==================== design 1
Design 1, clock routing:
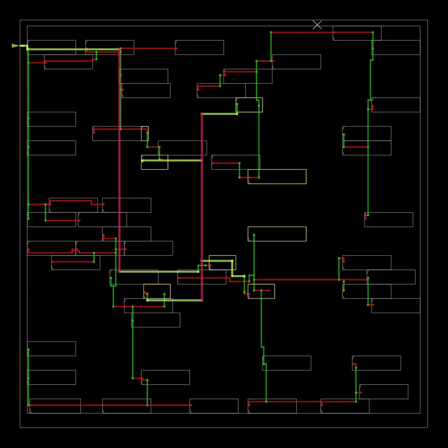

===== config.mk =====
export PLATFORM = sky130hd
export DESIGN_NAME = sjr_run_controller_flat
export DESIGN_NICKNAME = d
export VERILOG_FILES = /design/src/rtl/sjr_run_controller_pkg.sv /design/src/rtl/sjr_run_controller_if.sv /design/src/rtl/sjr_run_controller_sat_counter.sv /design/src/rtl/sjr_run_controller.sv /design/src/flat_wrapper.sv
export SDC_FILE = /design/constraint.sdc
export NUM_CORES = 1
export LEC_CHECK = 0
export ABC_AREA = 1
export CAP_MARGIN = 40
export CORE_UTILIZATION = 56
export CTS_CLUSTER_DIAMETER = 80
export DETAILED_ROUTE_END_ITERATION = 6
export PLACE_DENSITY_LB_ADDON = 0.05
export SLEW_MARGIN = 30
export SYNTH_ARGS = -nofsm -noshare
export SYNTH_HDL_FRONTEND = slang
export SYNTH_SLANG_ARGS = --single-unit

===== constraint.sdc =====
create_clock -name clk_i -period 5.05 [get_ports clk_i]
set_input_delay 1.515 -clock clk_i [delete_from_list [all_inputs] [get_ports clk_i]]
set_output_delay 1.515 -clock clk_i [all_outputs]
set_load 0.005 [all_outputs]

===== src/rtl/sjr_run_controller_pkg.sv =====
// rtl/sjr_run_controller_pkg.sv - shared state encoding and widths for the run controller
package sjr_ctrl_pkg;

  localparam int unsigned CNT_W_DEFAULT = 32;

  // State codes kept as 32-bit parameters so existing tooling that greps them keeps working
  localparam logic [31:0] ST_IDLE = 32'd0;
  localparam logic [31:0] ST_RST  = 32'd1;
  localparam logic [31:0] ST_REQ  = 32'd2;
  localparam logic [31:0] ST_RUN  = 32'd3;
  localparam logic [31:0] ST_DONE = 32'd4;

  typedef enum logic [2:0] {
    S_IDLE = 3'(ST_IDLE),
    S_RST  = 3'(ST_RST),
    S_REQ  = 3'(ST_REQ),
    S_RUN  = 3'(ST_RUN),
    S_DONE = 3'(ST_DONE)
  } state_e;

endpackage


===== src/rtl/sjr_run_controller_if.sv =====
// rtl/sjr_run_controller_if.sv - host/target handshake bundle of the run controller
interface sjr_run_controller_if #(
  parameter int unsigned CNT_W = 32
);
  logic             go;
  logic             target_reset;
  logic             run_req;
  logic             run_busy;
  logic             finish_flag;
  logic             busy;
  logic             done;
  logic             timed_out;
  logic [CNT_W-1:0] cycle_count;

  modport master (
    input  go, run_busy, finish_flag,
    output target_reset, run_req, busy, done, timed_out, cycle_count
  );

  modport slave (
    output go, run_busy, finish_flag,
    input  target_reset, run_req, busy, done, timed_out, cycle_count
  );
endinterface


===== src/rtl/sjr_run_controller_sat_counter.sv =====
// rtl/sjr_run_controller_sat_counter.sv - saturating up-counter with clear and enable
module sjr_sat_counter #(
  parameter int unsigned CNT_W = 32
) (
  input  logic             clk_i,
  input  logic             rst_ni,
  input  logic             clr_i,
  input  logic             en_i,
  output logic [CNT_W-1:0] count_o,
  output logic [CNT_W-1:0] count_next_o
);

  logic [CNT_W-1:0] count_q;

  // Value the counter takes when enabled; sticks at all-ones instead of wrapping
  always_comb begin
    count_next_o = (&count_q) ? count_q : count_q + CNT_W'(1);
  end

  // Clear has priority so a new run always starts from zero
  always_ff @(posedge clk_i or negedge rst_ni) begin
    if (!rst_ni) begin
      count_q <= '0;
    end else if (clr_i) begin
      count_q <= '0;
    end else if (en_i) begin
      count_q <= count_next_o;
    end
  end

  assign count_o = count_q;

endmodule


===== src/rtl/sjr_run_controller.sv =====
// rtl/sjr_run_controller.sv - resets a target, issues its run handshake, times and latches the result
module sjr_run_controller
  import sjr_ctrl_pkg::*;
#(
  parameter int unsigned      RESET_CYCLES = 4,
  parameter int unsigned      CNT_W        = CNT_W_DEFAULT,
  parameter logic [CNT_W-1:0] TIMEOUT      = '1
) (
  input logic                 clk_i,
  input logic                 rst_ni,
  sjr_run_controller_if.master bus
);

  localparam logic [7:0] RST_LAST = 8'(RESET_CYCLES - 1);

  state_e           state_q, state_d;
  logic [7:0]       rst_cnt_q, rst_cnt_d;
  logic             target_reset_q, target_reset_d;
  logic             run_req_q, run_req_d;
  logic             busy_q, busy_d;
  logic             done_q, done_d;
  logic             timed_out_q, timed_out_d;
  logic             cnt_clr, cnt_en, timeout_hit;
  logic [CNT_W-1:0] cnt_q, cnt_inc;

  sjr_sat_counter #(.CNT_W(CNT_W)) u_cycle_cnt (
    .clk_i       (clk_i),
    .rst_ni      (rst_ni),
    .clr_i       (cnt_clr),
    .en_i        (cnt_en),
    .count_o     (cnt_q),
    .count_next_o(cnt_inc)
  );

  // Timeout looks at the value this cycle will be counted to, so DONE lands exactly on TIMEOUT
  assign timeout_hit = (TIMEOUT != '0) && (cnt_inc >= TIMEOUT);

  // Next state and next registered outputs; completion is tested before timeout so it wins ties
  always_comb begin
    state_d     = state_q;
    rst_cnt_d   = rst_cnt_q;
    timed_out_d = timed_out_q;
    cnt_clr     = 1'b0;
    cnt_en      = 1'b0;
    case (state_q)
      S_IDLE, S_DONE: begin
        if (bus.go) begin
          state_d     = S_RST;
          rst_cnt_d   = 8'd0;
          timed_out_d = 1'b0;
          cnt_clr     = 1'b1;
        end
      end
      S_RST: begin
        if (rst_cnt_q == RST_LAST) state_d = S_REQ;
        else                       rst_cnt_d = rst_cnt_q + 8'd1;
      end
      S_REQ: begin
        cnt_en = 1'b1;
        if (bus.finish_flag) begin
          state_d = S_DONE;
        end else if (timeout_hit) begin
          state_d     = S_DONE;
          timed_out_d = 1'b1;
        end else if (bus.run_busy) begin
          state_d = S_RUN;
        end
      end
      S_RUN: begin
        cnt_en = 1'b1;
        if (bus.finish_flag || !bus.run_busy) begin
          state_d = S_DONE;
        end else if (timeout_hit) begin
          state_d     = S_DONE;
          timed_out_d = 1'b1;
        end
      end
      default: state_d = S_IDLE;
    endcase
    target_reset_d = (state_d == S_IDLE) || (state_d == S_RST);
    run_req_d      = (state_d == S_REQ);
    busy_d         = (state_d == S_RST) || (state_d == S_REQ) || (state_d == S_RUN);
    done_d         = (state_d == S_DONE);
  end

  // State and output registers; reset holds the target in reset while idle
  always_ff @(posedge clk_i or negedge rst_ni) begin
    if (!rst_ni) begin
      state_q        <= S_IDLE;
      rst_cnt_q      <= 8'd0;
      target_reset_q <= 1'b1;
      run_req_q      <= 1'b0;
      busy_q         <= 1'b0;
      done_q         <= 1'b0;
      timed_out_q    <= 1'b0;
    end else begin
      state_q        <= state_d;
      rst_cnt_q      <= rst_cnt_d;
      target_reset_q <= target_reset_d;
      run_req_q      <= run_req_d;
      busy_q         <= busy_d;
      done_q         <= done_d;
      timed_out_q    <= timed_out_d;
    end
  end

  assign bus.target_reset = target_reset_q;
  assign bus.run_req      = run_req_q;
  assign bus.busy         = busy_q;
  assign bus.done         = done_q;
  assign bus.timed_out    = timed_out_q;
  assign bus.cycle_count  = cnt_q;

endmodule


===== src/flat_wrapper.sv =====
// flat-port wrapper written by rule: the top's interface ports become plain ports
module sjr_run_controller_flat import sjr_ctrl_pkg::*;
#(
  parameter int unsigned      RESET_CYCLES = 4,
  parameter int unsigned      CNT_W        = CNT_W_DEFAULT,
  parameter logic [CNT_W-1:0] TIMEOUT      = '1
)
  (clk_i, rst_ni, bus_go, bus_run_busy, bus_finish_flag, bus_target_reset, bus_run_req, bus_busy, bus_done, bus_timed_out, bus_cycle_count);
  sjr_run_controller_if #(.CNT_W(CNT_W)) bus_i ();
  input logic clk_i;
  input logic rst_ni;
  input wire logic [$bits(bus_i.go)-1:0] bus_go;
  input wire logic [$bits(bus_i.run_busy)-1:0] bus_run_busy;
  input wire logic [$bits(bus_i.finish_flag)-1:0] bus_finish_flag;
  output wire logic [$bits(bus_i.target_reset)-1:0] bus_target_reset;
  output wire logic [$bits(bus_i.run_req)-1:0] bus_run_req;
  output wire logic [$bits(bus_i.busy)-1:0] bus_busy;
  output wire logic [$bits(bus_i.done)-1:0] bus_done;
  output wire logic [$bits(bus_i.timed_out)-1:0] bus_timed_out;
  output wire logic [$bits(bus_i.cycle_count)-1:0] bus_cycle_count;
  assign bus_i.go = bus_go;
  assign bus_i.run_busy = bus_run_busy;
  assign bus_i.finish_flag = bus_finish_flag;
  assign bus_target_reset = bus_i.target_reset;
  assign bus_run_req = bus_i.run_req;
  assign bus_busy = bus_i.busy;
  assign bus_done = bus_i.done;
  assign bus_timed_out = bus_i.timed_out;
  assign bus_cycle_count = bus_i.cycle_count;
  sjr_run_controller #(.RESET_CYCLES(RESET_CYCLES), .CNT_W(CNT_W), .TIMEOUT(TIMEOUT)) u_core (.clk_i(clk_i), .rst_ni(rst_ni), .bus(bus_i));
endmodule

==================== design 2
### src/rtl/dl_shift_pipe.sv
// dl_shift_pipe - pipelined barrel shifter with a valid/ready handshake.
//
// Supports SLL, SRL, SRA, ROL and ROR. The $clog2(NUM_BITS) shift levels
// (level i moves by 2^i when shamt[i] is set) are grouped evenly over
// NUM_STAGES register stages. A tag rides along with each operation.
// Backpressure stalls the whole pipe; bubbles are never collapsed.
//
// Ports:
//   i_clk        clock, rising edge
//   i_rst_n      asynchronous active-low reset
//   i_flush      synchronous; drops every in-flight op and any same-cycle input
//   i_in_valid   input operation present
//   o_in_ready   input accepted this cycle (= !o_out_valid | i_out_ready)
//   i_in_op      000 SLL, 001 SRL, 011 SRA, 100 ROL, 101 ROR, others reserved
//   i_in_data    operand
//   i_in_shamt   shift amount, 0..NUM_BITS-1
//   i_in_tag     opaque tag returned with the result
//   o_out_valid  result present
//   i_out_ready  consumer takes the result
//   o_out_data   result
//   o_out_tag    tag of the result
//   o_out_err    result came from a reserved opcode (data passed unshifted)
module dl_shift_pipe #(
  parameter int NUM_BITS   = 32,
  parameter int NUM_STAGES = 2,
  parameter int TAG_W      = 4
) (
  input  logic                        i_clk,
  input  logic                        i_rst_n,
  input  logic                        i_flush,
  input  logic                        i_in_valid,
  output logic                        o_in_ready,
  input  logic [2:0]                  i_in_op,
  input  logic [NUM_BITS-1:0]         i_in_data,
  input  logic [$clog2(NUM_BITS)-1:0] i_in_shamt,
  input  logic [TAG_W-1:0]            i_in_tag,
  output logic                        o_out_valid,
  input  logic                        i_out_ready,
  output logic [NUM_BITS-1:0]         o_out_data,
  output logic [TAG_W-1:0]            o_out_tag,
  output logic                        o_out_err
);

  localparam int S = $clog2(NUM_BITS);
  // Levels per stage; trailing stages may own fewer (or zero) levels.
  localparam int L = (S + NUM_STAGES - 1) / NUM_STAGES;

  localparam logic [2:0] OP_SLL = 3'b000;
  localparam logic [2:0] OP_SRL = 3'b001;
  localparam logic [2:0] OP_SRA = 3'b011;
  localparam logic [2:0] OP_ROL = 3'b100;
  localparam logic [2:0] OP_ROR = 3'b101;

  // Stage registers
  logic                r_valid [NUM_STAGES];
  logic [NUM_BITS-1:0] r_data  [NUM_STAGES];
  logic [S-1:0]        r_shamt [NUM_STAGES];
  logic [2:0]          r_op    [NUM_STAGES];
  logic [TAG_W-1:0]    r_tag   [NUM_STAGES];
  logic                r_err   [NUM_STAGES];
  logic                r_fill  [NUM_STAGES];

  // Values each stage loads on an advancing edge
  logic                w_nxt_valid [NUM_STAGES];
  logic [NUM_BITS-1:0] w_nxt_data  [NUM_STAGES];
  logic [S-1:0]        w_nxt_shamt [NUM_STAGES];
  logic [2:0]          w_nxt_op    [NUM_STAGES];
  logic [TAG_W-1:0]    w_nxt_tag   [NUM_STAGES];
  logic                w_nxt_err   [NUM_STAGES];
  logic                w_nxt_fill  [NUM_STAGES];

  logic w_adv;

  // The only combinational path: out_ready -> in_ready.
  assign w_adv      = !r_valid[NUM_STAGES-1] | i_out_ready;
  assign o_in_ready = w_adv;

  function automatic logic is_reserved(input logic [2:0] op);
    return !(op == OP_SLL || op == OP_SRL || op == OP_SRA ||
             op == OP_ROL || op == OP_ROR);
  endfunction

  // One shift level by amt (a power of two, 1..NUM_BITS/2). The fill bit is
  // the operand MSB captured at acceptance, so partially shifted data never
  // decides the sign of later levels.
  function automatic logic [NUM_BITS-1:0] shift_level(
    input logic [NUM_BITS-1:0] d,
    input logic [2:0]          op,
    input logic                fill,
    input int                  amt
  );
    logic [NUM_BITS-1:0] ones;
    ones = '1;
    case (op)
      OP_SLL:         shift_level = d << amt;
      OP_SRL, OP_SRA: shift_level = (d >> amt) | (fill ? ~(ones >> amt) : '0);
      OP_ROL:         shift_level = (d << amt) | (d >> (NUM_BITS - amt));
      OP_ROR:         shift_level = (d >> amt) | (d << (NUM_BITS - amt));
      default:        shift_level = d; // reserved: effective shift of 0
    endcase
  endfunction

  always_comb begin
    logic [NUM_BITS-1:0] v_data;
    logic [S-1:0]        v_shamt;
    logic [2:0]          v_op;
    logic                v_fill;
    int                  p;
    v_data  = '0;
    v_shamt = '0;
    v_op    = '0;
    v_fill  = 1'b0;
    p       = 0;
    for (int k = 0; k < NUM_STAGES; k++) begin
      p = (k > 0) ? k - 1 : 0;
      if (k == 0) begin
        w_nxt_valid[k] = i_in_valid;
        w_nxt_tag[k]   = i_in_tag;
        w_nxt_err[k]   = is_reserved(i_in_op);
        v_data         = i_in_data;
        v_shamt        = i_in_shamt;
        v_op           = i_in_op;
        v_fill         = (i_in_op == OP_SRA) & i_in_data[NUM_BITS-1];
      end else begin
        w_nxt_valid[k] = r_valid[p];
        w_nxt_tag[k]   = r_tag[p];
        w_nxt_err[k]   = r_err[p];
        v_data         = r_data[p];
        v_shamt        = r_shamt[p];
        v_op           = r_op[p];
        v_fill         = r_fill[p];
      end
      for (int j = 0; j < S; j++) begin
        if (j >= k * L && j < (k + 1) * L && v_shamt[j]) begin
          v_data = shift_level(v_data, v_op, v_fill, 1 << j);
        end
      end
      w_nxt_data[k]  = v_data;
      w_nxt_shamt[k] = v_shamt;
      w_nxt_op[k]    = v_op;
      w_nxt_fill[k]  = v_fill;
    end
  end

  always_ff @(posedge i_clk or negedge i_rst_n) begin
    if (!i_rst_n) begin
      for (int k = 0; k < NUM_STAGES; k++) begin
        r_valid[k] <= 1'b0;
        r_data[k]  <= '0;
        r_shamt[k] <= '0;
        r_op[k]    <= '0;
        r_tag[k]   <= '0;
        r_err[k]   <= 1'b0;
        r_fill[k]  <= 1'b0;
      end
    end else begin
      for (int k = 0; k < NUM_STAGES; k++) begin
        // flush wins over both advance and hold; it also drops the input
        // loaded into stage 0 on this edge.
        if (i_flush) begin
          r_valid[k] <= 1'b0;
        end else if (w_adv) begin
          r_valid[k] <= w_nxt_valid[k];
        end
        if (w_adv) begin
          r_data[k]  <= w_nxt_data[k];
          r_shamt[k] <= w_nxt_shamt[k];
          r_op[k]    <= w_nxt_op[k];
          r_tag[k]   <= w_nxt_tag[k];
          r_err[k]   <= w_nxt_err[k];
          r_fill[k]  <= w_nxt_fill[k];
        end
      end
    end
  end

  assign o_out_valid = r_valid[NUM_STAGES-1];
  assign o_out_data  = r_data[NUM_STAGES-1];
  assign o_out_tag   = r_tag[NUM_STAGES-1];
  assign o_out_err   = r_err[NUM_STAGES-1];

endmodule

### config.mk
export PLATFORM = sky130hd
export DESIGN_NAME = dl_shift_pipe
export DESIGN_NICKNAME = d
export VERILOG_FILES = /design/src/rtl/dl_shift_pipe.sv
export SDC_FILE = /design/constraint.sdc
export NUM_CORES = 1
export LEC_CHECK = 0
export ABC_AREA = 1
export CORE_AREA = 2 2 108 136
export CTS_BUF_LIST = sky130_fd_sc_hd__clkbuf_4
export CTS_CLUSTER_DIAMETER = 80
export DETAILED_ROUTE_END_ITERATION = 10
export DIE_AREA = 0 0 110 138
export GPL_ROUTABILITY_DRIVEN = 1
export GPL_TIMING_DRIVEN = 1
export PLACE_DENSITY_LB_ADDON = 0.05
export REMOVE_ABC_BUFFERS = 1
export SLEW_MARGIN = 10
export SYNTH_ARGS = -nofsm -noshare
export SYNTH_HDL_FRONTEND = slang
export SYNTH_SLANG_ARGS = --single-unit
export TNS_END_PERCENT = 20
### constraint.sdc
create_clock -name i_clk -period 3.6 [get_ports i_clk]
set_input_delay 0.54 -clock i_clk [delete_from_list [all_inputs] [get_ports i_clk]]
set_output_delay 0.54 -clock i_clk [all_outputs]
set_load 0.05 [all_outputs]
Design 1, register map, names as in the netlist:
(4 px per micron) Other sequential cells in the stronger gray, the rest of the logic in the fainter gray.
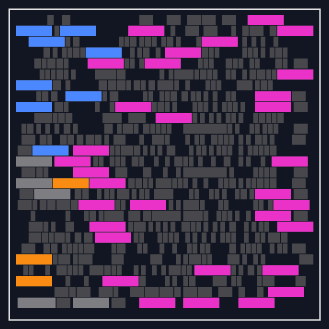
u_core.rst_cnt_q -> blue  # flops 8, where top left
u_core.u_cycle_cnt.count_o -> magenta  # flops 32, where all over the die
u_core.state_q -> orange  # flops 3
not colored = 5

## Picture notes: 'clock routing' of design 1
CTS Sinks: 48
Clk. pwr: 0.000331 W
clock skew: 0.00390 ns
flop count: 48
clkbuf count: 6

==> flow_summary.toml, design 1 <==
# generated from flow reports
[global_routing]
antenna_found_initial = 0
grt_use_total_pct = 29.4
grt-ovfl-total = 0
grt_pass1_wl_mm = 13.8

[yosys]
ys_top_cells_by_count = "nand2_1, nor2_1, inv_1, dfrtp_1, nand3_1"
avgSynthCellArea_sq_um = 6.51
area_leaders = "dfrtp_1, nand2_1, nor2_1"
edf_count = 0
synth_async_sr_flop_share_pct = 100
synthAoiAreaFrac_pct = 7.88
ys.flops = 48
ys_top_logic_family = "simple AND/OR/NAND/NOR gates"
ys_warn_count = 0
yosys.area_share.simple_pct = 42.4

[critical_path]
path_max_fanout = 31
cpMostUsedCell = "nand2_1"
crit_family = "simple AND/OR/NAND/NOR gates"
worstSetupPathType = "flop to flop"
cp.depth = 16
cp_cell_sequence = "ha_1, inv_2, nor2_4, nand2_4, nor2_8, nand2_4, nand2_1, nand2_1, nor2_1, nand2_1, nor2_1, nand2_2, nand2_1, o21ai_2, inv_2, nand3_1"
crit_path_end_kind = "flop"
regToRegSetupSlack_ns = 2.10

[pwr]
combPwrFrac_pct = 29.6
p_seq_share_pct = 41.5
leakagePower_nw = 1.65
vdd_drop_max_mv = 0.230
power.internal_w = 0.000746

[cells_and_area]
comb_share_pct = 45.9
flop_area_sq_mm = 0.00120
final_nets = 537
area_growth_syn_to_layout_pct = 19.1
logic_area_sq_mm = 0.00174
area_dominant_class = "multi-input combinational cells"
drive_above_1_share_pct = 6.03
postLayoutCoreUtil_pct = 69.1

[drt]
remaining_drc_errors = 2
dr.pass1.iters = 7
drt_iter0_markers = 226

[floorplan]
io_pins = 42
chipWidth_microns = 77.3

[flow_run]
warnings = 26

[worst_hold_path]
worstHoldEndpoint = "u_core.rst_cnt_q[1]$_DFFE_PN0P_"
holdCritStartpoint = "u_core.rst_cnt_q[1]$_DFFE_PN0P_"

[outcome]
violations = "DRC"
status = "finished, violations left"

[clock_network]
clock_latency_ns = 0.30
cts_tree = "yes"
cts_root_buf = "clkbuf_8"

[final_timing]
hold_viol_final = 0
tightest_slew_ns = 0.615

[place]
gp_congestion = 0.932
portBuffers = 41
-- design 1: power groups by stage --
stage / clock, W / sequential, W / combinational [W]
floorplan: 0 / 0.000472 / 0.000216
global placement: 0 / 0.000480 / 0.000315
detailed placement: 0 / 0.000480 / 0.000324
CTS: 0.000340 / 0.000473 / 0.000324
global route: 0.000352 / 0.000480 / 0.000383
finish: 0.000331 / 0.000474 / 0.000338
Design 2, register map, names as in the netlist:
(3 px per micron) Other sequential cells in the stronger gray, the rest of the logic in the fainter gray.
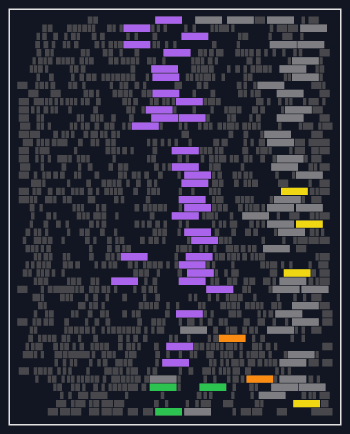
r_op -> green  # flops 3
r_shamt -> orange  # flops 2
r_data -> purple  # flops 32
r_tag -> yellow  # flops 4
not colored = 41
Seq. pwr: 0.00119 W
Register Area: 0.00205 sq mm
fin util: 54.5%
sequential cell area share: 26.8%

==> flow_summary.toml, design 2 <==
# generated from flow reports
[clock_network]
htree_levels = 3
ctsResizeCount = 0
ctsHoldBuffers = 0
clock_path_buffers = 2
cts_setup_buffers = 0
cts_tree = "yes"
path_clk_slew_ns = 0.12

[yosys]
ys_top_logic_family = "simple AND/OR/NAND/NOR gates"
ys_warn_count = 0
yosys_area_sq_mm = 0.00680
syn_area_sq_mm = 0.00680
yosysCellCount = 1137
area_leaders = "dfrtp_1, nand2_1, nand3_1"
syn-instance-count = 1137
synth-adder-area-share_pct = 0
top_cell = "nand2_1"
ys.flops = 82
yosys.area_share.simple_pct = 45.2

[place]
hpwlAfterDp_mm = 15.7
place_area_sq_mm = 0.00756
portBuffers = 87

[floorplan]
fp_util_pct = 48.4
die_h_microns = 138
io_pins = 88
dieArea_sq_mm = 0.0152

[pwr]
p_per_area_mw_per_mm2 = 394
p_seq_share_pct = 39.5
p_clk_w = 0.000408
p_total_w = 0.00302
power_leader = "combinational cells"

[critical_path]
crit_family = "buffers and inverters"
cp_cell_sequence = "inv_1, nand2_1, nand2_1, nand2_2, inv_1, o21ai_0, o22ai_1, nand2_1, nand2_1"
arrival_ns = 2.89
slowest_stage = "inv_1"
worst_r2r_path_depth = 9
reg2reg_from = "r_op[5]$_DFFE_PN0P_"

[worst_hold_path]
hold_class = "primary input to async pin"

[global_routing]
grt_use_total_pct = 28.2
grtUsageMet2_pct = 46.6
grt_pass1_wl_mm = 34.5
grt_max_degree = 93
use_met1_pct = 36.2

[drt]
dr.pass1.iters = 8
vias = 7262
drt-total-wl_mm = 20.6
drt_iter0_markers = 583

[final_timing]
final.setup.tns_ns = 0
relSlewSlack_pct = 33.8
hold_viol_final = 0
period_needed_ns = 2.52
tightest_slew_ns = 0.993

[cells_and_area]
n_all_inverters = 81
area_dominant_class = "multi-input combinational cells"
comb_cells = 872
n_fill_cell = 1529
area_growth_syn_to_layout_pct = 12.5
clkCellAreaFrac_pct = 1.19

[outcome]
status = "finished, final reports clean"

[flow_run]
cap_violations = 0
[design 2: registers in the layout, summed over array words and instances (netlist names)]
signal,cells
o_out_data,32
o_out_err,1
o_out_tag,4
o_out_valid,1
r_data,32
r_err,1
r_fill,1
r_op,3
r_shamt,2
r_tag,4
r_valid,1
[design 2: through the flow]
stage	std cells	setup slack, ns
floorplan	1035	-3.40
global placement	1324	0.759
detailed placement	1324	0.745
CTS	1338	1.12
global route	1339	0.771
finish	1339	1.08

==================== design 3
File: src/rtl/ax301_segment_scanner.sv
// Time-multiplexed 7-segment scanner: double-buffered hex/dp/blank content,
// committed only at frame wrap, with a blanking gap at the start of every digit slot.
module ax301_segment_scanner #(
  parameter int NUM_DIGITS     = 6,
  parameter int SCAN_DIV       = 50000,
  parameter int BLANK_CYCLES   = 500,
  parameter int SEG_ACTIVE_LOW = 1,
  parameter int SEL_ACTIVE_LOW = 1
) (
  input  logic                    clk,
  input  logic                    rst,
  input  logic                    en,
  input  logic                    wr_en,
  input  logic [4*NUM_DIGITS-1:0] wr_value,
  input  logic [NUM_DIGITS-1:0]   wr_dp,
  input  logic [NUM_DIGITS-1:0]   wr_blank,
  output logic [7:0]              segment,
  output logic [NUM_DIGITS-1:0]   sel,
  output logic                    frame_done,
  output logic                    pending
);

  localparam int CNT_W = (SCAN_DIV > 1) ? $clog2(SCAN_DIV) : 1;
  localparam int IDX_W = (NUM_DIGITS > 1) ? $clog2(NUM_DIGITS) : 1;
  localparam logic [7:0]            SEG_OFF = (SEG_ACTIVE_LOW != 0) ? 8'hFF : 8'h00;
  localparam logic [NUM_DIGITS-1:0] SEL_OFF = (SEL_ACTIVE_LOW != 0) ? {NUM_DIGITS{1'b1}} : '0;

  logic [CNT_W-1:0]        r_cnt;
  logic [IDX_W-1:0]        r_idx;
  logic [4*NUM_DIGITS-1:0] r_sh_value, r_com_value;
  logic [NUM_DIGITS-1:0]   r_sh_dp, r_com_dp;
  logic [NUM_DIGITS-1:0]   r_sh_blank, r_com_blank;
  logic                    r_pending;
  logic [7:0]              r_segment;
  logic [NUM_DIGITS-1:0]   r_sel;
  logic                    r_frame_done;

  logic                    w_cnt_last;
  logic                    w_idx_last;
  logic                    w_wrap;
  logic                    w_in_blank;
  logic                    w_active;
  logic [7:0]              w_dig_seg [NUM_DIGITS];
  logic [7:0]              w_raw_seg;
  logic [NUM_DIGITS-1:0]   w_sel_hot;
  logic [7:0]              w_seg_drive;
  logic [NUM_DIGITS-1:0]   w_sel_drive;

  function automatic logic [6:0] hex7(input logic [3:0] n);
    case (n)
      4'h0: hex7 = 7'h3F;
      4'h1: hex7 = 7'h06;
      4'h2: hex7 = 7'h5B;
      4'h3: hex7 = 7'h4F;
      4'h4: hex7 = 7'h66;
      4'h5: hex7 = 7'h6D;
      4'h6: hex7 = 7'h7D;
      4'h7: hex7 = 7'h07;
      4'h8: hex7 = 7'h7F;
      4'h9: hex7 = 7'h6F;
      4'hA: hex7 = 7'h77;
      4'hB: hex7 = 7'h7C;
      4'hC: hex7 = 7'h39;
      4'hD: hex7 = 7'h5E;
      4'hE: hex7 = 7'h79;
      4'hF: hex7 = 7'h71;
    endcase
  endfunction

  assign w_cnt_last = (r_cnt == CNT_W'(SCAN_DIV - 1));
  assign w_idx_last = (r_idx == IDX_W'(NUM_DIGITS - 1));
  assign w_wrap     = en & w_cnt_last & w_idx_last;

  generate
    if (BLANK_CYCLES == 0) begin : g_no_blank
      assign w_in_blank = 1'b0;
    end else begin : g_blank
      assign w_in_blank = (r_cnt < CNT_W'(BLANK_CYCLES));
    end
    for (genvar gi = 0; gi < NUM_DIGITS; gi++) begin : g_digit
      assign w_dig_seg[gi] = {r_com_dp[gi], hex7(r_com_value[4*gi +: 4])};
    end
  endgenerate

  assign w_raw_seg   = w_dig_seg[r_idx];
  assign w_sel_hot   = NUM_DIGITS'(1'b1) << r_idx;
  assign w_active    = en & ~w_in_blank & ~r_com_blank[r_idx];
  assign w_seg_drive = (SEG_ACTIVE_LOW != 0) ? ~w_raw_seg : w_raw_seg;
  assign w_sel_drive = (SEL_ACTIVE_LOW != 0) ? ~w_sel_hot : w_sel_hot;

  always_ff @(posedge clk or posedge rst) begin
    if (rst) begin
      r_cnt <= '0;
      r_idx <= '0;
    end else if (!en) begin
      r_cnt <= '0;
      r_idx <= '0;
    end else if (w_cnt_last) begin
      r_cnt <= '0;
      r_idx <= w_idx_last ? '0 : r_idx + IDX_W'(1);
    end else begin
      r_cnt <= r_cnt + CNT_W'(1);
    end
  end

  // While stopped the committed copy follows the shadow so re-enabling shows fresh data.
  always_ff @(posedge clk or posedge rst) begin
    if (rst) begin
      r_sh_value  <= '0;
      r_sh_dp     <= '0;
      r_sh_blank  <= '0;
      r_com_value <= '0;
      r_com_dp    <= '0;
      r_com_blank <= '0;
      r_pending   <= 1'b0;
    end else if (!en) begin
      r_pending <= 1'b0;
      if (wr_en) begin
        r_sh_value  <= wr_value;
        r_sh_dp     <= wr_dp;
        r_sh_blank  <= wr_blank;
        r_com_value <= wr_value;
        r_com_dp    <= wr_dp;
        r_com_blank <= wr_blank;
      end else begin
        r_com_value <= r_sh_value;
        r_com_dp    <= r_sh_dp;
        r_com_blank <= r_sh_blank;
      end
    end else if (w_wrap) begin
      r_pending <= 1'b0;
      if (wr_en) begin
        r_sh_value  <= wr_value;
        r_sh_dp     <= wr_dp;
        r_sh_blank  <= wr_blank;
        r_com_value <= wr_value;
        r_com_dp    <= wr_dp;
        r_com_blank <= wr_blank;
      end else if (r_pending) begin
        r_com_value <= r_sh_value;
        r_com_dp    <= r_sh_dp;
        r_com_blank <= r_sh_blank;
      end
    end else if (wr_en) begin
      r_sh_value <= wr_value;
      r_sh_dp    <= wr_dp;
      r_sh_blank <= wr_blank;
      r_pending  <= 1'b1;
    end
  end

  always_ff @(posedge clk or posedge rst) begin
    if (rst) begin
      r_segment    <= SEG_OFF;
      r_sel        <= SEL_OFF;
      r_frame_done <= 1'b0;
    end else begin
      r_segment    <= w_active ? w_seg_drive : SEG_OFF;
      r_sel        <= w_active ? w_sel_drive : SEL_OFF;
      r_frame_done <= w_wrap;
    end
  end

  assign segment    = r_segment;
  assign sel        = r_sel;
  assign frame_done = r_frame_done;
  assign pending    = r_pending;

endmodule
File: config.mk
export PLATFORM = sky130hd
export DESIGN_NAME = ax301_segment_scanner
export DESIGN_NICKNAME = d
export VERILOG_FILES = /design/src/rtl/ax301_segment_scanner.sv
export SDC_FILE = /design/constraint.sdc
export NUM_CORES = 1
export LEC_CHECK = 0
export CELL_PAD_IN_SITES_DETAIL_PLACEMENT = 1
export CELL_PAD_IN_SITES_GLOBAL_PLACEMENT = 2
export CORE_ASPECT_RATIO = 1.75
export CORE_MARGIN = 3
export CORE_UTILIZATION = 28
export DETAILED_ROUTE_END_ITERATION = 10
export GPL_TIMING_DRIVEN = 0
export PLACE_DENSITY_LB_ADDON = 0.1
export SLEW_MARGIN = 15
export SYNTH_ARGS = -nofsm -noshare
export SYNTH_HDL_FRONTEND = slang
export SYNTH_SLANG_ARGS = --single-unit
File: constraint.sdc
create_clock -name clk -period 4.1 [get_ports clk]
set_input_delay 0.41 -clock clk [delete_from_list [all_inputs] [get_ports clk]]
set_output_delay 0.41 -clock clk [all_outputs]
set_load 0.03 [all_outputs]
==================== design 4
<file path="src/rtl/fetch_pkg.sv">
// fetch_pkg: shared state type and constants for the instruction fetch controller
// Contents: fetch_state_t (IDLE/BUSY/HOLD/FAULT), TIMEOUT_DEFAULT, INSTR_BYTES
package fetch_pkg;
    typedef enum logic [1:0] {IDLE, BUSY, HOLD, FAULT} fetch_state_t;
    localparam int TIMEOUT_DEFAULT = 16;
    localparam int INSTR_BYTES     = 4;
endpackage

</file>
<file path="src/rtl/fetch_timer.sv">
// fetch_timer: counts cycles spent waiting for memory and flags the last allowed one
// Ports: Clk, Rst (sync, active-low), clear (zero the count), enable (count this cycle),
//        expired (high on the TIMEOUT-th enabled cycle since the last clear)
module fetch_timer import fetch_pkg::*; #(
    parameter int TIMEOUT = TIMEOUT_DEFAULT
) (
    input  logic Clk,
    input  logic Rst,
    input  logic clear,
    input  logic enable,
    output logic expired
);
    localparam int CW = $clog2(TIMEOUT + 1);
    logic [CW-1:0] r_cnt;
    always_ff @(posedge Clk) begin
        if (!Rst || clear)
            r_cnt <= '0;
        else if (enable)
            r_cnt <= r_cnt + CW'(1);
    end
    assign expired = enable && (r_cnt == CW'(TIMEOUT - 1));
endmodule

</file>
<file path="src/rtl/fetch_ctrl.sv">
// fetch_ctrl: one-instruction-at-a-time fetch FSM between the PC, instruction memory and decode
// Ports: Clk, Rst (sync, active-low); pc_q in, pc_next/pc_en out (PC load);
//        mem_req/mem_addr out, mem_ack/mem_rdata/mem_err in (memory read);
//        instr_valid/instr out, instr_ready in (decode handshake);
//        branch_taken/branch_target in (redirect on handshake); fetch_fault/fault_addr out (sticky)
module fetch_ctrl import fetch_pkg::*; #(
    parameter int TIMEOUT = TIMEOUT_DEFAULT,
    parameter int ADDR_W  = 32
) (
    input  logic              Clk,
    input  logic              Rst,
    input  logic [ADDR_W-1:0] pc_q,
    output logic [ADDR_W-1:0] pc_next,
    output logic              pc_en,
    output logic              mem_req,
    output logic [ADDR_W-1:0] mem_addr,
    input  logic              mem_ack,
    input  logic [ADDR_W-1:0] mem_rdata,
    input  logic              mem_err,
    output logic              instr_valid,
    output logic [ADDR_W-1:0] instr,
    input  logic              instr_ready,
    input  logic              branch_taken,
    input  logic [ADDR_W-1:0] branch_target,
    output logic              fetch_fault,
    output logic [ADDR_W-1:0] fault_addr
);
    fetch_state_t      r_state;
    logic [ADDR_W-1:0] r_addr;
    logic [ADDR_W-1:0] r_instr;
    logic [ADDR_W-1:0] r_fault_addr;
    logic              r_fault;
    logic              w_busy;
    logic              w_expired;

    assign w_busy = (r_state == BUSY);

    fetch_timer #(.TIMEOUT(TIMEOUT)) u_timer (
        .Clk     (Clk),
        .Rst     (Rst),
        .clear   (!w_busy),
        .enable  (w_busy),
        .expired (w_expired)
    );

    always_ff @(posedge Clk) begin
        if (!Rst) begin
            r_state      <= IDLE;
            r_instr      <= '0;
            r_fault      <= 1'b0;
            r_fault_addr <= '0;
        end else begin
            case (r_state)
                IDLE: begin
                    r_addr <= pc_q;
                    if (pc_q[1:0] != 2'b00) begin
                        r_state      <= FAULT;
                        r_fault      <= 1'b1;
                        r_fault_addr <= pc_q;
                    end else begin
                        r_state <= BUSY;
                    end
                end
                BUSY: begin
                    // an ack arriving on the expiry cycle takes priority over the timeout
                    if (mem_ack && !mem_err) begin
                        r_instr <= mem_rdata;
                        r_state <= HOLD;
                    end else if (mem_ack || w_expired) begin
                        r_state      <= FAULT;
                        r_fault      <= 1'b1;
                        r_fault_addr <= r_addr;
                    end
                end
                HOLD: begin
                    if (instr_ready)
                        r_state <= IDLE;
                end
                default: r_state <= FAULT;
            endcase
        end
    end

    // request/valid/enable are gated by Rst so they drop as soon as reset is asserted
    assign mem_req     = Rst && w_busy;
    assign mem_addr    = r_addr;
    assign instr_valid = Rst && (r_state == HOLD);
    assign instr       = r_instr;
    assign pc_en       = instr_valid && instr_ready;
    assign pc_next     = branch_taken ? branch_target : r_addr + ADDR_W'(INSTR_BYTES);
    assign fetch_fault = r_fault;
    assign fault_addr  = r_fault_addr;
endmodule

</file>
<file path="config.mk">
export PLATFORM = sky130hd
export DESIGN_NAME = fetch_ctrl
export DESIGN_NICKNAME = d
export VERILOG_FILES = /design/src/rtl/fetch_pkg.sv /design/src/rtl/fetch_timer.sv /design/src/rtl/fetch_ctrl.sv
export SDC_FILE = /design/constraint.sdc
export NUM_CORES = 1
export LEC_CHECK = 0
export CORE_MARGIN = 8
export CORE_UTILIZATION = 41
export CTS_CLUSTER_SIZE = 25
export DETAILED_ROUTE_END_ITERATION = 8
export PLACE_DENSITY = 0.82
export SYNTH_ARGS = -nofsm -noshare
export SYNTH_HDL_FRONTEND = slang
export SYNTH_SLANG_ARGS = --single-unit
</file>
<file path="constraint.sdc">
create_clock -name Clk -period 5.45 [get_ports Clk]
set_clock_uncertainty 0.05 [all_clocks]
set_input_delay 0.8175 -clock Clk [delete_from_list [all_inputs] [get_ports Clk]]
set_output_delay 0.8175 -clock Clk [all_outputs]
set_load 0.1 [all_outputs]
</file>
Design 3, clock routing:
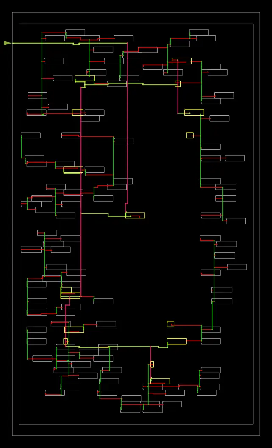
flop count: 107
clkbuf count: 12
CTS buffer count: 9
CTS Sinks: 107
Clk. pwr: 0.000859 W

==> flow_summary.toml, design 3 <==
# generated from flow reports
[global_routing]
gr-usage-met3_pct = 2.50
grt_pass1_wl_mm = 26.1
use_met1_pct = 15.5
first_global_vias = 4700
grt_max_degree = 63

[cells_and_area]
final_nets = 664
postLayoutCoreUtil_pct = 34.6
flop_area_sq_mm = 0.00270
logic_area_sq_mm = 0.00313
area_growth_syn_to_layout_pct = 20.0

[pwr]
leakagePower_nw = 3.05
power.switching_w = 0.000809
p_per_area_mw_per_mm2 = 374
power_frac_clock_pct = 31.4
combinationalPower_w = 0.000660
p_total_w = 0.00274

[place]
gp_congestion = 0.805
hpwlAfterDp_mm = 12.5
place_area_sq_mm = 0.00704

[yosys]
avgSynthCellArea_sq_um = 11.7
yosys_area_sq_mm = 0.00611
ys_sh_xor_pct = 2.15
syn_area_sq_mm = 0.00611
edf_count = 0
synthAoiAreaFrac_pct = 9.24
ys_top_cells_by_count = "dfrtp_1, mux2_2, ha_1, nor2_1, mux2_4"
top_cell = "dfrtp_1"
area_leaders = "dfrtp_1, mux2_2, ha_1"
synth-adder-area-share_pct = 7.79
ys_top_logic_family = "multiplexers"

[floorplan]
chipWidth_microns = 118
rows = 70
dieArea_sq_mm = 0.0237
die_h_microns = 201

[critical_path]
cp_cell_sequence = "clkbuf_1, nor2b_1, nand3_1, o311ai_0, a21oi_1, o2111ai_1"
crit_path_end_kind = "flop"
regToRegSetupSlack_ns = 1.30
setup.worst_path.start_class = "flop"
crit_start = "r_idx[1]$_DFFE_PP0P_"

[outcome]
status = "finished, final reports clean"

[drt]
dr.pass1.iters = 4
vias = 4231
remaining_drc_errors = 0
drt-total-wl_mm = 16.2

[clock_network]
cts_setup_buffers = 0
path_clk_slew_ns = 0.08

[final_timing]
finalClockPeriodUsage_pct = 68.3
clock_skew_ns = 0.0131
relSlewSlack_pct = 32.7
design 3: metal layers:
layer  share of wire (%)  up-vias
met3                 2.7       20
met2                  55       70
met5                   0        -
li1                    -     2002
met1                  39     2139
met4                 2.9        0
design 3: flip-flops by register name, summed over array words and instances, names as in the netlist:
name / flops
r_com_dp: 6
r_com_blank: 6
r_sh_blank: 6
r_sh_dp: 6
r_sh_value: 24
pending: 1
frame_done: 1
r_com_value: 24
r_idx: 3
segment: 8
sel: 6
r_cnt: 16
Design 4, metal 2:
(3 px per micron)
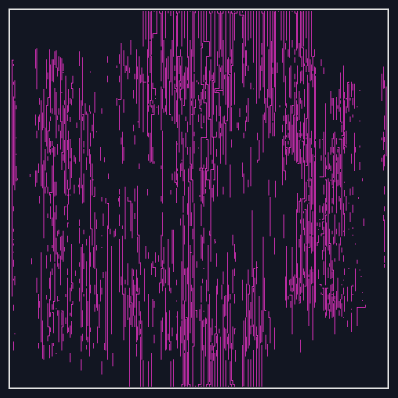
nets with wire on the layer = 713
wire length on this layer = 8010 microns
share of all routed wire = 47%
longest straight run = 78.7 microns

==> flow_summary.toml, design 4 <==
# generated from flow reports
[yosys]
syn_area_sq_mm = 0.00495
area_leaders = "dfxtp_1, edfxtp_1, nand2_1"
edf_count = 32
ys_sh_xor_pct = 2.48
fp_nets = 626
top_cell = "nand2_1"
synth_async_sr_flop_share_pct = 0
yosys_area_sq_mm = 0.00495
ys_sh_mux_pct = 7.36
top_area_cell = "dfxtp_1"
ys_warn_count = 0
syn-instance-count = 521
ys.flops = 104
ys_top_cells_by_count = "nand2_1, dfxtp_1, mux2i_1"
synth_cell_types = 41
seq_area_frac_synth_pct = 48.6

[critical_path]
reg2reg_from = "r_state[0]$_SDFFE_PN0P_"
endpoint = "pc_next[27]"
worst_r2r_path_depth = 4
cpMostUsedCell = "buf_4"
arrival_ns = 3.05
setup.worst_path.start_class = "primary input"
worstSetupPathType = "primary input to primary output"
cp_cell_sequence = "clkdlybuf4s50_1, buf_4, inv_1, o211ai_1, nand3_1, buf_4"
crit_buf_inv = 4

[final_timing]
hold_viol_final = 0
report.final.slew_viol_count = 0
final.setup.tns_ns = 0
finalClockPeriodUsage_pct = 71.9
tightest_slew_ns = 1.24
final-setup-viol-count = 0

[global_routing]
antenna_found_initial = 0
grt-ovfl-total = 0
gr-usage-met3_pct = 9.32
use_met1_pct = 22.8
grtUsageMet2_pct = 34.9
grt_max_degree = 57

[cells_and_area]
flop_area_sq_mm = 0.00240
logic_area_sq_mm = 0.00239
comb_cells = 373
drive_above_1_share_pct = 8.14
postLayoutCoreUtil_pct = 63.8
area_growth_syn_to_layout_pct = 53.7
area_dominant_class = "registers"
seq_area_share_pct = 31.6
nClkBuffers = 9
antenna_cells = 0
nNonClkBuffers = 238
comb_share_pct = 31.5

[drt]
vias = 4782
vias_per_cell = 5.41
antenna_left = 0

[pwr]
p_clk_w = 0.000673
swShare_pct = 40.2
combPwrFrac_pct = 36.9
power_leader = "combinational cells"

[place]
dp_slack_ns = 1.54
dp_cells = 868
gp_congestion = 0.805
portBuffers = 233

[flow_run]
cap_violations = 0

[floorplan]
chipWidth_microns = 126
fp_util_pct = 41.5

[worst_hold_path]
hold_class = "flop to flop"

[clock_network]
cts_root_buf = "clkbuf_16"
path_clk_slew_ns = 0.07
clock_latency_ns = 0.35

[outcome]
status = "finished, final reports clean"
-- design 4: metrics by stage --
stage	hold WS (ns)	area, sq um
2_1_floorplan	0.368	4950
3_3_place_gp	0.377	7290
3_5_place_dp	0.389	7290
6_report	0.399	7600
4_1_cts	0.404	7600
5_1_grt	0.431	7600
-- design 4: state kept, by name, summed over array words and instances, names as in the netlist --
name and count:
r_state 2, u_timer.r_cnt 5, fault_addr 32, mem_addr 32
fetch_fault 1, instr 32

==> gallery <==
Register map, names as in the netlist.
shot_01.png
(2 px per micron) Other sequential cells in the stronger gray, the rest of the logic in the fainter gray.
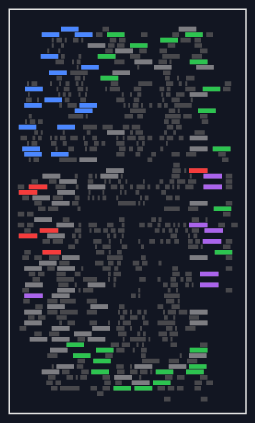
shot_02.png
(3 px per micron) Other sequential cells in the stronger gray, the rest of the logic in the fainter gray.
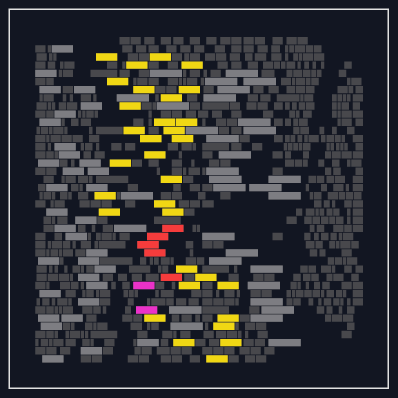
design 4 -> shot_02.png
design 3 -> shot_01.png


==================== design 5
Design 5, clock wires, drivers and flops:
(8 px per micron)
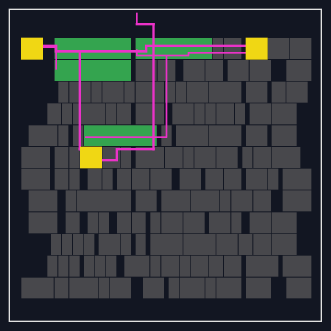

[config.mk]
export PLATFORM = sky130hd
export DESIGN_NAME = control_fsm
export DESIGN_NICKNAME = d
export VERILOG_FILES = /design/src/rtl/control_fsm.sv
export SDC_FILE = /design/constraint.sdc
export NUM_CORES = 1
export LEC_CHECK = 0
export ABC_AREA = 1
export CORE_UTILIZATION = 38
export DETAILED_ROUTE_END_ITERATION = 16
export GPL_TIMING_DRIVEN = 0
export PLACE_DENSITY = 0.78
export SKIP_LAST_GASP = 1
export SYNTH_ARGS = -nofsm -noshare
export SYNTH_HDL_FRONTEND = slang
export SYNTH_SLANG_ARGS = --single-unit
export TNS_END_PERCENT = 20
[constraint.sdc]
create_clock -name clk -period 1.55 [get_ports clk]
set_input_delay 0.31 -clock clk [delete_from_list [all_inputs] [get_ports clk]]
set_output_delay 0.31 -clock clk [all_outputs]
set_load 0.005 [all_outputs]
[src/rtl/control_fsm.sv]
// control_fsm
// Moore sequencer for a multicycle LC-3b style datapath. It handles
// fetch, decode, ADD/AND/NOT, BR, LDR and STR. Every output decodes from
// the current state only.
//
// Ports
//   clk, rst_n           clock, asynchronous active-low reset
//   opcode[3:0]          IR[15:12]
//   branch_enable        CC matches the IR nzp field
//   mem_resp             memory finishes the current read/write this cycle
//   pcmux_sel .. mdrmux_sel, load_*   datapath mux selects and register loads
//   aluop[2:0]           ALU operation (add=0, and=1, not=2, pass=3)
//   mem_read, mem_write  memory requests, held until mem_resp
//   mem_byte_enable[1:0] always 2'b11 (word accesses only)
//
// state     | meaning
// ----------+------------------------------------------------
// FETCH1    | MAR <- PC
// FETCH2    | read memory into MDR, wait for mem_resp
// FETCH3    | IR <- MDR, PC <- PC+2
// DECODE    | dispatch on opcode; unsupported opcodes act as NOP
// S_ADD     | DR <- SR1 + SR2, update CC
// S_AND     | DR <- SR1 & SR2, update CC
// S_NOT     | DR <- ~SR1, update CC
// BR        | test branch_enable
// BR_TAKEN  | PC <- branch target
// CALC_ADDR | MAR <- base + sext(offset6)<<1
// LDR1      | read memory into MDR, wait for mem_resp
// LDR2      | DR <- MDR, update CC
// STR1      | MDR <- SR (port A selects IR[11:9])
// STR2      | write memory, wait for mem_resp
module control_fsm (
  input  logic       clk,
  input  logic       rst_n,
  input  logic [3:0] opcode,
  input  logic       branch_enable,
  input  logic       mem_resp,
  output logic       pcmux_sel,
  output logic       load_pc,
  output logic       storemux_sel,
  output logic       load_ir,
  output logic       load_regfile,
  output logic       load_mar,
  output logic       load_mdr,
  output logic       load_cc,
  output logic       alumux_sel,
  output logic       regfilemux_sel,
  output logic       marmux_sel,
  output logic       mdrmux_sel,
  output logic [2:0] aluop,
  output logic       mem_read,
  output logic       mem_write,
  output logic [1:0] mem_byte_enable
);

  localparam logic [3:0] op_br  = 4'b0000;
  localparam logic [3:0] op_add = 4'b0001;
  localparam logic [3:0] op_and = 4'b0101;
  localparam logic [3:0] op_not = 4'b1001;
  localparam logic [3:0] op_ldr = 4'b0110;
  localparam logic [3:0] op_str = 4'b0111;

  localparam logic [2:0] alu_add  = 3'd0;
  localparam logic [2:0] alu_and  = 3'd1;
  localparam logic [2:0] alu_not  = 3'd2;
  localparam logic [2:0] alu_pass = 3'd3;

  typedef enum logic [3:0] {
    FETCH1, FETCH2, FETCH3, DECODE,
    S_ADD, S_AND, S_NOT,
    BR, BR_TAKEN,
    CALC_ADDR, LDR1, LDR2, STR1, STR2
  } state_t;

  state_t state, state_next;

  assign mem_byte_enable = 2'b11;

  always_ff @(posedge clk or negedge rst_n) begin
    if (!rst_n) state <= FETCH1;
    else        state <= state_next;
  end

  always_comb begin
    state_next     = state;
    pcmux_sel      = 1'b0;
    load_pc        = 1'b0;
    storemux_sel   = 1'b0;
    load_ir        = 1'b0;
    load_regfile   = 1'b0;
    load_mar       = 1'b0;
    load_mdr       = 1'b0;
    load_cc        = 1'b0;
    alumux_sel     = 1'b0;
    regfilemux_sel = 1'b0;
    marmux_sel     = 1'b0;
    mdrmux_sel     = 1'b0;
    aluop          = alu_add;
    mem_read       = 1'b0;
    mem_write      = 1'b0;

    case (state)
      FETCH1: begin
        marmux_sel = 1'b1;
        load_mar   = 1'b1;
        state_next = FETCH2;
      end
      FETCH2: begin
        mdrmux_sel = 1'b1;
        load_mdr   = 1'b1;
        mem_read   = 1'b1;
        if (mem_resp) state_next = FETCH3;
      end
      FETCH3: begin
        load_ir    = 1'b1;
        load_pc    = 1'b1;
        state_next = DECODE;
      end
      DECODE: begin
        case (opcode)
          op_add:         state_next = S_ADD;
          op_and:         state_next = S_AND;
          op_not:         state_next = S_NOT;
          op_br:          state_next = BR;
          op_ldr, op_str: state_next = CALC_ADDR;
          default:        state_next = FETCH1;
        endcase
      end
      S_ADD, S_AND, S_NOT: begin
        if (state == S_AND)      aluop = alu_and;
        else if (state == S_NOT) aluop = alu_not;
        load_regfile = 1'b1;
        load_cc      = 1'b1;
        state_next   = FETCH1;
      end
      BR: begin
        state_next = branch_enable ? BR_TAKEN : FETCH1;
      end
      BR_TAKEN: begin
        pcmux_sel  = 1'b1;
        load_pc    = 1'b1;
        state_next = FETCH1;
      end
      CALC_ADDR: begin
        alumux_sel = 1'b1;
        load_mar   = 1'b1;
        if (opcode == op_ldr)      state_next = LDR1;
        else if (opcode == op_str) state_next = STR1;
        else                       state_next = FETCH1;
      end
      LDR1: begin
        mdrmux_sel = 1'b1;
        load_mdr   = 1'b1;
        mem_read   = 1'b1;
        if (mem_resp) state_next = LDR2;
      end
      LDR2: begin
        regfilemux_sel = 1'b1;
        load_regfile   = 1'b1;
        load_cc        = 1'b1;
        state_next     = FETCH1;
      end
      STR1: begin
        storemux_sel = 1'b1;
        aluop        = alu_pass;
        load_mdr     = 1'b1;
        state_next   = STR2;
      end
      STR2: begin
        mem_write = 1'b1;
        if (mem_resp) state_next = FETCH1;
      end
      default: state_next = FETCH1;
    endcase
  end

endmodule
==================== design 6
===== src/rtl/eth_tx_frame_sequencer.sv =====
// ---------------------------------------------------------------------------
// eth_tx_frame_sequencer
//
// Purpose:
//   Emits one Ethernet TX frame for each accepted start pulse. Each frame is
//   FRAME_BYTES of payload read word-by-word from a 32-bit synchronous memory.
//   The words are presented on the MAC transmit FIFO interface (ff_tx_*) with
//   sop/eop/mod framing, and the block waits on ff_tx_rdy backpressure. After
//   each frame it inserts an inter-frame gap. New frames start only once the
//   MAC configuration is done.
//
//   Per word the block runs FETCH -> LOAD -> SEND, which is 3 cycles per word
//   when ff_tx_rdy is held high.
//
// Ports:
//   clk_hifreq     in   system clock
//   rst            in   synchronous, active-high reset
//   start          in   single-cycle frame trigger
//   cfg_done       in   MAC configuration complete; gates new frames only
//   mem_rd_en      out  memory read strobe; data is valid on mem_data next cycle
//   mem_addr       out  memory word address, (BASE_ADDR + word index) mod 256
//   mem_data       in   memory read data
//   ff_tx_rdy      in   MAC FIFO ready
//   ff_tx_data     out  frame word, byte 0 in [31:24]
//   ff_tx_wren     out  word valid
//   ff_tx_sop      out  first word of frame
//   ff_tx_eop      out  last word of frame
//   ff_tx_mod      out  number of invalid bytes in the eop word
//   ff_tx_err      out  tied to 0
//   busy           out  high whenever the sequencer is not idle
//   frame_count    out  completed frames, wraps
//   dropped_starts out  starts ignored while busy, saturates at 255
// ---------------------------------------------------------------------------
module eth_tx_frame_sequencer #(
    parameter int         FRAME_BYTES = 64,
    parameter logic [7:0] BASE_ADDR   = 8'd0,
    parameter int         IFG_CYCLES  = 12
) (
    input  logic        clk_hifreq,
    input  logic        rst,
    input  logic        start,
    input  logic        cfg_done,
    output logic        mem_rd_en,
    output logic [7:0]  mem_addr,
    input  logic [31:0] mem_data,
    input  logic        ff_tx_rdy,
    output logic [31:0] ff_tx_data,
    output logic        ff_tx_wren,
    output logic        ff_tx_sop,
    output logic        ff_tx_eop,
    output logic [1:0]  ff_tx_mod,
    output logic        ff_tx_err,
    output logic        busy,
    output logic [15:0] frame_count,
    output logic [7:0]  dropped_starts
);

    localparam int         NWORDS   = (FRAME_BYTES + 3) / 4;
    localparam logic [7:0] LAST_IDX = 8'(NWORDS - 1);
    localparam logic [1:0] EOP_MOD  = 2'((4 - FRAME_BYTES % 4) % 4);
    // A gap of zero still spends one cycle in IFG before returning to IDLE.
    localparam logic [7:0] IFG_LAST = (IFG_CYCLES == 0) ? 8'd0 : 8'(IFG_CYCLES - 1);

    typedef enum logic [2:0] {
        S_IDLE,
        S_FETCH,
        S_LOAD,
        S_SEND,
        S_IFG
    } state_t;

    state_t      state_q, state_d;
    logic [7:0]  idx_q;
    logic [7:0]  ifg_cnt_q;
    logic [31:0] data_q;
    logic [15:0] frame_count_q;
    logic [7:0]  dropped_q;

    logic is_last;
    logic accept;

    assign is_last = (idx_q == LAST_IDX);
    assign accept  = (state_q == S_SEND) && ff_tx_rdy;

    // NOTE: every signal assigned in this block gets a default value first.
    // Without the defaults, a path that skips an assignment would infer a latch.
    always_comb begin
        state_d    = state_q;
        mem_rd_en  = 1'b0;
        mem_addr   = 8'd0;
        ff_tx_wren = 1'b0;
        ff_tx_sop  = 1'b0;
        ff_tx_eop  = 1'b0;
        ff_tx_mod  = 2'd0;

        case (state_q)
            S_IDLE: begin
                if (start && cfg_done) state_d = S_FETCH;
            end
            S_FETCH: begin
                mem_rd_en = 1'b1;
                mem_addr  = BASE_ADDR + idx_q;    // 8-bit sum wraps mod 256
                state_d   = S_LOAD;
            end
            S_LOAD: begin
                state_d = S_SEND;
            end
            S_SEND: begin
                // While ff_tx_rdy is low these outputs are functions of state
                // and idx only, so they hold steady until the word is accepted.
                ff_tx_wren = 1'b1;
                ff_tx_sop  = (idx_q == 8'd0);
                ff_tx_eop  = is_last;
                ff_tx_mod  = is_last ? EOP_MOD : 2'd0;
                if (ff_tx_rdy) state_d = is_last ? S_IFG : S_FETCH;
            end
            S_IFG: begin
                if (ifg_cnt_q == IFG_LAST) state_d = S_IDLE;
            end
            default: state_d = S_IDLE;
        endcase
    end

    // NOTE: sequential state uses non-blocking assignments only. Then every
    // register samples the values from before the edge, whatever order the
    // statements are written in.
    always_ff @(posedge clk_hifreq) begin
        if (rst) begin
            state_q       <= S_IDLE;
            idx_q         <= 8'd0;
            ifg_cnt_q     <= 8'd0;
            data_q        <= 32'd0;
            frame_count_q <= 16'd0;
            dropped_q     <= 8'd0;
        end else begin
            state_q <= state_d;

            if (state_q == S_IDLE)
                idx_q <= 8'd0;
            else if (accept && !is_last)
                idx_q <= idx_q + 8'd1;

            if (state_q == S_LOAD)
                data_q <= mem_data;

            if (state_q == S_IFG)
                ifg_cnt_q <= ifg_cnt_q + 8'd1;
            else
                ifg_cnt_q <= 8'd0;

            if (accept && is_last)
                frame_count_q <= frame_count_q + 16'd1;

            // A start in IFG is dropped too, including one on the cycle that
            // returns to IDLE.
            if (start && (state_q != S_IDLE) && (dropped_q != 8'hFF))
                dropped_q <= dropped_q + 8'd1;
        end
    end

    assign ff_tx_data     = data_q;
    assign ff_tx_err      = 1'b0;
    assign busy           = (state_q != S_IDLE);
    assign frame_count    = frame_count_q;
    assign dropped_starts = dropped_q;

endmodule

===== config.mk =====
export PLATFORM = sky130hd
export DESIGN_NAME = eth_tx_frame_sequencer
export DESIGN_NICKNAME = d
export VERILOG_FILES = /design/src/rtl/eth_tx_frame_sequencer.sv
export SDC_FILE = /design/constraint.sdc
export NUM_CORES = 1
export LEC_CHECK = 0
export CELL_PAD_IN_SITES_DETAIL_PLACEMENT = 1
export CELL_PAD_IN_SITES_GLOBAL_PLACEMENT = 1
export CORE_UTILIZATION = 29
export DETAILED_ROUTE_END_ITERATION = 10
export PLACE_DENSITY = 0.71
export RECOVER_POWER = 100
export SYNTH_ARGS = -nofsm -noshare
export SYNTH_HDL_FRONTEND = slang
export SYNTH_SLANG_ARGS = --single-unit

===== constraint.sdc =====
create_clock -name clk_hifreq -period 2.2 [get_ports clk_hifreq]
set_clock_uncertainty 0.05 [all_clocks]
set_input_delay 0.22 -clock clk_hifreq [delete_from_list [all_inputs] [get_ports clk_hifreq]]
set_output_delay 0.22 -clock clk_hifreq [all_outputs]
set_load 0.05 [all_outputs]

==================== design 7
[src/rtl/hd_program_loader_pkg.sv]
// Shared state encoding and instruction-memory port constants for the HD program loader.
package hd_program_loader_pkg;

    typedef enum logic [3:0] {
        ST_IDLE,
        ST_HDR_REQ,
        ST_HDR_WAIT,
        ST_WORD_REQ,
        ST_WORD_WAIT,
        ST_WRITE,
        ST_CKS_REQ,
        ST_CKS_WAIT,
        ST_DONE
    } loader_state_t;

    localparam logic [2:0]  CTRL_SALVA_NONE    = 3'b000;
    localparam logic [2:0]  CTRL_SALVA_WRITE   = 3'b001;
    localparam logic [31:0] HDR_OFFSET         = 32'd0;
    localparam int          MEM_DEPTH_DEFAULT  = 201;
    localparam int          HD_TIMEOUT_DEFAULT = 255;

endpackage

[src/rtl/hd_program_loader_if.sv]
// HD word-read port: the loader issues address/read requests and receives valid-qualified data.
interface hd_program_loader_if;

    logic [31:0] hd_addr;
    logic        hd_rd_en;
    logic [31:0] hd_data;
    logic        hd_valid;

    modport master (output hd_addr, output hd_rd_en, input hd_data, input hd_valid);
    modport slave  (input hd_addr, input hd_rd_en, output hd_data, output hd_valid);

endinterface

[src/rtl/hd_program_loader.sv]
// Copies a length-prefixed program image from the HD port into instruction memory.
// Optional trailing XOR checksum word is enabled with `define LOADER_CHECKSUM_EN.
module hd_program_loader
    import hd_program_loader_pkg::*;
#(
    parameter int MEM_DEPTH  = MEM_DEPTH_DEFAULT,
    parameter int HD_TIMEOUT = HD_TIMEOUT_DEFAULT
) (
    input  logic                 clock,
    input  logic                 reset,
    input  logic                 start,
    input  logic [31:0]          hd_base,
    hd_program_loader_if.master  hd,
    output logic [31:0]          entradaDeInstrucao,
    output logic [31:0]          posicaoParaSalvarInstrucao,
    output logic [2:0]           controleSalvaInstrucao,
    output logic                 encerrarBios,
    output logic                 busy,
    output logic                 erro
);

    loader_state_t state_q, state_d;
    logic [31:0]   base_q, base_d;
    logic [31:0]   count_q, count_d;
    logic [31:0]   idx_q, idx_d;
    logic [31:0]   word_q, word_d;
    logic [31:0]   tcnt_q, tcnt_d;
    logic          erro_q, erro_d;
    logic          in_wait;
`ifdef LOADER_CHECKSUM_EN
    logic [31:0]   cks_q, cks_d;
`endif

    always_ff @(posedge clock) begin
        if (!reset) begin
            state_q <= ST_IDLE;
            base_q  <= '0;
            count_q <= '0;
            idx_q   <= '0;
            word_q  <= '0;
            tcnt_q  <= '0;
            erro_q  <= 1'b0;
`ifdef LOADER_CHECKSUM_EN
            cks_q   <= '0;
`endif
        end else begin
            state_q <= state_d;
            base_q  <= base_d;
            count_q <= count_d;
            idx_q   <= idx_d;
            word_q  <= word_d;
            tcnt_q  <= tcnt_d;
            erro_q  <= erro_d;
`ifdef LOADER_CHECKSUM_EN
            cks_q   <= cks_d;
`endif
        end
    end

    assign in_wait = (state_q == ST_HDR_WAIT) || (state_q == ST_WORD_WAIT) ||
                     (state_q == ST_CKS_WAIT);

    always_comb begin
        state_d = state_q;
        base_d  = base_q;
        count_d = count_q;
        idx_d   = idx_q;
        word_d  = word_q;
        tcnt_d  = tcnt_q;
        erro_d  = erro_q;
`ifdef LOADER_CHECKSUM_EN
        cks_d   = cks_q;
`endif
        hd.hd_rd_en                = 1'b0;
        hd.hd_addr                 = '0;
        entradaDeInstrucao         = '0;
        posicaoParaSalvarInstrucao = '0;
        controleSalvaInstrucao     = CTRL_SALVA_NONE;
        encerrarBios               = 1'b0;

        // Every wait state shares one timeout: give up after HD_TIMEOUT silent cycles.
        if (in_wait && !hd.hd_valid) begin
            if (tcnt_q == 32'(HD_TIMEOUT - 1)) begin
                erro_d  = 1'b1;
                state_d = ST_IDLE;
            end else begin
                tcnt_d = tcnt_q + 32'd1;
            end
        end

        case (state_q)
            ST_IDLE: begin
                if (start) begin
                    base_d  = hd_base;
                    erro_d  = 1'b0;
                    idx_d   = '0;
                    state_d = ST_HDR_REQ;
`ifdef LOADER_CHECKSUM_EN
                    cks_d   = '0;
`endif
                end
            end
            ST_HDR_REQ: begin
                hd.hd_rd_en = 1'b1;
                hd.hd_addr  = base_q + HDR_OFFSET;
                tcnt_d      = '0;
                state_d     = ST_HDR_WAIT;
            end
            ST_HDR_WAIT: begin
                hd.hd_rd_en = 1'b1;
                hd.hd_addr  = base_q + HDR_OFFSET;
                if (hd.hd_valid) begin
                    if (hd.hd_data == 32'd0) begin
                        state_d = ST_DONE;
                    end else if (hd.hd_data > 32'(MEM_DEPTH)) begin
                        count_d = 32'(MEM_DEPTH);
                        erro_d  = 1'b1;
                        state_d = ST_WORD_REQ;
                    end else begin
                        count_d = hd.hd_data;
                        state_d = ST_WORD_REQ;
                    end
                end
            end
            ST_WORD_REQ: begin
                hd.hd_rd_en = 1'b1;
                hd.hd_addr  = base_q + 32'd1 + idx_q;
                tcnt_d      = '0;
                state_d     = ST_WORD_WAIT;
            end
            ST_WORD_WAIT: begin
                hd.hd_rd_en = 1'b1;
                hd.hd_addr  = base_q + 32'd1 + idx_q;
                if (hd.hd_valid) begin
                    word_d  = hd.hd_data;
                    state_d = ST_WRITE;
                end
            end
            ST_WRITE: begin
                controleSalvaInstrucao     = CTRL_SALVA_WRITE;
                posicaoParaSalvarInstrucao = idx_q;
                entradaDeInstrucao         = word_q;
                idx_d                      = idx_q + 32'd1;
`ifdef LOADER_CHECKSUM_EN
                cks_d                      = cks_q ^ word_q;
                state_d = (idx_q + 32'd1 == count_q) ? ST_CKS_REQ : ST_WORD_REQ;
`else
                state_d = (idx_q + 32'd1 == count_q) ? ST_DONE : ST_WORD_REQ;
`endif
            end
`ifdef LOADER_CHECKSUM_EN
            ST_CKS_REQ: begin
                hd.hd_rd_en = 1'b1;
                hd.hd_addr  = base_q + 32'd1 + idx_q;
                tcnt_d      = '0;
                state_d     = ST_CKS_WAIT;
            end
            ST_CKS_WAIT: begin
                hd.hd_rd_en = 1'b1;
                hd.hd_addr  = base_q + 32'd1 + idx_q;
                if (hd.hd_valid) begin
                    if (hd.hd_data == cks_q) begin
                        state_d = ST_DONE;
                    end else begin
                        erro_d  = 1'b1;
                        state_d = ST_IDLE;
                    end
                end
            end
`endif
            ST_DONE: begin
                encerrarBios = 1'b1;
                state_d      = ST_IDLE;
            end
            default: state_d = ST_IDLE;
        endcase
    end

    assign busy = (state_q != ST_IDLE);
    assign erro = erro_q;

endmodule

[src/flat_wrapper.sv]
// flat-port wrapper written by rule: the top's interface ports become plain ports
module hd_program_loader_flat import hd_program_loader_pkg::*;
#(
    parameter int MEM_DEPTH  = MEM_DEPTH_DEFAULT,
    parameter int HD_TIMEOUT = HD_TIMEOUT_DEFAULT
)
  (clock, reset, start, hd_base, entradaDeInstrucao, posicaoParaSalvarInstrucao, controleSalvaInstrucao, encerrarBios, busy, erro, hd_hd_addr, hd_hd_rd_en, hd_hd_data, hd_hd_valid);
  hd_program_loader_if hd_i ();
  input  logic clock;
  input  logic reset;
  input  logic start;
  input  logic [31:0] hd_base;
  output logic [31:0] entradaDeInstrucao;
  output logic [31:0] posicaoParaSalvarInstrucao;
  output logic [2:0] controleSalvaInstrucao;
  output logic encerrarBios;
  output logic busy;
  output logic erro;
  output wire logic [$bits(hd_i.hd_addr)-1:0] hd_hd_addr;
  output wire logic [$bits(hd_i.hd_rd_en)-1:0] hd_hd_rd_en;
  input wire logic [$bits(hd_i.hd_data)-1:0] hd_hd_data;
  input wire logic [$bits(hd_i.hd_valid)-1:0] hd_hd_valid;
  assign hd_hd_addr = hd_i.hd_addr;
  assign hd_hd_rd_en = hd_i.hd_rd_en;
  assign hd_i.hd_data = hd_hd_data;
  assign hd_i.hd_valid = hd_hd_valid;
  hd_program_loader #(.MEM_DEPTH(MEM_DEPTH), .HD_TIMEOUT(HD_TIMEOUT)) u_core (.clock(clock), .reset(reset), .start(start), .hd_base(hd_base), .hd(hd_i), .entradaDeInstrucao(entradaDeInstrucao), .posicaoParaSalvarInstrucao(posicaoParaSalvarInstrucao), .controleSalvaInstrucao(controleSalvaInstrucao), .encerrarBios(encerrarBios), .busy(busy), .erro(erro));
endmodule
[config.mk]
export PLATFORM = sky130hd
export DESIGN_NAME = hd_program_loader_flat
export DESIGN_NICKNAME = d
export VERILOG_FILES = /design/src/rtl/hd_program_loader_pkg.sv /design/src/rtl/hd_program_loader_if.sv /design/src/rtl/hd_program_loader.sv /design/src/flat_wrapper.sv
export SDC_FILE = /design/constraint.sdc
export NUM_CORES = 1
export LEC_CHECK = 0
export ABC_AREA = 1
export CAP_MARGIN = 20
export CELL_PAD_IN_SITES_DETAIL_PLACEMENT = 0
export CELL_PAD_IN_SITES_GLOBAL_PLACEMENT = 1
export CORE_MARGIN = 10
export CORE_UTILIZATION = 34
export DETAILED_ROUTE_END_ITERATION = 12
export HOLD_SLACK_MARGIN = 0.06
export PLACE_DENSITY_LB_ADDON = 0.15
export SYNTH_ARGS = -nofsm -noshare
export SYNTH_HDL_FRONTEND = slang
export SYNTH_SLANG_ARGS = --single-unit
[constraint.sdc]
create_clock -name clock -period 2.2 [get_ports clock]
set_input_delay 0.22 -clock clock [delete_from_list [all_inputs] [get_ports clock]]
set_output_delay 0.22 -clock clock [all_outputs]
set_load 0.005 [all_outputs]
==================== design 8
==> src/rtl/keypad_encoder.sv <==
// keypad_encoder
//   Scans an active-low key matrix one column at a time, debounces whole
//   scan frames, and turns one accepted key press into one command word for
//   the controller. The command is held until the controller acknowledges it.
//   The key must then be released for DEBOUNCE frames before another press
//   is accepted.
//
// Ports
//   Clock    in   system clock, rising edge
//   Reset    in   synchronous, active-low reset
//   key_col  out  column drive, active-low, exactly one bit low
//   key_row  in   row sense, active-low, already synchronised
//   in_cmd   out  command to controller, IC_NONE when idle
//   in_ack   in   controller consumed in_cmd this cycle
//   busy     out  high while a press is being debounced, issued or released

`ifndef IC_N
`define IC_N    5
`define IC_NONE 5'd0
`define IC_D0   5'd1
`define IC_D1   5'd2
`define IC_D2   5'd3
`define IC_D3   5'd4
`define IC_D4   5'd5
`define IC_D5   5'd6
`define IC_D6   5'd7
`define IC_D7   5'd8
`define IC_D8   5'd9
`define IC_D9   5'd10
`define IC_EXAD 5'd11
`define IC_EXSB 5'd12
`define IC_EXMU 5'd13
`define IC_EXDI 5'd14
`define IC_EXLP 5'd15
`define IC_EXRP 5'd16
`define IC_EXOK 5'd17
`define IC_CLBK 5'd18
`define IC_CLCL 5'd19
`endif

module keypad_encoder #(
  parameter int ROWS     = 4,
  parameter int COLS     = 5,
  parameter int SCAN_DIV = 1000,
  parameter int DEBOUNCE = 8
) (
  input  logic             Clock,
  input  logic             Reset,
  output logic [COLS-1:0]  key_col,
  input  logic [ROWS-1:0]  key_row,
  output logic [`IC_N-1:0] in_cmd,
  input  logic             in_ack,
  output logic             busy
);

  localparam int SLOT_W = (SCAN_DIV > 1) ? $clog2(SCAN_DIV) : 1;
  localparam int COL_W  = (COLS > 1) ? $clog2(COLS) : 1;
  localparam int ROW_W  = (ROWS > 1) ? $clog2(ROWS) : 1;
  localparam int KEY_W  = (ROWS * COLS > 1) ? $clog2(ROWS * COLS) : 1;
  localparam int CNT_W  = $clog2(DEBOUNCE + 1);

  typedef enum logic [1:0] {S_IDLE, S_DEB, S_ISSUE, S_WAIT_REL} state_t;

  state_t             r_state, w_state_nxt;
  logic [SLOT_W-1:0]  r_slot;
  logic [COL_W-1:0]   r_col_idx;
  logic [1:0]         r_acc_n;     // lows seen so far this frame: 0, 1, 2 = many
  logic [KEY_W-1:0]   r_acc_key;
  logic [KEY_W-1:0]   r_cand, w_cand_nxt;
  logic [CNT_W-1:0]   r_cnt, w_cnt_nxt, w_cnt_inc;

  logic               w_sample, w_frame_end, w_none, w_single, w_cnt_done;
  logic [1:0]         w_col_n, w_tot_n;
  logic [ROW_W-1:0]   w_col_row;
  logic [KEY_W-1:0]   w_col_key, w_tot_key;

  function automatic logic [`IC_N-1:0] f_map(input logic [KEY_W-1:0] k);
    int unsigned idx;
    idx = 32'(k);
    case (idx)
      0:       f_map = `IC_D0;
      1:       f_map = `IC_D1;
      2:       f_map = `IC_D2;
      3:       f_map = `IC_D3;
      4:       f_map = `IC_D4;
      5:       f_map = `IC_D5;
      6:       f_map = `IC_D6;
      7:       f_map = `IC_D7;
      8:       f_map = `IC_D8;
      9:       f_map = `IC_D9;
      10:      f_map = `IC_EXAD;
      11:      f_map = `IC_EXSB;
      12:      f_map = `IC_EXMU;
      13:      f_map = `IC_EXDI;
      14:      f_map = `IC_EXLP;
      15:      f_map = `IC_EXRP;
      16:      f_map = `IC_EXOK;
      17:      f_map = `IC_CLBK;
      18:      f_map = `IC_CLCL;
      default: f_map = `IC_NONE;
    endcase
  endfunction

  // Column scan: the row sample is taken on the last cycle of each slot.
  assign w_sample    = (r_slot == SLOT_W'(SCAN_DIV - 1));
  assign w_frame_end = w_sample && (r_col_idx == COL_W'(COLS - 1));

  always_ff @(posedge Clock) begin
    if (!Reset) begin
      r_slot    <= '0;
      r_col_idx <= '0;
    end else if (w_sample) begin
      r_slot    <= '0;
      r_col_idx <= (r_col_idx == COL_W'(COLS - 1)) ? '0 : r_col_idx + 1'b1;
    end else begin
      r_slot    <= r_slot + 1'b1;
    end
  end

  always_comb begin
    key_col            = '1;
    key_col[r_col_idx] = 1'b0;
  end

  // Low rows in the currently driven column.
  always_comb begin
    w_col_n   = 2'd0;
    w_col_row = '0;
    for (int unsigned r = 0; r < ROWS; r++) begin
      if (!key_row[r]) begin
        if (w_col_n == 2'd0) begin
          w_col_n   = 2'd1;
          w_col_row = ROW_W'(r);
        end else begin
          w_col_n   = 2'd2;
        end
      end
    end
  end

  assign w_col_key = KEY_W'(int'(r_col_idx) * ROWS + int'(w_col_row));

  // Merge this column into the frame so far; column 0 starts a fresh frame,
  // so the frame-end result includes the last column without an extra cycle.
  always_comb begin
    if (r_col_idx == '0 || r_acc_n == 2'd0) begin
      w_tot_n   = w_col_n;
      w_tot_key = w_col_key;
    end else if (w_col_n == 2'd0) begin
      w_tot_n   = r_acc_n;
      w_tot_key = r_acc_key;
    end else begin
      w_tot_n   = 2'd2;
      w_tot_key = r_acc_key;
    end
  end

  assign w_none   = (w_tot_n == 2'd0);
  assign w_single = (w_tot_n == 2'd1);

  always_ff @(posedge Clock) begin
    if (!Reset) begin
      r_acc_n   <= '0;
      r_acc_key <= '0;
    end else if (w_sample) begin
      r_acc_n   <= w_tot_n;
      r_acc_key <= w_tot_key;
    end
  end

  // Saturating frame counter; every entry into IDLE clears it, so the IDLE
  // increment always yields 1 and DEBOUNCE == 1 accepts on the first frame.
  assign w_cnt_inc  = (r_cnt == CNT_W'(DEBOUNCE)) ? r_cnt : r_cnt + 1'b1;
  assign w_cnt_done = (w_cnt_inc == CNT_W'(DEBOUNCE));

  // State register.
  always_ff @(posedge Clock) begin
    if (!Reset) begin
      r_state <= S_IDLE;
      r_cnt   <= '0;
      r_cand  <= '0;
    end else begin
      r_state <= w_state_nxt;
      r_cnt   <= w_cnt_nxt;
      r_cand  <= w_cand_nxt;
    end
  end

  // Next-state logic.
  always_comb begin
    w_state_nxt = r_state;
    w_cnt_nxt   = r_cnt;
    w_cand_nxt  = r_cand;
    case (r_state)
      S_IDLE: begin
        if (w_frame_end && w_single) begin
          w_cand_nxt = w_tot_key;
          if (w_cnt_done) begin
            w_cnt_nxt   = '0;
            w_state_nxt = (f_map(w_tot_key) != `IC_NONE) ? S_ISSUE : S_WAIT_REL;
          end else begin
            w_cnt_nxt   = w_cnt_inc;
            w_state_nxt = S_DEB;
          end
        end
      end
      S_DEB: begin
        if (w_frame_end) begin
          if (w_single && (w_tot_key == r_cand)) begin
            if (w_cnt_done) begin
              w_cnt_nxt   = '0;
              w_state_nxt = (f_map(r_cand) != `IC_NONE) ? S_ISSUE : S_WAIT_REL;
            end else begin
              w_cnt_nxt   = w_cnt_inc;
            end
          end else begin
            w_cnt_nxt   = '0;
            w_state_nxt = S_IDLE;
          end
        end
      end
      S_ISSUE: begin
        if (in_ack) begin
          w_cnt_nxt   = '0;
          w_state_nxt = S_WAIT_REL;
        end
      end
      S_WAIT_REL: begin
        if (w_frame_end) begin
          if (w_none) begin
            if (w_cnt_done) begin
              w_cnt_nxt   = '0;
              w_state_nxt = S_IDLE;
            end else begin
              w_cnt_nxt   = w_cnt_inc;
            end
          end else begin
            w_cnt_nxt = '0;
          end
        end
      end
      default: begin
        w_cnt_nxt   = '0;
        w_state_nxt = S_IDLE;
      end
    endcase
  end

  // Outputs.
  always_comb begin
    in_cmd = `IC_NONE;
    busy   = (r_state != S_IDLE);
    if (r_state == S_ISSUE) in_cmd = f_map(r_cand);
  end

endmodule

==> config.mk <==
export PLATFORM = sky130hd
export DESIGN_NAME = keypad_encoder
export DESIGN_NICKNAME = d
export VERILOG_FILES = /design/src/rtl/keypad_encoder.sv
export SDC_FILE = /design/constraint.sdc
export NUM_CORES = 1
export LEC_CHECK = 0
export ABC_AREA = 1
export CORE_UTILIZATION = 58
export CTS_CLUSTER_SIZE = 40
export DETAILED_ROUTE_END_ITERATION = 12
export GPL_TIMING_DRIVEN = 0
export HOLD_SLACK_MARGIN = 0.12
export PLACE_DENSITY = 0.89
export SYNTH_ARGS = -nofsm -noshare
export SYNTH_HDL_FRONTEND = slang
export SYNTH_SLANG_ARGS = --single-unit
==> constraint.sdc <==
create_clock -name Clock -period 2.6 [get_ports Clock]
set_input_delay 0.65 -clock Clock [delete_from_list [all_inputs] [get_ports Clock]]
set_output_delay 0.65 -clock Clock [all_outputs]
set_load 0.05 [all_outputs]
Design 8, register map, names as in the netlist:
(6 px per micron) Other sequential cells in the stronger gray, the rest of the logic in the fainter gray.
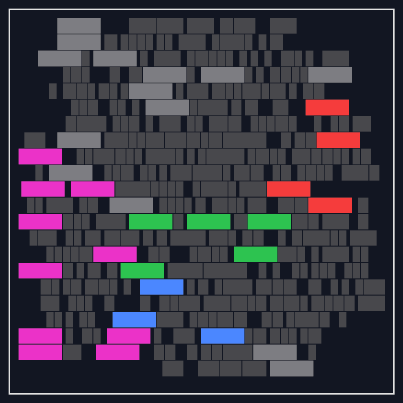
r_slot -> magenta  # flops 10
r_cnt -> red  # flops 4, where right middle
r_col_idx -> blue  # flops 3
r_acc_key -> green  # flops 5, where middle
not colored = 14

==> flow_summary.toml, design 8 <==
# generated from flow reports
[final_timing]
clock_skew_ns = 0.00715
postLayoutSetupSlackWorst_ns = 0.220
hold_viol_final = 0
report.final.slew_viol_count = 0

[global_routing]
grt_use_total_pct = 25.5
grtUsageMet2_pct = 42.8
grt_max_degree = 11

[clock_network]
cts_tree = "yes"
clock_path_buffers = 2
path_clk_slew_ns = 0.07
cts.sinks = 36
htree_levels = 2

[pwr]
p_per_area_mw_per_mm2 = 535
vdd_drop_max_mv = 0.338

[drt]
drt_iter0_markers = 98
routedWlPerCell_microns = 11.8
top_layer = "met4"

[flow_run]
cap_violations = 0

[yosys]
yosysTopAreaCellShare_pct = 32.5
synth_async_sr_flop_share_pct = 0
yosys_area_sq_mm = 0.00222
ys_warn_count = 0
top_area_cell = "dfxtp_1"

[critical_path]
crit_buf_inv = 3
worst_r2r_path_depth = 16
endpoint = "r_state[1]$_SDFFE_PN0P_"
arrival_ns = 2.57
worstSetupPathType = "primary input to flop"
slowest_stage = "clkdlybuf4s50_1"
cp_cell_sequence = "clkdlybuf4s50_1, inv_1, nand3_1, nand2_1, nor2_2, nor2_2, nor2_4, buf_12, a21oi_2, nor2_4, nand3_1, nor2_1, nor2_1"

[floorplan]
chipWidth_microns = 63.8
fp_util_pct = 60.6
dieArea_sq_mm = 0.00408

[place]
dp_cells = 392

[cells_and_area]
area_growth_syn_to_layout_pct = 20.0
comb_cells = 233
n_all_inverters = 55
clkCellAreaFrac_pct = 3.62

[outcome]
status = "finished, final reports clean"

[worst_hold_path]
worstHoldEndpoint = "r_slot[0]$_SDFF_PP0_"
## design 8: cells by family (layout without fill, tap and decap cells)
group,after synthesis,after routing,share of synthesized area [%]
XOR/XNOR,7,7,2.76
adder cells (fa/ha/maj),11,11,6.20
flip-flops,36,36,32.5
AND-OR/OR-AND,39,39,11.3
buffers and inverters,59,88,10.5
AND/OR/NAND/NOR,175,176,36.7
## design 8: where the power goes
group | internal [W] | switching, W | leakage, nW
combinational | 0.000125 | 0.000266 | 0.975
sequential | 0.000577 | 0.0000289 | 0.291
clock | 0.000236 | 0.000191 | 0.0503
Design 6, metal 2:
(3 px per micron)
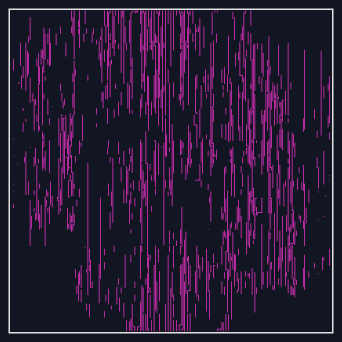
main direction = vertical
wire length on this layer = 4850 microns
share of all routed wire = 52%
longest straight run = 44.2 microns
nets with wire on the layer = 492

Design 6, register map, names as in the netlist:
(3 px per micron) Other sequential cells in the stronger gray, the rest of the logic in the fainter gray.
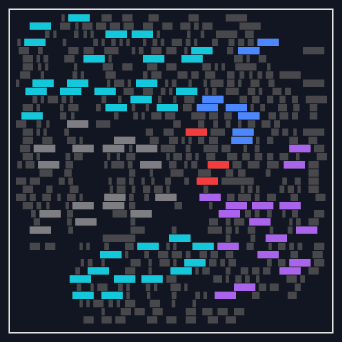
ff_tx_data -> cyan  # flops 32
frame_count -> purple  # flops 16
state_q -> red  # flops 3
idx_q -> blue  # flops 8
not colored = 16

==> flow_summary.toml, design 6 <==
# generated from flow reports
[outcome]
status = "finished, final reports clean"

[critical_path]
worst_r2r_path_depth = 5
r2r-end = "frame_count[11]$_SDFFE_PP0P_"
crit_start = "idx_q[7]$_SDFFE_PP0P_"
regToRegSetupSlack_ns = 0.07
reg2reg_from = "idx_q[7]$_SDFFE_PP0P_"
endpoint = "frame_count[11]$_SDFFE_PP0P_"
crit_family = "simple AND/OR/NAND/NOR gates"
crit_required_ns = 2.40
crit_buf_inv = 1

[cells_and_area]
clkCellAreaFrac_pct = 4.47
nNonClkBuffers = 131
buf_share_pct = 27.2
final_nets = 545
nClkBuffers = 9
drive_above_1_share_pct = 10.8
antenna_cells = 0
area_dominant_class = "multi-input combinational cells"
final_layout_top_logic_cells = "nand2_1, dfxtp_1, dlygate4sd3_1"
comb_cells = 281
seq_cell_count = 75

[global_routing]
gr-usage-met3_pct = 3.63
grt-ovfl-total = 0
busiest_layer = "met2"
use_met1_pct = 20.0
grtUsageMet2_pct = 30.1

[yosys]
ys_sh_mux_pct = 0.933
ys_warn_count = 0
synth-adder-area-share_pct = 1.94
area_leaders = "dfxtp_1, nand2_1, a21oi_1"
syn-instance-count = 385
avgSynthCellArea_sq_um = 8.36
edf_count = 0
ys.flops = 75
synth_async_sr_flop_share_pct = 0

[pwr]
leakagePower_nw = 1.89
swShare_pct = 26.9
power.internal_w = 0.00217
powerSeq_w = 0.00141
vdd_drop_max_mv = 0.305
combPwrFrac_pct = 13.3

[floorplan]
num_tap_cells = 140
die_h_microns = 107
dieArea_sq_mm = 0.0115

[clock_network]
path_clk_slew_ns = 0.09
ctsHoldBuffers = 0
numCtsBuffers = 9
htree_levels = 3
cts.sinks = 75
cts_root_buf = "clkbuf_8"

[drt]
wl_met1_mm = 4.10
remaining_drc_errors = 0
wl_met2_mm = 4.85
drt-total-wl_mm = 9.35
vias_per_cell = 4.85
antenna_left = 0

[flow_run]
cap_violations = 0

[final_timing]
final-setup-viol-count = 0
tightest_slew_ns = 0.693
hold_viol_final = 0
finalClockPeriodUsage_pct = 96.8
period_needed_ns = 2.13

[worst_hold_path]
worstHoldPathCells = 2

[place]
gp_congestion = 0.771
## design 6: sequential cells by signal (all words and copies together), names as in the netlist
| name | cells |
|---|---|
| frame_count | 16 |
| ff_tx_data | 32 |
| state_q | 3 |
| idx_q | 8 |
| ifg_cnt_q | 8 |
| dropped_starts | 8 |
## design 6: stage by stage
step,cells,TNS [ns],setup slack [ns]
2_1_floorplan,387,0,0.0198
6_report,647,0,0.0702
5_1_grt,647,0,0.0124
3_5_place_dp,630,-0.237,-0.0718
4_1_cts,645,0,0.0343
3_3_place_gp,630,-0.0707,-0.0371
Design 5, cell area per tile:
(10 px per micron) The die is cut into 8 by 8 equal tiles; black is low, pale yellow is high, 0 to 100% covered.
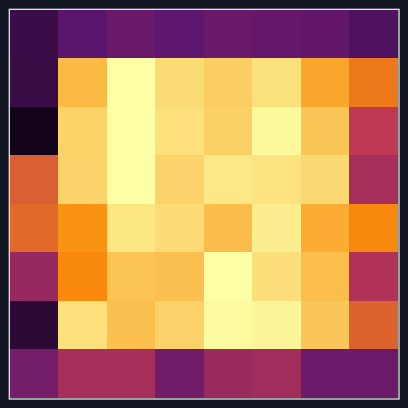
emptiest ninth of the die = top left
tiles over 75% full = 55%
fullest tile = 100%
densest ninth of the die = middle
mean over tiles = 67%
core region area: 0.00119 sq mm
fin util: 87.0%

About 'clock wires, drivers and flops' of design 5:
clock wires -> magenta  # length 114 microns
clock drivers -> yellow  # count 3
flip-flops -> green  # count 4
routed clock nets = 4

==> flow_summary.toml, design 5 <==
# generated from flow reports
[outcome]
status = "finished, violations left"
violations = "setup timing"

[clock_network]
cts.sinks = 4
clock_latency_ns = 0.25
cts_tree = "yes"
ctsHoldBuffers = 0

[global_routing]
grt-ovfl-total = 0
antenna_found_initial = 0

[cells_and_area]
final_area_sq_mm = 0.00103
clkCellAreaFrac_pct = 2.18
layout.cells.most_common = "buf_4"
antenna_cells = 0

[yosys]
syn_area_sq_um = 515
ys_warn_count = 0
synth_async_sr_flop_share_pct = 100
ys_sh_xor_pct = 0
avgSynthCellArea_sq_um = 5.48
ys_top_logic_family = "simple AND/OR/NAND/NOR gates"
yosys_area_sq_um = 515
ys_top_cells_by_count = "nand2_1, nor2_1, inv_1, nand3_1"

[place]
dp_slack_ns = -0.294

[critical_path]
path_max_fanout = 7
worst_r2r_path_depth = 10

[flow_run]
cap_violations = 0

[final_timing]
postLayoutSetupSlackWorst_ns = -0.294
clock_skew_ns = 0.0141
hold_ws_ns = 0.260
final-setup-viol-count = 17

[floorplan]
chipWidth_microns = 38.8
io_pins = 27
dieArea_sq_mm = 0.00151
rows = 12

[drt]
routedWlPerCell_microns = 14.9

[pwr]
p_per_area_mw_per_mm2 = 1440
leakagePower_nw = 0.585
design 5: power by group through the flow:
stage	Sequential [W]	Combinational, W	Clock [W]
6_report	0.000225	0.00112	0.000140
5_1_grt	0.000229	0.00120	0.000151
4_1_cts	0.000214	0.00101	0.000142
3_5_place_dp	0.000201	0.000740	0
3_3_place_gp	0.000202	0.000728	0
2_1_floorplan	0.000187	0.000425	0
design 5: per-layer routing:
metal  GRT usage [%]  share of wire, %
met1            39.4                39
met2            64.2                48
met3            11.6               7.3
met4            22.4               6.0
met5               0                 0
Design 7, cell area per tile:
(2 px per micron) The die is cut into 20 by 20 equal tiles; black is low, pale yellow is high, 0 to 100% covered.
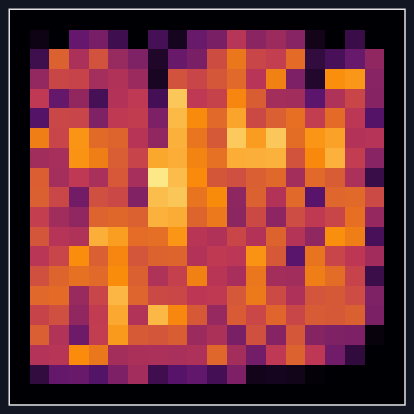
tiles over 75% full = 9.0%
densest ninth of the die = middle
mean over tiles = 41%
nearly empty tiles = 21%
fullest tile = 95%

Design 7, supply network:
(2 px per micron) Pins as bars on the die edge.
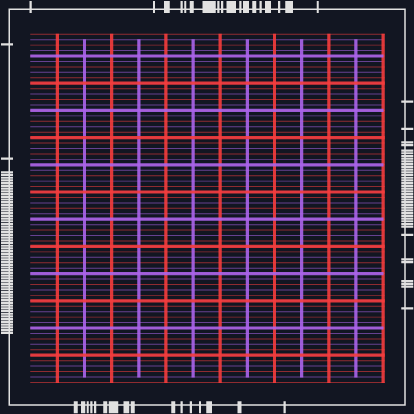
VDD -> purple
VSS -> red
met5 straps = 12
rows = 64
signal pins = 171
met1 rails = 65
worst vdd ir: 0.549 mV
core region area: 0.0307 sq mm
Die Y: 197 microns

==> flow_summary.toml, design 7 <==
# generated from flow reports
[cells_and_area]
comb_share_pct = 44.6
area_dominant_class = "multi-input combinational cells"
antenna_cells = 1
comb_cells = 1254
nClkBuffers = 20
n_fill_cell = 3179
clkCellAreaFrac_pct = 3.67
final_area_sq_mm = 0.0163
area_growth_syn_to_layout_pct = 53.3
final_nets = 2221

[pwr]
power_frac_clock_pct = 42.1
leakagePower_nw = 6.80
p_total_w = 0.00743
combinationalPower_w = 0.00118
power.switching_w = 0.00210

[global_routing]
use_met1_pct = 24.2
grt-ovfl-total = 0
gr-usage-met3_pct = 4.65
grtUsageMet2_pct = 37.8
busiest_layer = "met2"

[critical_path]
regToRegSetupSlack_ns = -0.44
slowest_stage = "fa_2"
crit_start = "u_core.base_q[0]$_SDFFE_PN0P_"
crit_required_ns = 1.98
reg2reg_from = "u_core.idx_q[1]$_SDFFE_PN0P_"
crit_buf_inv = 5
crit_family = "AND-OR/OR-AND gates"
arrival_ns = 2.70
path_max_fanout = 3
crit_path_end_kind = "primary output"
cpMostUsedCell = "inv_2"

[drt]
dr.pass1.iters = 5
vias_per_cell = 4.94
antenna_left = 0
routedWlPerCell_microns = 16.6
vias = 12500
wl_met1_mm = 17.8

[clock_network]
clock_latency_ns = 0.44
path_clk_slew_ns = 0.07

[yosys]
synth_cell_types = 53
yosys.area_share.simple_pct = 34.3
ys_top_cells_by_count = "nand2_1, nor2_1, inv_1, a21oi_1, dfxtp_1"
yosysCellCount = 1688
synth_async_sr_flop_share_pct = 0
synthAoiAreaFrac_pct = 17.1
yosysTopAreaCellShare_pct = 31.0
ys.flops = 165
synthFlopType = "dfxtp_1"
top_area_cell = "dfxtp_1"

[outcome]
status = "finished, violations left"
violations = "setup timing"

[place]
hpwlAfterDp_mm = 31.7
portBuffers = 168

[floorplan]
rows = 64
chipWidth_microns = 197
fp_util_pct = 34.7
io_pins = 171

[final_timing]
period_needed_ns = 2.92
report.final.slew_viol_count = 0
hold_viol_final = 0
tightest_slew_ns = 0.617
final-setup-viol-count = 31
fmax_ghz = 0.343
postLayoutSetupSlackWorst_ns = -0.719
## design 7: flip-flops by register name, summed over array words and instances (netlist names)
name            count
u_core.base_q      32
u_core.count_q     32
u_core.erro         1
u_core.idx_q       32
u_core.state_q      4
u_core.tcnt_q      32
u_core.word_q      32
## design 7: worst paths after layout
path	end	depth (start not counted)
worst min-delay path	u_core.count_q[9]$_SDFFE_PN0P_	4
worst max-delay path	hd_hd_addr[24]	17
worst min register to register	u_core.word_q[26]$_SDFFE_PN0P_	2
worst max register to register	u_core.state_q[3]$_SDFF_PN0_	19

==================== design 9
Design 9, supply network:
(4 px per micron) Pins as bars on the die edge.
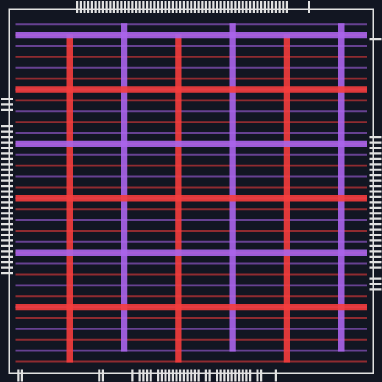

==> config.mk <==
export PLATFORM = sky130hd
export DESIGN_NAME = cp0_flat
export DESIGN_NICKNAME = d
export VERILOG_FILES = /design/src/rtl/cp0_if.sv /design/src/rtl/cp0.sv /design/src/flat_wrapper.sv
export SDC_FILE = /design/constraint.sdc
export NUM_CORES = 1
export LEC_CHECK = 0
export CAP_MARGIN = 25
export CORE_UTILIZATION = 41
export DETAILED_ROUTE_END_ITERATION = 8
export GPL_ROUTABILITY_DRIVEN = 1
export PLACE_DENSITY = 0.84
export SLEW_MARGIN = 0
export SYNTH_ARGS = -nofsm -noshare
export SYNTH_HDL_FRONTEND = slang
export SYNTH_SLANG_ARGS = --single-unit
==> constraint.sdc <==
create_clock -name clk -period 2.45 [get_ports clk]
set_input_delay 0.245 -clock clk [delete_from_list [all_inputs] [get_ports clk]]
set_output_delay 0.245 -clock clk [all_outputs]
set_load 0.1 [all_outputs]
==> src/rtl/cp0_if.sv <==
// cp0_if: M-stage side of the coprocessor-0 controller.
//   master (pipeline): drives A1/A2/DIn/We/EXLClr, PC_M/BD_M/ExcCode_M and HWInt;
//                      receives IntReq, EPC and DOut.
//   slave  (cp0):      the reverse.
interface cp0_if;
    logic [4:0]  A1;         // mfc0 read register number
    logic [4:0]  A2;         // mtc0 write register number
    logic [31:0] DIn;        // mtc0 write data
    logic        We;         // mtc0 in M stage
    logic        EXLClr;     // eret in M stage
    logic [31:0] PC_M;       // PC of M-stage instruction
    logic        BD_M;       // M-stage instruction is in a delay slot
    logic [6:2]  ExcCode_M;  // pending exception code, 0 = none
    logic [7:2]  HWInt;      // level-sensitive hardware interrupt lines
    logic        IntReq;     // take exception/interrupt this cycle
    logic [31:0] EPC;        // current EPC register
    logic [31:0] DOut;       // mfc0 read data

    modport master (
        output A1, A2, DIn, We, EXLClr, PC_M, BD_M, ExcCode_M, HWInt,
        input  IntReq, EPC, DOut
    );

    modport slave (
        input  A1, A2, DIn, We, EXLClr, PC_M, BD_M, ExcCode_M, HWInt,
        output IntReq, EPC, DOut
    );
endinterface

==> src/rtl/cp0.sv <==
// cp0: coprocessor-0 exception/interrupt controller at the end of the M stage.
// Decides each cycle whether the M-stage instruction is taken as an exception
// or interrupt, records SR/Cause/EPC on a take, and serves mfc0/mtc0/eret.
//   clk    system clock, all state on rising edge
//   reset  asynchronous, active-low
//   bus    cp0_if.slave: M-stage controls in, IntReq/EPC/DOut out
module cp0 #(
    parameter logic [31:0] PRID   = 32'h4D49_5053,
    parameter logic [5:0]  IM_RST = 6'b111111
) (
    input  logic  clk,
    input  logic  reset,
    cp0_if.slave  bus
);
    // SR fields
    logic [5:0]  im;
    logic        exl;
    logic        ie;
    // Cause fields
    logic        bd;
    logic [5:0]  ip;
    logic [4:0]  exc_code;
    logic [31:0] epc;

    logic        int_req;
    logic        exc_req;
    logic        take;
    logic [31:0] epc_src;
    logic [31:0] sr_val;
    logic [31:0] cause_val;

    assign int_req = ie & ~exl & (|(bus.HWInt & im));
    assign exc_req = (bus.ExcCode_M != 5'd0) & ~exl;
    assign take    = int_req | exc_req;

    // A delay-slot instruction restarts at its branch; subtraction wraps.
    assign epc_src = bus.BD_M ? (bus.PC_M - 32'd4) : bus.PC_M;

    assign sr_val    = {16'h0, im, 8'h0, exl, ie};
    assign cause_val = {bd, 15'h0, ip, 3'b000, exc_code, 2'b00};

    always_ff @(posedge clk or negedge reset) begin
        if (!reset) begin
            im       <= IM_RST;
            exl      <= 1'b0;
            ie       <= 1'b1;
            bd       <= 1'b0;
            ip       <= 6'd0;
            exc_code <= 5'd0;
            epc      <= 32'd0;
        end else begin
            ip <= bus.HWInt;
            if (take) begin
                // Interrupts outrank exceptions; a pending mtc0 is dropped.
                exl      <= 1'b1;
                exc_code <= int_req ? 5'd0 : bus.ExcCode_M;
                bd       <= bus.BD_M;
                epc      <= {epc_src[31:2], 2'b00};
            end else begin
                if (bus.We && bus.A2 == 5'd12) begin
                    im  <= bus.DIn[15:10];
                    exl <= bus.DIn[1];
                    ie  <= bus.DIn[0];
                end
                if (bus.We && bus.A2 == 5'd14)
                    epc <= {bus.DIn[31:2], 2'b00};
                // eret clears EXL even when an SR write lands in the same cycle.
                if (bus.EXLClr)
                    exl <= 1'b0;
            end
        end
    end

    always_comb begin
        bus.DOut = 32'd0;
        case (bus.A1)
            5'd12:   bus.DOut = sr_val;
            5'd13:   bus.DOut = cause_val;
            5'd14:   bus.DOut = epc;
            5'd15:   bus.DOut = PRID;
            default: bus.DOut = 32'd0;
        endcase
    end

    assign bus.IntReq = take;
    assign bus.EPC    = epc;
endmodule

==> src/flat_wrapper.sv <==
// flat-port wrapper written by rule: the top's interface ports become plain ports
module cp0_flat 
#(
    parameter logic [31:0] PRID   = 32'h4D49_5053,
    parameter logic [5:0]  IM_RST = 6'b111111
)
  (clk, reset, bus_A1, bus_A2, bus_DIn, bus_We, bus_EXLClr, bus_PC_M, bus_BD_M, bus_ExcCode_M, bus_HWInt, bus_IntReq, bus_EPC, bus_DOut);
  cp0_if bus_i ();
  input  logic clk;
  input  logic reset;
  input wire logic [$bits(bus_i.A1)-1:0] bus_A1;
  input wire logic [$bits(bus_i.A2)-1:0] bus_A2;
  input wire logic [$bits(bus_i.DIn)-1:0] bus_DIn;
  input wire logic [$bits(bus_i.We)-1:0] bus_We;
  input wire logic [$bits(bus_i.EXLClr)-1:0] bus_EXLClr;
  input wire logic [$bits(bus_i.PC_M)-1:0] bus_PC_M;
  input wire logic [$bits(bus_i.BD_M)-1:0] bus_BD_M;
  input wire logic [$bits(bus_i.ExcCode_M)-1:0] bus_ExcCode_M;
  input wire logic [$bits(bus_i.HWInt)-1:0] bus_HWInt;
  output wire logic [$bits(bus_i.IntReq)-1:0] bus_IntReq;
  output wire logic [$bits(bus_i.EPC)-1:0] bus_EPC;
  output wire logic [$bits(bus_i.DOut)-1:0] bus_DOut;
  assign bus_i.A1 = bus_A1;
  assign bus_i.A2 = bus_A2;
  assign bus_i.DIn = bus_DIn;
  assign bus_i.We = bus_We;
  assign bus_i.EXLClr = bus_EXLClr;
  assign bus_i.PC_M = bus_PC_M;
  assign bus_i.BD_M = bus_BD_M;
  assign bus_i.ExcCode_M = bus_ExcCode_M;
  assign bus_i.HWInt = bus_HWInt;
  assign bus_IntReq = bus_i.IntReq;
  assign bus_EPC = bus_i.EPC;
  assign bus_DOut = bus_i.DOut;
  cp0 #(.PRID(PRID), .IM_RST(IM_RST)) u_core (.clk(clk), .reset(reset), .bus(bus_i));
endmodule
==================== design 10
===== src/rtl/dvi_iic_sched_if.sv =====
// Transaction bus between the DVI register-write scheduler and the I2C write engine.
// The scheduler drives requests (master); the engine accepts and reports completion (slave).
interface dvi_iic_sched_if;
  logic       Txn_valid;
  logic       Txn_ready;
  logic [6:0] Txn_slave;
  logic [7:0] Txn_reg;
  logic [7:0] Txn_data;
  logic       Txn_done;
  logic       Txn_nack;

  modport master (
    output Txn_valid, Txn_slave, Txn_reg, Txn_data,
    input  Txn_ready, Txn_done, Txn_nack
  );

  modport slave (
    input  Txn_valid, Txn_slave, Txn_reg, Txn_data,
    output Txn_ready, Txn_done, Txn_nack
  );
endinterface


===== src/rtl/dvi_iic_sched.sv =====
// Serialises DVI transmitter register writes onto one I2C write engine: a fixed
// power-up init table first, then host writes, with NACK retry after an idle gap.
module dvi_iic_sched #(
  parameter logic [6:0]  SLAVE_ADDR       = 7'h76,
  parameter int unsigned MAX_RETRY        = 3,
  parameter int unsigned RETRY_GAP_CYCLES = 6000,
  parameter int unsigned CNT_W            = 16
) (
  input  logic                  Clk,
  input  logic                  Reset_n,
  input  logic                  i_Hi_res,
  input  logic                  i_Host_req,
  input  logic [7:0]            i_Host_reg,
  input  logic [7:0]            i_Host_data,
  output logic                  o_Host_done,
  output logic                  o_Host_err,
  output logic                  o_Init_done,
  output logic                  o_Init_err,
  output logic                  o_Busy,
  dvi_iic_sched_if.master       txn
);

  localparam int unsigned IDX_W   = 3;
  localparam int unsigned RTY_W   = $clog2(MAX_RETRY + 2);
  localparam logic [IDX_W-1:0] LAST_IDX = IDX_W'(4);

  typedef enum logic [2:0] {
    S_SEL,
    S_ISSUE,
    S_WAIT,
    S_GAP,
    S_IDLE
  } state_t;

  state_t           r_state;
  logic [IDX_W-1:0] r_idx;
  logic [RTY_W-1:0] r_retry;
  logic [CNT_W-1:0] r_cnt;
  logic             r_src_host;
  logic             r_hires;
  logic             r_hires_vld;
  logic             r_valid;
  logic [7:0]       r_reg;
  logic [7:0]       r_data;
  logic             r_host_done;
  logic             r_host_err;
  logic             r_init_done;
  logic             r_init_err;
  logic             r_busy;
  logic             w_hires;

  // Until the first post-reset edge has latched Hi_res, use the live pin.
  assign w_hires = r_hires_vld ? r_hires : i_Hi_res;

  // Init table entry {reg, data}; entries 2..4 depend on the pixel-clock range.
  function automatic logic [15:0] init_entry(input logic [IDX_W-1:0] idx, input logic hires);
    logic [15:0] v;
    case (idx)
      IDX_W'(0): v = 16'h49C0;
      IDX_W'(1): v = 16'h2109;
      IDX_W'(2): v = hires ? 16'h3306 : 16'h3308;
      IDX_W'(3): v = hires ? 16'h3426 : 16'h3416;
      IDX_W'(4): v = hires ? 16'h36A0 : 16'h3660;
      default:   v = 16'h0000;
    endcase
    return v;
  endfunction

  always_ff @(posedge Clk) begin
    if (!Reset_n) begin
      r_state     <= S_SEL;
      r_idx       <= '0;
      r_retry     <= '0;
      r_cnt       <= '0;
      r_src_host  <= 1'b0;
      r_hires     <= 1'b0;
      r_hires_vld <= 1'b0;
      r_valid     <= 1'b0;
      r_reg       <= 8'h00;
      r_data      <= 8'h00;
      r_host_done <= 1'b0;
      r_host_err  <= 1'b0;
      r_init_done <= 1'b0;
      r_init_err  <= 1'b0;
      r_busy      <= 1'b1;
    end else begin
      r_host_done <= 1'b0;
      r_busy      <= 1'b1;
      if (!r_hires_vld) begin
        r_hires     <= i_Hi_res;
        r_hires_vld <= 1'b1;
      end

      case (r_state)
        S_SEL: begin
          if (!r_init_done) begin
            {r_reg, r_data} <= init_entry(r_idx, w_hires);
            r_src_host      <= 1'b0;
            r_retry         <= '0;
            r_state         <= S_ISSUE;
          end else if (i_Host_req && !r_host_done) begin
            // r_host_done still high means this request was just completed.
            r_reg      <= i_Host_reg;
            r_data     <= i_Host_data;
            r_src_host <= 1'b1;
            r_retry    <= '0;
            r_state    <= S_ISSUE;
          end else begin
            r_state <= S_IDLE;
            r_busy  <= 1'b0;
          end
        end

        S_ISSUE: begin
          if (r_valid && txn.Txn_ready) begin
            r_valid <= 1'b0;
            r_state <= S_WAIT;
          end else begin
            r_valid <= 1'b1;
          end
        end

        S_WAIT: begin
          if (txn.Txn_done) begin
            if (txn.Txn_nack && (r_retry < RTY_W'(MAX_RETRY))) begin
              r_retry <= r_retry + RTY_W'(1);
              r_cnt   <= '0;
              r_state <= S_GAP;
            end else begin
              r_state <= S_SEL;
              if (r_src_host) begin
                r_host_done <= 1'b1;
                r_host_err  <= txn.Txn_nack;
              end else begin
                r_idx <= r_idx + IDX_W'(1);
                if (txn.Txn_nack) r_init_err <= 1'b1;
                if (r_idx == LAST_IDX) r_init_done <= 1'b1;
              end
            end
          end
        end

        // Raise Txn_valid as the gap ends so exactly RETRY_GAP_CYCLES idle cycles separate attempts.
        S_GAP: begin
          if (r_cnt == CNT_W'(RETRY_GAP_CYCLES - 1)) begin
            r_valid <= 1'b1;
            r_state <= S_ISSUE;
          end else begin
            r_cnt <= r_cnt + CNT_W'(1);
          end
        end

        S_IDLE: begin
          if (i_Host_req) r_state <= S_SEL;
          else            r_busy  <= 1'b0;
        end

        default: r_state <= S_SEL;
      endcase
    end
  end

  assign txn.Txn_valid = r_valid;
  assign txn.Txn_slave = SLAVE_ADDR;
  assign txn.Txn_reg   = r_reg;
  assign txn.Txn_data  = r_data;
  assign o_Host_done   = r_host_done;
  assign o_Host_err    = r_host_err;
  assign o_Init_done   = r_init_done;
  assign o_Init_err    = r_init_err;
  assign o_Busy        = r_busy;

endmodule


===== src/flat_wrapper.sv =====
// flat-port wrapper written by rule: the top's interface ports become plain ports
module dvi_iic_sched_flat 
#(
  parameter logic [6:0]  SLAVE_ADDR       = 7'h76,
  parameter int unsigned MAX_RETRY        = 3,
  parameter int unsigned RETRY_GAP_CYCLES = 6000,
  parameter int unsigned CNT_W            = 16
)
  (Clk, Reset_n, i_Hi_res, i_Host_req, i_Host_reg, i_Host_data, o_Host_done, o_Host_err, o_Init_done, o_Init_err, o_Busy, txn_Txn_valid, txn_Txn_slave, txn_Txn_reg, txn_Txn_data, txn_Txn_ready, txn_Txn_done, txn_Txn_nack);
  dvi_iic_sched_if txn_i ();
  input  logic Clk;
  input  logic Reset_n;
  input  logic i_Hi_res;
  input  logic i_Host_req;
  input  logic [7:0] i_Host_reg;
  input  logic [7:0] i_Host_data;
  output logic o_Host_done;
  output logic o_Host_err;
  output logic o_Init_done;
  output logic o_Init_err;
  output logic o_Busy;
  output wire logic [$bits(txn_i.Txn_valid)-1:0] txn_Txn_valid;
  output wire logic [$bits(txn_i.Txn_slave)-1:0] txn_Txn_slave;
  output wire logic [$bits(txn_i.Txn_reg)-1:0] txn_Txn_reg;
  output wire logic [$bits(txn_i.Txn_data)-1:0] txn_Txn_data;
  input wire logic [$bits(txn_i.Txn_ready)-1:0] txn_Txn_ready;
  input wire logic [$bits(txn_i.Txn_done)-1:0] txn_Txn_done;
  input wire logic [$bits(txn_i.Txn_nack)-1:0] txn_Txn_nack;
  assign txn_Txn_valid = txn_i.Txn_valid;
  assign txn_Txn_slave = txn_i.Txn_slave;
  assign txn_Txn_reg = txn_i.Txn_reg;
  assign txn_Txn_data = txn_i.Txn_data;
  assign txn_i.Txn_ready = txn_Txn_ready;
  assign txn_i.Txn_done = txn_Txn_done;
  assign txn_i.Txn_nack = txn_Txn_nack;
  dvi_iic_sched #(.SLAVE_ADDR(SLAVE_ADDR), .MAX_RETRY(MAX_RETRY), .RETRY_GAP_CYCLES(RETRY_GAP_CYCLES), .CNT_W(CNT_W)) u_core (.Clk(Clk), .Reset_n(Reset_n), .i_Hi_res(i_Hi_res), .i_Host_req(i_Host_req), .i_Host_reg(i_Host_reg), .i_Host_data(i_Host_data), .o_Host_done(o_Host_done), .o_Host_err(o_Host_err), .o_Init_done(o_Init_done), .o_Init_err(o_Init_err), .o_Busy(o_Busy), .txn(txn_i));
endmodule

===== config.mk =====
export PLATFORM = sky130hd
export DESIGN_NAME = dvi_iic_sched_flat
export DESIGN_NICKNAME = d
export VERILOG_FILES = /design/src/rtl/dvi_iic_sched_if.sv /design/src/rtl/dvi_iic_sched.sv /design/src/flat_wrapper.sv
export SDC_FILE = /design/constraint.sdc
export NUM_CORES = 1
export LEC_CHECK = 0
export CAP_MARGIN = 15
export CORE_AREA = 4 4 88 69
export CTS_CLUSTER_SIZE = 12
export DETAILED_ROUTE_END_ITERATION = 16
export DIE_AREA = 0 0 92 73
export PLACE_DENSITY = 0.84
export SYNTH_ARGS = -nofsm -noshare
export SYNTH_HDL_FRONTEND = slang
export SYNTH_SLANG_ARGS = --single-unit

===== constraint.sdc =====
create_clock -name Clk -period 1.85 [get_ports Clk]
set_input_delay 0.185 -clock Clk [delete_from_list [all_inputs] [get_ports Clk]]
set_output_delay 0.185 -clock Clk [all_outputs]
set_load 0.005 [all_outputs]

==================== design 11
===== config.mk =====
export PLATFORM = sky130hd
export DESIGN_NAME = pipe_hazard_ctrl
export DESIGN_NICKNAME = d
export VERILOG_FILES = /design/src/rtl/pipe_hazard_ctrl.sv
export SDC_FILE = /design/constraint.sdc
export NUM_CORES = 1
export LEC_CHECK = 0
export ABC_AREA = 0
export CORE_MARGIN = 3
export CORE_UTILIZATION = 30
export DETAILED_ROUTE_END_ITERATION = 10
export GPL_TIMING_DRIVEN = 1
export PLACE_DENSITY = 0.55
export SETUP_SLACK_MARGIN = 0.2
export SLEW_MARGIN = 20
export SYNTH_ARGS = -nofsm -noshare
export SYNTH_HDL_FRONTEND = slang
export SYNTH_SLANG_ARGS = --single-unit
export TNS_END_PERCENT = 100

===== constraint.sdc =====
create_clock -name CLK -period 5.85 [get_ports CLK]
set_input_delay 1.17 -clock CLK [delete_from_list [all_inputs] [get_ports CLK]]
set_output_delay 1.17 -clock CLK [all_outputs]
set_load 0.02 [all_outputs]

===== src/rtl/pipe_hazard_ctrl.sv =====
// Hazard/sequencing controller for the 5-stage pipeline: memory-wait freeze with
// watchdog, mispredict redirect flush window, load-use interlock, stall counter.
module pipe_hazard_ctrl #(
  parameter int MEM_TIMEOUT      = 64,
  parameter int REDIRECT_BUBBLES = 1
) (
  input  logic        CLK,
  input  logic        NRST,
  input  logic [4:0]  c_rs1,
  input  logic [4:0]  c_rs2,
  input  logic        c_use_rs1,
  input  logic        c_use_rs2,
  input  logic [4:0]  e_rd,
  input  logic        e_is_load,
  input  logic        fail_predict,
  input  logic        mem_req,
  input  logic        mem_ready,
  output logic        stall_f,
  output logic        stall_c,
  output logic        stall_e,
  output logic        stall_m,
  output logic        bubble_e,
  output logic        flush_c,
  output logic        flush_e,
  output logic        mem_err,
  output logic [31:0] stall_cycles
);
  localparam int             WW  = $clog2(MEM_TIMEOUT + 1);
  localparam logic [WW-1:0]  TMO = WW'(MEM_TIMEOUT);
  localparam logic [3:0]     RB  = 4'(REDIRECT_BUBBLES);

  typedef enum logic {RUN, FLUSH} state_t;

  state_t        state;
  logic [3:0]    fl_cnt;
  logic [WW-1:0] wait_cnt;

  logic mem_wait, mem_to, mem_stall, fp_take, lu_haz, lu_stall;

  always_comb begin
    mem_wait  = mem_req & ~mem_ready;
    mem_to    = mem_wait & (wait_cnt == TMO);
    mem_stall = mem_wait & (wait_cnt < TMO);
    fp_take   = fail_predict & ~mem_stall;
    lu_haz    = e_is_load & (e_rd != 5'd0) &
                ((c_use_rs1 & (c_rs1 == e_rd)) | (c_use_rs2 & (c_rs2 == e_rd)));
    // The watchdog cycle must let everything advance, so it also masks load-use.
    lu_stall  = lu_haz & (state == RUN) & ~mem_stall & ~fail_predict & ~mem_to;
  end

  // Outputs are forced low while reset is asserted, independent of the inputs.
  always_comb begin
    stall_f  = NRST & (mem_stall | lu_stall);
    stall_c  = NRST & (mem_stall | lu_stall);
    stall_e  = NRST & mem_stall;
    stall_m  = NRST & mem_stall;
    bubble_e = NRST & lu_stall;
    flush_c  = NRST & ((state == FLUSH) | fp_take);
    flush_e  = NRST & fp_take;
    mem_err  = NRST & mem_to;
  end

  always_ff @(posedge CLK or negedge NRST) begin
    if (!NRST) begin
      state  <= RUN;
      fl_cnt <= 4'd0;
    end else begin
      case (state)
        RUN: begin
          if (fp_take && RB != 4'd0) begin
            state  <= FLUSH;
            fl_cnt <= RB;
          end
        end
        FLUSH: begin
          if (!mem_stall) begin
            if (fail_predict) begin
              fl_cnt <= RB;
            end else begin
              fl_cnt <= fl_cnt - 4'd1;
              if (fl_cnt == 4'd1) state <= RUN;
            end
          end
        end
        default: state <= RUN;
      endcase
    end
  end

  always_ff @(posedge CLK or negedge NRST) begin
    if (!NRST)                  wait_cnt <= '0;
    else if (mem_wait && !mem_to) wait_cnt <= wait_cnt + WW'(1);
    else                        wait_cnt <= '0;
  end

  always_ff @(posedge CLK or negedge NRST) begin
    if (!NRST)                                   stall_cycles <= 32'd0;
    else if (stall_f && stall_cycles != 32'hFFFF_FFFF) stall_cycles <= stall_cycles + 32'd1;
  end
endmodule


==> layout pictures side by side <==
Cell area per tile.
picture 1
(4 px per micron) The die is cut into 9 by 7 equal tiles; black is low, pale yellow is high, 0 to 100% covered.
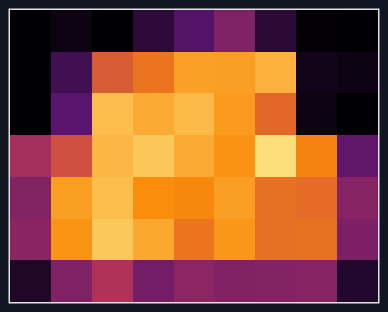
picture 2
(4 px per micron) The die is cut into 9 by 9 equal tiles; black is low, pale yellow is high, 0 to 100% covered.
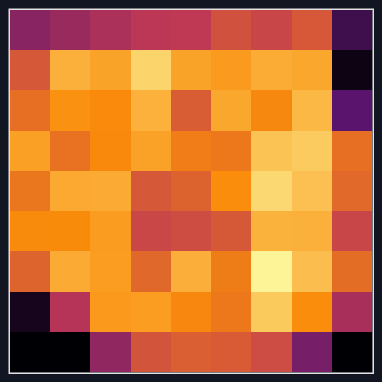
picture 3
(4 px per micron) The die is cut into 10 by 10 equal tiles; black is low, pale yellow is high, 0 to 100% covered.
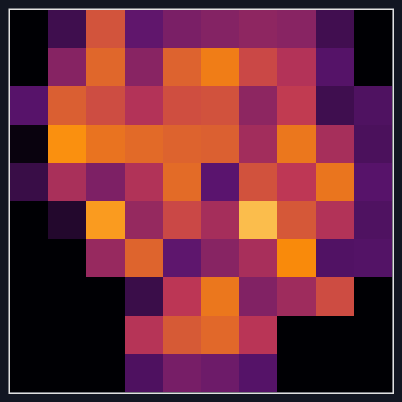
The one with the highest utilization is picture 2.
The one with the smallest die is picture 1.
picture 2 -> design 9
picture 3 -> design 11
picture 1 -> design 10

Key to picture 2:
mean over tiles = 64%
tiles over 75% full = 40%
emptiest ninth of the die = bottom left
fullest tile = 98%
nearly empty tiles = 3.7%

Design 9, clock routing:
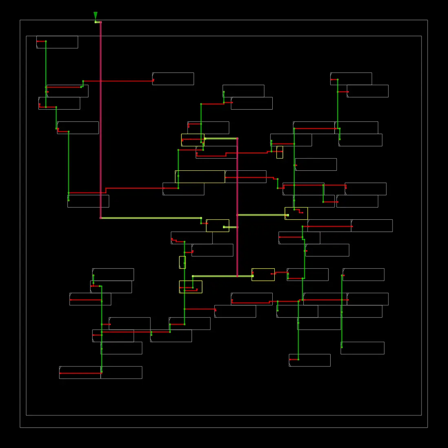
CTS buffer count: 5
clkbuf count: 7
flop count: 50
clock skew: 0.0101 ns
CTS Sinks: 50

Design 9, metal 2:
(4 px per micron)
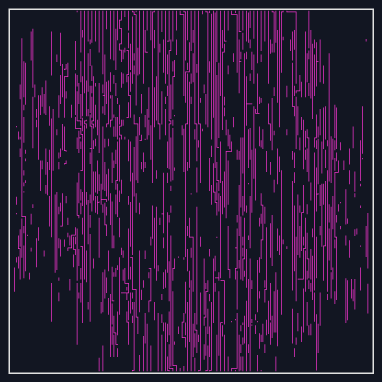
longest straight run = 44.5 microns
wire length on this layer = 5330 microns
DRT Wirelength: 10.0 mm
DR vias: 3139
met2 Usage GRT: 46.1%

About 'supply network' of design 9:
VSS -> red
VDD -> purple
met1 rails = 32
rows = 31

==> flow_summary.toml, design 9 <==
# generated from flow reports
[cells_and_area]
flop_area_sq_mm = 0.00126
final_layout_top_logic_cells = "clkdlybuf4s50_1, mux2i_1, buf_4"
area_growth_syn_to_layout_pct = 67.8

[drt]
dr.pass1.iters = 4
antenna_left = 0

[yosys]
top_cell = "mux2i_1"
syn_area_sq_mm = 0.00322
synthFlopType = "dfrtp_1"

[clock_network]
ctsResizeCount = 0
htree_levels = 2
ctsHoldBuffers = 1
path_clk_slew_ns = 0.08

[worst_hold_path]
holdCritStartpoint = "bus_HWInt[0]"

[pwr]
power.internal_w = 0.00248

[final_timing]
rsz0062_at_grt = "false"
fmax_ghz = 0.450

[critical_path]
arrival_ns = 1.98
path_max_fanout = 52
cp_cell_sequence = "clkdlybuf4s50_1, a22o_1, o31ai_2, a31oi_4, buf_12, buf_12"

[outcome]
status = "finished, final reports clean"

[global_routing]
grt-ovfl-total = 0

[place]
gp_congestion = 0.852
==> design 9: metal layers <==
metal,wire length (microns),vias up
met4,151,0
met2,5330,91
met5,0,-
met1,4080,1522
met3,476,12
li1,-,1514
==> design 9: critical path, delay by kind of cell <==
family                 cells  cell delay, ns
AOI/OAI and AO/OA          3            0.84
buffers and inverters      3            0.87
==> design 9: layout make-up <==
cell class	count	area share [%]
timing repair buffer	173	36.4
multi-input combinational	262	35.5
sequential	50	23.3
tap	99	2.29
clock buffer	7	1.41
clock inverter	1	0.556
inverter	8	0.556
Design 11, metal 2:
(4 px per micron)
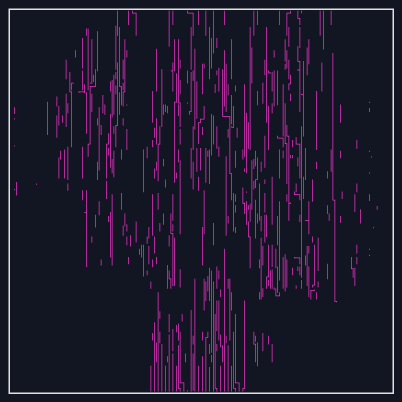
longest straight run = 37.7 microns
share of all routed wire = 47%
nets with wire on the layer = 269
met2 Usage GRT: 20.5%
DRT Wirelength: 5.51 mm
DR vias: 1899

Design 11, clock routing:
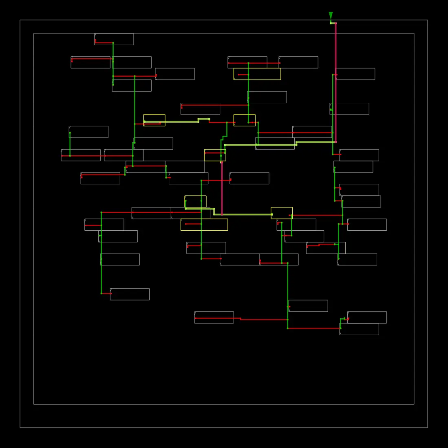
clkbuf count: 5
CTS buffer count: 5
Late-Pin Clk Latency: 0.29 ns

==> flow_summary.toml, design 11 <==
# generated from flow reports
[clock_network]
cts.sinks = 44
path_clk_slew_ns = 0.08
htree_levels = 2
cts_tree = "yes"

[flow_run]
cap_violations = 0

[pwr]
power_frac_clock_pct = 30.9
power.internal_w = 0.000620
power_leader = "registers"
p_clk_w = 0.000269
swShare_pct = 28.7
combinationalPower_w = 0.000205
p_seq_share_pct = 45.4

[critical_path]
worstSetupPathType = "primary input to primary output"
reg2reg_from = "stall_cycles[24]$_DFFE_PN0P_"
setup.worst_path.start_class = "primary input"
cp.depth = 7
crit_path_end_kind = "primary output"

[outcome]
status = "finished, final reports clean"

[yosys]
ys_sh_xor_pct = 16.7
synth-adder-area-share_pct = 2.60
yosys.area_share.simple_pct = 27.3
synth_cell_types = 43
yosysCellCount = 246
fp_nets = 274
syn_area_sq_mm = 0.00241
edf_count = 0
syn-instance-count = 246
yosysTopAreaCellShare_pct = 45.7
avgSynthCellArea_sq_um = 9.80

[cells_and_area]
seq_cell_count = 44
buf_share_pct = 19.5
n_fill_cell = 790
top_register = "stall_cycles"
largest_register_ffs = 32
comb_cells = 187
antenna_cells = 0
final_nets = 336
reg.largest.list = "stall_cycles x32, wait_cnt x7, fl_cnt x4"

[floorplan]
dieArea_sq_mm = 0.00914
rows = 32
num_tap_cells = 102
chipWidth_microns = 95.6

[place]
gp_congestion = 0.719

[drt]
remaining_drc_errors = 0
vias_per_cell = 4.63
antenna_left = 0

[worst_hold_path]
worstHoldPathCells = 1
holdCritStartpoint = "stall_cycles[27]$_DFFE_PN0P_"
worstHoldEndpoint = "stall_cycles[27]$_DFFE_PN0P_"

[global_routing]
grt_pass1_wl_mm = 9.27
first_global_vias = 1876
grt-ovfl-total = 0

[final_timing]
period_needed_ns = 4.47
clock_skew_ns = 0.0101
postLayoutSetupSlackWorst_ns = 1.38
-- design 11: per-layer routing --
metal / up-vias / share of wire (%) / GRT usage (%)
li1: 966 / - / -
met1: 902 / 49 / 18.2
met2: 27 / 47 / 20.5
met3: 4 / 2.7 / 2.45
met4: 0 / 0.73 / 2.13
met5: - / 0 / 0
-- design 11: stage by stage --
step	utilization [%]	hold slack [ns]	cells	power, W
finish	41.7	0.484	410	0.000869
global route	41.7	0.509	410	0.000924
CTS	41.7	0.490	410	0.000881
detailed placement	40.1	0.475	403	0.000609
global placement	40.1	0.478	403	0.000609
floorplan	-	0.466	246	0.000511
Design 10, clock routing:
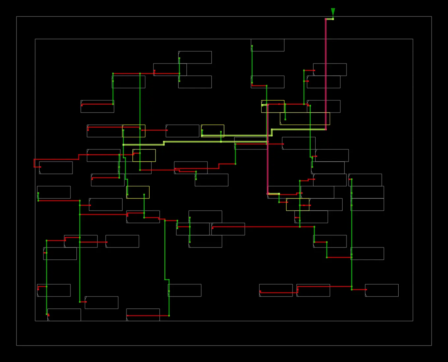
Clk. pwr: 0.000797 W
CTS Sinks: 50
Late-Pin Clk Latency: 0.30 ns

==> flow_summary.toml, design 10 <==
# generated from flow reports
[global_routing]
grt_use_total_pct = 19.4
antenna_found_initial = 0
grt_max_degree = 28
busiest_layer = "met2"
use_met1_pct = 27.5
gr-usage-met3_pct = 4.64
grtUsageMet2_pct = 29.7

[place]
dp_slack_ns = -0.0105
place_area_sq_mm = 0.00317
portBuffers = 44
gp_congestion = 0.932

[cells_and_area]
final_area_sq_mm = 0.00329
area_growth_syn_to_layout_pct = 25.8
logic_area_sq_mm = 0.00144
clkCellAreaFrac_pct = 3.42
final_nets = 400
layout.cells.most_common = "dfxtp_1"
n_fill_cell = 451

[yosys]
ys.flops = 50
avgSynthCellArea_sq_um = 8.27
synth_cell_types = 62
yosysTopAreaCellShare_pct = 38.3
top_cell = "dfxtp_1"
yosys_area_sq_mm = 0.00261
area_leaders = "dfxtp_1, nand2_1, a21oi_1"

[final_timing]
fmax_ghz = 0.573
finalClockPeriodUsage_pct = 94.3
tightest_slew_ns = 0.554
hold_ws_ns = 0.457
postLayoutSetupSlackWorst_ns = 0.105
rsz0062_at_grt = "false"
hold_viol_final = 0

[clock_network]
cts_root_buf = "clkbuf_8"
clock_path_buffers = 2
numCtsBuffers = 5
ctsHoldBuffers = 0

[critical_path]
crit_buf_inv = 2
reg2reg_from = "u_core.r_state[2]$_SDFFE_PN0P_"
slowest_stage = "dfxtp_1"
r2r-end = "u_core.r_cnt[0]$_SDFFE_PN0P_"
regToRegSetupSlack_ns = 0.14
setup.worst_path.start_class = "flop"

[drt]
drt-total-wl_mm = 6.34
routedWlPerCell_microns = 14.2
top_layer = "met4"
dr.pass1.iters = 5
vias = 2462

[worst_hold_path]
worstHoldPathCells = 2

[outcome]
status = "finished, final reports clean"

[flow_run]
cap_violations = 0

[pwr]
p_per_area_mw_per_mm2 = 841
combinationalPower_w = 0.000746
power.internal_w = 0.00195

[floorplan]
rows = 23
dieArea_sq_mm = 0.00672
==> design 10: worst register-to-register path: cells and delay by family (launching register included) <==
kind            cells  cell delay, ns
compound gates      1            0.17
flops               1            0.60
mux                 1            0.28
simple gates        2            0.56
==> design 10: kinds of logic after synthesis <==
logic type / share of synthesized area (%)
multiplexers: 1.96
AND-OR/OR-AND: 21.5
buffers and inverters: 7.61
AND/OR/NAND/NOR: 26.3
flip-flops: 38.3
other: 0.287
XOR/XNOR: 0.670
adder cells (fa/ha/maj): 3.35

==================== design 12
Design 12, metal 2:
(2 px per micron)
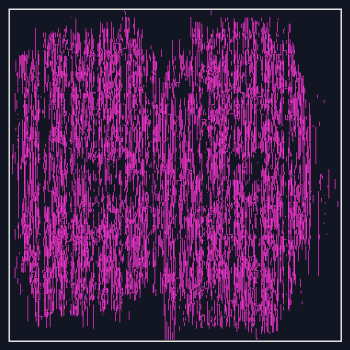

<file path="src/rtl/multi_led_blink_pkg.sv">
// rtl/multi_led_blink_pkg.sv - shared mode encoding for the multi-channel LED blinker
package multi_led_blink_pkg;

    localparam int MODE_W = 2;

    typedef enum logic [MODE_W-1:0] {
        MODE_OFF     = 2'b00,
        MODE_ON      = 2'b01,
        MODE_BLINK   = 2'b10,
        MODE_ONESHOT = 2'b11
    } mode_e;

    // A half-period of zero behaves as one cycle
    function automatic logic [31:0] eff_half(input logic [31:0] h);
        return (h == 32'd0) ? 32'd1 : h;
    endfunction

endpackage

</file>
<file path="src/rtl/multi_led_blink_channel.sv">
// rtl/multi_led_blink_channel.sv - one LED channel: mode, half-period, counter and LED state
module blink_channel
    import multi_led_blink_pkg::*;
#(
    parameter int    DIV_W        = 27,
    parameter int    DEFAULT_HALF = 50_000_000,
    parameter mode_e RESET_MODE   = MODE_BLINK
) (
    input  logic             clk_in,
    input  logic             rst_n,
    input  logic             run,
    input  logic             we,
    input  logic [1:0]       wmode,
    input  logic [DIV_W-1:0] whalf,
    output logic             led,
    output logic             tick
);

    mode_e            mode;
    logic [DIV_W-1:0] half;
    logic [DIV_W-1:0] cnt;
    logic [DIV_W-1:0] last;

    // Terminal count is Heff-1; H=0 is treated as H=1 so the terminal count is 0
    always_comb begin
        last = (half == '0) ? '0 : half - DIV_W'(1);
    end

    // Channel state: writes win over counting, counting only while run is high
    always_ff @(posedge clk_in) begin
        if (!rst_n) begin
            mode <= RESET_MODE;
            half <= DIV_W'(DEFAULT_HALF);
            cnt  <= '0;
            led  <= 1'b0;
            tick <= 1'b0;
        end else begin
            tick <= 1'b0;
            if (we) begin
                mode <= mode_e'(wmode);
                half <= whalf;
                cnt  <= '0;
                led  <= (mode_e'(wmode) != MODE_OFF);
            end else if (run) begin
                case (mode)
                    MODE_OFF: begin
                        cnt <= '0;
                        led <= 1'b0;
                    end
                    MODE_ON: begin
                        cnt <= '0;
                        led <= 1'b1;
                    end
                    MODE_BLINK: begin
                        if (cnt == last) begin
                            cnt  <= '0;
                            led  <= ~led;
                            tick <= 1'b1;
                        end else begin
                            cnt <= cnt + DIV_W'(1);
                        end
                    end
                    MODE_ONESHOT: begin
                        if (cnt == last) begin
                            cnt  <= '0;
                            led  <= 1'b0;
                            mode <= MODE_OFF;
                            tick <= 1'b1;
                        end else begin
                            cnt <= cnt + DIV_W'(1);
                        end
                    end
                    default: begin
                        cnt <= '0;
                    end
                endcase
            end
        end
    end

endmodule

</file>
<file path="src/rtl/multi_led_blink.sv">
// rtl/multi_led_blink.sv - N_CH independent LED channels with a shared config write port
module multi_led_blink
    import multi_led_blink_pkg::*;
#(
    parameter int    N_CH         = 4,
    parameter int    DIV_W        = 27,
    parameter int    DEFAULT_HALF = 50_000_000,
    parameter mode_e RESET_MODE   = MODE_BLINK
) (
    input  logic             clk_in,
    input  logic             rst_n,
    input  logic             run,
    input  logic             cfg_we,
    input  logic [3:0]       cfg_ch,
    input  logic [1:0]       cfg_mode,
    input  logic [DIV_W-1:0] cfg_half,
    output logic [N_CH-1:0]  led,
    output logic [N_CH-1:0]  tick,
    output logic             cfg_err
);

    logic bad_ch;

    // Channel index outside the populated range
    always_comb begin
        bad_ch = (32'(cfg_ch) >= N_CH);
    end

    // Error pulse for writes that address a missing channel
    always_ff @(posedge clk_in) begin
        if (!rst_n) begin
            cfg_err <= 1'b0;
        end else begin
            cfg_err <= cfg_we && bad_ch;
        end
    end

    for (genvar g = 0; g < N_CH; g++) begin : g_ch
        blink_channel #(
            .DIV_W        (DIV_W),
            .DEFAULT_HALF (DEFAULT_HALF),
            .RESET_MODE   (RESET_MODE)
        ) u_ch (
            .clk_in (clk_in),
            .rst_n  (rst_n),
            .run    (run),
            .we     (cfg_we && (cfg_ch == 4'(g))),
            .wmode  (cfg_mode),
            .whalf  (cfg_half),
            .led    (led[g]),
            .tick   (tick[g])
        );
    end

endmodule
</file>
<file path="config.mk">
export PLATFORM = sky130hd
export DESIGN_NAME = multi_led_blink
export DESIGN_NICKNAME = d
export VERILOG_FILES = /design/src/rtl/multi_led_blink_pkg.sv /design/src/rtl/multi_led_blink_channel.sv /design/src/rtl/multi_led_blink.sv
export SDC_FILE = /design/constraint.sdc
export NUM_CORES = 1
export LEC_CHECK = 0
export CORE_MARGIN = 2
export CORE_UTILIZATION = 63
export CTS_CLUSTER_DIAMETER = 60
export DETAILED_ROUTE_END_ITERATION = 12
export PLACE_DENSITY = 0.93
export SYNTH_ARGS = -nofsm -noshare
export SYNTH_HDL_FRONTEND = slang
export SYNTH_HIERARCHICAL = 1
export SYNTH_SLANG_ARGS = --single-unit
</file>
<file path="constraint.sdc">
create_clock -name clk_in -period 4.15 [get_ports clk_in]
set_input_delay 0.83 -clock clk_in [delete_from_list [all_inputs] [get_ports clk_in]]
set_output_delay 0.83 -clock clk_in [all_outputs]
set_load 0.02 [all_outputs]
</file>
==================== design 13
$ cat config.mk
export PLATFORM = sky130hd
export DESIGN_NAME = shared_mem_arbiter
export DESIGN_NICKNAME = d
export VERILOG_FILES = /design/src/rtl/nrisc_pkg.sv /design/src/rtl/shared_mem_arbiter_rr_arb2.sv /design/src/rtl/shared_mem_arbiter.sv
export SDC_FILE = /design/constraint.sdc
export NUM_CORES = 1
export LEC_CHECK = 0
export CAP_MARGIN = 15
export CORE_MARGIN = 5
export CORE_UTILIZATION = 41
export CTS_CLUSTER_SIZE = 8
export DETAILED_ROUTE_END_ITERATION = 16
export GPL_TIMING_DRIVEN = 0
export PLACE_DENSITY = 0.8
export SLEW_MARGIN = 10
export SYNTH_ARGS = -nofsm -noshare
export SYNTH_HDL_FRONTEND = slang
export SYNTH_SLANG_ARGS = --single-unit
export TNS_END_PERCENT = 5
$ cat constraint.sdc
create_clock -name clk -period 2.7 [get_ports clk]
set_clock_uncertainty 0.1 [all_clocks]
set_input_delay 0.675 -clock clk [delete_from_list [all_inputs] [get_ports clk]]
set_output_delay 0.675 -clock clk [all_outputs]
set_load 0.005 [all_outputs]
$ cat src/rtl/nrisc_pkg.sv
// Shared definitions for the dual-core shared data memory arbiter.
// Holds the arbiter state encoding and the default word/region widths.
package nrisc_pkg;

  localparam int TamDefault      = 16;
  localparam int LDataMemDefault = 8;
  localparam int CntWDefault     = 16;

  typedef enum logic [1:0] {
    IDLE   = 2'd0,
    ACCESS = 2'd1,
    RESP   = 2'd2
  } state_t;

endpackage

$ cat src/rtl/shared_mem_arbiter_rr_arb2.sv
// Two-way round-robin pick: a lone requester wins, a tie goes to the
// core that did not own the previous transaction.
module rr_arb2 (
  input  logic req0,
  input  logic req1,
  input  logic last_owner,
  output logic grant
);

  always_comb begin
    grant = 1'b0;
    if (req0 && req1) begin
      grant = ~last_owner;
    end else if (req1) begin
      grant = 1'b1;
    end
  end

endmodule

$ cat src/rtl/shared_mem_arbiter.sv
// Arbitrates two cores' accesses to the shared single-port RAM region,
// stalling the waiting core and counting contention cycles.
module shared_mem_arbiter
  import nrisc_pkg::*;
#(
  parameter int TAM      = TamDefault,
  parameter int LDataMem = LDataMemDefault,
  parameter int CntW     = CntWDefault
) (
  input  logic                clk,
  input  logic                rst,
  input  logic [TAM-1:0]      cpu0_addr,
  input  logic [TAM-1:0]      cpu0_wdata,
  input  logic                cpu0_load,
  input  logic                cpu0_write,
  output logic [TAM-1:0]      cpu0_rdata,
  output logic                cpu0_stall,
  input  logic [TAM-1:0]      cpu1_addr,
  input  logic [TAM-1:0]      cpu1_wdata,
  input  logic                cpu1_load,
  input  logic                cpu1_write,
  output logic [TAM-1:0]      cpu1_rdata,
  output logic                cpu1_stall,
  output logic [LDataMem-1:0] mem_addr,
  output logic [TAM-1:0]      mem_wdata,
  output logic                mem_we,
  output logic                mem_re,
  input  logic [TAM-1:0]      mem_rdata,
  output logic [CntW-1:0]     conflict_cnt,
  output state_t              dbg_state
);

  // Handshake: a core holds load/write (level) while its stall is high;
  // the access completes in the cycle stall falls, and read data is valid then.

  state_t              state, state_n;
  logic                owner, owner_n;
  logic                last_owner;
  logic                load_op;
  logic                pick;
  logic                req0, req1;
  logic                conflict;
  logic [LDataMem-1:0] op_addr;
  logic [TAM-1:0]      op_wdata;
  logic                op_write;
  logic [TAM-1:0]      rdata0_q, rdata1_q;
  logic                unused_addr_bits;

  assign req0 = (cpu0_load | cpu0_write) & cpu0_addr[LDataMem];
  assign req1 = (cpu1_load | cpu1_write) & cpu1_addr[LDataMem];
  assign unused_addr_bits = ^{cpu0_addr[TAM-1:LDataMem+1], cpu1_addr[TAM-1:LDataMem+1]};

  rr_arb2 u_rr_arb2 (
    .req0       (req0),
    .req1       (req1),
    .last_owner (last_owner),
    .grant      (pick)
  );

  always_comb begin
    state_n = state;
    owner_n = owner;
    load_op = 1'b0;
    case (state)
      IDLE: begin
        if (req0 || req1) begin
          state_n = ACCESS;
          owner_n = pick;
          load_op = 1'b1;
        end
      end
      ACCESS: state_n = RESP;
      RESP: begin
        // Only the other core may follow back-to-back; the owner's still-held
        // request is the one just being completed.
        if (owner ? req0 : req1) begin
          state_n = ACCESS;
          owner_n = ~owner;
          load_op = 1'b1;
        end else begin
          state_n = IDLE;
        end
      end
      default: state_n = IDLE;
    endcase
  end

  assign cpu0_stall = req0 & ~((state == RESP) & ~owner);
  assign cpu1_stall = req1 & ~((state == RESP) & owner);
  assign conflict   = req0 & req1 & (cpu0_stall | cpu1_stall);

  always_ff @(posedge clk) begin
    if (rst) begin
      state        <= IDLE;
      owner        <= 1'b0;
      last_owner   <= 1'b1;
      op_addr      <= '0;
      op_wdata     <= '0;
      op_write     <= 1'b0;
      rdata0_q     <= '0;
      rdata1_q     <= '0;
      conflict_cnt <= '0;
    end else begin
      state <= state_n;
      owner <= owner_n;
      if (load_op) begin
        op_addr  <= owner_n ? cpu1_addr[LDataMem-1:0] : cpu0_addr[LDataMem-1:0];
        op_wdata <= owner_n ? cpu1_wdata : cpu0_wdata;
        op_write <= owner_n ? cpu1_write : cpu0_write;
      end
      if (state == RESP) begin
        last_owner <= owner;
        if (!op_write) begin
          if (owner) rdata1_q <= mem_rdata;
          else       rdata0_q <= mem_rdata;
        end
      end
      if (conflict && (conflict_cnt != '1)) begin
        conflict_cnt <= conflict_cnt + 1'b1;
      end
    end
  end

  assign mem_we    = (state == ACCESS) & op_write;
  assign mem_re    = (state == ACCESS) & ~op_write;
  assign mem_addr  = (state == ACCESS) ? op_addr : '0;
  assign mem_wdata = (state == ACCESS) ? op_wdata : '0;

  // RAM data arrives during RESP, so it is forwarded straight through then.
  assign cpu0_rdata = ((state == RESP) & ~owner & ~op_write) ? mem_rdata : rdata0_q;
  assign cpu1_rdata = ((state == RESP) & owner & ~op_write) ? mem_rdata : rdata1_q;
  assign dbg_state  = state;

endmodule


## Gallery

Cell area per tile.
(a)
(2 px per micron) The die is cut into 17 by 17 equal tiles; black is low, pale yellow is high, 0 to 100% covered.
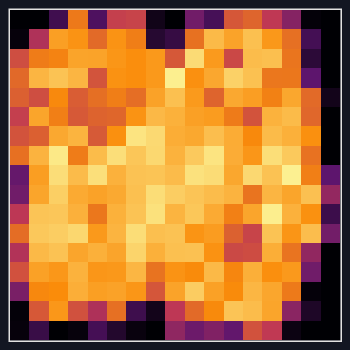
(b)
(4 px per micron) The die is cut into 10 by 10 equal tiles; black is low, pale yellow is high, 0 to 100% covered.
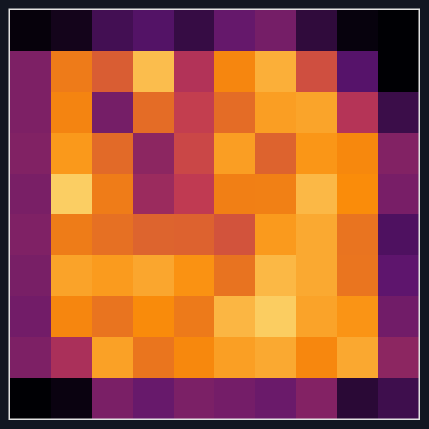
| picture | from |
|---|---|
| (a) | design 12 |
| (b) | design 13 |
Of these, largest die: (a)

Design 13, clock routing:
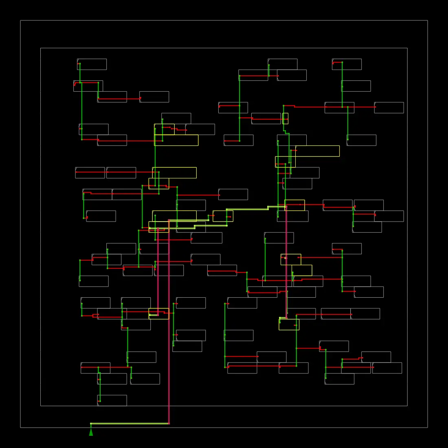
flop count: 77
Late-Pin Clk Latency: 0.34 ns
Clk. pwr: 0.00113 W

==> flow_summary.toml, design 13 <==
# generated from flow reports
[yosys]
syn-instance-count = 355
fp_nets = 442
area_leaders = "dfxtp_1, and2_1, mux2_2"

[place]
place_area_sq_mm = 0.00509
dp_cells = 608

[cells_and_area]
logic_area_sq_mm = 0.00190
comb_share_pct = 33.7
comb_cells = 255

[critical_path]
worstSetupPathType = "flop to primary output"
cp.depth = 7
crit_required_ns = 1.92
crit_buf_inv = 4
path_max_fanout = 7
setup.worst_path.start_class = "flop"
endpoint = "cpu1_rdata[3]"

[pwr]
p_total_w = 0.00280
power.internal_w = 0.00219

[clock_network]
clock_path_buffers = 2

[final_timing]
postLayoutSetupSlackWorst_ns = -0.0150
finalClockPeriodUsage_pct = 101
rsz0062_at_grt = "true"
final-setup-viol-count = 3
final.setup.tns_ns = -0.0297

[drt]
dr.pass1.iters = 4

[global_routing]
busiest_layer = "met2"

[outcome]
status = "finished, violations left"
violations = "setup timing"
design 13: worst reg2reg max path: cells and delay by family, from the launching register on:
| family | cells | cell delay, ns |
|---|---|---|
| adder cells (fa/ha/maj) | 1 | 0.27 |
| flip-flops | 1 | 0.40 |
| AND/OR/NAND/NOR | 3 | 0.73 |
| AND-OR/OR-AND | 1 | 0.26 |
| multiplexers | 1 | 0.24 |
| buffers and inverters | 1 | 0.15 |
design 13: routing by layer:
metal	wire, microns	share of wire [%]	vias up
met5	0	0	-
met3	585	5.8	17
met2	5120	51	96
met4	249	2.5	0
li1	-	-	1600
met1	4050	40	1481
Design 12, supply network:
(2 px per micron) Pins as bars on the die edge.
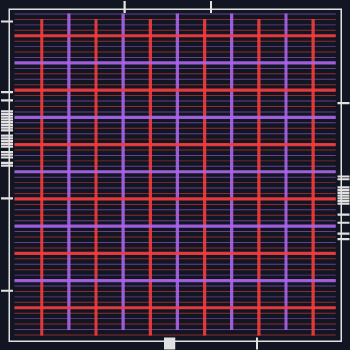
VSS -> red
VDD -> purple
met1 rails = 60
met4 straps = 11
met5 straps = 11
rows = 59

Design 12, register map, names as in the netlist:
(2 px per micron) Other sequential cells in the stronger gray, the rest of the logic in the fainter gray.
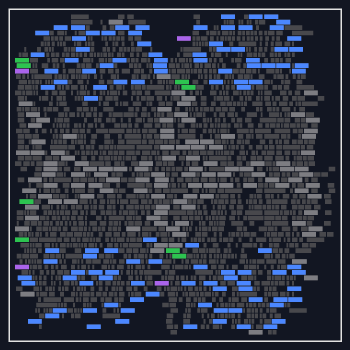
g_ch.u_ch/mode -> green  # flops 8
g_ch.u_ch/cnt -> blue  # flops 108, where all over the die
g_ch.u_ch/led -> purple  # flops 4
not colored = 113
Seq. pwr: 0.00231 W
sequential cell area share: 26.0%

Notes on 'metal 2' of design 12 above:
main direction = vertical
longest straight run = 60.9 microns
wire length on this layer = 21.6 mm
share of all routed wire = 46%
met2 Usage GRT: 54.2%
DR vias: 15900
DRT Wirelength: 46.8 mm

==> flow_summary.toml, design 12 <==
# generated from flow reports
[critical_path]
setup.worst_path.start_class = "flop"
cp_cell_sequence = "nor4_2, nand4_1, or3_1, xnor2_1, or4b_2, o311ai_0, nand3b_1, or4_4, and2_4, a22o_1"
crit_buf_inv = 0
path_max_fanout = 19
crit_required_ns = 4.59
cp.depth = 10
crit_family = "simple AND/OR/NAND/NOR gates"
crit_start = "g_ch[1].u_ch/half[7]$_SDFFE_PN1P_"
r2r-end = "g_ch[1].u_ch/cnt[25]$_SDFFE_PP0P_"
cpPeakStageDelay_ns = 0.67
worstSetupPathType = "flop to flop"

[yosys]
syn-instance-count = 2031
synth_cell_types = 95
fp_nets = 2088
yosysCellCount = 2031
ys_sh_mux_pct = 9.82
yosys.area_share.simple_pct = 32.3
yosysTopAreaCellShare_pct = 28.5
yosys_area_sq_mm = 0.0164
synthFlopType = "dfxtp_1"

[final_timing]
tightest_slew_ns = 0.859
fmax_ghz = 0.251
final-setup-viol-count = 0
hold_ws_ns = 0.516
postLayoutSetupSlackWorst_ns = 0.168
clock_skew_ns = 0.0135
hold_viol_final = 0

[pwr]
swShare_pct = 24.9
power_leader = "the clock network"
combPwrFrac_pct = 8.3
power_frac_clock_pct = 47.6
p_seq_share_pct = 44.0
leakagePower_nw = 6.20
combinationalPower_w = 0.000437

[floorplan]
fp_util_pct = 63.5
rows = 59
chipWidth_microns = 165

[worst_hold_path]
worstHoldEndpoint = "g_ch[1].u_ch/cnt[26]$_SDFFE_PP0P_"
holdCritStartpoint = "g_ch[1].u_ch/cnt[26]$_SDFFE_PP0P_"

[drt]
remaining_drc_errors = 0
antenna_left = 0

[cells_and_area]
final_nets = 2064
antenna_cells = 0
postLayoutCoreUtil_pct = 69.6

[flow_run]
cap_violations = 0
warnings = 35

[place]
hpwlAfterDp_mm = 32.6
portBuffers = 45
gp_congestion = 1.02
dp_cells = 2306
dp_slack_ns = 0.121
place_area_sq_mm = 0.0169

[clock_network]
cts.sinks = 233
cts_root_buf = "clkbuf_16"
ctsHoldBuffers = 0
numCtsBuffers = 27
clock_path_buffers = 3

[global_routing]
grt-ovfl-total = 0
first_global_vias = 14600
grt_max_degree = 58

[outcome]
status = "finished, final reports clean"
-- design 12: metal layers --
metal  GRT usage (%)  up-vias  share of wire [%]
met5               0        -                  0
li1                -     7421                  -
met3            5.72      140                9.8
met2            54.2      822                 46
met4            14.2        0                4.3
met1            43.4     7546                 40
-- design 12: final cells by class --
| class | count | area [sq um] |
|---|---|---|
| Multi-Input combinational cell | 1593 | 10900 |
| Fill cell | 1962 | 7830 |
| Sequential cell | 233 | 4670 |
| Timing Repair Buffer | 90 | 786 |
| Clock buffer | 31 | 721 |
| Tap cell | 335 | 419 |
| Inverter | 62 | 233 |
| Clock inverter | 17 | 206 |

==================== design 14
Design 14, metal 2:
(2 px per micron)
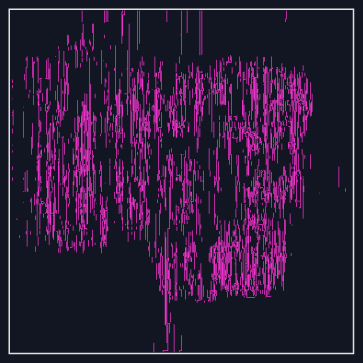

File: src/rtl/flappy_physics.sv
// flappy_physics: per-frame game-state engine. Advances bird physics, pipe scroll,
// collision and score once per frame clock edge; all outputs are registered.
module flappy_physics #(
  parameter int unsigned WIDTH      = 40,
  parameter int unsigned HEIGHT     = 20,
  parameter int unsigned BIRD_X     = 8,
  parameter int unsigned GAP        = 6,
  parameter int unsigned GRAVITY    = 1,
  parameter int unsigned FLAP_VEL   = 6,
  parameter int unsigned MAX_FALL   = 8,
  parameter int unsigned SCROLL_DIV = 2,
  parameter int unsigned DEAD_HOLD  = 30
) (
  input  logic        clk,
  input  logic        rst,
  input  logic        flap,
  output logic [1:0]  state,
  output logic [7:0]  bird_row,
  output logic [7:0]  pipe_x,
  output logic [7:0]  gap_top,
  output logic [15:0] score
);

  typedef enum logic [1:0] {StReady = 2'd0, StPlay = 2'd1, StDead = 2'd2} state_e;

  localparam int unsigned ScrollW = (SCROLL_DIV > 1) ? $clog2(SCROLL_DIV) : 1;
  localparam int unsigned DeadW   = (DEAD_HOLD > 0) ? $clog2(DEAD_HOLD + 1) : 1;

  localparam logic [7:0]         YReady     = 8'(HEIGHT * 2);
  localparam logic [7:0]         YEntry     = 8'(HEIGHT * 2 - FLAP_VEL);
  localparam logic [7:0]         YFloor     = 8'(HEIGHT * 4 - 1);
  localparam logic signed [8:0]  YLimit     = 9'(HEIGHT * 4);
  localparam logic [7:0]         PipeStart  = 8'(WIDTH - 1);
  localparam logic [7:0]         GapReady   = 8'((HEIGHT - GAP) / 2);
  localparam logic [15:0]        GapSpan    = 16'(HEIGHT - GAP - 1);
  localparam logic [8:0]         GapH       = 9'(GAP);
  localparam logic [7:0]         BirdX      = 8'(BIRD_X);
  localparam logic signed [7:0]  VelFlap    = 8'(-int'(FLAP_VEL));
  localparam logic signed [8:0]  VelGrav    = 9'(GRAVITY);
  localparam logic signed [8:0]  VelMax     = 9'(MAX_FALL);
  localparam logic [ScrollW-1:0] ScrollLast = ScrollW'(SCROLL_DIV - 1);
  localparam logic [DeadW-1:0]   DeadLast   = DeadW'(DEAD_HOLD);
  localparam logic [15:0]        LfsrSeed   = 16'hACE1;

  state_e              state_q, state_d;
  logic [7:0]          y_q, y_d;
  logic signed [7:0]   vel_q, vel_d;
  logic [7:0]          pipe_x_q, pipe_x_d;
  logic [7:0]          gap_top_q, gap_top_d;
  logic [15:0]         score_q, score_d;
  logic [ScrollW-1:0]  scroll_q, scroll_d;
  logic [DeadW-1:0]    dead_q, dead_d;
  logic                flap_q;
  logic [15:0]         lfsr_q, lfsr_d;

  logic                fe;
  logic signed [8:0]   vel_sum;
  logic signed [7:0]   vel_n;
  logic signed [8:0]   y_sum;
  logic [7:0]          row_n;
  logic                hit_floor;
  logic                hit_pipe;

  // Next-frame game state from current state and the flap rising edge.
  always_comb begin
    fe        = flap & ~flap_q;
    // Fibonacci LFSR, taps 16/14/13/11, shifting right.
    lfsr_d    = {lfsr_q[0] ^ lfsr_q[2] ^ lfsr_q[3] ^ lfsr_q[5], lfsr_q[15:1]};
    state_d   = state_q;
    y_d       = y_q;
    vel_d     = vel_q;
    pipe_x_d  = pipe_x_q;
    gap_top_d = gap_top_q;
    score_d   = score_q;
    scroll_d  = scroll_q;
    dead_d    = dead_q;
    vel_sum   = 9'sd0;
    vel_n     = 8'sd0;
    y_sum     = 9'sd0;
    row_n     = 8'd0;
    hit_floor = 1'b0;
    hit_pipe  = 1'b0;

    unique case (state_q)
      StReady: begin
        y_d       = YReady;
        vel_d     = 8'sd0;
        pipe_x_d  = PipeStart;
        gap_top_d = GapReady;
        scroll_d  = '0;
        dead_d    = '0;
        if (fe) begin
          score_d = 16'd0;
          vel_d   = VelFlap;
          y_d     = YEntry;
          state_d = StPlay;
        end
      end

      StPlay: begin
        // Clamp velocity before it is applied to the position.
        vel_sum = $signed({vel_q[7], vel_q}) + VelGrav;
        if (fe) begin
          vel_n = VelFlap;
        end else if (vel_sum > VelMax) begin
          vel_n = VelMax[7:0];
        end else begin
          vel_n = vel_sum[7:0];
        end

        // 9-bit signed so the ceiling and floor cannot wrap.
        y_sum = $signed({1'b0, y_q}) + $signed({vel_n[7], vel_n});
        if (y_sum < 9'sd0) begin
          y_d   = 8'd0;
          vel_d = 8'sd0;
        end else if (y_sum >= YLimit) begin
          y_d       = YFloor;
          vel_d     = vel_n;
          hit_floor = 1'b1;
        end else begin
          y_d   = y_sum[7:0];
          vel_d = vel_n;
        end

        if (scroll_q == ScrollLast) begin
          scroll_d = '0;
          if (pipe_x_q == 8'd0) begin
            pipe_x_d  = PipeStart;
            gap_top_d = 8'd1 + 8'(lfsr_q % GapSpan);
          end else begin
            pipe_x_d = pipe_x_q - 8'd1;
            if (pipe_x_q == BirdX && score_q != 16'hFFFF) begin
              score_d = score_q + 16'd1;
            end
          end
        end else begin
          scroll_d = scroll_q + ScrollW'(1);
        end

        row_n    = {2'b00, y_d[7:2]};
        hit_pipe = (pipe_x_d == BirdX) &&
                   ((row_n < gap_top_d) || ({1'b0, row_n} >= ({1'b0, gap_top_d} + GapH)));
        if (hit_floor || hit_pipe) begin
          state_d = StDead;
          dead_d  = '0;
        end
      end

      StDead: begin
        if (dead_q != DeadLast) begin
          dead_d = dead_q + DeadW'(1);
        end else if (fe) begin
          state_d   = StReady;
          y_d       = YReady;
          vel_d     = 8'sd0;
          pipe_x_d  = PipeStart;
          gap_top_d = GapReady;
          scroll_d  = '0;
          dead_d    = '0;
        end
      end

      default: state_d = StReady;
    endcase
  end

  // Frame register with synchronous reset.
  always_ff @(posedge clk) begin
    if (rst) begin
      state_q   <= StReady;
      y_q       <= YReady;
      vel_q     <= 8'sd0;
      pipe_x_q  <= PipeStart;
      gap_top_q <= GapReady;
      score_q   <= 16'd0;
      scroll_q  <= '0;
      dead_q    <= '0;
      flap_q    <= 1'b0;
      lfsr_q    <= LfsrSeed;
    end else begin
      state_q   <= state_d;
      y_q       <= y_d;
      vel_q     <= vel_d;
      pipe_x_q  <= pipe_x_d;
      gap_top_q <= gap_top_d;
      score_q   <= score_d;
      scroll_q  <= scroll_d;
      dead_q    <= dead_d;
      flap_q    <= flap;
      lfsr_q    <= lfsr_d;
    end
  end

  assign state    = state_q;
  assign bird_row = {2'b00, y_q[7:2]};
  assign pipe_x   = pipe_x_q;
  assign gap_top  = gap_top_q;
  assign score    = score_q;

endmodule

File: config.mk
export PLATFORM = sky130hd
export DESIGN_NAME = flappy_physics
export DESIGN_NICKNAME = d
export VERILOG_FILES = /design/src/rtl/flappy_physics.sv
export SDC_FILE = /design/constraint.sdc
export NUM_CORES = 1
export LEC_CHECK = 0
export CAP_MARGIN = 25
export CORE_MARGIN = 3
export CORE_UTILIZATION = 30
export CTS_CLUSTER_SIZE = 24
export DETAILED_ROUTE_END_ITERATION = 12
export PLACE_DENSITY_LB_ADDON = 0.3
export SETUP_SLACK_MARGIN = 0.02
export SKIP_LAST_GASP = 1
export SLEW_MARGIN = 20
export SYNTH_ARGS = -nofsm -noshare
export SYNTH_HDL_FRONTEND = slang
export SYNTH_SLANG_ARGS = --single-unit
File: constraint.sdc
create_clock -name clk -period 15.56 [get_ports clk]
set_input_delay 1.556 -clock clk [delete_from_list [all_inputs] [get_ports clk]]
set_output_delay 1.556 -clock clk [all_outputs]
set_load 0.1 [all_outputs]
==================== design 15
[src/rtl/rv_muldiv_pkg.sv]
// Shared definitions for the RV32IM multiply/divide units.
package rv_muldiv_pkg;
   localparam int XLEN      = 32;
   localparam int DIV_STEPS = 32;

   typedef enum logic [1:0] {IDLE, RUN, FIX} div_state_e;

   // Two's-complement magnitude when neg is set; 0x80000000 stays as unsigned 2^31.
   function automatic logic [XLEN-1:0] mag(input logic [XLEN-1:0] v, input logic neg);
      return neg ? (~v + 1'b1) : v;
   endfunction
endpackage

[src/rtl/div_step.sv]
// One restoring-division step: shift {R,Q} left, trial-subtract D, set the quotient bit.
module div_step
   import rv_muldiv_pkg::*;
(
   input  logic [2*XLEN-1:0] rq_i,
   input  logic [XLEN-1:0]   d_i,
   output logic [2*XLEN-1:0] rq_o
);
   logic [XLEN:0] rs;
   logic [XLEN:0] t;

   // R < D holds between steps, so a 33-bit trial difference is enough.
   assign rs = rq_i[2*XLEN-1:XLEN-1];
   assign t  = rs - {1'b0, d_i};

   always_comb begin
      if (t[XLEN]) rq_o = {rs[XLEN-1:0], rq_i[XLEN-2:0], 1'b0};
      else         rq_o = {t[XLEN-1:0],  rq_i[XLEN-2:0], 1'b1};
   end
endmodule

[src/rtl/divider.sv]
// Iterative radix-2 divider for DIV/DIVU/REM/REMU with a last-operand result cache.
module divider
   import rv_muldiv_pkg::*;
(
   input  logic            clk,
   input  logic            reset,
   input  logic [XLEN-1:0] a,
   input  logic [XLEN-1:0] b,
   input  logic            us,
   input  logic            rem,
   input  logic            load,
   output logic            busy,
   output logic [XLEN-1:0] out
);
   localparam logic [4:0] CNT_INIT = 5'(DIV_STEPS - 1);

   div_state_e      state_q, state_d;
   logic [XLEN-1:0] ca_q, ca_d, cb_q, cb_d;
   logic            cus_q, cus_d, cvalid_q, cvalid_d;
   logic [2*XLEN-1:0] rq_q, rq_d, rq_step;
   logic [XLEN-1:0] dv_q, dv_d;
   logic [4:0]      cnt_q, cnt_d;
   logic            nq_q, nq_d, nr_q, nr_d;
   logic [XLEN-1:0] qres_q, qres_d, rres_q, rres_d;
   logic            iload;

   assign iload = load & (~cvalid_q | ({ca_q, cb_q, cus_q} != {a, b, us}));
   assign busy  = iload | (state_q != IDLE);
   assign out   = rem ? rres_q : qres_q;

   div_step u_step (.rq_i(rq_q), .d_i(dv_q), .rq_o(rq_step));

   always_comb begin
      state_d  = state_q;
      ca_d     = ca_q;
      cb_d     = cb_q;
      cus_d    = cus_q;
      cvalid_d = cvalid_q;
      rq_d     = rq_q;
      dv_d     = dv_q;
      cnt_d    = cnt_q;
      nq_d     = nq_q;
      nr_d     = nr_q;
      qres_d   = qres_q;
      rres_d   = rres_q;
      case (state_q)
         RUN: begin
            rq_d  = rq_step;
            cnt_d = cnt_q - 5'd1;
            if (cnt_q == 5'd0) state_d = FIX;
         end
         FIX: begin
            qres_d  = nq_q ? (~rq_q[XLEN-1:0] + 1'b1) : rq_q[XLEN-1:0];
            rres_d  = nr_q ? (~rq_q[2*XLEN-1:XLEN] + 1'b1) : rq_q[2*XLEN-1:XLEN];
            state_d = IDLE;
         end
         default: ;
      endcase
      // A new operand set restarts from any state.
      if (iload) begin
         ca_d     = a;
         cb_d     = b;
         cus_d    = us;
         cvalid_d = 1'b1;
         rq_d     = {{XLEN{1'b0}}, mag(a, ~us & a[XLEN-1])};
         dv_d     = mag(b, ~us & b[XLEN-1]);
         cnt_d    = CNT_INIT;
         nq_d     = ~us & (a[XLEN-1] ^ b[XLEN-1]) & (b != '0);
         nr_d     = ~us & a[XLEN-1];
         state_d  = RUN;
      end
   end

   always_ff @(posedge clk) begin
      if (reset) begin
         state_q  <= IDLE;
         ca_q     <= '0;
         cb_q     <= '0;
         cus_q    <= 1'b0;
         cvalid_q <= 1'b0;
         rq_q     <= '0;
         dv_q     <= '0;
         cnt_q    <= '0;
         nq_q     <= 1'b0;
         nr_q     <= 1'b0;
         qres_q   <= '0;
         rres_q   <= '0;
      end else begin
         state_q  <= state_d;
         ca_q     <= ca_d;
         cb_q     <= cb_d;
         cus_q    <= cus_d;
         cvalid_q <= cvalid_d;
         rq_q     <= rq_d;
         dv_q     <= dv_d;
         cnt_q    <= cnt_d;
         nq_q     <= nq_d;
         nr_q     <= nr_d;
         qres_q   <= qres_d;
         rres_q   <= rres_d;
      end
   end
endmodule

[config.mk]
export PLATFORM = sky130hd
export DESIGN_NAME = divider
export DESIGN_NICKNAME = d
export VERILOG_FILES = /design/src/rtl/rv_muldiv_pkg.sv /design/src/rtl/div_step.sv /design/src/rtl/divider.sv
export SDC_FILE = /design/constraint.sdc
export NUM_CORES = 1
export LEC_CHECK = 0
export CAP_MARGIN = 15
export CORE_UTILIZATION = 45
export DETAILED_ROUTE_END_ITERATION = 8
export SYNTH_ARGS = -nofsm -noshare
export SYNTH_HDL_FRONTEND = slang
export SYNTH_HIERARCHICAL = 1
export SYNTH_SLANG_ARGS = --single-unit
[constraint.sdc]
create_clock -name clk -period 7.65 [get_ports clk]
set_clock_uncertainty 0.1 [all_clocks]
set_input_delay 2.295 -clock clk [delete_from_list [all_inputs] [get_ports clk]]
set_output_delay 2.295 -clock clk [all_outputs]
set_load 0.02 [all_outputs]
Design 14, clock routing:
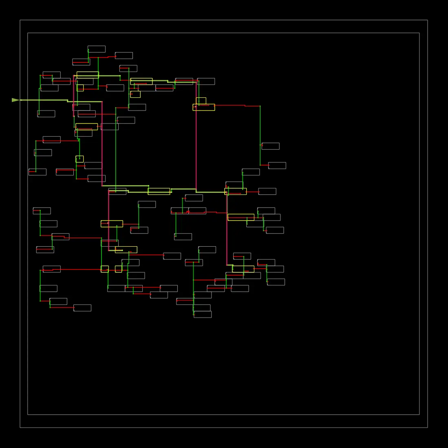
CTS Sinks: 73
flop count: 73

Design 14, cell area per tile:
(2 px per micron) The die is cut into 17 by 17 equal tiles; black is low, pale yellow is high, 0 to 100% covered.
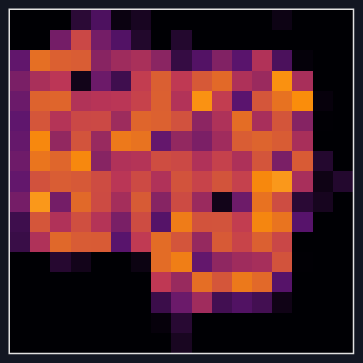
tiles over 75% full = 1.7%
nearly empty tiles = 35%
fullest tile = 78%

## Picture notes: 'metal 2' of design 14
wire length on this layer = 10100 microns
main direction = vertical
share of all routed wire = 45%

==> flow_summary.toml, design 14 <==
# generated from flow reports
[drt]
drt-total-wl_mm = 22.6
routedWlPerCell_microns = 16.3
top_layer = "met4"
wl_met1_mm = 11.1

[final_timing]
tightest_slew_ns = 1.05
fmax_ghz = 0.0806
finalClockPeriodUsage_pct = 79.7

[place]
portBuffers = 42
gp_congestion = 0.863

[critical_path]
crit_buf_inv = 1
worst_r2r_path_depth = 44
crit_start = "lfsr_q[15]$_SDFF_PP1_"
regToRegSetupSlack_ns = 3.16
r2r-end = "dead_q[4]$_SDFFE_PP0P_"

[floorplan]
fp_util_pct = 31.0
fp.coreArea_sq_mm = 0.0264
rows = 59

[cells_and_area]
area_dominant_class = "multi-input combinational cells"
stdcell_count = 1392
buf_share_pct = 5.12
n_all_inverters = 37
comb_share_pct = 68.9
logic_area_sq_mm = 0.00619

[global_routing]
antenna_found_initial = 0
gr-usage-met3_pct = 2.14

[flow_run]
warnings = 33

[yosys]
avgSynthCellArea_sq_um = 7.69
seq_area_frac_synth_pct = 17.8

[worst_hold_path]
holdCritStartpoint = "y_q[0]$_SDFFE_PP0P_"

[clock_network]
path_clk_slew_ns = 0.06
clock_path_buffers = 2

[outcome]
status = "finished, final reports clean"
-- design 14: cell families after synthesis --
group | after synthesis | share of synthesized area (%)
xor gates and xnor gates | 51 | 6.50
AOI/OAI and AO/OA | 375 | 35.7
other | 1 | 0.0457
DFF | 73 | 17.8
adders and majority gates | 38 | 5.84
buffers and inverters | 114 | 6.80
and+or+nand+nor | 403 | 25.3
muxes | 12 | 2.03
-- design 14: state kept, by name, summed over array words and instances (netlist names), 2 cells and up --
register	count
dead_q	5
pipe_x	8
vel_q	8
y_q	8
score	16
gap_top	8
lfsr_q	16
state	2
Design 15, metal 2:
(2 px per micron)
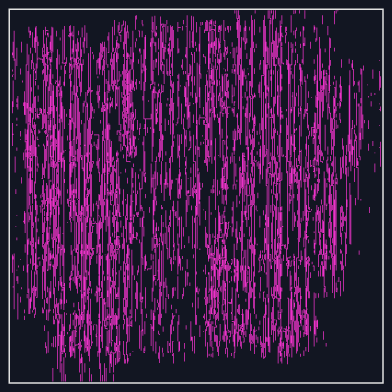
nets with wire on the layer = 1532
wire length on this layer = 20.4 mm
main direction = vertical
share of all routed wire = 45%
longest straight run = 86.7 microns

==> flow_summary.toml, design 15 <==
# generated from flow reports
[floorplan]
num_tap_cells = 448
rows = 67

[yosys]
area_leaders = "dfxtp_1, xor2_1, a21oi_1"
yosysCellCount = 1826
syn_area_sq_mm = 0.0152
ys_top_cells_by_count = "dfxtp_1, a21oi_1, xor2_1, o21ai_0, clkbuf_1"
ys_sh_xor_pct = 11.8
avgSynthCellArea_sq_um = 8.35
synth_cell_types = 81

[cells_and_area]
area_growth_syn_to_layout_pct = 14.2
comb_share_pct = 54.8
clkCellAreaFrac_pct = 5.31
top_register = "rq_q"

[final_timing]
period_needed_ns = 7.44
fmax_ghz = 0.134
tightest_slew_ns = 1.12
finalClockPeriodUsage_pct = 97.2

[drt]
antenna_left = 0
routedWlPerCell_microns = 19.7
wl_met1_mm = 21.5
vias_per_cell = 5.81
top_layer = "met4"
remaining_drc_errors = 0

[clock_network]
cts.sinks = 234
clock_latency_ns = 0.55
cts_setup_buffers = 0

[critical_path]
path_max_fanout = 2
crit_family = "simple AND/OR/NAND/NOR gates"
crit_required_ns = 5.26

[global_routing]
grt-ovfl-total = 0
grt_max_degree = 119
grt_pass1_wl_mm = 69.7
first_global_vias = 12300

[outcome]
status = "finished, final reports clean"

[worst_hold_path]
worstHoldEndpoint = "qres_q[29]$_SDFFE_PP0P_"
## design 15: routing by layer
layer / track usage [%] / vias up
met5: 0 / -
met4: 7.90 / 0
met3: 2.76 / 65
met2: 40.4 / 333
met1: 36.8 / 6355
li1: - / 6680
## design 15: stage by stage
step                      instances  setup TNS, ns  setup WS [ns]
after floorplan                1826              0          0.709
after global placement         2261              0        0.00436
after detailed placement       2261      -0.000363      -0.000363
after CTS                      2311              0          0.220
after global routing           2311              0          0.160
final                          2311              0          0.211

==> notes/layouts.md <==
Pictures saved along the way, in no particular order.

Supply network.
(2 px per micron) Pins as bars on the die edge.
Plate I
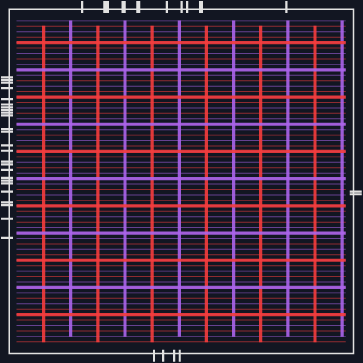
Plate II
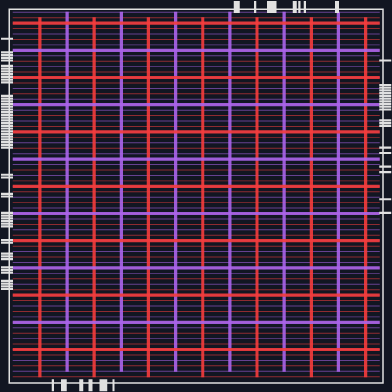
Of these, most pins: Plate II
Design 14 is Plate I.
Design 15 is Plate II.

Key to Plate II:
VDD -> purple
VSS -> red
met4 straps = 13
met5 straps = 13
signal pins = 102
rows = 67


==================== design 16
Design 16, metal 2:
(10 px per micron)
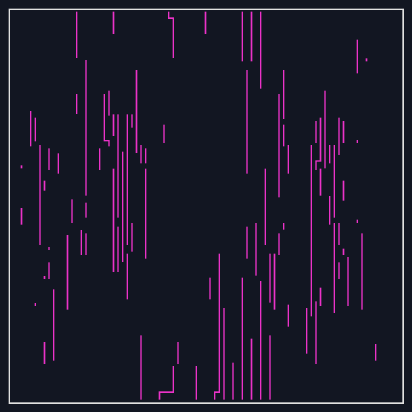

==> src/rtl/stall_control_unit_pkg.sv <==
// Shared types for the pipeline stall controller: FSM encoding,
// control-word layout and the NOP instruction constant.
package stall_control_unit_pkg;

  typedef enum logic [1:0] {
    RUN      = 2'd0,
    MEM_WAIT = 2'd1,
    FLUSH    = 2'd2
  } state_t;

  localparam logic [31:0] NOP_INSN = 32'h0000_0013;

  typedef struct packed {
    logic pc_wr_ena;
    logic if_id_wr_ena;
    logic if_id_flush;
    logic id_ex_bubble;
    logic pipe_hold;
  } ctrl_t;

  localparam ctrl_t CTRL_RUN = ctrl_t'(5'b11000);
  localparam ctrl_t CTRL_FRZ = ctrl_t'(5'b00001);
  localparam ctrl_t CTRL_LU  = ctrl_t'(5'b00010);
  localparam ctrl_t CTRL_BR  = ctrl_t'(5'b11110);
  localparam ctrl_t CTRL_FL  = ctrl_t'(5'b11100);
  localparam ctrl_t CTRL_RST = ctrl_t'(5'b00110);

endpackage

==> src/rtl/stall_control_unit_if.sv <==
// Hazard inputs from ID/EX/MEM and pipeline control outputs.
interface stall_control_unit_if #(
  parameter int REG_ADDR_WIDTH = 5,
  parameter int CNT_WIDTH      = 16
);
  logic [REG_ADDR_WIDTH-1:0] id_rs_addr;
  logic [REG_ADDR_WIDTH-1:0] id_rt_addr;
  logic                      id_uses_rt;
  logic [REG_ADDR_WIDTH-1:0] ex_reg_addr;
  logic                      ex_reg_wr_ena;
  logic                      ex_mem_rd;
  logic                      branch_taken;
  logic                      mem_req;
  logic                      dmem_ready;
  logic                      pc_wr_ena;
  logic                      if_id_wr_ena;
  logic                      if_id_flush;
  logic                      id_ex_bubble;
  logic                      pipe_hold;
  logic [CNT_WIDTH-1:0]      stall_cycles;

  modport master (
    output id_rs_addr, id_rt_addr, id_uses_rt,
    output ex_reg_addr, ex_reg_wr_ena, ex_mem_rd,
    output branch_taken, mem_req, dmem_ready,
    input  pc_wr_ena, if_id_wr_ena, if_id_flush,
    input  id_ex_bubble, pipe_hold, stall_cycles
  );

  modport slave (
    input  id_rs_addr, id_rt_addr, id_uses_rt,
    input  ex_reg_addr, ex_reg_wr_ena, ex_mem_rd,
    input  branch_taken, mem_req, dmem_ready,
    output pc_wr_ena, if_id_wr_ena, if_id_flush,
    output id_ex_bubble, pipe_hold, stall_cycles
  );
endinterface

==> src/rtl/stall_control_unit_load_use_detect.sv <==
// Load-use hazard comparator: EX load feeding a source of the ID
// instruction; register 0 never hazards.
module load_use_detect #(
  parameter int REG_ADDR_WIDTH = 5
) (
  input  logic [REG_ADDR_WIDTH-1:0] id_rs_addr,
  input  logic [REG_ADDR_WIDTH-1:0] id_rt_addr,
  input  logic                      id_uses_rt,
  input  logic [REG_ADDR_WIDTH-1:0] ex_reg_addr,
  input  logic                      ex_reg_wr_ena,
  input  logic                      ex_mem_rd,
  output logic                      load_use
);
  logic rs_hit;
  logic rt_hit;

  assign rs_hit = ex_reg_addr == id_rs_addr;
  assign rt_hit = id_uses_rt & (ex_reg_addr == id_rt_addr);

  assign load_use = ex_mem_rd & ex_reg_wr_ena &
                    (ex_reg_addr != '0) & (rs_hit | rt_hit);
endmodule

==> src/rtl/stall_control_unit.sv <==
// Pipeline stall/flush controller. Define STALL_COUNTER_EN to
// build the saturating stall-cycle counter; otherwise it reads 0.
module stall_control_unit
  import stall_control_unit_pkg::*;
#(
  parameter int REG_ADDR_WIDTH = 5,
  parameter int FLUSH_CYCLES   = 1,
  parameter int CNT_WIDTH      = 16
) (
  input logic                clk,
  input logic                rst,
  stall_control_unit_if.slave bus
);
  localparam logic [1:0] FLUSH_LOAD = 2'(FLUSH_CYCLES - 1);

  state_t     state;
  state_t     state_nxt;
  logic [1:0] fcnt;
  logic [1:0] fcnt_nxt;
  logic       load_use;
  logic       mem_stall;
  ctrl_t      ctrl;

  load_use_detect #(
    .REG_ADDR_WIDTH(REG_ADDR_WIDTH)
  ) u_load_use_detect (
    .id_rs_addr   (bus.id_rs_addr),
    .id_rt_addr   (bus.id_rt_addr),
    .id_uses_rt   (bus.id_uses_rt),
    .ex_reg_addr  (bus.ex_reg_addr),
    .ex_reg_wr_ena(bus.ex_reg_wr_ena),
    .ex_mem_rd    (bus.ex_mem_rd),
    .load_use     (load_use)
  );

  assign mem_stall = bus.mem_req & ~bus.dmem_ready;

  always_ff @(posedge clk or posedge rst) begin
    if (rst) begin
      state <= RUN;
      fcnt  <= '0;
    end else begin
      state <= state_nxt;
      fcnt  <= fcnt_nxt;
    end
  end

  always_comb begin
    state_nxt = state;
    fcnt_nxt  = fcnt;
    unique case (state)
      RUN: begin
        if (mem_stall) begin
          state_nxt = MEM_WAIT;
        end else if (bus.branch_taken && FLUSH_CYCLES > 1) begin
          state_nxt = FLUSH;
          fcnt_nxt  = FLUSH_LOAD;
        end
      end
      MEM_WAIT: begin
        if (bus.dmem_ready) state_nxt = RUN;
      end
      FLUSH: begin
        if (mem_stall) begin
          state_nxt = MEM_WAIT;
          fcnt_nxt  = '0;
        end else if (bus.branch_taken) begin
          fcnt_nxt = FLUSH_LOAD;
        end else begin
          fcnt_nxt = fcnt - 2'd1;
          if (fcnt == 2'd1) state_nxt = RUN;
        end
      end
      default: begin
        state_nxt = RUN;
        fcnt_nxt  = '0;
      end
    endcase
  end

  always_comb begin
    ctrl = CTRL_RUN;
    if (rst) begin
      ctrl = CTRL_RST;
    end else begin
      unique case (state)
        RUN: begin
          if (mem_stall)             ctrl = CTRL_FRZ;
          else if (bus.branch_taken) ctrl = CTRL_BR;
          else if (load_use)         ctrl = CTRL_LU;
        end
        MEM_WAIT: begin
          if (!bus.dmem_ready) ctrl = CTRL_FRZ;
        end
        FLUSH: begin
          // ID already holds a flushed NOP, so load-use is moot here
          if (mem_stall)             ctrl = CTRL_FRZ;
          else if (bus.branch_taken) ctrl = CTRL_BR;
          else                       ctrl = CTRL_FL;
        end
        default: ctrl = CTRL_RUN;
      endcase
    end
  end

  assign bus.pc_wr_ena    = ctrl.pc_wr_ena;
  assign bus.if_id_wr_ena = ctrl.if_id_wr_ena;
  assign bus.if_id_flush  = ctrl.if_id_flush;
  assign bus.id_ex_bubble = ctrl.id_ex_bubble;
  assign bus.pipe_hold    = ctrl.pipe_hold;

`ifdef STALL_COUNTER_EN
  localparam logic [CNT_WIDTH-1:0] CNT_ONE = CNT_WIDTH'(1);
  logic [CNT_WIDTH-1:0] stall_cnt;

  always_ff @(posedge clk or posedge rst) begin
    if (rst) begin
      stall_cnt <= '0;
    end else if (!ctrl.pc_wr_ena && !(&stall_cnt)) begin
      stall_cnt <= stall_cnt + CNT_ONE;
    end
  end

  assign bus.stall_cycles = stall_cnt;
`else
  assign bus.stall_cycles = {CNT_WIDTH{1'b0}};
`endif

endmodule

==> src/flat_wrapper.sv <==
// flat-port wrapper written by rule: the top's interface ports become plain ports
module stall_control_unit_flat import stall_control_unit_pkg::*;
#(
  parameter int REG_ADDR_WIDTH = 5,
  parameter int FLUSH_CYCLES   = 1,
  parameter int CNT_WIDTH      = 16
)
  (clk, rst, bus_id_rs_addr, bus_id_rt_addr, bus_id_uses_rt, bus_ex_reg_addr, bus_ex_reg_wr_ena, bus_ex_mem_rd, bus_branch_taken, bus_mem_req, bus_dmem_ready, bus_pc_wr_ena, bus_if_id_wr_ena, bus_if_id_flush, bus_id_ex_bubble, bus_pipe_hold, bus_stall_cycles);
  stall_control_unit_if #(.REG_ADDR_WIDTH(REG_ADDR_WIDTH), .CNT_WIDTH(CNT_WIDTH)) bus_i ();
  input logic clk;
  input logic rst;
  input wire logic [$bits(bus_i.id_rs_addr)-1:0] bus_id_rs_addr;
  input wire logic [$bits(bus_i.id_rt_addr)-1:0] bus_id_rt_addr;
  input wire logic [$bits(bus_i.id_uses_rt)-1:0] bus_id_uses_rt;
  input wire logic [$bits(bus_i.ex_reg_addr)-1:0] bus_ex_reg_addr;
  input wire logic [$bits(bus_i.ex_reg_wr_ena)-1:0] bus_ex_reg_wr_ena;
  input wire logic [$bits(bus_i.ex_mem_rd)-1:0] bus_ex_mem_rd;
  input wire logic [$bits(bus_i.branch_taken)-1:0] bus_branch_taken;
  input wire logic [$bits(bus_i.mem_req)-1:0] bus_mem_req;
  input wire logic [$bits(bus_i.dmem_ready)-1:0] bus_dmem_ready;
  output wire logic [$bits(bus_i.pc_wr_ena)-1:0] bus_pc_wr_ena;
  output wire logic [$bits(bus_i.if_id_wr_ena)-1:0] bus_if_id_wr_ena;
  output wire logic [$bits(bus_i.if_id_flush)-1:0] bus_if_id_flush;
  output wire logic [$bits(bus_i.id_ex_bubble)-1:0] bus_id_ex_bubble;
  output wire logic [$bits(bus_i.pipe_hold)-1:0] bus_pipe_hold;
  output wire logic [$bits(bus_i.stall_cycles)-1:0] bus_stall_cycles;
  assign bus_i.id_rs_addr = bus_id_rs_addr;
  assign bus_i.id_rt_addr = bus_id_rt_addr;
  assign bus_i.id_uses_rt = bus_id_uses_rt;
  assign bus_i.ex_reg_addr = bus_ex_reg_addr;
  assign bus_i.ex_reg_wr_ena = bus_ex_reg_wr_ena;
  assign bus_i.ex_mem_rd = bus_ex_mem_rd;
  assign bus_i.branch_taken = bus_branch_taken;
  assign bus_i.mem_req = bus_mem_req;
  assign bus_i.dmem_ready = bus_dmem_ready;
  assign bus_pc_wr_ena = bus_i.pc_wr_ena;
  assign bus_if_id_wr_ena = bus_i.if_id_wr_ena;
  assign bus_if_id_flush = bus_i.if_id_flush;
  assign bus_id_ex_bubble = bus_i.id_ex_bubble;
  assign bus_pipe_hold = bus_i.pipe_hold;
  assign bus_stall_cycles = bus_i.stall_cycles;
  stall_control_unit #(.REG_ADDR_WIDTH(REG_ADDR_WIDTH), .FLUSH_CYCLES(FLUSH_CYCLES), .CNT_WIDTH(CNT_WIDTH)) u_core (.clk(clk), .rst(rst), .bus(bus_i));
endmodule
==> config.mk <==
export PLATFORM = sky130hd
export DESIGN_NAME = stall_control_unit_flat
export DESIGN_NICKNAME = d
export VERILOG_FILES = /design/src/rtl/stall_control_unit_pkg.sv /design/src/rtl/stall_control_unit_if.sv /design/src/rtl/stall_control_unit_load_use_detect.sv /design/src/rtl/stall_control_unit.sv /design/src/flat_wrapper.sv
export SDC_FILE = /design/constraint.sdc
export NUM_CORES = 1
export LEC_CHECK = 0
export CAP_MARGIN = 20
export CORE_UTILIZATION = 25
export CTS_CLUSTER_DIAMETER = 120
export CTS_CLUSTER_SIZE = 8
export DETAILED_ROUTE_END_ITERATION = 7
export GPL_TIMING_DRIVEN = 0
export HOLD_SLACK_MARGIN = 0.12
export PLACE_DENSITY = 0.75
export SYNTH_ARGS = -nofsm -noshare
export SYNTH_HDL_FRONTEND = slang
export SYNTH_SLANG_ARGS = --single-unit
export TNS_END_PERCENT = 30
==> constraint.sdc <==
create_clock -name clk -period 2.7 [get_ports clk]
set_input_delay 0.81 -clock clk [delete_from_list [all_inputs] [get_ports clk]]
set_output_delay 0.81 -clock clk [all_outputs]
set_load 0.05 [all_outputs]
==================== design 17
### src/rtl/play_recorder.sv
// play_recorder
//   Capture stage in front of the record storage manager. While recording,
//   each new key press (a rising edge on the debounced key vector) is stored
//   in the event buffer together with the current tick timestamp. When
//   recording ends, the finished record is held steady and a one-cycle write
//   request carries the slot id. Slot ids are handed out round-robin,
//   1..RECS_MAX. A write id of 0 means "no write"; id n writes slot n-1.
//
// Ports
//   clk             system clock
//   sys_rst_n       asynchronous active-low reset
//   start           one-cycle pulse, begin recording (accepted in IDLE only)
//   stop            one-cycle pulse, end recording (honoured in REC only)
//   tick            one-cycle time-base strobe
//   keys            debounced key levels, 1 = pressed
//   record_events   EVENTS_MAX packed entries of {mask, ts}, entry 0 at the LSBs
//   record_count    number of valid entries in record_events
//   write_record_id slot id, nonzero only during the COMMIT cycle
//   recording       high while in REC
//   buf_full        record_count == EVENTS_MAX
module play_recorder #(
  parameter int KEYS       = 7,
  parameter int EVENTS_MAX = 16,
  parameter int TS_W       = 16,
  parameter int RECS_MAX   = 8
) (
  input  logic                                  clk,
  input  logic                                  sys_rst_n,
  input  logic                                  start,
  input  logic                                  stop,
  input  logic                                  tick,
  input  logic [KEYS-1:0]                       keys,
  output logic [EVENTS_MAX*(KEYS+TS_W)-1:0]     record_events,
  output logic [$clog2(EVENTS_MAX+1)-1:0]       record_count,
  output logic [7:0]                            write_record_id,
  output logic                                  recording,
  output logic                                  buf_full
);

  localparam int EW = KEYS + TS_W;
  localparam int CW = $clog2(EVENTS_MAX + 1);
  localparam logic [CW-1:0] MAX_COUNT  = CW'(EVENTS_MAX);
  localparam logic [CW-1:0] LAST_COUNT = CW'(EVENTS_MAX - 1);
  localparam logic [7:0]    LAST_SLOT  = 8'(RECS_MAX);

  typedef enum logic [1:0] {
    IDLE   = 2'd0,
    REC    = 2'd1,
    COMMIT = 2'd2
  } state_t;

  state_t          state;
  state_t          state_next;
  logic [KEYS-1:0] keys_q;
  logic [KEYS-1:0] new_keys;
  logic [TS_W-1:0] ts;
  logic [CW-1:0]   count;
  logic [7:0]      next_slot;
  logic            store;

  // Keys that went from released to pressed since the previous cycle.
  assign new_keys = keys & ~keys_q;

  // An event is stored only while recording and only if the buffer has room;
  // presses arriving on a full buffer are dropped.
  assign store = (state == REC) && (new_keys != '0) && (count < MAX_COUNT);

  assign record_count = count;
  assign buf_full     = (count == MAX_COUNT);

  // State register.
  always_ff @(posedge clk or negedge sys_rst_n) begin
    if (!sys_rst_n) begin
      state <= IDLE;
    end else begin
      state <= state_next;
    end
  end

  // Next-state logic. Recording ends on stop, or on the edge that stores the
  // last event the buffer can hold, whichever comes first.
  always_comb begin
    state_next = state;
    case (state)
      IDLE: begin
        if (start) begin
          state_next = REC;
        end
      end
      REC: begin
        if (stop || (store && (count == LAST_COUNT))) begin
          state_next = COMMIT;
        end
      end
      COMMIT: begin
        state_next = IDLE;
      end
      default: begin
        state_next = IDLE;
      end
    endcase
  end

  // Datapath. keys_q follows keys in every state, so keys already held when
  // start arrives never show up as new presses. write_record_id and
  // recording are loaded from the next state so they line up exactly with
  // the COMMIT and REC cycles.
  always_ff @(posedge clk or negedge sys_rst_n) begin
    if (!sys_rst_n) begin
      keys_q          <= '0;
      ts              <= '0;
      count           <= '0;
      record_events   <= '0;
      write_record_id <= 8'd0;
      next_slot       <= 8'd1;
      recording       <= 1'b0;
    end else begin
      keys_q          <= keys;
      write_record_id <= (state_next == COMMIT) ? next_slot : 8'd0;
      recording       <= (state_next == REC);
      case (state)
        IDLE: begin
          if (start) begin
            ts            <= '0;
            count         <= '0;
            record_events <= '0;
          end
        end
        REC: begin
          // Saturating timestamp; an event stored on a tick cycle sees the
          // pre-increment value because both use the current ts.
          if (tick && (ts != '1)) begin
            ts <= ts + TS_W'(1);
          end
          if (store) begin
            record_events[int'(count)*EW +: EW] <= {new_keys, ts};
            count <= count + CW'(1);
          end
        end
        COMMIT: begin
          next_slot <= (next_slot == LAST_SLOT) ? 8'd1 : next_slot + 8'd1;
        end
        default: begin
        end
      endcase
    end
  end

endmodule

### config.mk
export PLATFORM = sky130hd
export DESIGN_NAME = play_recorder
export DESIGN_NICKNAME = d
export VERILOG_FILES = /design/src/rtl/play_recorder.sv
export SDC_FILE = /design/constraint.sdc
export NUM_CORES = 1
export LEC_CHECK = 0
export CELL_PAD_IN_SITES_DETAIL_PLACEMENT = 1
export CELL_PAD_IN_SITES_GLOBAL_PLACEMENT = 2
export CORE_ASPECT_RATIO = 1.75
export CORE_MARGIN = 1
export CORE_UTILIZATION = 33
export DETAILED_ROUTE_END_ITERATION = 8
export GPL_ROUTABILITY_DRIVEN = 0
export HOLD_SLACK_MARGIN = 0.1
export MAX_ROUTING_LAYER = met4
export PLACE_DENSITY_LB_ADDON = 0.15
export SYNTH_ARGS = -nofsm -noshare
export SYNTH_HDL_FRONTEND = slang
export SYNTH_SLANG_ARGS = --single-unit
### constraint.sdc
create_clock -name clk -period 3.7 [get_ports clk]
set_input_delay 0.74 -clock clk [delete_from_list [all_inputs] [get_ports clk]]
set_output_delay 0.74 -clock clk [all_outputs]
set_load 0.01 [all_outputs]
==================== design 18
[src/rtl/key_debounce_if.sv]
// rtl/key_debounce_if.sv - key pins and conditioned key outputs grouped as one bundle
interface key_debounce_if #(
    parameter int KEYS = 2
);
    localparam int CODE_W = (KEYS > 1) ? $clog2(KEYS) : 1;

    logic [KEYS-1:0]   key;
    logic [KEYS-1:0]   key_state;
    logic [KEYS-1:0]   key_press;
    logic [KEYS-1:0]   key_release;
    logic [CODE_W-1:0] last_code;
    logic              last_valid;

    modport master (
        output key,
        input  key_state, key_press, key_release, last_code, last_valid
    );

    modport slave (
        input  key,
        output key_state, key_press, key_release, last_code, last_valid
    );
endinterface

[src/rtl/key_debounce.sv]
// rtl/key_debounce.sv - synchronizes and debounces push-buttons into levels and event strobes
module key_debounce #(
    parameter int KEYS            = 2,
    parameter int DEBOUNCE_CYCLES = 50000,
    parameter int CNT_W           = 16,
    parameter int ACTIVE_LOW      = 1
) (
    input  logic          clk,
    input  logic          rst_n,
    key_debounce_if.slave kif
);
    localparam int               CODE_W    = (KEYS > 1) ? $clog2(KEYS) : 1;
    localparam logic             REL_LEVEL = (ACTIVE_LOW != 0);
    localparam logic [CNT_W-1:0] CNT_LAST  = CNT_W'(DEBOUNCE_CYCLES - 1);

    typedef enum logic {RELEASED = 1'b0, PRESSED = 1'b1} state_t;

    logic [KEYS-1:0]   sync1;
    logic [KEYS-1:0]   sync2;
    logic [KEYS-1:0]   s;
    logic [KEYS-1:0]   held;
    logic [KEYS-1:0]   accept;
    logic [KEYS-1:0]   press_nxt;
    logic [CODE_W-1:0] code_nxt;
    state_t            st  [KEYS];
    logic [CNT_W-1:0]  cnt [KEYS];
    logic [KEYS-1:0]   press_q;
    logic [KEYS-1:0]   release_q;
    logic [CODE_W-1:0] code_q;
    logic              valid_q;

    assign s = REL_LEVEL ? ~sync2 : sync2;

    // Acceptance is decided combinationally so last_code can update in the same cycle as its strobe.
    always_comb begin
        held      = '0;
        accept    = '0;
        press_nxt = '0;
        code_nxt  = '0;
        for (int i = 0; i < KEYS; i++) begin
            held[i]      = (st[i] == PRESSED);
            accept[i]    = (s[i] != held[i]) && (cnt[i] == CNT_LAST);
            press_nxt[i] = accept[i] & s[i];
        end
        for (int i = KEYS - 1; i >= 0; i--) begin
            if (press_nxt[i]) code_nxt = CODE_W'(i);
        end
    end

    always_ff @(posedge clk) begin
        if (!rst_n) begin
            sync1     <= {KEYS{REL_LEVEL}};
            sync2     <= {KEYS{REL_LEVEL}};
            press_q   <= '0;
            release_q <= '0;
            code_q    <= '0;
            valid_q   <= 1'b0;
            for (int i = 0; i < KEYS; i++) begin
                st[i]  <= RELEASED;
                cnt[i] <= '0;
            end
        end else begin
            sync1 <= kif.key;
            sync2 <= sync1;
            for (int i = 0; i < KEYS; i++) begin
                press_q[i]   <= accept[i] & s[i];
                release_q[i] <= accept[i] & ~s[i];
                case (st[i])
                    RELEASED: begin
                        if (!s[i]) begin
                            cnt[i] <= '0;
                        end else if (accept[i]) begin
                            cnt[i] <= '0;
                            st[i]  <= PRESSED;
                        end else begin
                            cnt[i] <= cnt[i] + 1'b1;
                        end
                    end
                    PRESSED: begin
                        if (s[i]) begin
                            cnt[i] <= '0;
                        end else if (accept[i]) begin
                            cnt[i] <= '0;
                            st[i]  <= RELEASED;
                        end else begin
                            cnt[i] <= cnt[i] + 1'b1;
                        end
                    end
                    default: begin
                        cnt[i] <= '0;
                        st[i]  <= RELEASED;
                    end
                endcase
            end
            if (press_nxt != '0) begin
                code_q  <= code_nxt;
                valid_q <= 1'b1;
            end
        end
    end

    assign kif.key_state   = held;
    assign kif.key_press   = press_q;
    assign kif.key_release = release_q;
    assign kif.last_code   = code_q;
    assign kif.last_valid  = valid_q;
endmodule

[src/flat_wrapper.sv]
// flat-port wrapper written by rule: the top's interface ports become plain ports
module key_debounce_flat 
#(
    parameter int KEYS            = 2,
    parameter int DEBOUNCE_CYCLES = 50000,
    parameter int CNT_W           = 16,
    parameter int ACTIVE_LOW      = 1
)
  (clk, rst_n, kif_key, kif_key_state, kif_key_press, kif_key_release, kif_last_code, kif_last_valid);
  key_debounce_if #(.KEYS(KEYS)) kif_i ();
  input  logic clk;
  input  logic rst_n;
  input wire logic [$bits(kif_i.key)-1:0] kif_key;
  output wire logic [$bits(kif_i.key_state)-1:0] kif_key_state;
  output wire logic [$bits(kif_i.key_press)-1:0] kif_key_press;
  output wire logic [$bits(kif_i.key_release)-1:0] kif_key_release;
  output wire logic [$bits(kif_i.last_code)-1:0] kif_last_code;
  output wire logic [$bits(kif_i.last_valid)-1:0] kif_last_valid;
  assign kif_i.key = kif_key;
  assign kif_key_state = kif_i.key_state;
  assign kif_key_press = kif_i.key_press;
  assign kif_key_release = kif_i.key_release;
  assign kif_last_code = kif_i.last_code;
  assign kif_last_valid = kif_i.last_valid;
  key_debounce #(.KEYS(KEYS), .DEBOUNCE_CYCLES(DEBOUNCE_CYCLES), .CNT_W(CNT_W), .ACTIVE_LOW(ACTIVE_LOW)) u_core (.clk(clk), .rst_n(rst_n), .kif(kif_i));
endmodule
[config.mk]
export PLATFORM = sky130hd
export DESIGN_NAME = key_debounce_flat
export DESIGN_NICKNAME = d
export VERILOG_FILES = /design/src/rtl/key_debounce_if.sv /design/src/rtl/key_debounce.sv /design/src/flat_wrapper.sv
export SDC_FILE = /design/constraint.sdc
export NUM_CORES = 1
export LEC_CHECK = 0
export CAP_MARGIN = 5
export CORE_MARGIN = 1
export CORE_UTILIZATION = 50
export CTS_BUF_LIST = sky130_fd_sc_hd__clkbuf_16
export CTS_CLUSTER_SIZE = 12
export DETAILED_ROUTE_END_ITERATION = 8
export GPL_ROUTABILITY_DRIVEN = 1
export HOLD_SLACK_MARGIN = 0.08
export PLACE_DENSITY = 0.68
export SKIP_CTS_REPAIR_TIMING = 1
export SYNTH_ARGS = -nofsm -noshare
export SYNTH_HDL_FRONTEND = slang
export SYNTH_SLANG_ARGS = --single-unit
[constraint.sdc]
create_clock -name clk -period 3.4 [get_ports clk]
set_input_delay 0.51 -clock clk [delete_from_list [all_inputs] [get_ports clk]]
set_output_delay 0.51 -clock clk [all_outputs]
set_load 0.02 [all_outputs]
==================== design 19
### src/rtl/rcc_cfg_switch_seq_if.sv
// RCC config-switch sequencer bus.
// Test/regfile side is master; sequencer is slave.
interface rcc_cfg_switch_seq_if;
   logic test_req;
   logic cfg_update;
   logic atspeed_mode;
   logic clk_gate_en;
   logic cfg_load;
   logic busy;
   logic done;

   modport master (
      output test_req,
      output cfg_update,
      input  atspeed_mode,
      input  clk_gate_en,
      input  cfg_load,
      input  busy,
      input  done
   );

   modport slave (
      input  test_req,
      input  cfg_update,
      output atspeed_mode,
      output clk_gate_en,
      output cfg_load,
      output busy,
      output done
   );
endinterface

### src/rtl/rcc_cfg_switch_seq.sv
// RCC config mux sequencer: gate, wait, switch/load,
// settle, ungate, so no downstream clock sees a mid-cycle change.
module rcc_cfg_switch_seq #(
   parameter int unsigned GATE_WAIT   = 4,
   parameter int unsigned SETTLE_WAIT = 8,
   parameter int unsigned CNT_W       = 4
) (
   input logic                 clk,
   input logic                 rst_n,
   rcc_cfg_switch_seq_if.slave bus
);

   typedef enum logic [2:0] {
      S_IDLE,
      S_GATE,
      S_SWITCH,
      S_SETTLE,
      S_UNGATE
   } state_t;

   localparam logic [CNT_W-1:0] GATE_LD   = CNT_W'(GATE_WAIT - 1);
   localparam logic [CNT_W-1:0] SETTLE_LD = CNT_W'(SETTLE_WAIT - 1);
   localparam logic [CNT_W-1:0] CNT_ONE   = CNT_W'(1);

   state_t           state_q, state_d;
   logic [CNT_W-1:0] cnt_q, cnt_d;
   logic             sync1_q, sync2_q;
   logic             pend_q, pend_d;
   logic             mode_q, mode_d;
   logic             gate_en_q;
   logic             pend_clr;
   logic             load;
   logic             done;

   // Two-flop synchroniser for the asynchronous test request
   always_ff @(posedge clk or negedge rst_n) begin
      if (!rst_n) begin
         sync1_q <= 1'b0;
         sync2_q <= 1'b0;
      end else begin
         sync1_q <= bus.test_req;
         sync2_q <= sync1_q;
      end
   end

   // Sticky pending-update flag; a new update beats the clear
   assign pend_d = bus.cfg_update | (pend_q & ~pend_clr);

   // Sequence FSM: next state, counter, mode and strobes
   always_comb begin
      state_d  = state_q;
      cnt_d    = cnt_q;
      mode_d   = mode_q;
      pend_clr = 1'b0;
      load     = 1'b0;
      done     = 1'b0;
      unique case (state_q)
         S_IDLE: begin
            if ((sync2_q != mode_q) || pend_q) begin
               state_d = S_GATE;
               cnt_d   = GATE_LD;
            end
         end
         S_GATE: begin
            if (cnt_q == '0) state_d = S_SWITCH;
            else             cnt_d   = cnt_q - CNT_ONE;
         end
         S_SWITCH: begin
            mode_d   = sync2_q;
            load     = pend_q;
            pend_clr = 1'b1;
            state_d  = S_SETTLE;
            cnt_d    = SETTLE_LD;
         end
         S_SETTLE: begin
            if (cnt_q == '0) state_d = S_UNGATE;
            else             cnt_d   = cnt_q - CNT_ONE;
         end
         S_UNGATE: begin
            done    = 1'b1;
            state_d = S_IDLE;
         end
         default: state_d = S_IDLE;
      endcase
   end

   // State, counter, mode and pending-flag registers
   always_ff @(posedge clk or negedge rst_n) begin
      if (!rst_n) begin
         state_q <= S_IDLE;
         cnt_q   <= '0;
         mode_q  <= 1'b0;
         pend_q  <= 1'b0;
      end else begin
         state_q <= state_d;
         cnt_q   <= cnt_d;
         mode_q  <= mode_d;
         pend_q  <= pend_d;
      end
   end

   // Gate enable from its own flop so it cannot glitch
   always_ff @(posedge clk or negedge rst_n) begin
      if (!rst_n) gate_en_q <= 1'b1;
      else        gate_en_q <= (state_d == S_IDLE);
   end

   assign bus.atspeed_mode = mode_q;
   assign bus.clk_gate_en  = gate_en_q;
   assign bus.cfg_load     = load;
   assign bus.busy         = (state_q != S_IDLE);
   assign bus.done         = done;

endmodule

### src/flat_wrapper.sv
// flat-port wrapper written by rule: the top's interface ports become plain ports
module rcc_cfg_switch_seq_flat 
#(
   parameter int unsigned GATE_WAIT   = 4,
   parameter int unsigned SETTLE_WAIT = 8,
   parameter int unsigned CNT_W       = 4
)
  (clk, rst_n, bus_test_req, bus_cfg_update, bus_atspeed_mode, bus_clk_gate_en, bus_cfg_load, bus_busy, bus_done);
  rcc_cfg_switch_seq_if bus_i ();
  input logic clk;
  input logic rst_n;
  input wire logic [$bits(bus_i.test_req)-1:0] bus_test_req;
  input wire logic [$bits(bus_i.cfg_update)-1:0] bus_cfg_update;
  output wire logic [$bits(bus_i.atspeed_mode)-1:0] bus_atspeed_mode;
  output wire logic [$bits(bus_i.clk_gate_en)-1:0] bus_clk_gate_en;
  output wire logic [$bits(bus_i.cfg_load)-1:0] bus_cfg_load;
  output wire logic [$bits(bus_i.busy)-1:0] bus_busy;
  output wire logic [$bits(bus_i.done)-1:0] bus_done;
  assign bus_i.test_req = bus_test_req;
  assign bus_i.cfg_update = bus_cfg_update;
  assign bus_atspeed_mode = bus_i.atspeed_mode;
  assign bus_clk_gate_en = bus_i.clk_gate_en;
  assign bus_cfg_load = bus_i.cfg_load;
  assign bus_busy = bus_i.busy;
  assign bus_done = bus_i.done;
  rcc_cfg_switch_seq #(.GATE_WAIT(GATE_WAIT), .SETTLE_WAIT(SETTLE_WAIT), .CNT_W(CNT_W)) u_core (.clk(clk), .rst_n(rst_n), .bus(bus_i));
endmodule
### config.mk
export PLATFORM = sky130hd
export DESIGN_NAME = rcc_cfg_switch_seq_flat
export DESIGN_NICKNAME = d
export VERILOG_FILES = /design/src/rtl/rcc_cfg_switch_seq_if.sv /design/src/rtl/rcc_cfg_switch_seq.sv /design/src/flat_wrapper.sv
export SDC_FILE = /design/constraint.sdc
export NUM_CORES = 1
export LEC_CHECK = 0
export CORE_AREA = 2 2 39 41
export CTS_BUF_LIST = sky130_fd_sc_hd__clkbuf_4
export CTS_CLUSTER_SIZE = 25
export DETAILED_ROUTE_END_ITERATION = 8
export DIE_AREA = 0 0 41 43
export PLACE_DENSITY_LB_ADDON = 0.15
export SYNTH_ARGS = -nofsm -noshare
export SYNTH_HDL_FRONTEND = slang
export SYNTH_SLANG_ARGS = --single-unit
### constraint.sdc
create_clock -name clk -period 1.9 [get_ports clk]
set_input_delay 0.57 -clock clk [delete_from_list [all_inputs] [get_ports clk]]
set_output_delay 0.57 -clock clk [all_outputs]
set_load 0.1 [all_outputs]
Design 19, cell area per tile:
(8 px per micron) The die is cut into 8 by 9 equal tiles; black is low, pale yellow is high, 0 to 100% covered.
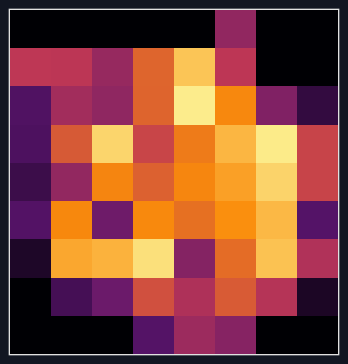
tiles over 75% full = 18%
nearly empty tiles = 21%
emptiest ninth of the die = top right
core region area: 0.00138 sq mm
fp util: 40.5%
fin util: 56.3%

==> flow_summary.toml, design 19 <==
# generated from flow reports
[global_routing]
antenna_found_initial = 0
grt_use_total_pct = 15.4
busiest_layer = "met2"
grtUsageMet2_pct = 25.3
use_met1_pct = 17.6
first_global_vias = 452
gr-usage-met3_pct = 7.85

[drt]
drt-total-wl_mm = 1.00
vias_per_cell = 5.00
drt_iter0_markers = 7
routedWlPerCell_microns = 12.3
antenna_left = 0
top_layer = "met3"
dr.pass1.iters = 3
met3WireLength_microns = 59

[critical_path]
crit_start = "u_core.state_q[0]$_DFF_PN0_"
path_max_fanout = 6
crit_path_end_kind = "primary output"
reg2reg_from = "u_core.cnt_q[0]$_DFFE_PN0P_"

[clock_network]
numCtsBuffers = 3
path_clk_slew_ns = 0.07
cts_tree = "yes"
htree_levels = 1

[floorplan]
chipWidth_microns = 41
io_pins = 9
die_h_microns = 43

[yosys]
ys.flops = 12
top_area_cell = "dfrtp_1"
synth_cell_types = 24
synthAoiAreaFrac_pct = 12.7
avgSynthCellArea_sq_um = 11.2
yosys_area_sq_um = 561
ys_sh_mux_pct = 3.79
seq_area_frac_synth_pct = 53.8
top_cell = "dfrtp_1"
syn-instance-count = 50
yosysTopAreaCellShare_pct = 49.1

[place]
hpwlAfterDp_microns = 743
place_area_sq_um = 727
gp_congestion = 0.677

[final_timing]
relSlewSlack_pct = 64.1
report.final.slew_viol_count = 0
hold_viol_final = 0
postLayoutSetupSlackWorst_ns = 0.0548
fmax_ghz = 0.542

[outcome]
status = "finished, final reports clean"

[cells_and_area]
stdcell_count = 81
area_growth_syn_to_layout_pct = 39.1
antenna_cells = 0
top_register = "u_core.cnt_q"
largest_register_ffs = 4
reg.largest.list = "u_core.cnt_q x4, u_core.state_q x3"
layout.cells.most_common = "dfrtp_1"
final_area_sq_um = 779

[flow_run]
warnings = 27

[worst_hold_path]
worstHoldPathCells = 0
hold_class = "flop to flop"
holdCritStartpoint = "u_core.sync1_q$_DFF_PN0_"
-- design 19: cell type report --
| class | count | area [sq um] |
|---|---|---|
| Inverter | 4 | 15.0 |
| Timing Repair Buffer | 11 | 153 |
| Tap cell | 16 | 20.0 |
| Clock buffer | 3 | 22.5 |
| Sequential cell | 12 | 303 |
| Multi-Input combinational cell | 34 | 263 |
| Fill cell | 114 | 604 |
| Clock inverter | 1 | 3.75 |
-- design 19: worst max-delay path: stages, from the launching register on --
cell,delay (ns)
dfrtp_2,0.44
or2_4,0.28
nor2_4,0.10
buf_12,0.18
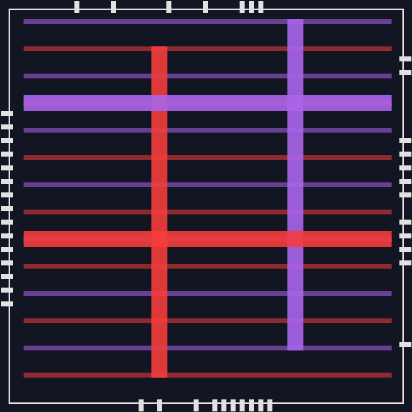
Design 16: supply network
(10 px per micron) Pins as bars on the die edge.
VDD -> purple
VSS -> red
signal pins = 44
rows = 13

Design 16, clock routing:
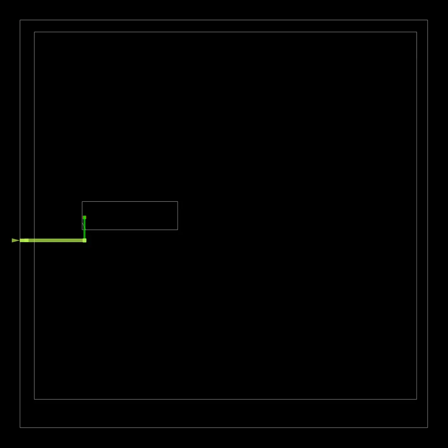
clock skew: 0 ns
Late-Pin Clk Latency: 0 ns
flop count: 1

About 'metal 2' of design 16:
share of all routed wire = 52%
main direction = vertical
wire length on this layer = 424 microns
longest straight run = 17.0 microns
met2 Usage GRT: 22.9%
DRT Wirelength: 818 microns

==> flow_summary.toml, design 16 <==
# generated from flow reports
[outcome]
status = "finished, violations left"
violations = "setup timing"

[yosys]
synthFlopType = "dfrtp_1"
avgSynthCellArea_sq_um = 7.22
yosys_area_sq_um = 347
top_area_cell = "buf_4"
synth_async_sr_flop_share_pct = 100
yosysTopAreaCellShare_pct = 36.8

[place]
portBuffers = 27
dp_cells = 105

[critical_path]
path_max_fanout = 2
cp.depth = 7
cpPeakStageDelay_ns = 0.30
arrival_ns = 2.04
worst_r2r_path_depth = 2

[floorplan]
num_tap_cells = 15

[flow_run]
cap_violations = 0

[drt]
met3WireLength_microns = 130
vias_per_cell = 3.73
dr.pass1.iters = 1
wl_met2_microns = 423

[global_routing]
gr-usage-met3_pct = 1.73
busiest_layer = "met2"
grt_pass1_wl_mm = 1.21
first_global_vias = 328
use_met1_pct = 11.6

[cells_and_area]
largest_register_ffs = 1
n_fill_cell = 138
n_all_inverters = 3

[final_timing]
hold_ws_ns = 0.575
postLayoutSetupSlackWorst_ns = -0.149
finalClockPeriodUsage_pct = 106
final-setup-viol-count = 3
hold_viol_final = 0
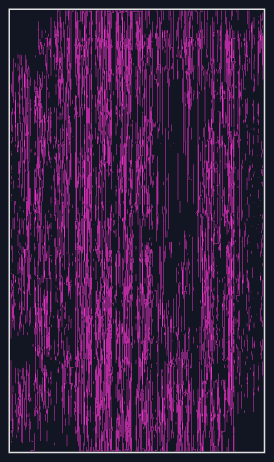
Design 17: metal 2
(1.5 px per micron)
wire length on this layer = 33.4 mm
main direction = vertical
DR vias: 12900
DRT Wirelength: 63.5 mm
met2 Usage GRT: 46.3%

==> flow_summary.toml, design 17 <==
# generated from flow reports
[final_timing]
final.setup.tns_ns = 0
fmax_ghz = 0.303
rsz0062_at_grt = "false"
relSlewSlack_pct = 11.9
tightest_slew_ns = 1.32
report.final.slew_viol_count = 0
clock_skew_ns = 0.0171
hold_viol_final = 0

[cells_and_area]
layout.cells.most_common = "dfrtp_1"
top_register = "record_events"
flop_area_sq_mm = 0.0104
largest_register_ffs = 368

[place]
dp_cells = 2232
dp_slack_ns = 0.217

[critical_path]
setup.worst_path.start_class = "flop"
crit_buf_inv = 1
cp_cell_sequence = "inv_1, ha_1, and2_1, ha_1, nor2b_1, and2_1, o21ai_1, a21oi_1, a32o_1"
r2r-end = "record_events[31]$_DFFE_PN0P_"
slowest_stage = "a21oi_1"
crit_family = "AND-OR/OR-AND gates"
cp.depth = 9

[yosys]
synthAoiAreaFrac_pct = 24.3
syn_area_sq_mm = 0.0161
area_leaders = "dfrtp_1, a32o_1, a22o_1"
ys_top_cells_by_count = "dfrtp_1, a22o_1, a32o_1, clkbuf_1, o2bb2ai_1"
synth-adder-area-share_pct = 0.698

[clock_network]
clock_latency_ns = 0.55
cts.sinks = 415
cts_root_buf = "clkbuf_16"
path_clk_slew_ns = 0.07

[drt]
vias_per_cell = 5.61
remaining_drc_errors = 0
drt_iter0_markers = 830

[outcome]
status = "finished, final reports clean"

[global_routing]
grt-ovfl-total = 0
grt_max_degree = 87

[flow_run]
warnings = 30
-- design 17: per-layer routing --
metal	part of all wire (%)	track usage [%]	vias to the layer above
met2	53	46.3	393
met5	0	-	-
li1	-	-	5520
met3	5.8	5.55	84
met1	39	29.4	6931
met4	3.0	8.75	0
-- design 17: layout make-up --
class	instances	area share, %
flip-flops and latches	415	46.0
clock inverters	16	0.742
well taps	648	3.59
inverters	12	0.199
repair buffers	470	20.5
diodes	2	0.0222
clock buffers	54	5.11
multi-input cells	687	23.9
Design 18, metal 2:
(6 px per micron)
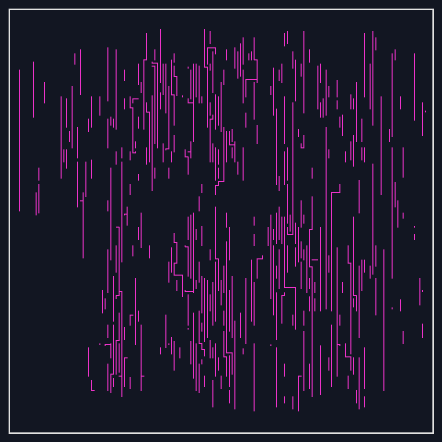
share of all routed wire = 44%
longest straight run = 30.3 microns
wire length on this layer = 1860 microns
nets with wire on the layer = 202

Design 18, supply network:
(6 px per micron) Pins as bars on the die edge.
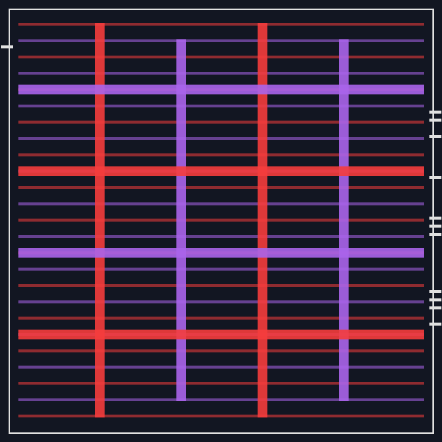
VDD -> purple
VSS -> red
rows = 24
met5 straps = 4
met1 rails = 25

==> flow_summary.toml, design 18 <==
# generated from flow reports
[cells_and_area]
final_area_sq_mm = 0.00262
logic_area_sq_mm = 0.00103
n_fill_cell = 391
comb_share_pct = 39.5
nNonClkBuffers = 13
n_all_inverters = 11
buf_share_pct = 4.78

[final_timing]
rsz0062_at_grt = "false"
final.setup.tns_ns = 0
period_needed_ns = 2.36
relSlewSlack_pct = 60.6

[critical_path]
crit_required_ns = 3.42
crit_path_end_kind = "flop"
arrival_ns = 2.38
cp.depth = 6
regToRegSetupSlack_ns = 1.04
endpoint = "u_core.cnt[0][9]$_SDFFCE_PN0P_"
worst_r2r_path_depth = 6
worstSetupPathType = "flop to flop"
r2r-end = "u_core.cnt[0][9]$_SDFFCE_PN0P_"
cpPeakStageDelay_ns = 0.58
crit_buf_inv = 1

[floorplan]
die_h_microns = 70.4
chipWidth_microns = 70.4
fp.coreArea_sq_mm = 0.00441

[drt]
drt_iter0_markers = 91
dr.pass1.iters = 4
antenna_left = 0
wl_met1_mm = 2.09
met3WireLength_microns = 176
remaining_drc_errors = 0

[yosys]
avgSynthCellArea_sq_um = 10.3
syn_area_sq_mm = 0.00234
top_area_cell = "edfxtp_1"
edf_count = 33
top_cell = "nor2_1"
fp_nets = 236
synthFlopType = "edfxtp_1"
area_leaders = "edfxtp_1, dfxtp_1, xnor2_1"

[clock_network]
numCtsBuffers = 5
clock_latency_ns = 0.29
htree_levels = 2

[global_routing]
gr-usage-met3_pct = 5.19
grt_pass1_wl_mm = 7.11

[flow_run]
warnings = 28

[place]
portBuffers = 11
gp_congestion = 0.783

[outcome]
status = "finished, final reports clean"
[design 18: state kept, by name, indices dropped and copies added (netlist names)]
signal                  flops
u_core.kif.last_code        1
u_core.kif.last_valid       1
u_core.kif.key_press        2
u_core.sync1                2
u_core.cnt                 32
u_core.sync2                2
u_core.st                   2
u_core.kif.key_release      2
[design 18: kinds of logic after synthesis]
group	count (synthesis)	synth area share (%)
buffers and inverters	19	3.96
adders and majority gates	6	3.21
DFF	44	51.8
AOI/OAI and AO/OA	17	5.89
and+or+nand+nor	113	25.0
xor gates and xnor gates	27	10.1

## Gallery

Register map, names as in the netlist.
image #1
(1.5 px per micron) Other sequential cells in the stronger gray, the rest of the logic in the fainter gray.
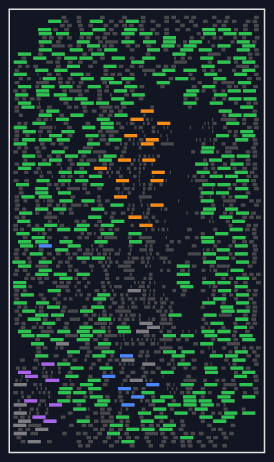
image #2
(6 px per micron) Other sequential cells in the stronger gray, the rest of the logic in the fainter gray.
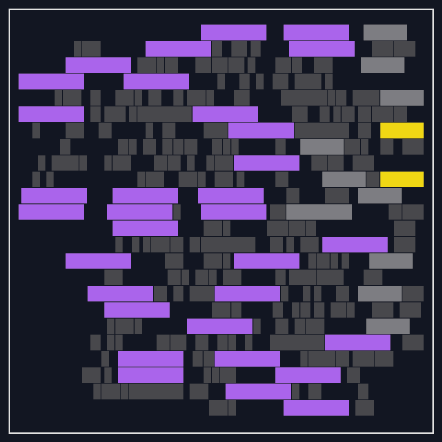
image #3
(8 px per micron) Other sequential cells in the stronger gray, the rest of the logic in the fainter gray.
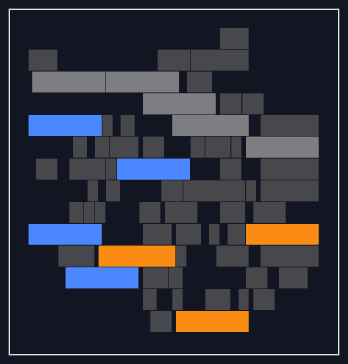
For design 17, see image #1.
For design 18, see image #2.
For design 19, see image #3.
Of these, smallest die: image #3
Of these, most cells: image #1


==================== design 20
Design 20, cell area per tile:
(1.5 px per micron) The die is cut into 26 by 26 equal tiles; black is low, pale yellow is high, 0 to 100% covered.
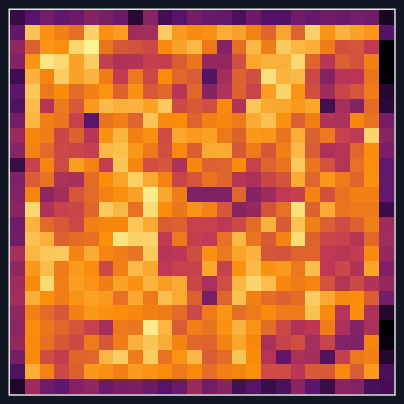

`config.mk`:
```
export PLATFORM = sky130hd
export DESIGN_NAME = fc_out_argmax_flat
export DESIGN_NICKNAME = d
export VERILOG_FILES = /design/src/rtl/fc_out_argmax_if.sv /design/src/rtl/fc_out_argmax.sv /design/src/flat_wrapper.sv
export SDC_FILE = /design/constraint.sdc
export NUM_CORES = 1
export LEC_CHECK = 0
export ABC_AREA = 1
export CAP_MARGIN = 20
export CORE_MARGIN = 5
export CORE_UTILIZATION = 51
export DETAILED_ROUTE_END_ITERATION = 10
export GPL_TIMING_DRIVEN = 0
export PLACE_DENSITY = 0.78
export SETUP_SLACK_MARGIN = 0.5
export SYNTH_ARGS = -nofsm -noshare
export SYNTH_HDL_FRONTEND = slang
export SYNTH_SLANG_ARGS = --single-unit
export TNS_END_PERCENT = 1
```
`constraint.sdc`:
```
create_clock -name clk -period 3 [get_ports clk]
set_input_delay 0.3 -clock clk [delete_from_list [all_inputs] [get_ports clk]]
set_output_delay 0.3 -clock clk [all_outputs]
set_load 0.02 [all_outputs]
```
`src/rtl/fc_out_argmax_if.sv`:
```
// Bus bundle for the classifier output stage: MAC beat input, bias
// register write port, registered class scores and the argmax result.
interface fc_out_argmax_if #(
    parameter int NUM_CLASS = 10,
    parameter int DIN_W     = 23,
    parameter int BIAS_W    = 16,
    parameter int DOUT_W    = 16
);
    localparam int IDX_W = $clog2(NUM_CLASS);

    logic                        in_valid;
    logic                        in_ready;
    logic [NUM_CLASS*DIN_W-1:0]  mac_in;
    logic                        bias_wr_en;
    logic [IDX_W-1:0]            bias_addr;
    logic [BIAS_W-1:0]           bias_data;
    logic [NUM_CLASS*DOUT_W-1:0] class_out;
    logic                        out_valid;
    logic [IDX_W-1:0]            class_idx;
    logic [DOUT_W-1:0]           max_val;
    logic                        idx_valid;

    modport master (
        output in_valid, mac_in, bias_wr_en, bias_addr, bias_data,
        input  in_ready, class_out, out_valid, class_idx, max_val, idx_valid
    );

    modport slave (
        input  in_valid, mac_in, bias_wr_en, bias_addr, bias_data,
        output in_ready, class_out, out_valid, class_idx, max_val, idx_valid
    );
endinterface

```
`src/rtl/fc_out_argmax.sv`:
```
// Classifier output stage: adds per-class bias to a beat of MAC results,
// scales and saturates into registered class scores, then scans them
// sequentially to report the winning class index and score.
module fc_out_argmax #(
    parameter int NUM_CLASS = 10,
    parameter int DIN_W     = 23,
    parameter int BIAS_W    = 16,
    parameter int DOUT_W    = 16,
    parameter int SHIFT     = 0
) (
    input  logic            clk,
    input  logic            rst_n,   // active-high synchronous reset
    fc_out_argmax_if.slave  bus
);
    localparam int IDX_W = $clog2(NUM_CLASS);
    localparam int SW    = DIN_W + 1;
    localparam logic signed [SW-1:0] SAT_MAX = {{(SW-DOUT_W+1){1'b0}}, {(DOUT_W-1){1'b1}}};
    localparam logic signed [SW-1:0] SAT_MIN = {{(SW-DOUT_W+1){1'b1}}, {(DOUT_W-1){1'b0}}};
    localparam logic [IDX_W-1:0]     LAST    = IDX_W'(NUM_CLASS - 1);

    typedef enum logic [1:0] {IDLE, SCAN, DONE} state_t;

    state_t                      state_q, state_d;
    logic signed [BIAS_W-1:0]    bias_q [NUM_CLASS];
    logic signed [BIAS_W-1:0]    bias_d [NUM_CLASS];
    logic [NUM_CLASS*DOUT_W-1:0] class_q, class_d;
    logic                        out_valid_q, out_valid_d;
    logic                        idx_valid_q, idx_valid_d;
    logic [IDX_W-1:0]            class_idx_q, class_idx_d;
    logic [DOUT_W-1:0]           max_val_q, max_val_d;
    logic [IDX_W-1:0]            ptr_q, ptr_d;
    logic signed [DOUT_W-1:0]    run_max_q, run_max_d;
    logic [IDX_W-1:0]            run_idx_q, run_idx_d;

    logic [NUM_CLASS*DOUT_W-1:0] score_all;
    logic signed [SW-1:0]        sum;
    logic signed [SW-1:0]        shifted;
    logic signed [DOUT_W-1:0]    cur;
    logic signed [DOUT_W-1:0]    win_max;
    logic [IDX_W-1:0]            win_idx;
    logic                        accept;

    assign bus.in_ready  = (state_q != SCAN);
    assign bus.class_out = class_q;
    assign bus.out_valid = out_valid_q;
    assign bus.class_idx = class_idx_q;
    assign bus.max_val   = max_val_q;
    assign bus.idx_valid = idx_valid_q;
    assign accept        = bus.in_valid & bus.in_ready;

    // Bias register file update; capture below reads bias_q, so a same-edge write is not seen
    always_comb begin
        bias_d = bias_q;
        if (bus.bias_wr_en && (32'(bus.bias_addr) < NUM_CLASS)) begin
            bias_d[bus.bias_addr] = bus.bias_data;
        end
    end

    // Per-class bias add, arithmetic shift and saturation to DOUT_W
    always_comb begin
        score_all = '0;
        sum       = '0;
        shifted   = '0;
        for (int unsigned k = 0; k < NUM_CLASS; k++) begin
            sum = {bus.mac_in[k*DIN_W + DIN_W - 1], bus.mac_in[k*DIN_W +: DIN_W]}
                + {{(SW-BIAS_W){bias_q[k][BIAS_W-1]}}, bias_q[k]};
            shifted = sum >>> SHIFT;
            if (shifted > SAT_MAX) begin
                score_all[k*DOUT_W +: DOUT_W] = SAT_MAX[DOUT_W-1:0];
            end else if (shifted < SAT_MIN) begin
                score_all[k*DOUT_W +: DOUT_W] = SAT_MIN[DOUT_W-1:0];
            end else begin
                score_all[k*DOUT_W +: DOUT_W] = shifted[DOUT_W-1:0];
            end
        end
    end

    // FSM next state: capture on accept, then one class compared per cycle
    always_comb begin
        state_d     = state_q;
        class_d     = class_q;
        out_valid_d = 1'b0;
        idx_valid_d = 1'b0;
        class_idx_d = class_idx_q;
        max_val_d   = max_val_q;
        ptr_d       = ptr_q;
        run_max_d   = run_max_q;
        run_idx_d   = run_idx_q;
        cur         = $signed(class_q[ptr_q*DOUT_W +: DOUT_W]);
        win_max     = run_max_q;
        win_idx     = run_idx_q;

        // strictly-greater update keeps the lower index on ties
        if (cur > run_max_q) begin
            win_max = cur;
            win_idx = ptr_q;
        end

        case (state_q)
            IDLE, DONE: begin
                if (accept) begin
                    class_d     = score_all;
                    out_valid_d = 1'b1;
                    run_max_d   = $signed(score_all[DOUT_W-1:0]);
                    run_idx_d   = '0;
                    ptr_d       = IDX_W'(1);
                    state_d     = SCAN;
                end else begin
                    state_d = IDLE;
                end
            end
            SCAN: begin
                run_max_d = win_max;
                run_idx_d = win_idx;
                if (ptr_q == LAST) begin
                    class_idx_d = win_idx;
                    max_val_d   = win_max;
                    idx_valid_d = 1'b1;
                    ptr_d       = '0;
                    state_d     = DONE;
                end else begin
                    ptr_d = ptr_q + IDX_W'(1);
                end
            end
            default: state_d = IDLE;
        endcase
    end

    // State and datapath registers with synchronous active-high reset
    always_ff @(posedge clk) begin
        if (rst_n) begin
            state_q     <= IDLE;
            for (int unsigned k = 0; k < NUM_CLASS; k++) begin
                bias_q[k] <= '0;
            end
            class_q     <= '0;
            out_valid_q <= 1'b0;
            idx_valid_q <= 1'b0;
            class_idx_q <= '0;
            max_val_q   <= '0;
            ptr_q       <= '0;
            run_max_q   <= '0;
            run_idx_q   <= '0;
        end else begin
            state_q     <= state_d;
            bias_q      <= bias_d;
            class_q     <= class_d;
            out_valid_q <= out_valid_d;
            idx_valid_q <= idx_valid_d;
            class_idx_q <= class_idx_d;
            max_val_q   <= max_val_d;
            ptr_q       <= ptr_d;
            run_max_q   <= run_max_d;
            run_idx_q   <= run_idx_d;
        end
    end
endmodule
```
`src/flat_wrapper.sv`:
```
// flat-port wrapper written by rule: the top's interface ports become plain ports
module fc_out_argmax_flat 
#(
    parameter int NUM_CLASS = 10,
    parameter int DIN_W     = 23,
    parameter int BIAS_W    = 16,
    parameter int DOUT_W    = 16,
    parameter int SHIFT     = 0
)
  (clk, rst_n, bus_in_valid, bus_mac_in, bus_bias_wr_en, bus_bias_addr, bus_bias_data, bus_in_ready, bus_class_out, bus_out_valid, bus_class_idx, bus_max_val, bus_idx_valid);
  fc_out_argmax_if #(.NUM_CLASS(NUM_CLASS), .DIN_W(DIN_W), .BIAS_W(BIAS_W), .DOUT_W(DOUT_W)) bus_i ();
  input  logic clk;
  input  logic rst_n;
  input wire logic [$bits(bus_i.in_valid)-1:0] bus_in_valid;
  input wire logic [$bits(bus_i.mac_in)-1:0] bus_mac_in;
  input wire logic [$bits(bus_i.bias_wr_en)-1:0] bus_bias_wr_en;
  input wire logic [$bits(bus_i.bias_addr)-1:0] bus_bias_addr;
  input wire logic [$bits(bus_i.bias_data)-1:0] bus_bias_data;
  output wire logic [$bits(bus_i.in_ready)-1:0] bus_in_ready;
  output wire logic [$bits(bus_i.class_out)-1:0] bus_class_out;
  output wire logic [$bits(bus_i.out_valid)-1:0] bus_out_valid;
  output wire logic [$bits(bus_i.class_idx)-1:0] bus_class_idx;
  output wire logic [$bits(bus_i.max_val)-1:0] bus_max_val;
  output wire logic [$bits(bus_i.idx_valid)-1:0] bus_idx_valid;
  assign bus_i.in_valid = bus_in_valid;
  assign bus_i.mac_in = bus_mac_in;
  assign bus_i.bias_wr_en = bus_bias_wr_en;
  assign bus_i.bias_addr = bus_bias_addr;
  assign bus_i.bias_data = bus_bias_data;
  assign bus_in_ready = bus_i.in_ready;
  assign bus_class_out = bus_i.class_out;
  assign bus_out_valid = bus_i.out_valid;
  assign bus_class_idx = bus_i.class_idx;
  assign bus_max_val = bus_i.max_val;
  assign bus_idx_valid = bus_i.idx_valid;
  fc_out_argmax #(.NUM_CLASS(NUM_CLASS), .DIN_W(DIN_W), .BIAS_W(BIAS_W), .DOUT_W(DOUT_W), .SHIFT(SHIFT)) u_core (.clk(clk), .rst_n(rst_n), .bus(bus_i));
endmodule
```
==================== design 21
`src/rtl/ccw_output_if.sv`:
```
// Link-side and requester-side signals of the counter-clockwise ring output port.
// The slave modport is the output port itself; master is the requesters plus the downstream link.
interface ccw_output_if #(
  parameter int DATA_WIDTH = 64
);

  logic                  polarity;
  logic                  req_ccw_even;
  logic                  req_ccw_odd;
  logic                  req_pe_even;
  logic                  req_pe_odd;
  logic [DATA_WIDTH-1:0] din_ccw_even;
  logic [DATA_WIDTH-1:0] din_ccw_odd;
  logic [DATA_WIDTH-1:0] din_pe_even;
  logic [DATA_WIDTH-1:0] din_pe_odd;
  logic                  gnt_ccw_even;
  logic                  gnt_ccw_odd;
  logic                  gnt_pe_even;
  logic                  gnt_pe_odd;
  logic                  ccwro;
  logic                  ccwso;
  logic [DATA_WIDTH-1:0] ccwdo;

  modport slave (
    input  polarity,
    input  req_ccw_even, req_ccw_odd, req_pe_even, req_pe_odd,
    input  din_ccw_even, din_ccw_odd, din_pe_even, din_pe_odd,
    output gnt_ccw_even, gnt_ccw_odd, gnt_pe_even, gnt_pe_odd,
    input  ccwro,
    output ccwso, ccwdo
  );

  modport master (
    output polarity,
    output req_ccw_even, req_ccw_odd, req_pe_even, req_pe_odd,
    output din_ccw_even, din_ccw_odd, din_pe_even, din_pe_odd,
    input  gnt_ccw_even, gnt_ccw_odd, gnt_pe_even, gnt_pe_odd,
    output ccwro,
    input  ccwso, ccwdo
  );

endinterface

```
`src/rtl/ccw_output.sv`:
```
// Counter-clockwise ring transmit port: per-VC round-robin arbitration, one-packet buffer per VC,
// hop decrement on send. Define CCW_OUT_STATS_EN to add the per-VC sent-packet counters.
module ccw_output #(
  parameter int DATA_WIDTH = 64,
  parameter int HOP_MSB    = 55,
  parameter int HOP_LSB    = 48
`ifdef CCW_OUT_STATS_EN
  , parameter int CNT_WIDTH = 16
`endif
) (
  input  logic                 clk,
  input  logic                 rst,
  ccw_output_if.slave          bus
`ifdef CCW_OUT_STATS_EN
  , output logic [CNT_WIDTH-1:0] sent_even_cnt,
  output logic [CNT_WIDTH-1:0]   sent_odd_cnt
`endif
);

  localparam int HOP_W = HOP_MSB - HOP_LSB + 1;
  localparam logic [HOP_W-1:0] HOP_ONE = HOP_W'(1);

  typedef enum logic {
    EMPTY = 1'b0,
    FULL  = 1'b1
  } vcState_e;

  // Index 0 is the even VC, index 1 the odd VC throughout.
  vcState_e              state_q [2];
  logic [DATA_WIDTH-1:0] buf_q   [2];
  logic [1:0]            rr_q;

  logic [1:0]            reqCcw;
  logic [1:0]            reqPe;
  logic [1:0]            gntCcw;
  logic [1:0]            gntPe;
  logic [DATA_WIDTH-1:0] dinCcw [2];
  logic [DATA_WIDTH-1:0] dinPe  [2];

  logic                  sendVc;
  logic                  sendNow;
  logic [DATA_WIDTH-1:0] sendBuf;
  logic [HOP_W-1:0]      sendHop;
  logic [HOP_W-1:0]      sendHopDec;
  logic [DATA_WIDTH-1:0] sendData;

  assign reqCcw    = {bus.req_ccw_odd, bus.req_ccw_even};
  assign reqPe     = {bus.req_pe_odd,  bus.req_pe_even};
  assign dinCcw[0] = bus.din_ccw_even;
  assign dinCcw[1] = bus.din_ccw_odd;
  assign dinPe[0]  = bus.din_pe_even;
  assign dinPe[1]  = bus.din_pe_odd;

  // A full VC never grants, even when it drains this cycle, so each VC moves at most one packet per two cycles.
  always_comb begin
    gntCcw = '0;
    gntPe  = '0;
    for (int v = 0; v < 2; v++) begin
      if (rst && state_q[v] == EMPTY) begin
        if (reqCcw[v] && reqPe[v]) begin
          gntCcw[v] = ~rr_q[v];
          gntPe[v]  = rr_q[v];
        end else begin
          gntCcw[v] = reqCcw[v];
          gntPe[v]  = reqPe[v];
        end
      end
    end
  end

  assign bus.gnt_ccw_even = gntCcw[0];
  assign bus.gnt_ccw_odd  = gntCcw[1];
  assign bus.gnt_pe_even  = gntPe[0];
  assign bus.gnt_pe_odd   = gntPe[1];

  // The hop field saturates at zero rather than wrapping.
  always_comb begin
    sendVc     = bus.polarity;
    sendBuf    = buf_q[sendVc];
    sendHop    = sendBuf[HOP_MSB:HOP_LSB];
    sendHopDec = (sendHop == '0) ? '0 : sendHop - HOP_ONE;
    sendNow    = (state_q[sendVc] == FULL) & bus.ccwro & rst;
    sendData   = '0;
    if (sendNow) begin
      sendData                  = sendBuf;
      sendData[HOP_MSB:HOP_LSB] = sendHopDec;
    end
  end

  assign bus.ccwso = sendNow;
  assign bus.ccwdo = sendData;

  always_ff @(posedge clk) begin
    if (!rst) begin
      for (int v = 0; v < 2; v++) begin
        state_q[v] <= EMPTY;
        buf_q[v]   <= '0;
      end
      rr_q <= '0;
    end else begin
      for (int v = 0; v < 2; v++) begin
        case (state_q[v])
          EMPTY: begin
            if (gntCcw[v] || gntPe[v]) begin
              buf_q[v]   <= gntCcw[v] ? dinCcw[v] : dinPe[v];
              state_q[v] <= FULL;
              if (reqCcw[v] && reqPe[v]) begin
                rr_q[v] <= gntCcw[v];
              end
            end
          end
          FULL: begin
            if (sendNow && sendVc == 1'(v)) begin
              state_q[v] <= EMPTY;
            end
          end
          default: state_q[v] <= EMPTY;
        endcase
      end
    end
  end

`ifdef CCW_OUT_STATS_EN
  localparam logic [CNT_WIDTH-1:0] CNT_ONE = CNT_WIDTH'(1);

  logic [CNT_WIDTH-1:0] sentCnt_q [2];

  always_ff @(posedge clk) begin
    if (!rst) begin
      sentCnt_q[0] <= '0;
      sentCnt_q[1] <= '0;
    end else if (sendNow && sentCnt_q[sendVc] != '1) begin
      sentCnt_q[sendVc] <= sentCnt_q[sendVc] + CNT_ONE;
    end
  end

  assign sent_even_cnt = sentCnt_q[0];
  assign sent_odd_cnt  = sentCnt_q[1];
`endif

endmodule
```
`src/flat_wrapper.sv`:
```
// flat-port wrapper written by rule: the top's interface ports become plain ports
module ccw_output_flat 
#(
  parameter int DATA_WIDTH = 64,
  parameter int HOP_MSB    = 55,
  parameter int HOP_LSB    = 48

)
  (clk, rst, bus_polarity, bus_req_ccw_even, bus_req_ccw_odd, bus_req_pe_even, bus_req_pe_odd, bus_din_ccw_even, bus_din_ccw_odd, bus_din_pe_even, bus_din_pe_odd, bus_gnt_ccw_even, bus_gnt_ccw_odd, bus_gnt_pe_even, bus_gnt_pe_odd, bus_ccwro, bus_ccwso, bus_ccwdo);
  ccw_output_if #(.DATA_WIDTH(DATA_WIDTH)) bus_i ();
  input  logic clk;
  input  logic rst;
  input wire logic [$bits(bus_i.polarity)-1:0] bus_polarity;
  input wire logic [$bits(bus_i.req_ccw_even)-1:0] bus_req_ccw_even;
  input wire logic [$bits(bus_i.req_ccw_odd)-1:0] bus_req_ccw_odd;
  input wire logic [$bits(bus_i.req_pe_even)-1:0] bus_req_pe_even;
  input wire logic [$bits(bus_i.req_pe_odd)-1:0] bus_req_pe_odd;
  input wire logic [$bits(bus_i.din_ccw_even)-1:0] bus_din_ccw_even;
  input wire logic [$bits(bus_i.din_ccw_odd)-1:0] bus_din_ccw_odd;
  input wire logic [$bits(bus_i.din_pe_even)-1:0] bus_din_pe_even;
  input wire logic [$bits(bus_i.din_pe_odd)-1:0] bus_din_pe_odd;
  output wire logic [$bits(bus_i.gnt_ccw_even)-1:0] bus_gnt_ccw_even;
  output wire logic [$bits(bus_i.gnt_ccw_odd)-1:0] bus_gnt_ccw_odd;
  output wire logic [$bits(bus_i.gnt_pe_even)-1:0] bus_gnt_pe_even;
  output wire logic [$bits(bus_i.gnt_pe_odd)-1:0] bus_gnt_pe_odd;
  input wire logic [$bits(bus_i.ccwro)-1:0] bus_ccwro;
  output wire logic [$bits(bus_i.ccwso)-1:0] bus_ccwso;
  output wire logic [$bits(bus_i.ccwdo)-1:0] bus_ccwdo;
  assign bus_i.polarity = bus_polarity;
  assign bus_i.req_ccw_even = bus_req_ccw_even;
  assign bus_i.req_ccw_odd = bus_req_ccw_odd;
  assign bus_i.req_pe_even = bus_req_pe_even;
  assign bus_i.req_pe_odd = bus_req_pe_odd;
  assign bus_i.din_ccw_even = bus_din_ccw_even;
  assign bus_i.din_ccw_odd = bus_din_ccw_odd;
  assign bus_i.din_pe_even = bus_din_pe_even;
  assign bus_i.din_pe_odd = bus_din_pe_odd;
  assign bus_gnt_ccw_even = bus_i.gnt_ccw_even;
  assign bus_gnt_ccw_odd = bus_i.gnt_ccw_odd;
  assign bus_gnt_pe_even = bus_i.gnt_pe_even;
  assign bus_gnt_pe_odd = bus_i.gnt_pe_odd;
  assign bus_i.ccwro = bus_ccwro;
  assign bus_ccwso = bus_i.ccwso;
  assign bus_ccwdo = bus_i.ccwdo;
  ccw_output #(.DATA_WIDTH(DATA_WIDTH), .HOP_MSB(HOP_MSB), .HOP_LSB(HOP_LSB)) u_core (.clk(clk), .rst(rst), .bus(bus_i));
endmodule
```
`config.mk`:
```
export PLATFORM = sky130hd
export DESIGN_NAME = ccw_output_flat
export DESIGN_NICKNAME = d
export VERILOG_FILES = /design/src/rtl/ccw_output_if.sv /design/src/rtl/ccw_output.sv /design/src/flat_wrapper.sv
export SDC_FILE = /design/constraint.sdc
export NUM_CORES = 1
export LEC_CHECK = 0
export CORE_UTILIZATION = 25
export DETAILED_ROUTE_END_ITERATION = 7
export GPL_ROUTABILITY_DRIVEN = 0
export HOLD_SLACK_MARGIN = 0.12
export PLACE_DENSITY = 0.61
export SETUP_SLACK_MARGIN = 0.3
export SLEW_MARGIN = 10
export SYNTH_ARGS = -nofsm -noshare
export SYNTH_HDL_FRONTEND = slang
export SYNTH_SLANG_ARGS = --single-unit
export TNS_END_PERCENT = 20
```
`constraint.sdc`:
```
create_clock -name clk -period 7.39 [get_ports clk]
set_input_delay 1.1085 -clock clk [delete_from_list [all_inputs] [get_ports clk]]
set_output_delay 1.1085 -clock clk [all_outputs]
set_load 0.03 [all_outputs]
```
==================== design 22
File: src/rtl/sync_fifo.sv
// ============================================================================
// sync_fifo : single-clock first-word-fall-through FIFO with wrap-bit pointers
// Optional macro SYNC_FIFO_ERR_STICKY_EN adds sticky overflow/underflow flags
// Revision  : 1.0
// ============================================================================
`default_nettype none

module sync_fifo #(
    parameter int DATA_WIDTH = 39,
    parameter int DEPTH      = 4,
    parameter int AF_LEVEL   = DEPTH - 1,
    parameter int AE_LEVEL   = 1
) (
    input  logic                       clk,
    input  logic                       rst_n,
    input  logic                       flush,
    input  logic                       w_push,
    input  logic [DATA_WIDTH-1:0]      w_data,
    output logic                       w_full,
    output logic                       w_almost_full,
    input  logic                       r_pop,
    output logic [DATA_WIDTH-1:0]      r_data,
    output logic                       r_empty,
    output logic                       r_almost_empty,
    output logic [$clog2(DEPTH):0]     count
`ifdef SYNC_FIFO_ERR_STICKY_EN
    ,
    output logic                       err_overflow,
    output logic                       err_underflow
`endif
);

    localparam int ADDR_W = $clog2(DEPTH);
    localparam int PTR_W  = ADDR_W + 1;
    localparam logic [PTR_W-1:0] AF_THR  = PTR_W'(AF_LEVEL);
    localparam logic [PTR_W-1:0] AE_THR  = PTR_W'(AE_LEVEL);
    localparam logic [PTR_W-1:0] PTR_INC = PTR_W'(1);

    logic [PTR_W-1:0]      wptr;
    logic [PTR_W-1:0]      rptr;
    logic [DATA_WIDTH-1:0] mem [DEPTH];
    logic                  pop_ok;
    logic                  push_ok;

    assign r_empty = (wptr == rptr);
    assign w_full  = (wptr[ADDR_W] != rptr[ADDR_W]) &&
                     (wptr[ADDR_W-1:0] == rptr[ADDR_W-1:0]);
    assign count   = wptr - rptr;

    assign w_almost_full  = (count >= AF_THR);
    assign r_almost_empty = (count <= AE_THR);

    // A pop in the same cycle frees a slot, so a full FIFO may still take a push.
    assign pop_ok  = r_pop && !r_empty && !flush;
    assign push_ok = w_push && (!w_full || pop_ok) && !flush;

    assign r_data = mem[rptr[ADDR_W-1:0]];

    always_ff @(posedge clk or negedge rst_n) begin
        if (!rst_n) begin
            wptr <= '0;
            rptr <= '0;
        end else if (flush) begin
            wptr <= '0;
            rptr <= '0;
        end else begin
            if (push_ok) begin
                wptr <= wptr + PTR_INC;
            end
            if (pop_ok) begin
                rptr <= rptr + PTR_INC;
            end
        end
    end

    always_ff @(posedge clk) begin
        if (push_ok) begin
            mem[wptr[ADDR_W-1:0]] <= w_data;
        end
    end

`ifdef SYNC_FIFO_ERR_STICKY_EN
    always_ff @(posedge clk or negedge rst_n) begin
        if (!rst_n) begin
            err_overflow  <= 1'b0;
            err_underflow <= 1'b0;
        end else if (flush) begin
            err_overflow  <= 1'b0;
            err_underflow <= 1'b0;
        end else begin
            if (w_push && w_full && !pop_ok) begin
                err_overflow <= 1'b1;
            end
            if (r_pop && r_empty) begin
                err_underflow <= 1'b1;
            end
        end
    end
`endif

endmodule

`default_nettype wire

File: config.mk
export PLATFORM = sky130hd
export DESIGN_NAME = sync_fifo
export DESIGN_NICKNAME = d
export VERILOG_FILES = /design/src/rtl/sync_fifo.sv
export SDC_FILE = /design/constraint.sdc
export NUM_CORES = 1
export LEC_CHECK = 0
export CAP_MARGIN = 20
export CORE_ASPECT_RATIO = 1.1
export CORE_MARGIN = 2
export CORE_UTILIZATION = 56
export CTS_CLUSTER_DIAMETER = 100
export DETAILED_ROUTE_END_ITERATION = 16
export DONT_BUFFER_PORTS = 1
export GPL_ROUTABILITY_DRIVEN = 0
export GPL_TIMING_DRIVEN = 0
export MAX_ROUTING_LAYER = met4
export PLACE_DENSITY = 0.71
export SLEW_MARGIN = 20
export SYNTH_ARGS = -nofsm -noshare
export SYNTH_HDL_FRONTEND = slang
export SYNTH_SLANG_ARGS = --single-unit
export TNS_END_PERCENT = 5
File: constraint.sdc
create_clock -name clk -period 6.1 [get_ports clk]
set_input_delay 0.915 -clock clk [delete_from_list [all_inputs] [get_ports clk]]
set_output_delay 0.915 -clock clk [all_outputs]
set_load 0.005 [all_outputs]
==================== design 23
<file path="src/rtl/memory_fetcher.sv">
// Weight/bias fetch stage: streams one BRAM row (N weights + bias) per enabled
// clock to the MAC array, wrapping from row M-1 back to row 0.
module memory_fetcher #(
    parameter int    BRAM_WIDTH     = 64,
    parameter int    M              = 6,
    parameter int    N              = 4,
    parameter int    BIAS_PRECISION = 32,
    parameter int    PRECISION      = 8,
    parameter string INIT_FILE      = ""
) (
    input  logic                              clk,
    input  logic                              rst,
    input  logic                              ce,
    output logic [N-1:0][PRECISION-1:0]       data_out,
    output logic [BIAS_PRECISION-1:0]         bias,
    output logic                              in_ready
);

    localparam int ADDR_W   = (M > 1) ? $clog2(M) : 1;
    localparam int WEIGHT_W = N * PRECISION;
    localparam logic [ADDR_W-1:0] LAST_ADDR = ADDR_W'(M - 1);

    generate
        if (BRAM_WIDTH < WEIGHT_W + BIAS_PRECISION) begin : g_width_check
            $error("memory_fetcher: BRAM_WIDTH too small for N*PRECISION + BIAS_PRECISION");
        end
    endgenerate

    function automatic logic [BRAM_WIDTH-1:0] build_word(input int r);
        logic [BRAM_WIDTH-1:0] w;
        w = '0;
        for (int k = 0; k < N; k++) begin
            w[k*PRECISION +: PRECISION] = PRECISION'(r * N + k + 1);
        end
        w[WEIGHT_W +: BIAS_PRECISION] = BIAS_PRECISION'(256 * (r + 1));
        return w;
    endfunction

    logic [BRAM_WIDTH-1:0] mem [0:M-1];

    generate
        for (genvar r = 0; r < M; r++) begin : g_row
            assign mem[r] = build_word(r);
        end
    endgenerate

    logic [ADDR_W-1:0]            addr_q, addr_d;
    logic [N-1:0][PRECISION-1:0]  data_q, data_d;
    logic [BIAS_PRECISION-1:0]    bias_q, bias_d;
    logic                         ready_q, ready_d;
    logic [BRAM_WIDTH-1:0]        row_word;

    assign row_word = mem[addr_q];

    always_comb begin
        addr_d  = addr_q;
        data_d  = data_q;
        bias_d  = bias_q;
        ready_d = 1'b0;
        if (ce) begin
            for (int k = 0; k < N; k++) begin
                data_d[k] = row_word[k*PRECISION +: PRECISION];
            end
            bias_d  = row_word[WEIGHT_W +: BIAS_PRECISION];
            ready_d = 1'b1;
            addr_d  = (addr_q == LAST_ADDR) ? '0 : addr_q + 1'b1;
        end
    end

    always_ff @(posedge clk) begin
        if (rst) begin
            addr_q  <= '0;
            data_q  <= '0;
            bias_q  <= '0;
            ready_q <= 1'b0;
        end else begin
            addr_q  <= addr_d;
            data_q  <= data_d;
            bias_q  <= bias_d;
            ready_q <= ready_d;
        end
    end

    assign data_out = data_q;
    assign bias     = bias_q;
    assign in_ready = ready_q;

endmodule

</file>
<file path="config.mk">
export PLATFORM = sky130hd
export DESIGN_NAME = memory_fetcher
export DESIGN_NICKNAME = d
export VERILOG_FILES = /design/src/rtl/memory_fetcher.sv
export SDC_FILE = /design/constraint.sdc
export NUM_CORES = 1
export LEC_CHECK = 0
export CORE_MARGIN = 5
export CORE_UTILIZATION = 33
export DETAILED_ROUTE_END_ITERATION = 10
export PLACE_DENSITY = 0.9
export REMOVE_ABC_BUFFERS = 1
export SYNTH_ARGS = -nofsm -noshare
export SYNTH_HDL_FRONTEND = slang
export SYNTH_SLANG_ARGS = --single-unit
</file>
<file path="constraint.sdc">
create_clock -name clk -period 1.35 [get_ports clk]
set_clock_uncertainty 0.15 [all_clocks]
set_input_delay 0.3375 -clock clk [delete_from_list [all_inputs] [get_ports clk]]
set_output_delay 0.3375 -clock clk [all_outputs]
set_load 0.01 [all_outputs]
</file>

==> notes/layouts.md <==
Pictures saved along the way, in no particular order.

Supply network.
panel A
(6 px per micron) Pins as bars on the die edge.
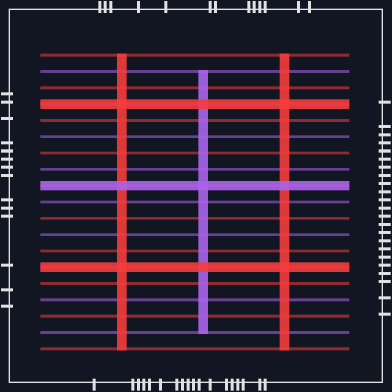
panel B
(2 px per micron) Pins as bars on the die edge.
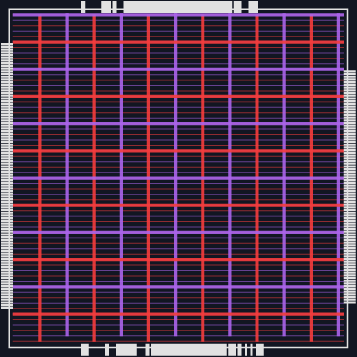
panel C
(1.5 px per micron) Pins as bars on the die edge.
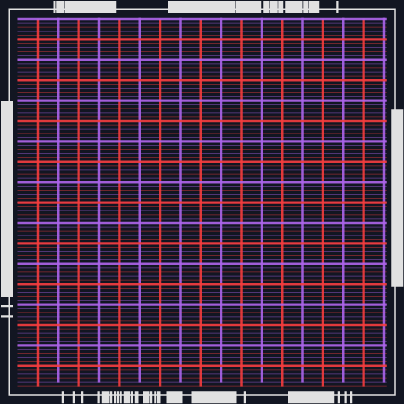
panel D
(3 px per micron) Pins as bars on the die edge.
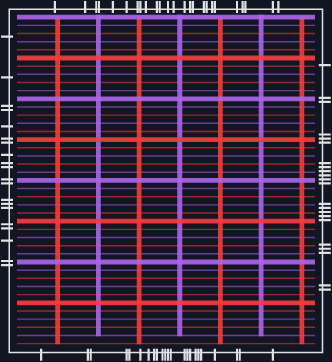
panel C: design 20
panel D: design 22
panel A: design 23
panel B: design 21
Of these, fewest pins: panel A
Of these, smallest die: panel A

Design 21, metal 2:
(2 px per micron)
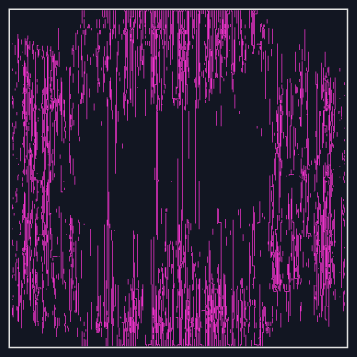
longest straight run = 65.3 microns
main direction = vertical
met2 Usage GRT: 30.9%
DR vias: 6411

==> flow_summary.toml, design 21 <==
# generated from flow reports
[outcome]
status = "finished, final reports clean"

[global_routing]
busiest_layer = "met2"
grt_max_degree = 73
grt_pass1_wl_mm = 37.3
antenna_found_initial = 0

[cells_and_area]
largest_register_ffs = 128
flop_area_sq_mm = 0.00393
top_register = "u_core.buf_q"
seq_cell_count = 132
n_all_inverters = 4
area_dominant_class = "registers"
nClkBuffers = 17

[critical_path]
cp_cell_sequence = "clkdlybuf4s50_1, nand2b_2, nor2_4, buf_4, a22o_1, clkdlybuf4s50_1"
crit_start = "bus_polarity"
endpoint = "bus_ccwdo[38]"
reg2reg_from = "u_core.state_q[0]$_SDFFCE_PN0P_"
arrival_ns = 4.33

[clock_network]
clock_path_buffers = 2
ctsResizeCount = 0
numCtsBuffers = 17
cts.sinks = 132

[pwr]
p_seq_share_pct = 43.5
swShare_pct = 26.6
combinationalPower_w = 0.000405
power_leader = "registers"
p_clk_w = 0.000850
p_total_w = 0.00222
leakagePower_nw = 4.15

[place]
portBuffers = 332
place_area_sq_mm = 0.0104

[yosys]
edf_count = 129
yosysCellCount = 709
ys_sh_xor_pct = 0.760
fp_nets = 975
yosys.area_share.simple_pct = 17.6
synthAoiAreaFrac_pct = 17.6
area_leaders = "edfxtp_1, nand2_1, a21oi_1"
synth_cell_types = 39
top_area_cell = "edfxtp_1"
yosys_area_sq_mm = 0.00692

[final_timing]
period_needed_ns = 5.44
report.final.slew_viol_count = 0
clock_skew_ns = 0.0123

[drt]
dr.pass1.iters = 5
top_layer = "met4"
drt_iter0_markers = 377
met3WireLength_mm = 1.85

[worst_hold_path]
hold_class = "flop to flop"

[floorplan]
fp.coreArea_sq_mm = 0.0270
-- design 21: cells in the final DEF (no fill, tap or decap), drive strengths merged, types with 8 or more instances in the layout --
cell type | synthesis | routed
a21oi | 131 | 131
a22o | 56 | 56
buf | 52 | 8
clkbuf | 5 | 17
clkdlybuf4s50 | 0 | 332
edfxtp | 129 | 129
inv | 4 | 8
mux2i | 8 | 8
nand2 | 265 | 265
nor2 | 12 | 12
nor3 | 10 | 10
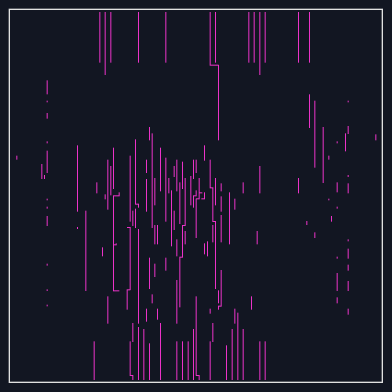
Design 23: metal 2
(6 px per micron)
share of all routed wire = 49%
wire length on this layer = 698 microns
longest straight run = 15.8 microns
main direction = vertical
nets with wire on the layer = 113
met2 Usage GRT: 10.8%
DR vias: 549

==> flow_summary.toml, design 23 <==
# generated from flow reports
[final_timing]
rsz0062_at_grt = "false"
finalClockPeriodUsage_pct = 97.2

[global_routing]
grt_use_total_pct = 6.65

[yosys]
yosys.area_share.simple_pct = 8.30
ys_sh_mux_pct = 5.63
ys_sh_xor_pct = 0
ys_warn_count = 0

[worst_hold_path]
worstHoldEndpoint = "data_out[17]$_SDFFE_PP0P_"

[cells_and_area]
comb_cells = 76
area_growth_syn_to_layout_pct = 1.41
n_fill_cell = 280
comb_share_pct = 41.6
seq_cell_count = 11
seq_area_share_pct = 25.7
postLayoutCoreUtil_pct = 35.8

[outcome]
status = "finished, final reports clean"

[drt]
wl_met2_microns = 698
top_layer = "met4"
antenna_left = 0
drt_iter0_markers = 10
wl_met1_microns = 466

[clock_network]
numCtsBuffers = 3
cts_setup_buffers = 0
clock_path_buffers = 2

[pwr]
leakagePower_nw = 0.504
power.internal_w = 0.000533
p_total_w = 0.000784
power_leader = "registers"

[place]
dp_slack_ns = -0.151

[floorplan]
fp_util_pct = 35.3

[critical_path]
regToRegSetupSlack_ns = 0.12
-- design 23: Yosys cell counts (all sizes together) --
master	number	share of area [%]
a211oi	1	1.4
nand2b	2	1.4
o21ai	1	0.56
a21o	1	0.84
nor2	8	3.4
dfxtp	11	25
nand3	2	1.1
inv	4	1.7
nand2	2	0.84
buf	59	50
mux2i	5	5.6
ha	3	4.2
conb	1	0.42
nor3b	1	0.84
a21oi	4	2.3
nor2b	1	0.70
-- design 23: sequential cells by signal, indices dropped and copies added (netlist names) --
name,cells
bias,2
addr_q,3
in_ready,1
data_out,5
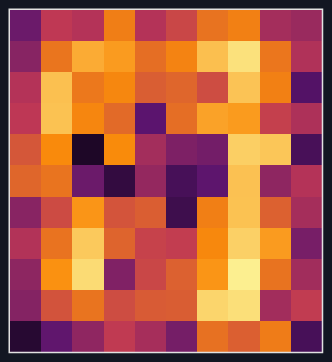
Design 22: cell area per tile
(3 px per micron) The die is cut into 10 by 11 equal tiles; black is low, pale yellow is high, 0 to 100% covered.
mean over tiles = 58%
emptiest ninth of the die = middle
tiles over 75% full = 21%

==> flow_summary.toml, design 22 <==
# generated from flow reports
[global_routing]
grt_max_degree = 40
busiest_layer = "met2"
grt_pass1_wl_mm = 15.6
grt-ovfl-total = 0
grt_use_total_pct = 19.0
gr-usage-met3_pct = 6.69

[drt]
dr.pass1.iters = 4
routedWlPerCell_microns = 22.3
vias = 2583
remaining_drc_errors = 0

[yosys]
synthFlopType = "edfxtp_1"
seq_area_frac_synth_pct = 78.6
area_leaders = "edfxtp_1, mux4_2, dfrtp_1"
top_area_cell = "edfxtp_1"
edf_count = 156
yosysCellCount = 264
synth-adder-area-share_pct = 1.75
yosysTopAreaCellShare_pct = 76.2
yosys.area_share.simple_pct = 1.42
avgSynthCellArea_sq_um = 23.3
ys_sh_mux_pct = 15.1
fp_nets = 316

[place]
portBuffers = 0
dp_slack_ns = 2.56
hpwlAfterDp_mm = 6.35
place_area_sq_mm = 0.00644
dp_cells = 415

[final_timing]
report.final.slew_viol_count = 0
clock_skew_ns = 0.00472
rsz0062_at_grt = "false"
final-setup-viol-count = 0
finalClockPeriodUsage_pct = 56.2

[pwr]
leakagePower_nw = 2.22
power_frac_clock_pct = 38.5
vdd_drop_max_mv = 0.226
swShare_pct = 23.1

[cells_and_area]
flop_area_sq_mm = 0.00483
logic_area_sq_mm = 0.00126
antenna_cells = 0
layout.cells.most_common = "edfxtp_1"
n_fill_cell = 743
final_area_sq_mm = 0.00700
area_dominant_class = "registers"
n_all_inverters = 10
clkCellAreaFrac_pct = 7.97
drive_above_1_share_pct = 28.7
nClkBuffers = 18

[clock_network]
path_clk_slew_ns = 0.06
clock_path_buffers = 2
cts_tree = "yes"
numCtsBuffers = 17
htree_levels = 4
cts_setup_buffers = 0
ctsResizeCount = 0

[critical_path]
crit_family = "buffers and inverters"
path_max_fanout = 22
crit_path_end_kind = "flop"
crit_buf_inv = 3
setup.worst_path.start_class = "flop"
arrival_ns = 3.59
r2r-end = "mem[3][13]$_DFFE_PP_"
cp.depth = 7
slowest_stage = "o311ai_1"
crit_start = "rptr[1]$_DFFE_PN0P_"
cpPeakStageDelay_ns = 0.93

[outcome]
status = "finished, final reports clean"

[floorplan]
fp.coreArea_sq_mm = 0.0108
die_h_microns = 114
rows = 40

[worst_hold_path]
hold_class = "primary input to async pin"
-- design 22: metal layers --
metal	share of wire (%)	routed length [microns]
met4	1.5	149
met3	6.4	634
met1	39	3900
met5	0	0
met2	53	5290
-- design 22: power groups by stage --
stage / combinational, W / clock (W) / sequential, W
2_1_floorplan: 0.000244 / 0 / 0.00129
6_report: 0.000303 / 0.000987 / 0.00128
5_1_grt: 0.000333 / 0.00106 / 0.00128
3_5_place_dp: 0.000313 / 0 / 0.00130
4_1_cts: 0.000314 / 0.00101 / 0.00128
3_3_place_gp: 0.000305 / 0 / 0.00130
Design 20, metal 2:
(1.5 px per micron)
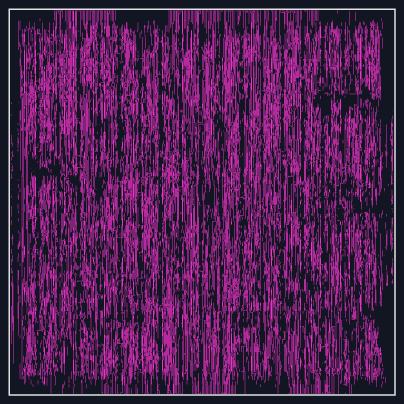
wire length on this layer = 58.8 mm
nets with wire on the layer = 5021
longest straight run = 92.2 microns

## Picture notes: 'cell area per tile' of design 20
nearly empty tiles = 0.60%
tiles over 75% full = 28%
fullest tile = 97%
mean over tiles = 62%
fp util: 51.3%
fin util: 68.7%
core region area: 0.0602 sq mm

==> flow_summary.toml, design 20 <==
# generated from flow reports
[pwr]
power_frac_clock_pct = 32.1
powerSeq_w = 0.00565
power.internal_w = 0.0108
power_leader = "combinational cells"
p_total_w = 0.0172
leakagePower_nw = 18.5

[critical_path]
path_max_fanout = 10
arrival_ns = 3.72
crit_path_end_kind = "flop"

[cells_and_area]
comb_cells = 4039
final_area_sq_mm = 0.0414
layout.cells.most_common = "nand2_1"
area_dominant_class = "multi-input combinational cells"
final_layout_top_logic_cells = "nand2_1, nor2_1, clkdlybuf4s50_1"
buf_share_pct = 13.4
n_fill_cell = 5390

[clock_network]
cts_root_buf = "clkbuf_16"
htree_levels = 2

[yosys]
seq_area_frac_synth_pct = 23.8
ys.flops = 368
top_area_cell = "dfxtp_1"
yosysCellCount = 5018
synthFlopType = "dfxtp_1"
syn-instance-count = 5018
yosys_area_sq_mm = 0.0309
ys_top_logic_family = "simple AND/OR/NAND/NOR gates"
ys_top_cells_by_count = "nand2_1, nor2_1, inv_1, nand3_1, a21oi_1"

[final_timing]
tightest_slew_ns = 1.13
period_needed_ns = 3.27
final.setup.tns_ns = -5.41
relSlewSlack_pct = 24.6
rsz0062_at_grt = "true"
final-setup-viol-count = 52
postLayoutSetupSlackWorst_ns = -0.272
hold_ws_ns = 0.270

[floorplan]
chipWidth_microns = 256
num_tap_cells = 782
dieArea_sq_mm = 0.0657

[drt]
vias = 37200
remaining_drc_errors = 0
dr.pass1.iters = 6
wl_met2_mm = 58.8

[global_routing]
grtUsageMet2_pct = 59.2
first_global_vias = 33600
gr-usage-met3_pct = 8.86
antenna_found_initial = 5

[place]
dp_slack_ns = -0.559
hpwlAfterDp_mm = 108

[outcome]
violations = "setup timing"
status = "finished, violations left"

[flow_run]
cap_violations = 0
warnings = 30

[worst_hold_path]
hold_class = "primary input to flop"
design 20: path summary, 6_finish.rpt:
check                                             to                          startpoint  slack [ns]  cells after the start
setup / recovery    u_core.run_max_q[1]$_SDFFE_PP0P_        u_core.ptr_q[0]$_SDFFE_PP0P_       -0.27                     22
hold reg to reg   u_core.bus.max_val[0]$_SDFFE_PP0P_  u_core.bus.max_val[0]$_SDFFE_PP0P_        0.47                      2
hold / removal       u_core.bias_q[100]$_SDFFE_PP0P_                    bus_bias_data[4]        0.27                      3
setup reg to reg    u_core.run_max_q[1]$_SDFFE_PP0P_        u_core.ptr_q[0]$_SDFFE_PP0P_       -0.27                     22


==> gallery <==
Clock routing.
picture 1
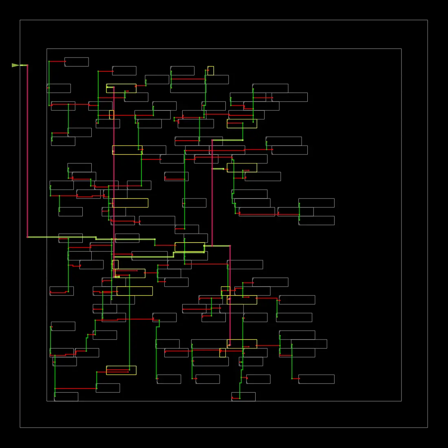
picture 2
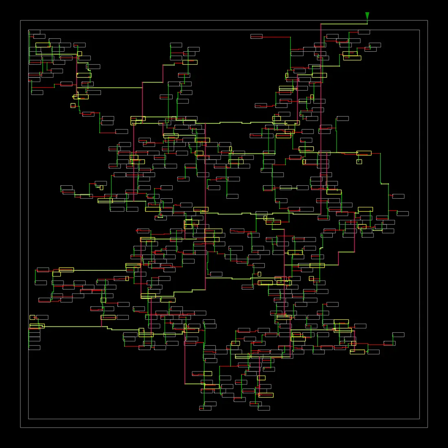
picture 3
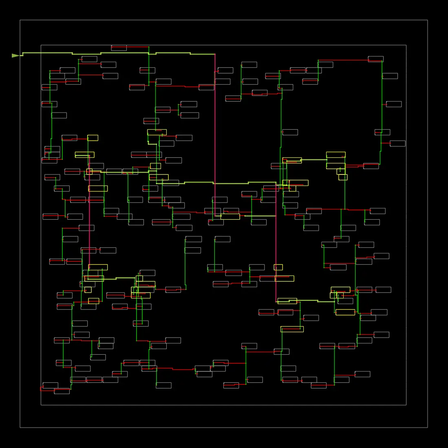
picture 4
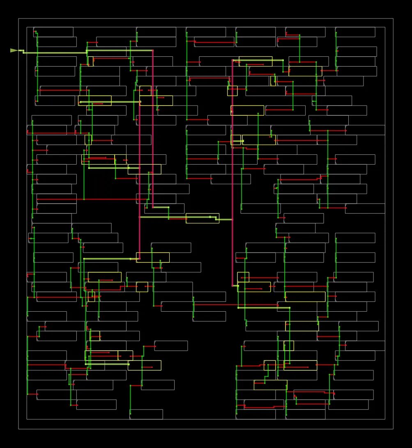
picture 5
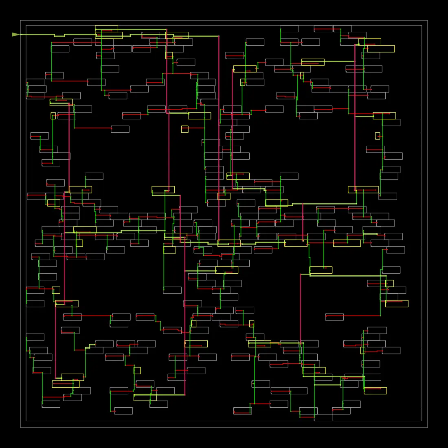
picture 6
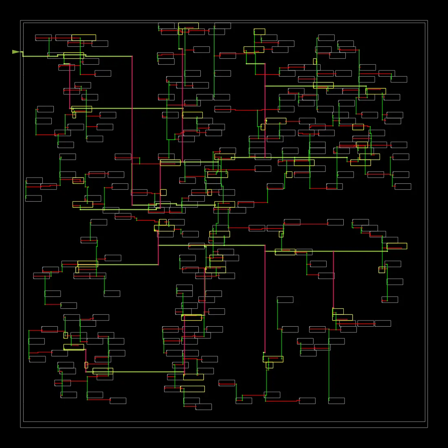
Of these, fewest sequential cells: picture 1
Of these, most clock buffers: picture 2
Picture 5 comes from design 12.
Picture 6 comes from design 15.
Picture 1 comes from design 4.
Picture 3 comes from design 7.
Picture 2 comes from design 20.
Picture 4 comes from design 22.


==> layout pictures side by side <==
Register map, names as in the netlist.
picture 1
(1.5 px per micron) Other sequential cells in the stronger gray, the rest of the logic in the fainter gray.
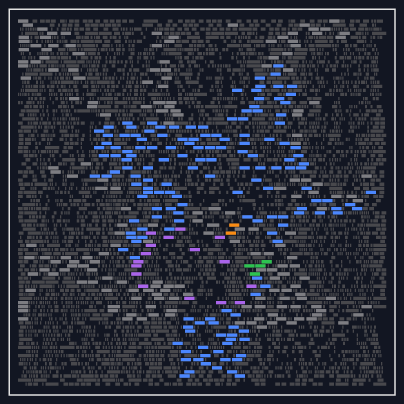
picture 2
(2 px per micron) Other sequential cells in the stronger gray, the rest of the logic in the fainter gray.
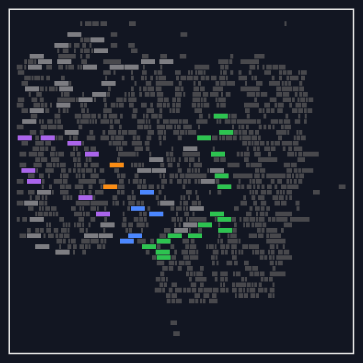
picture 3
(3 px per micron) Other sequential cells in the stronger gray, the rest of the logic in the fainter gray.
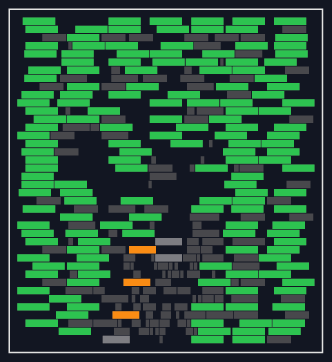
picture 4
(4 px per micron) Other sequential cells in the stronger gray, the rest of the logic in the fainter gray.
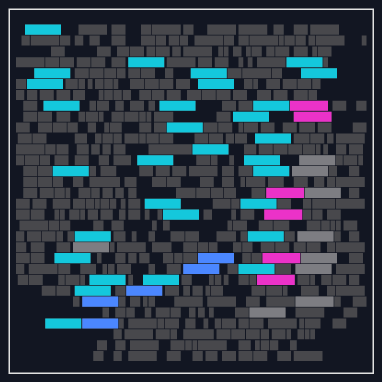
picture 5
(4 px per micron) Other sequential cells in the stronger gray, the rest of the logic in the fainter gray.
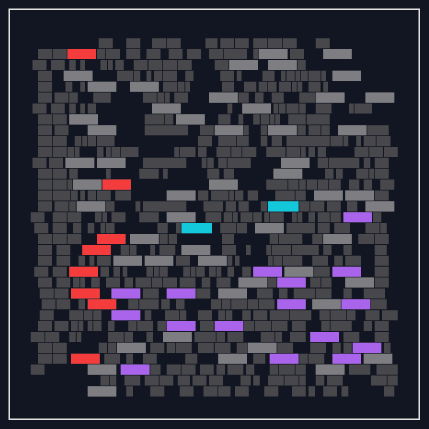
picture 6
(2 px per micron) Other sequential cells in the stronger gray, the rest of the logic in the fainter gray.
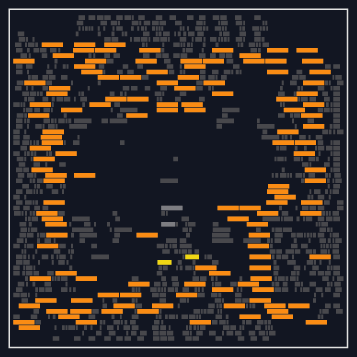
For design 21, see picture 6.
For design 13, see picture 5.
For design 22, see picture 3.
For design 9, see picture 4.
For design 20, see picture 1.
For design 14, see picture 2.

Key to picture 1:
u_core.bus.class_idx -> green  # flops 4
u_core.state_q -> orange  # flops 2
u_core.bus.class_out -> blue  # flops 160
u_core.run_max_q -> purple  # flops 16
not colored = 186

No activity file was given, so power comes from the tool's default toggle rates.
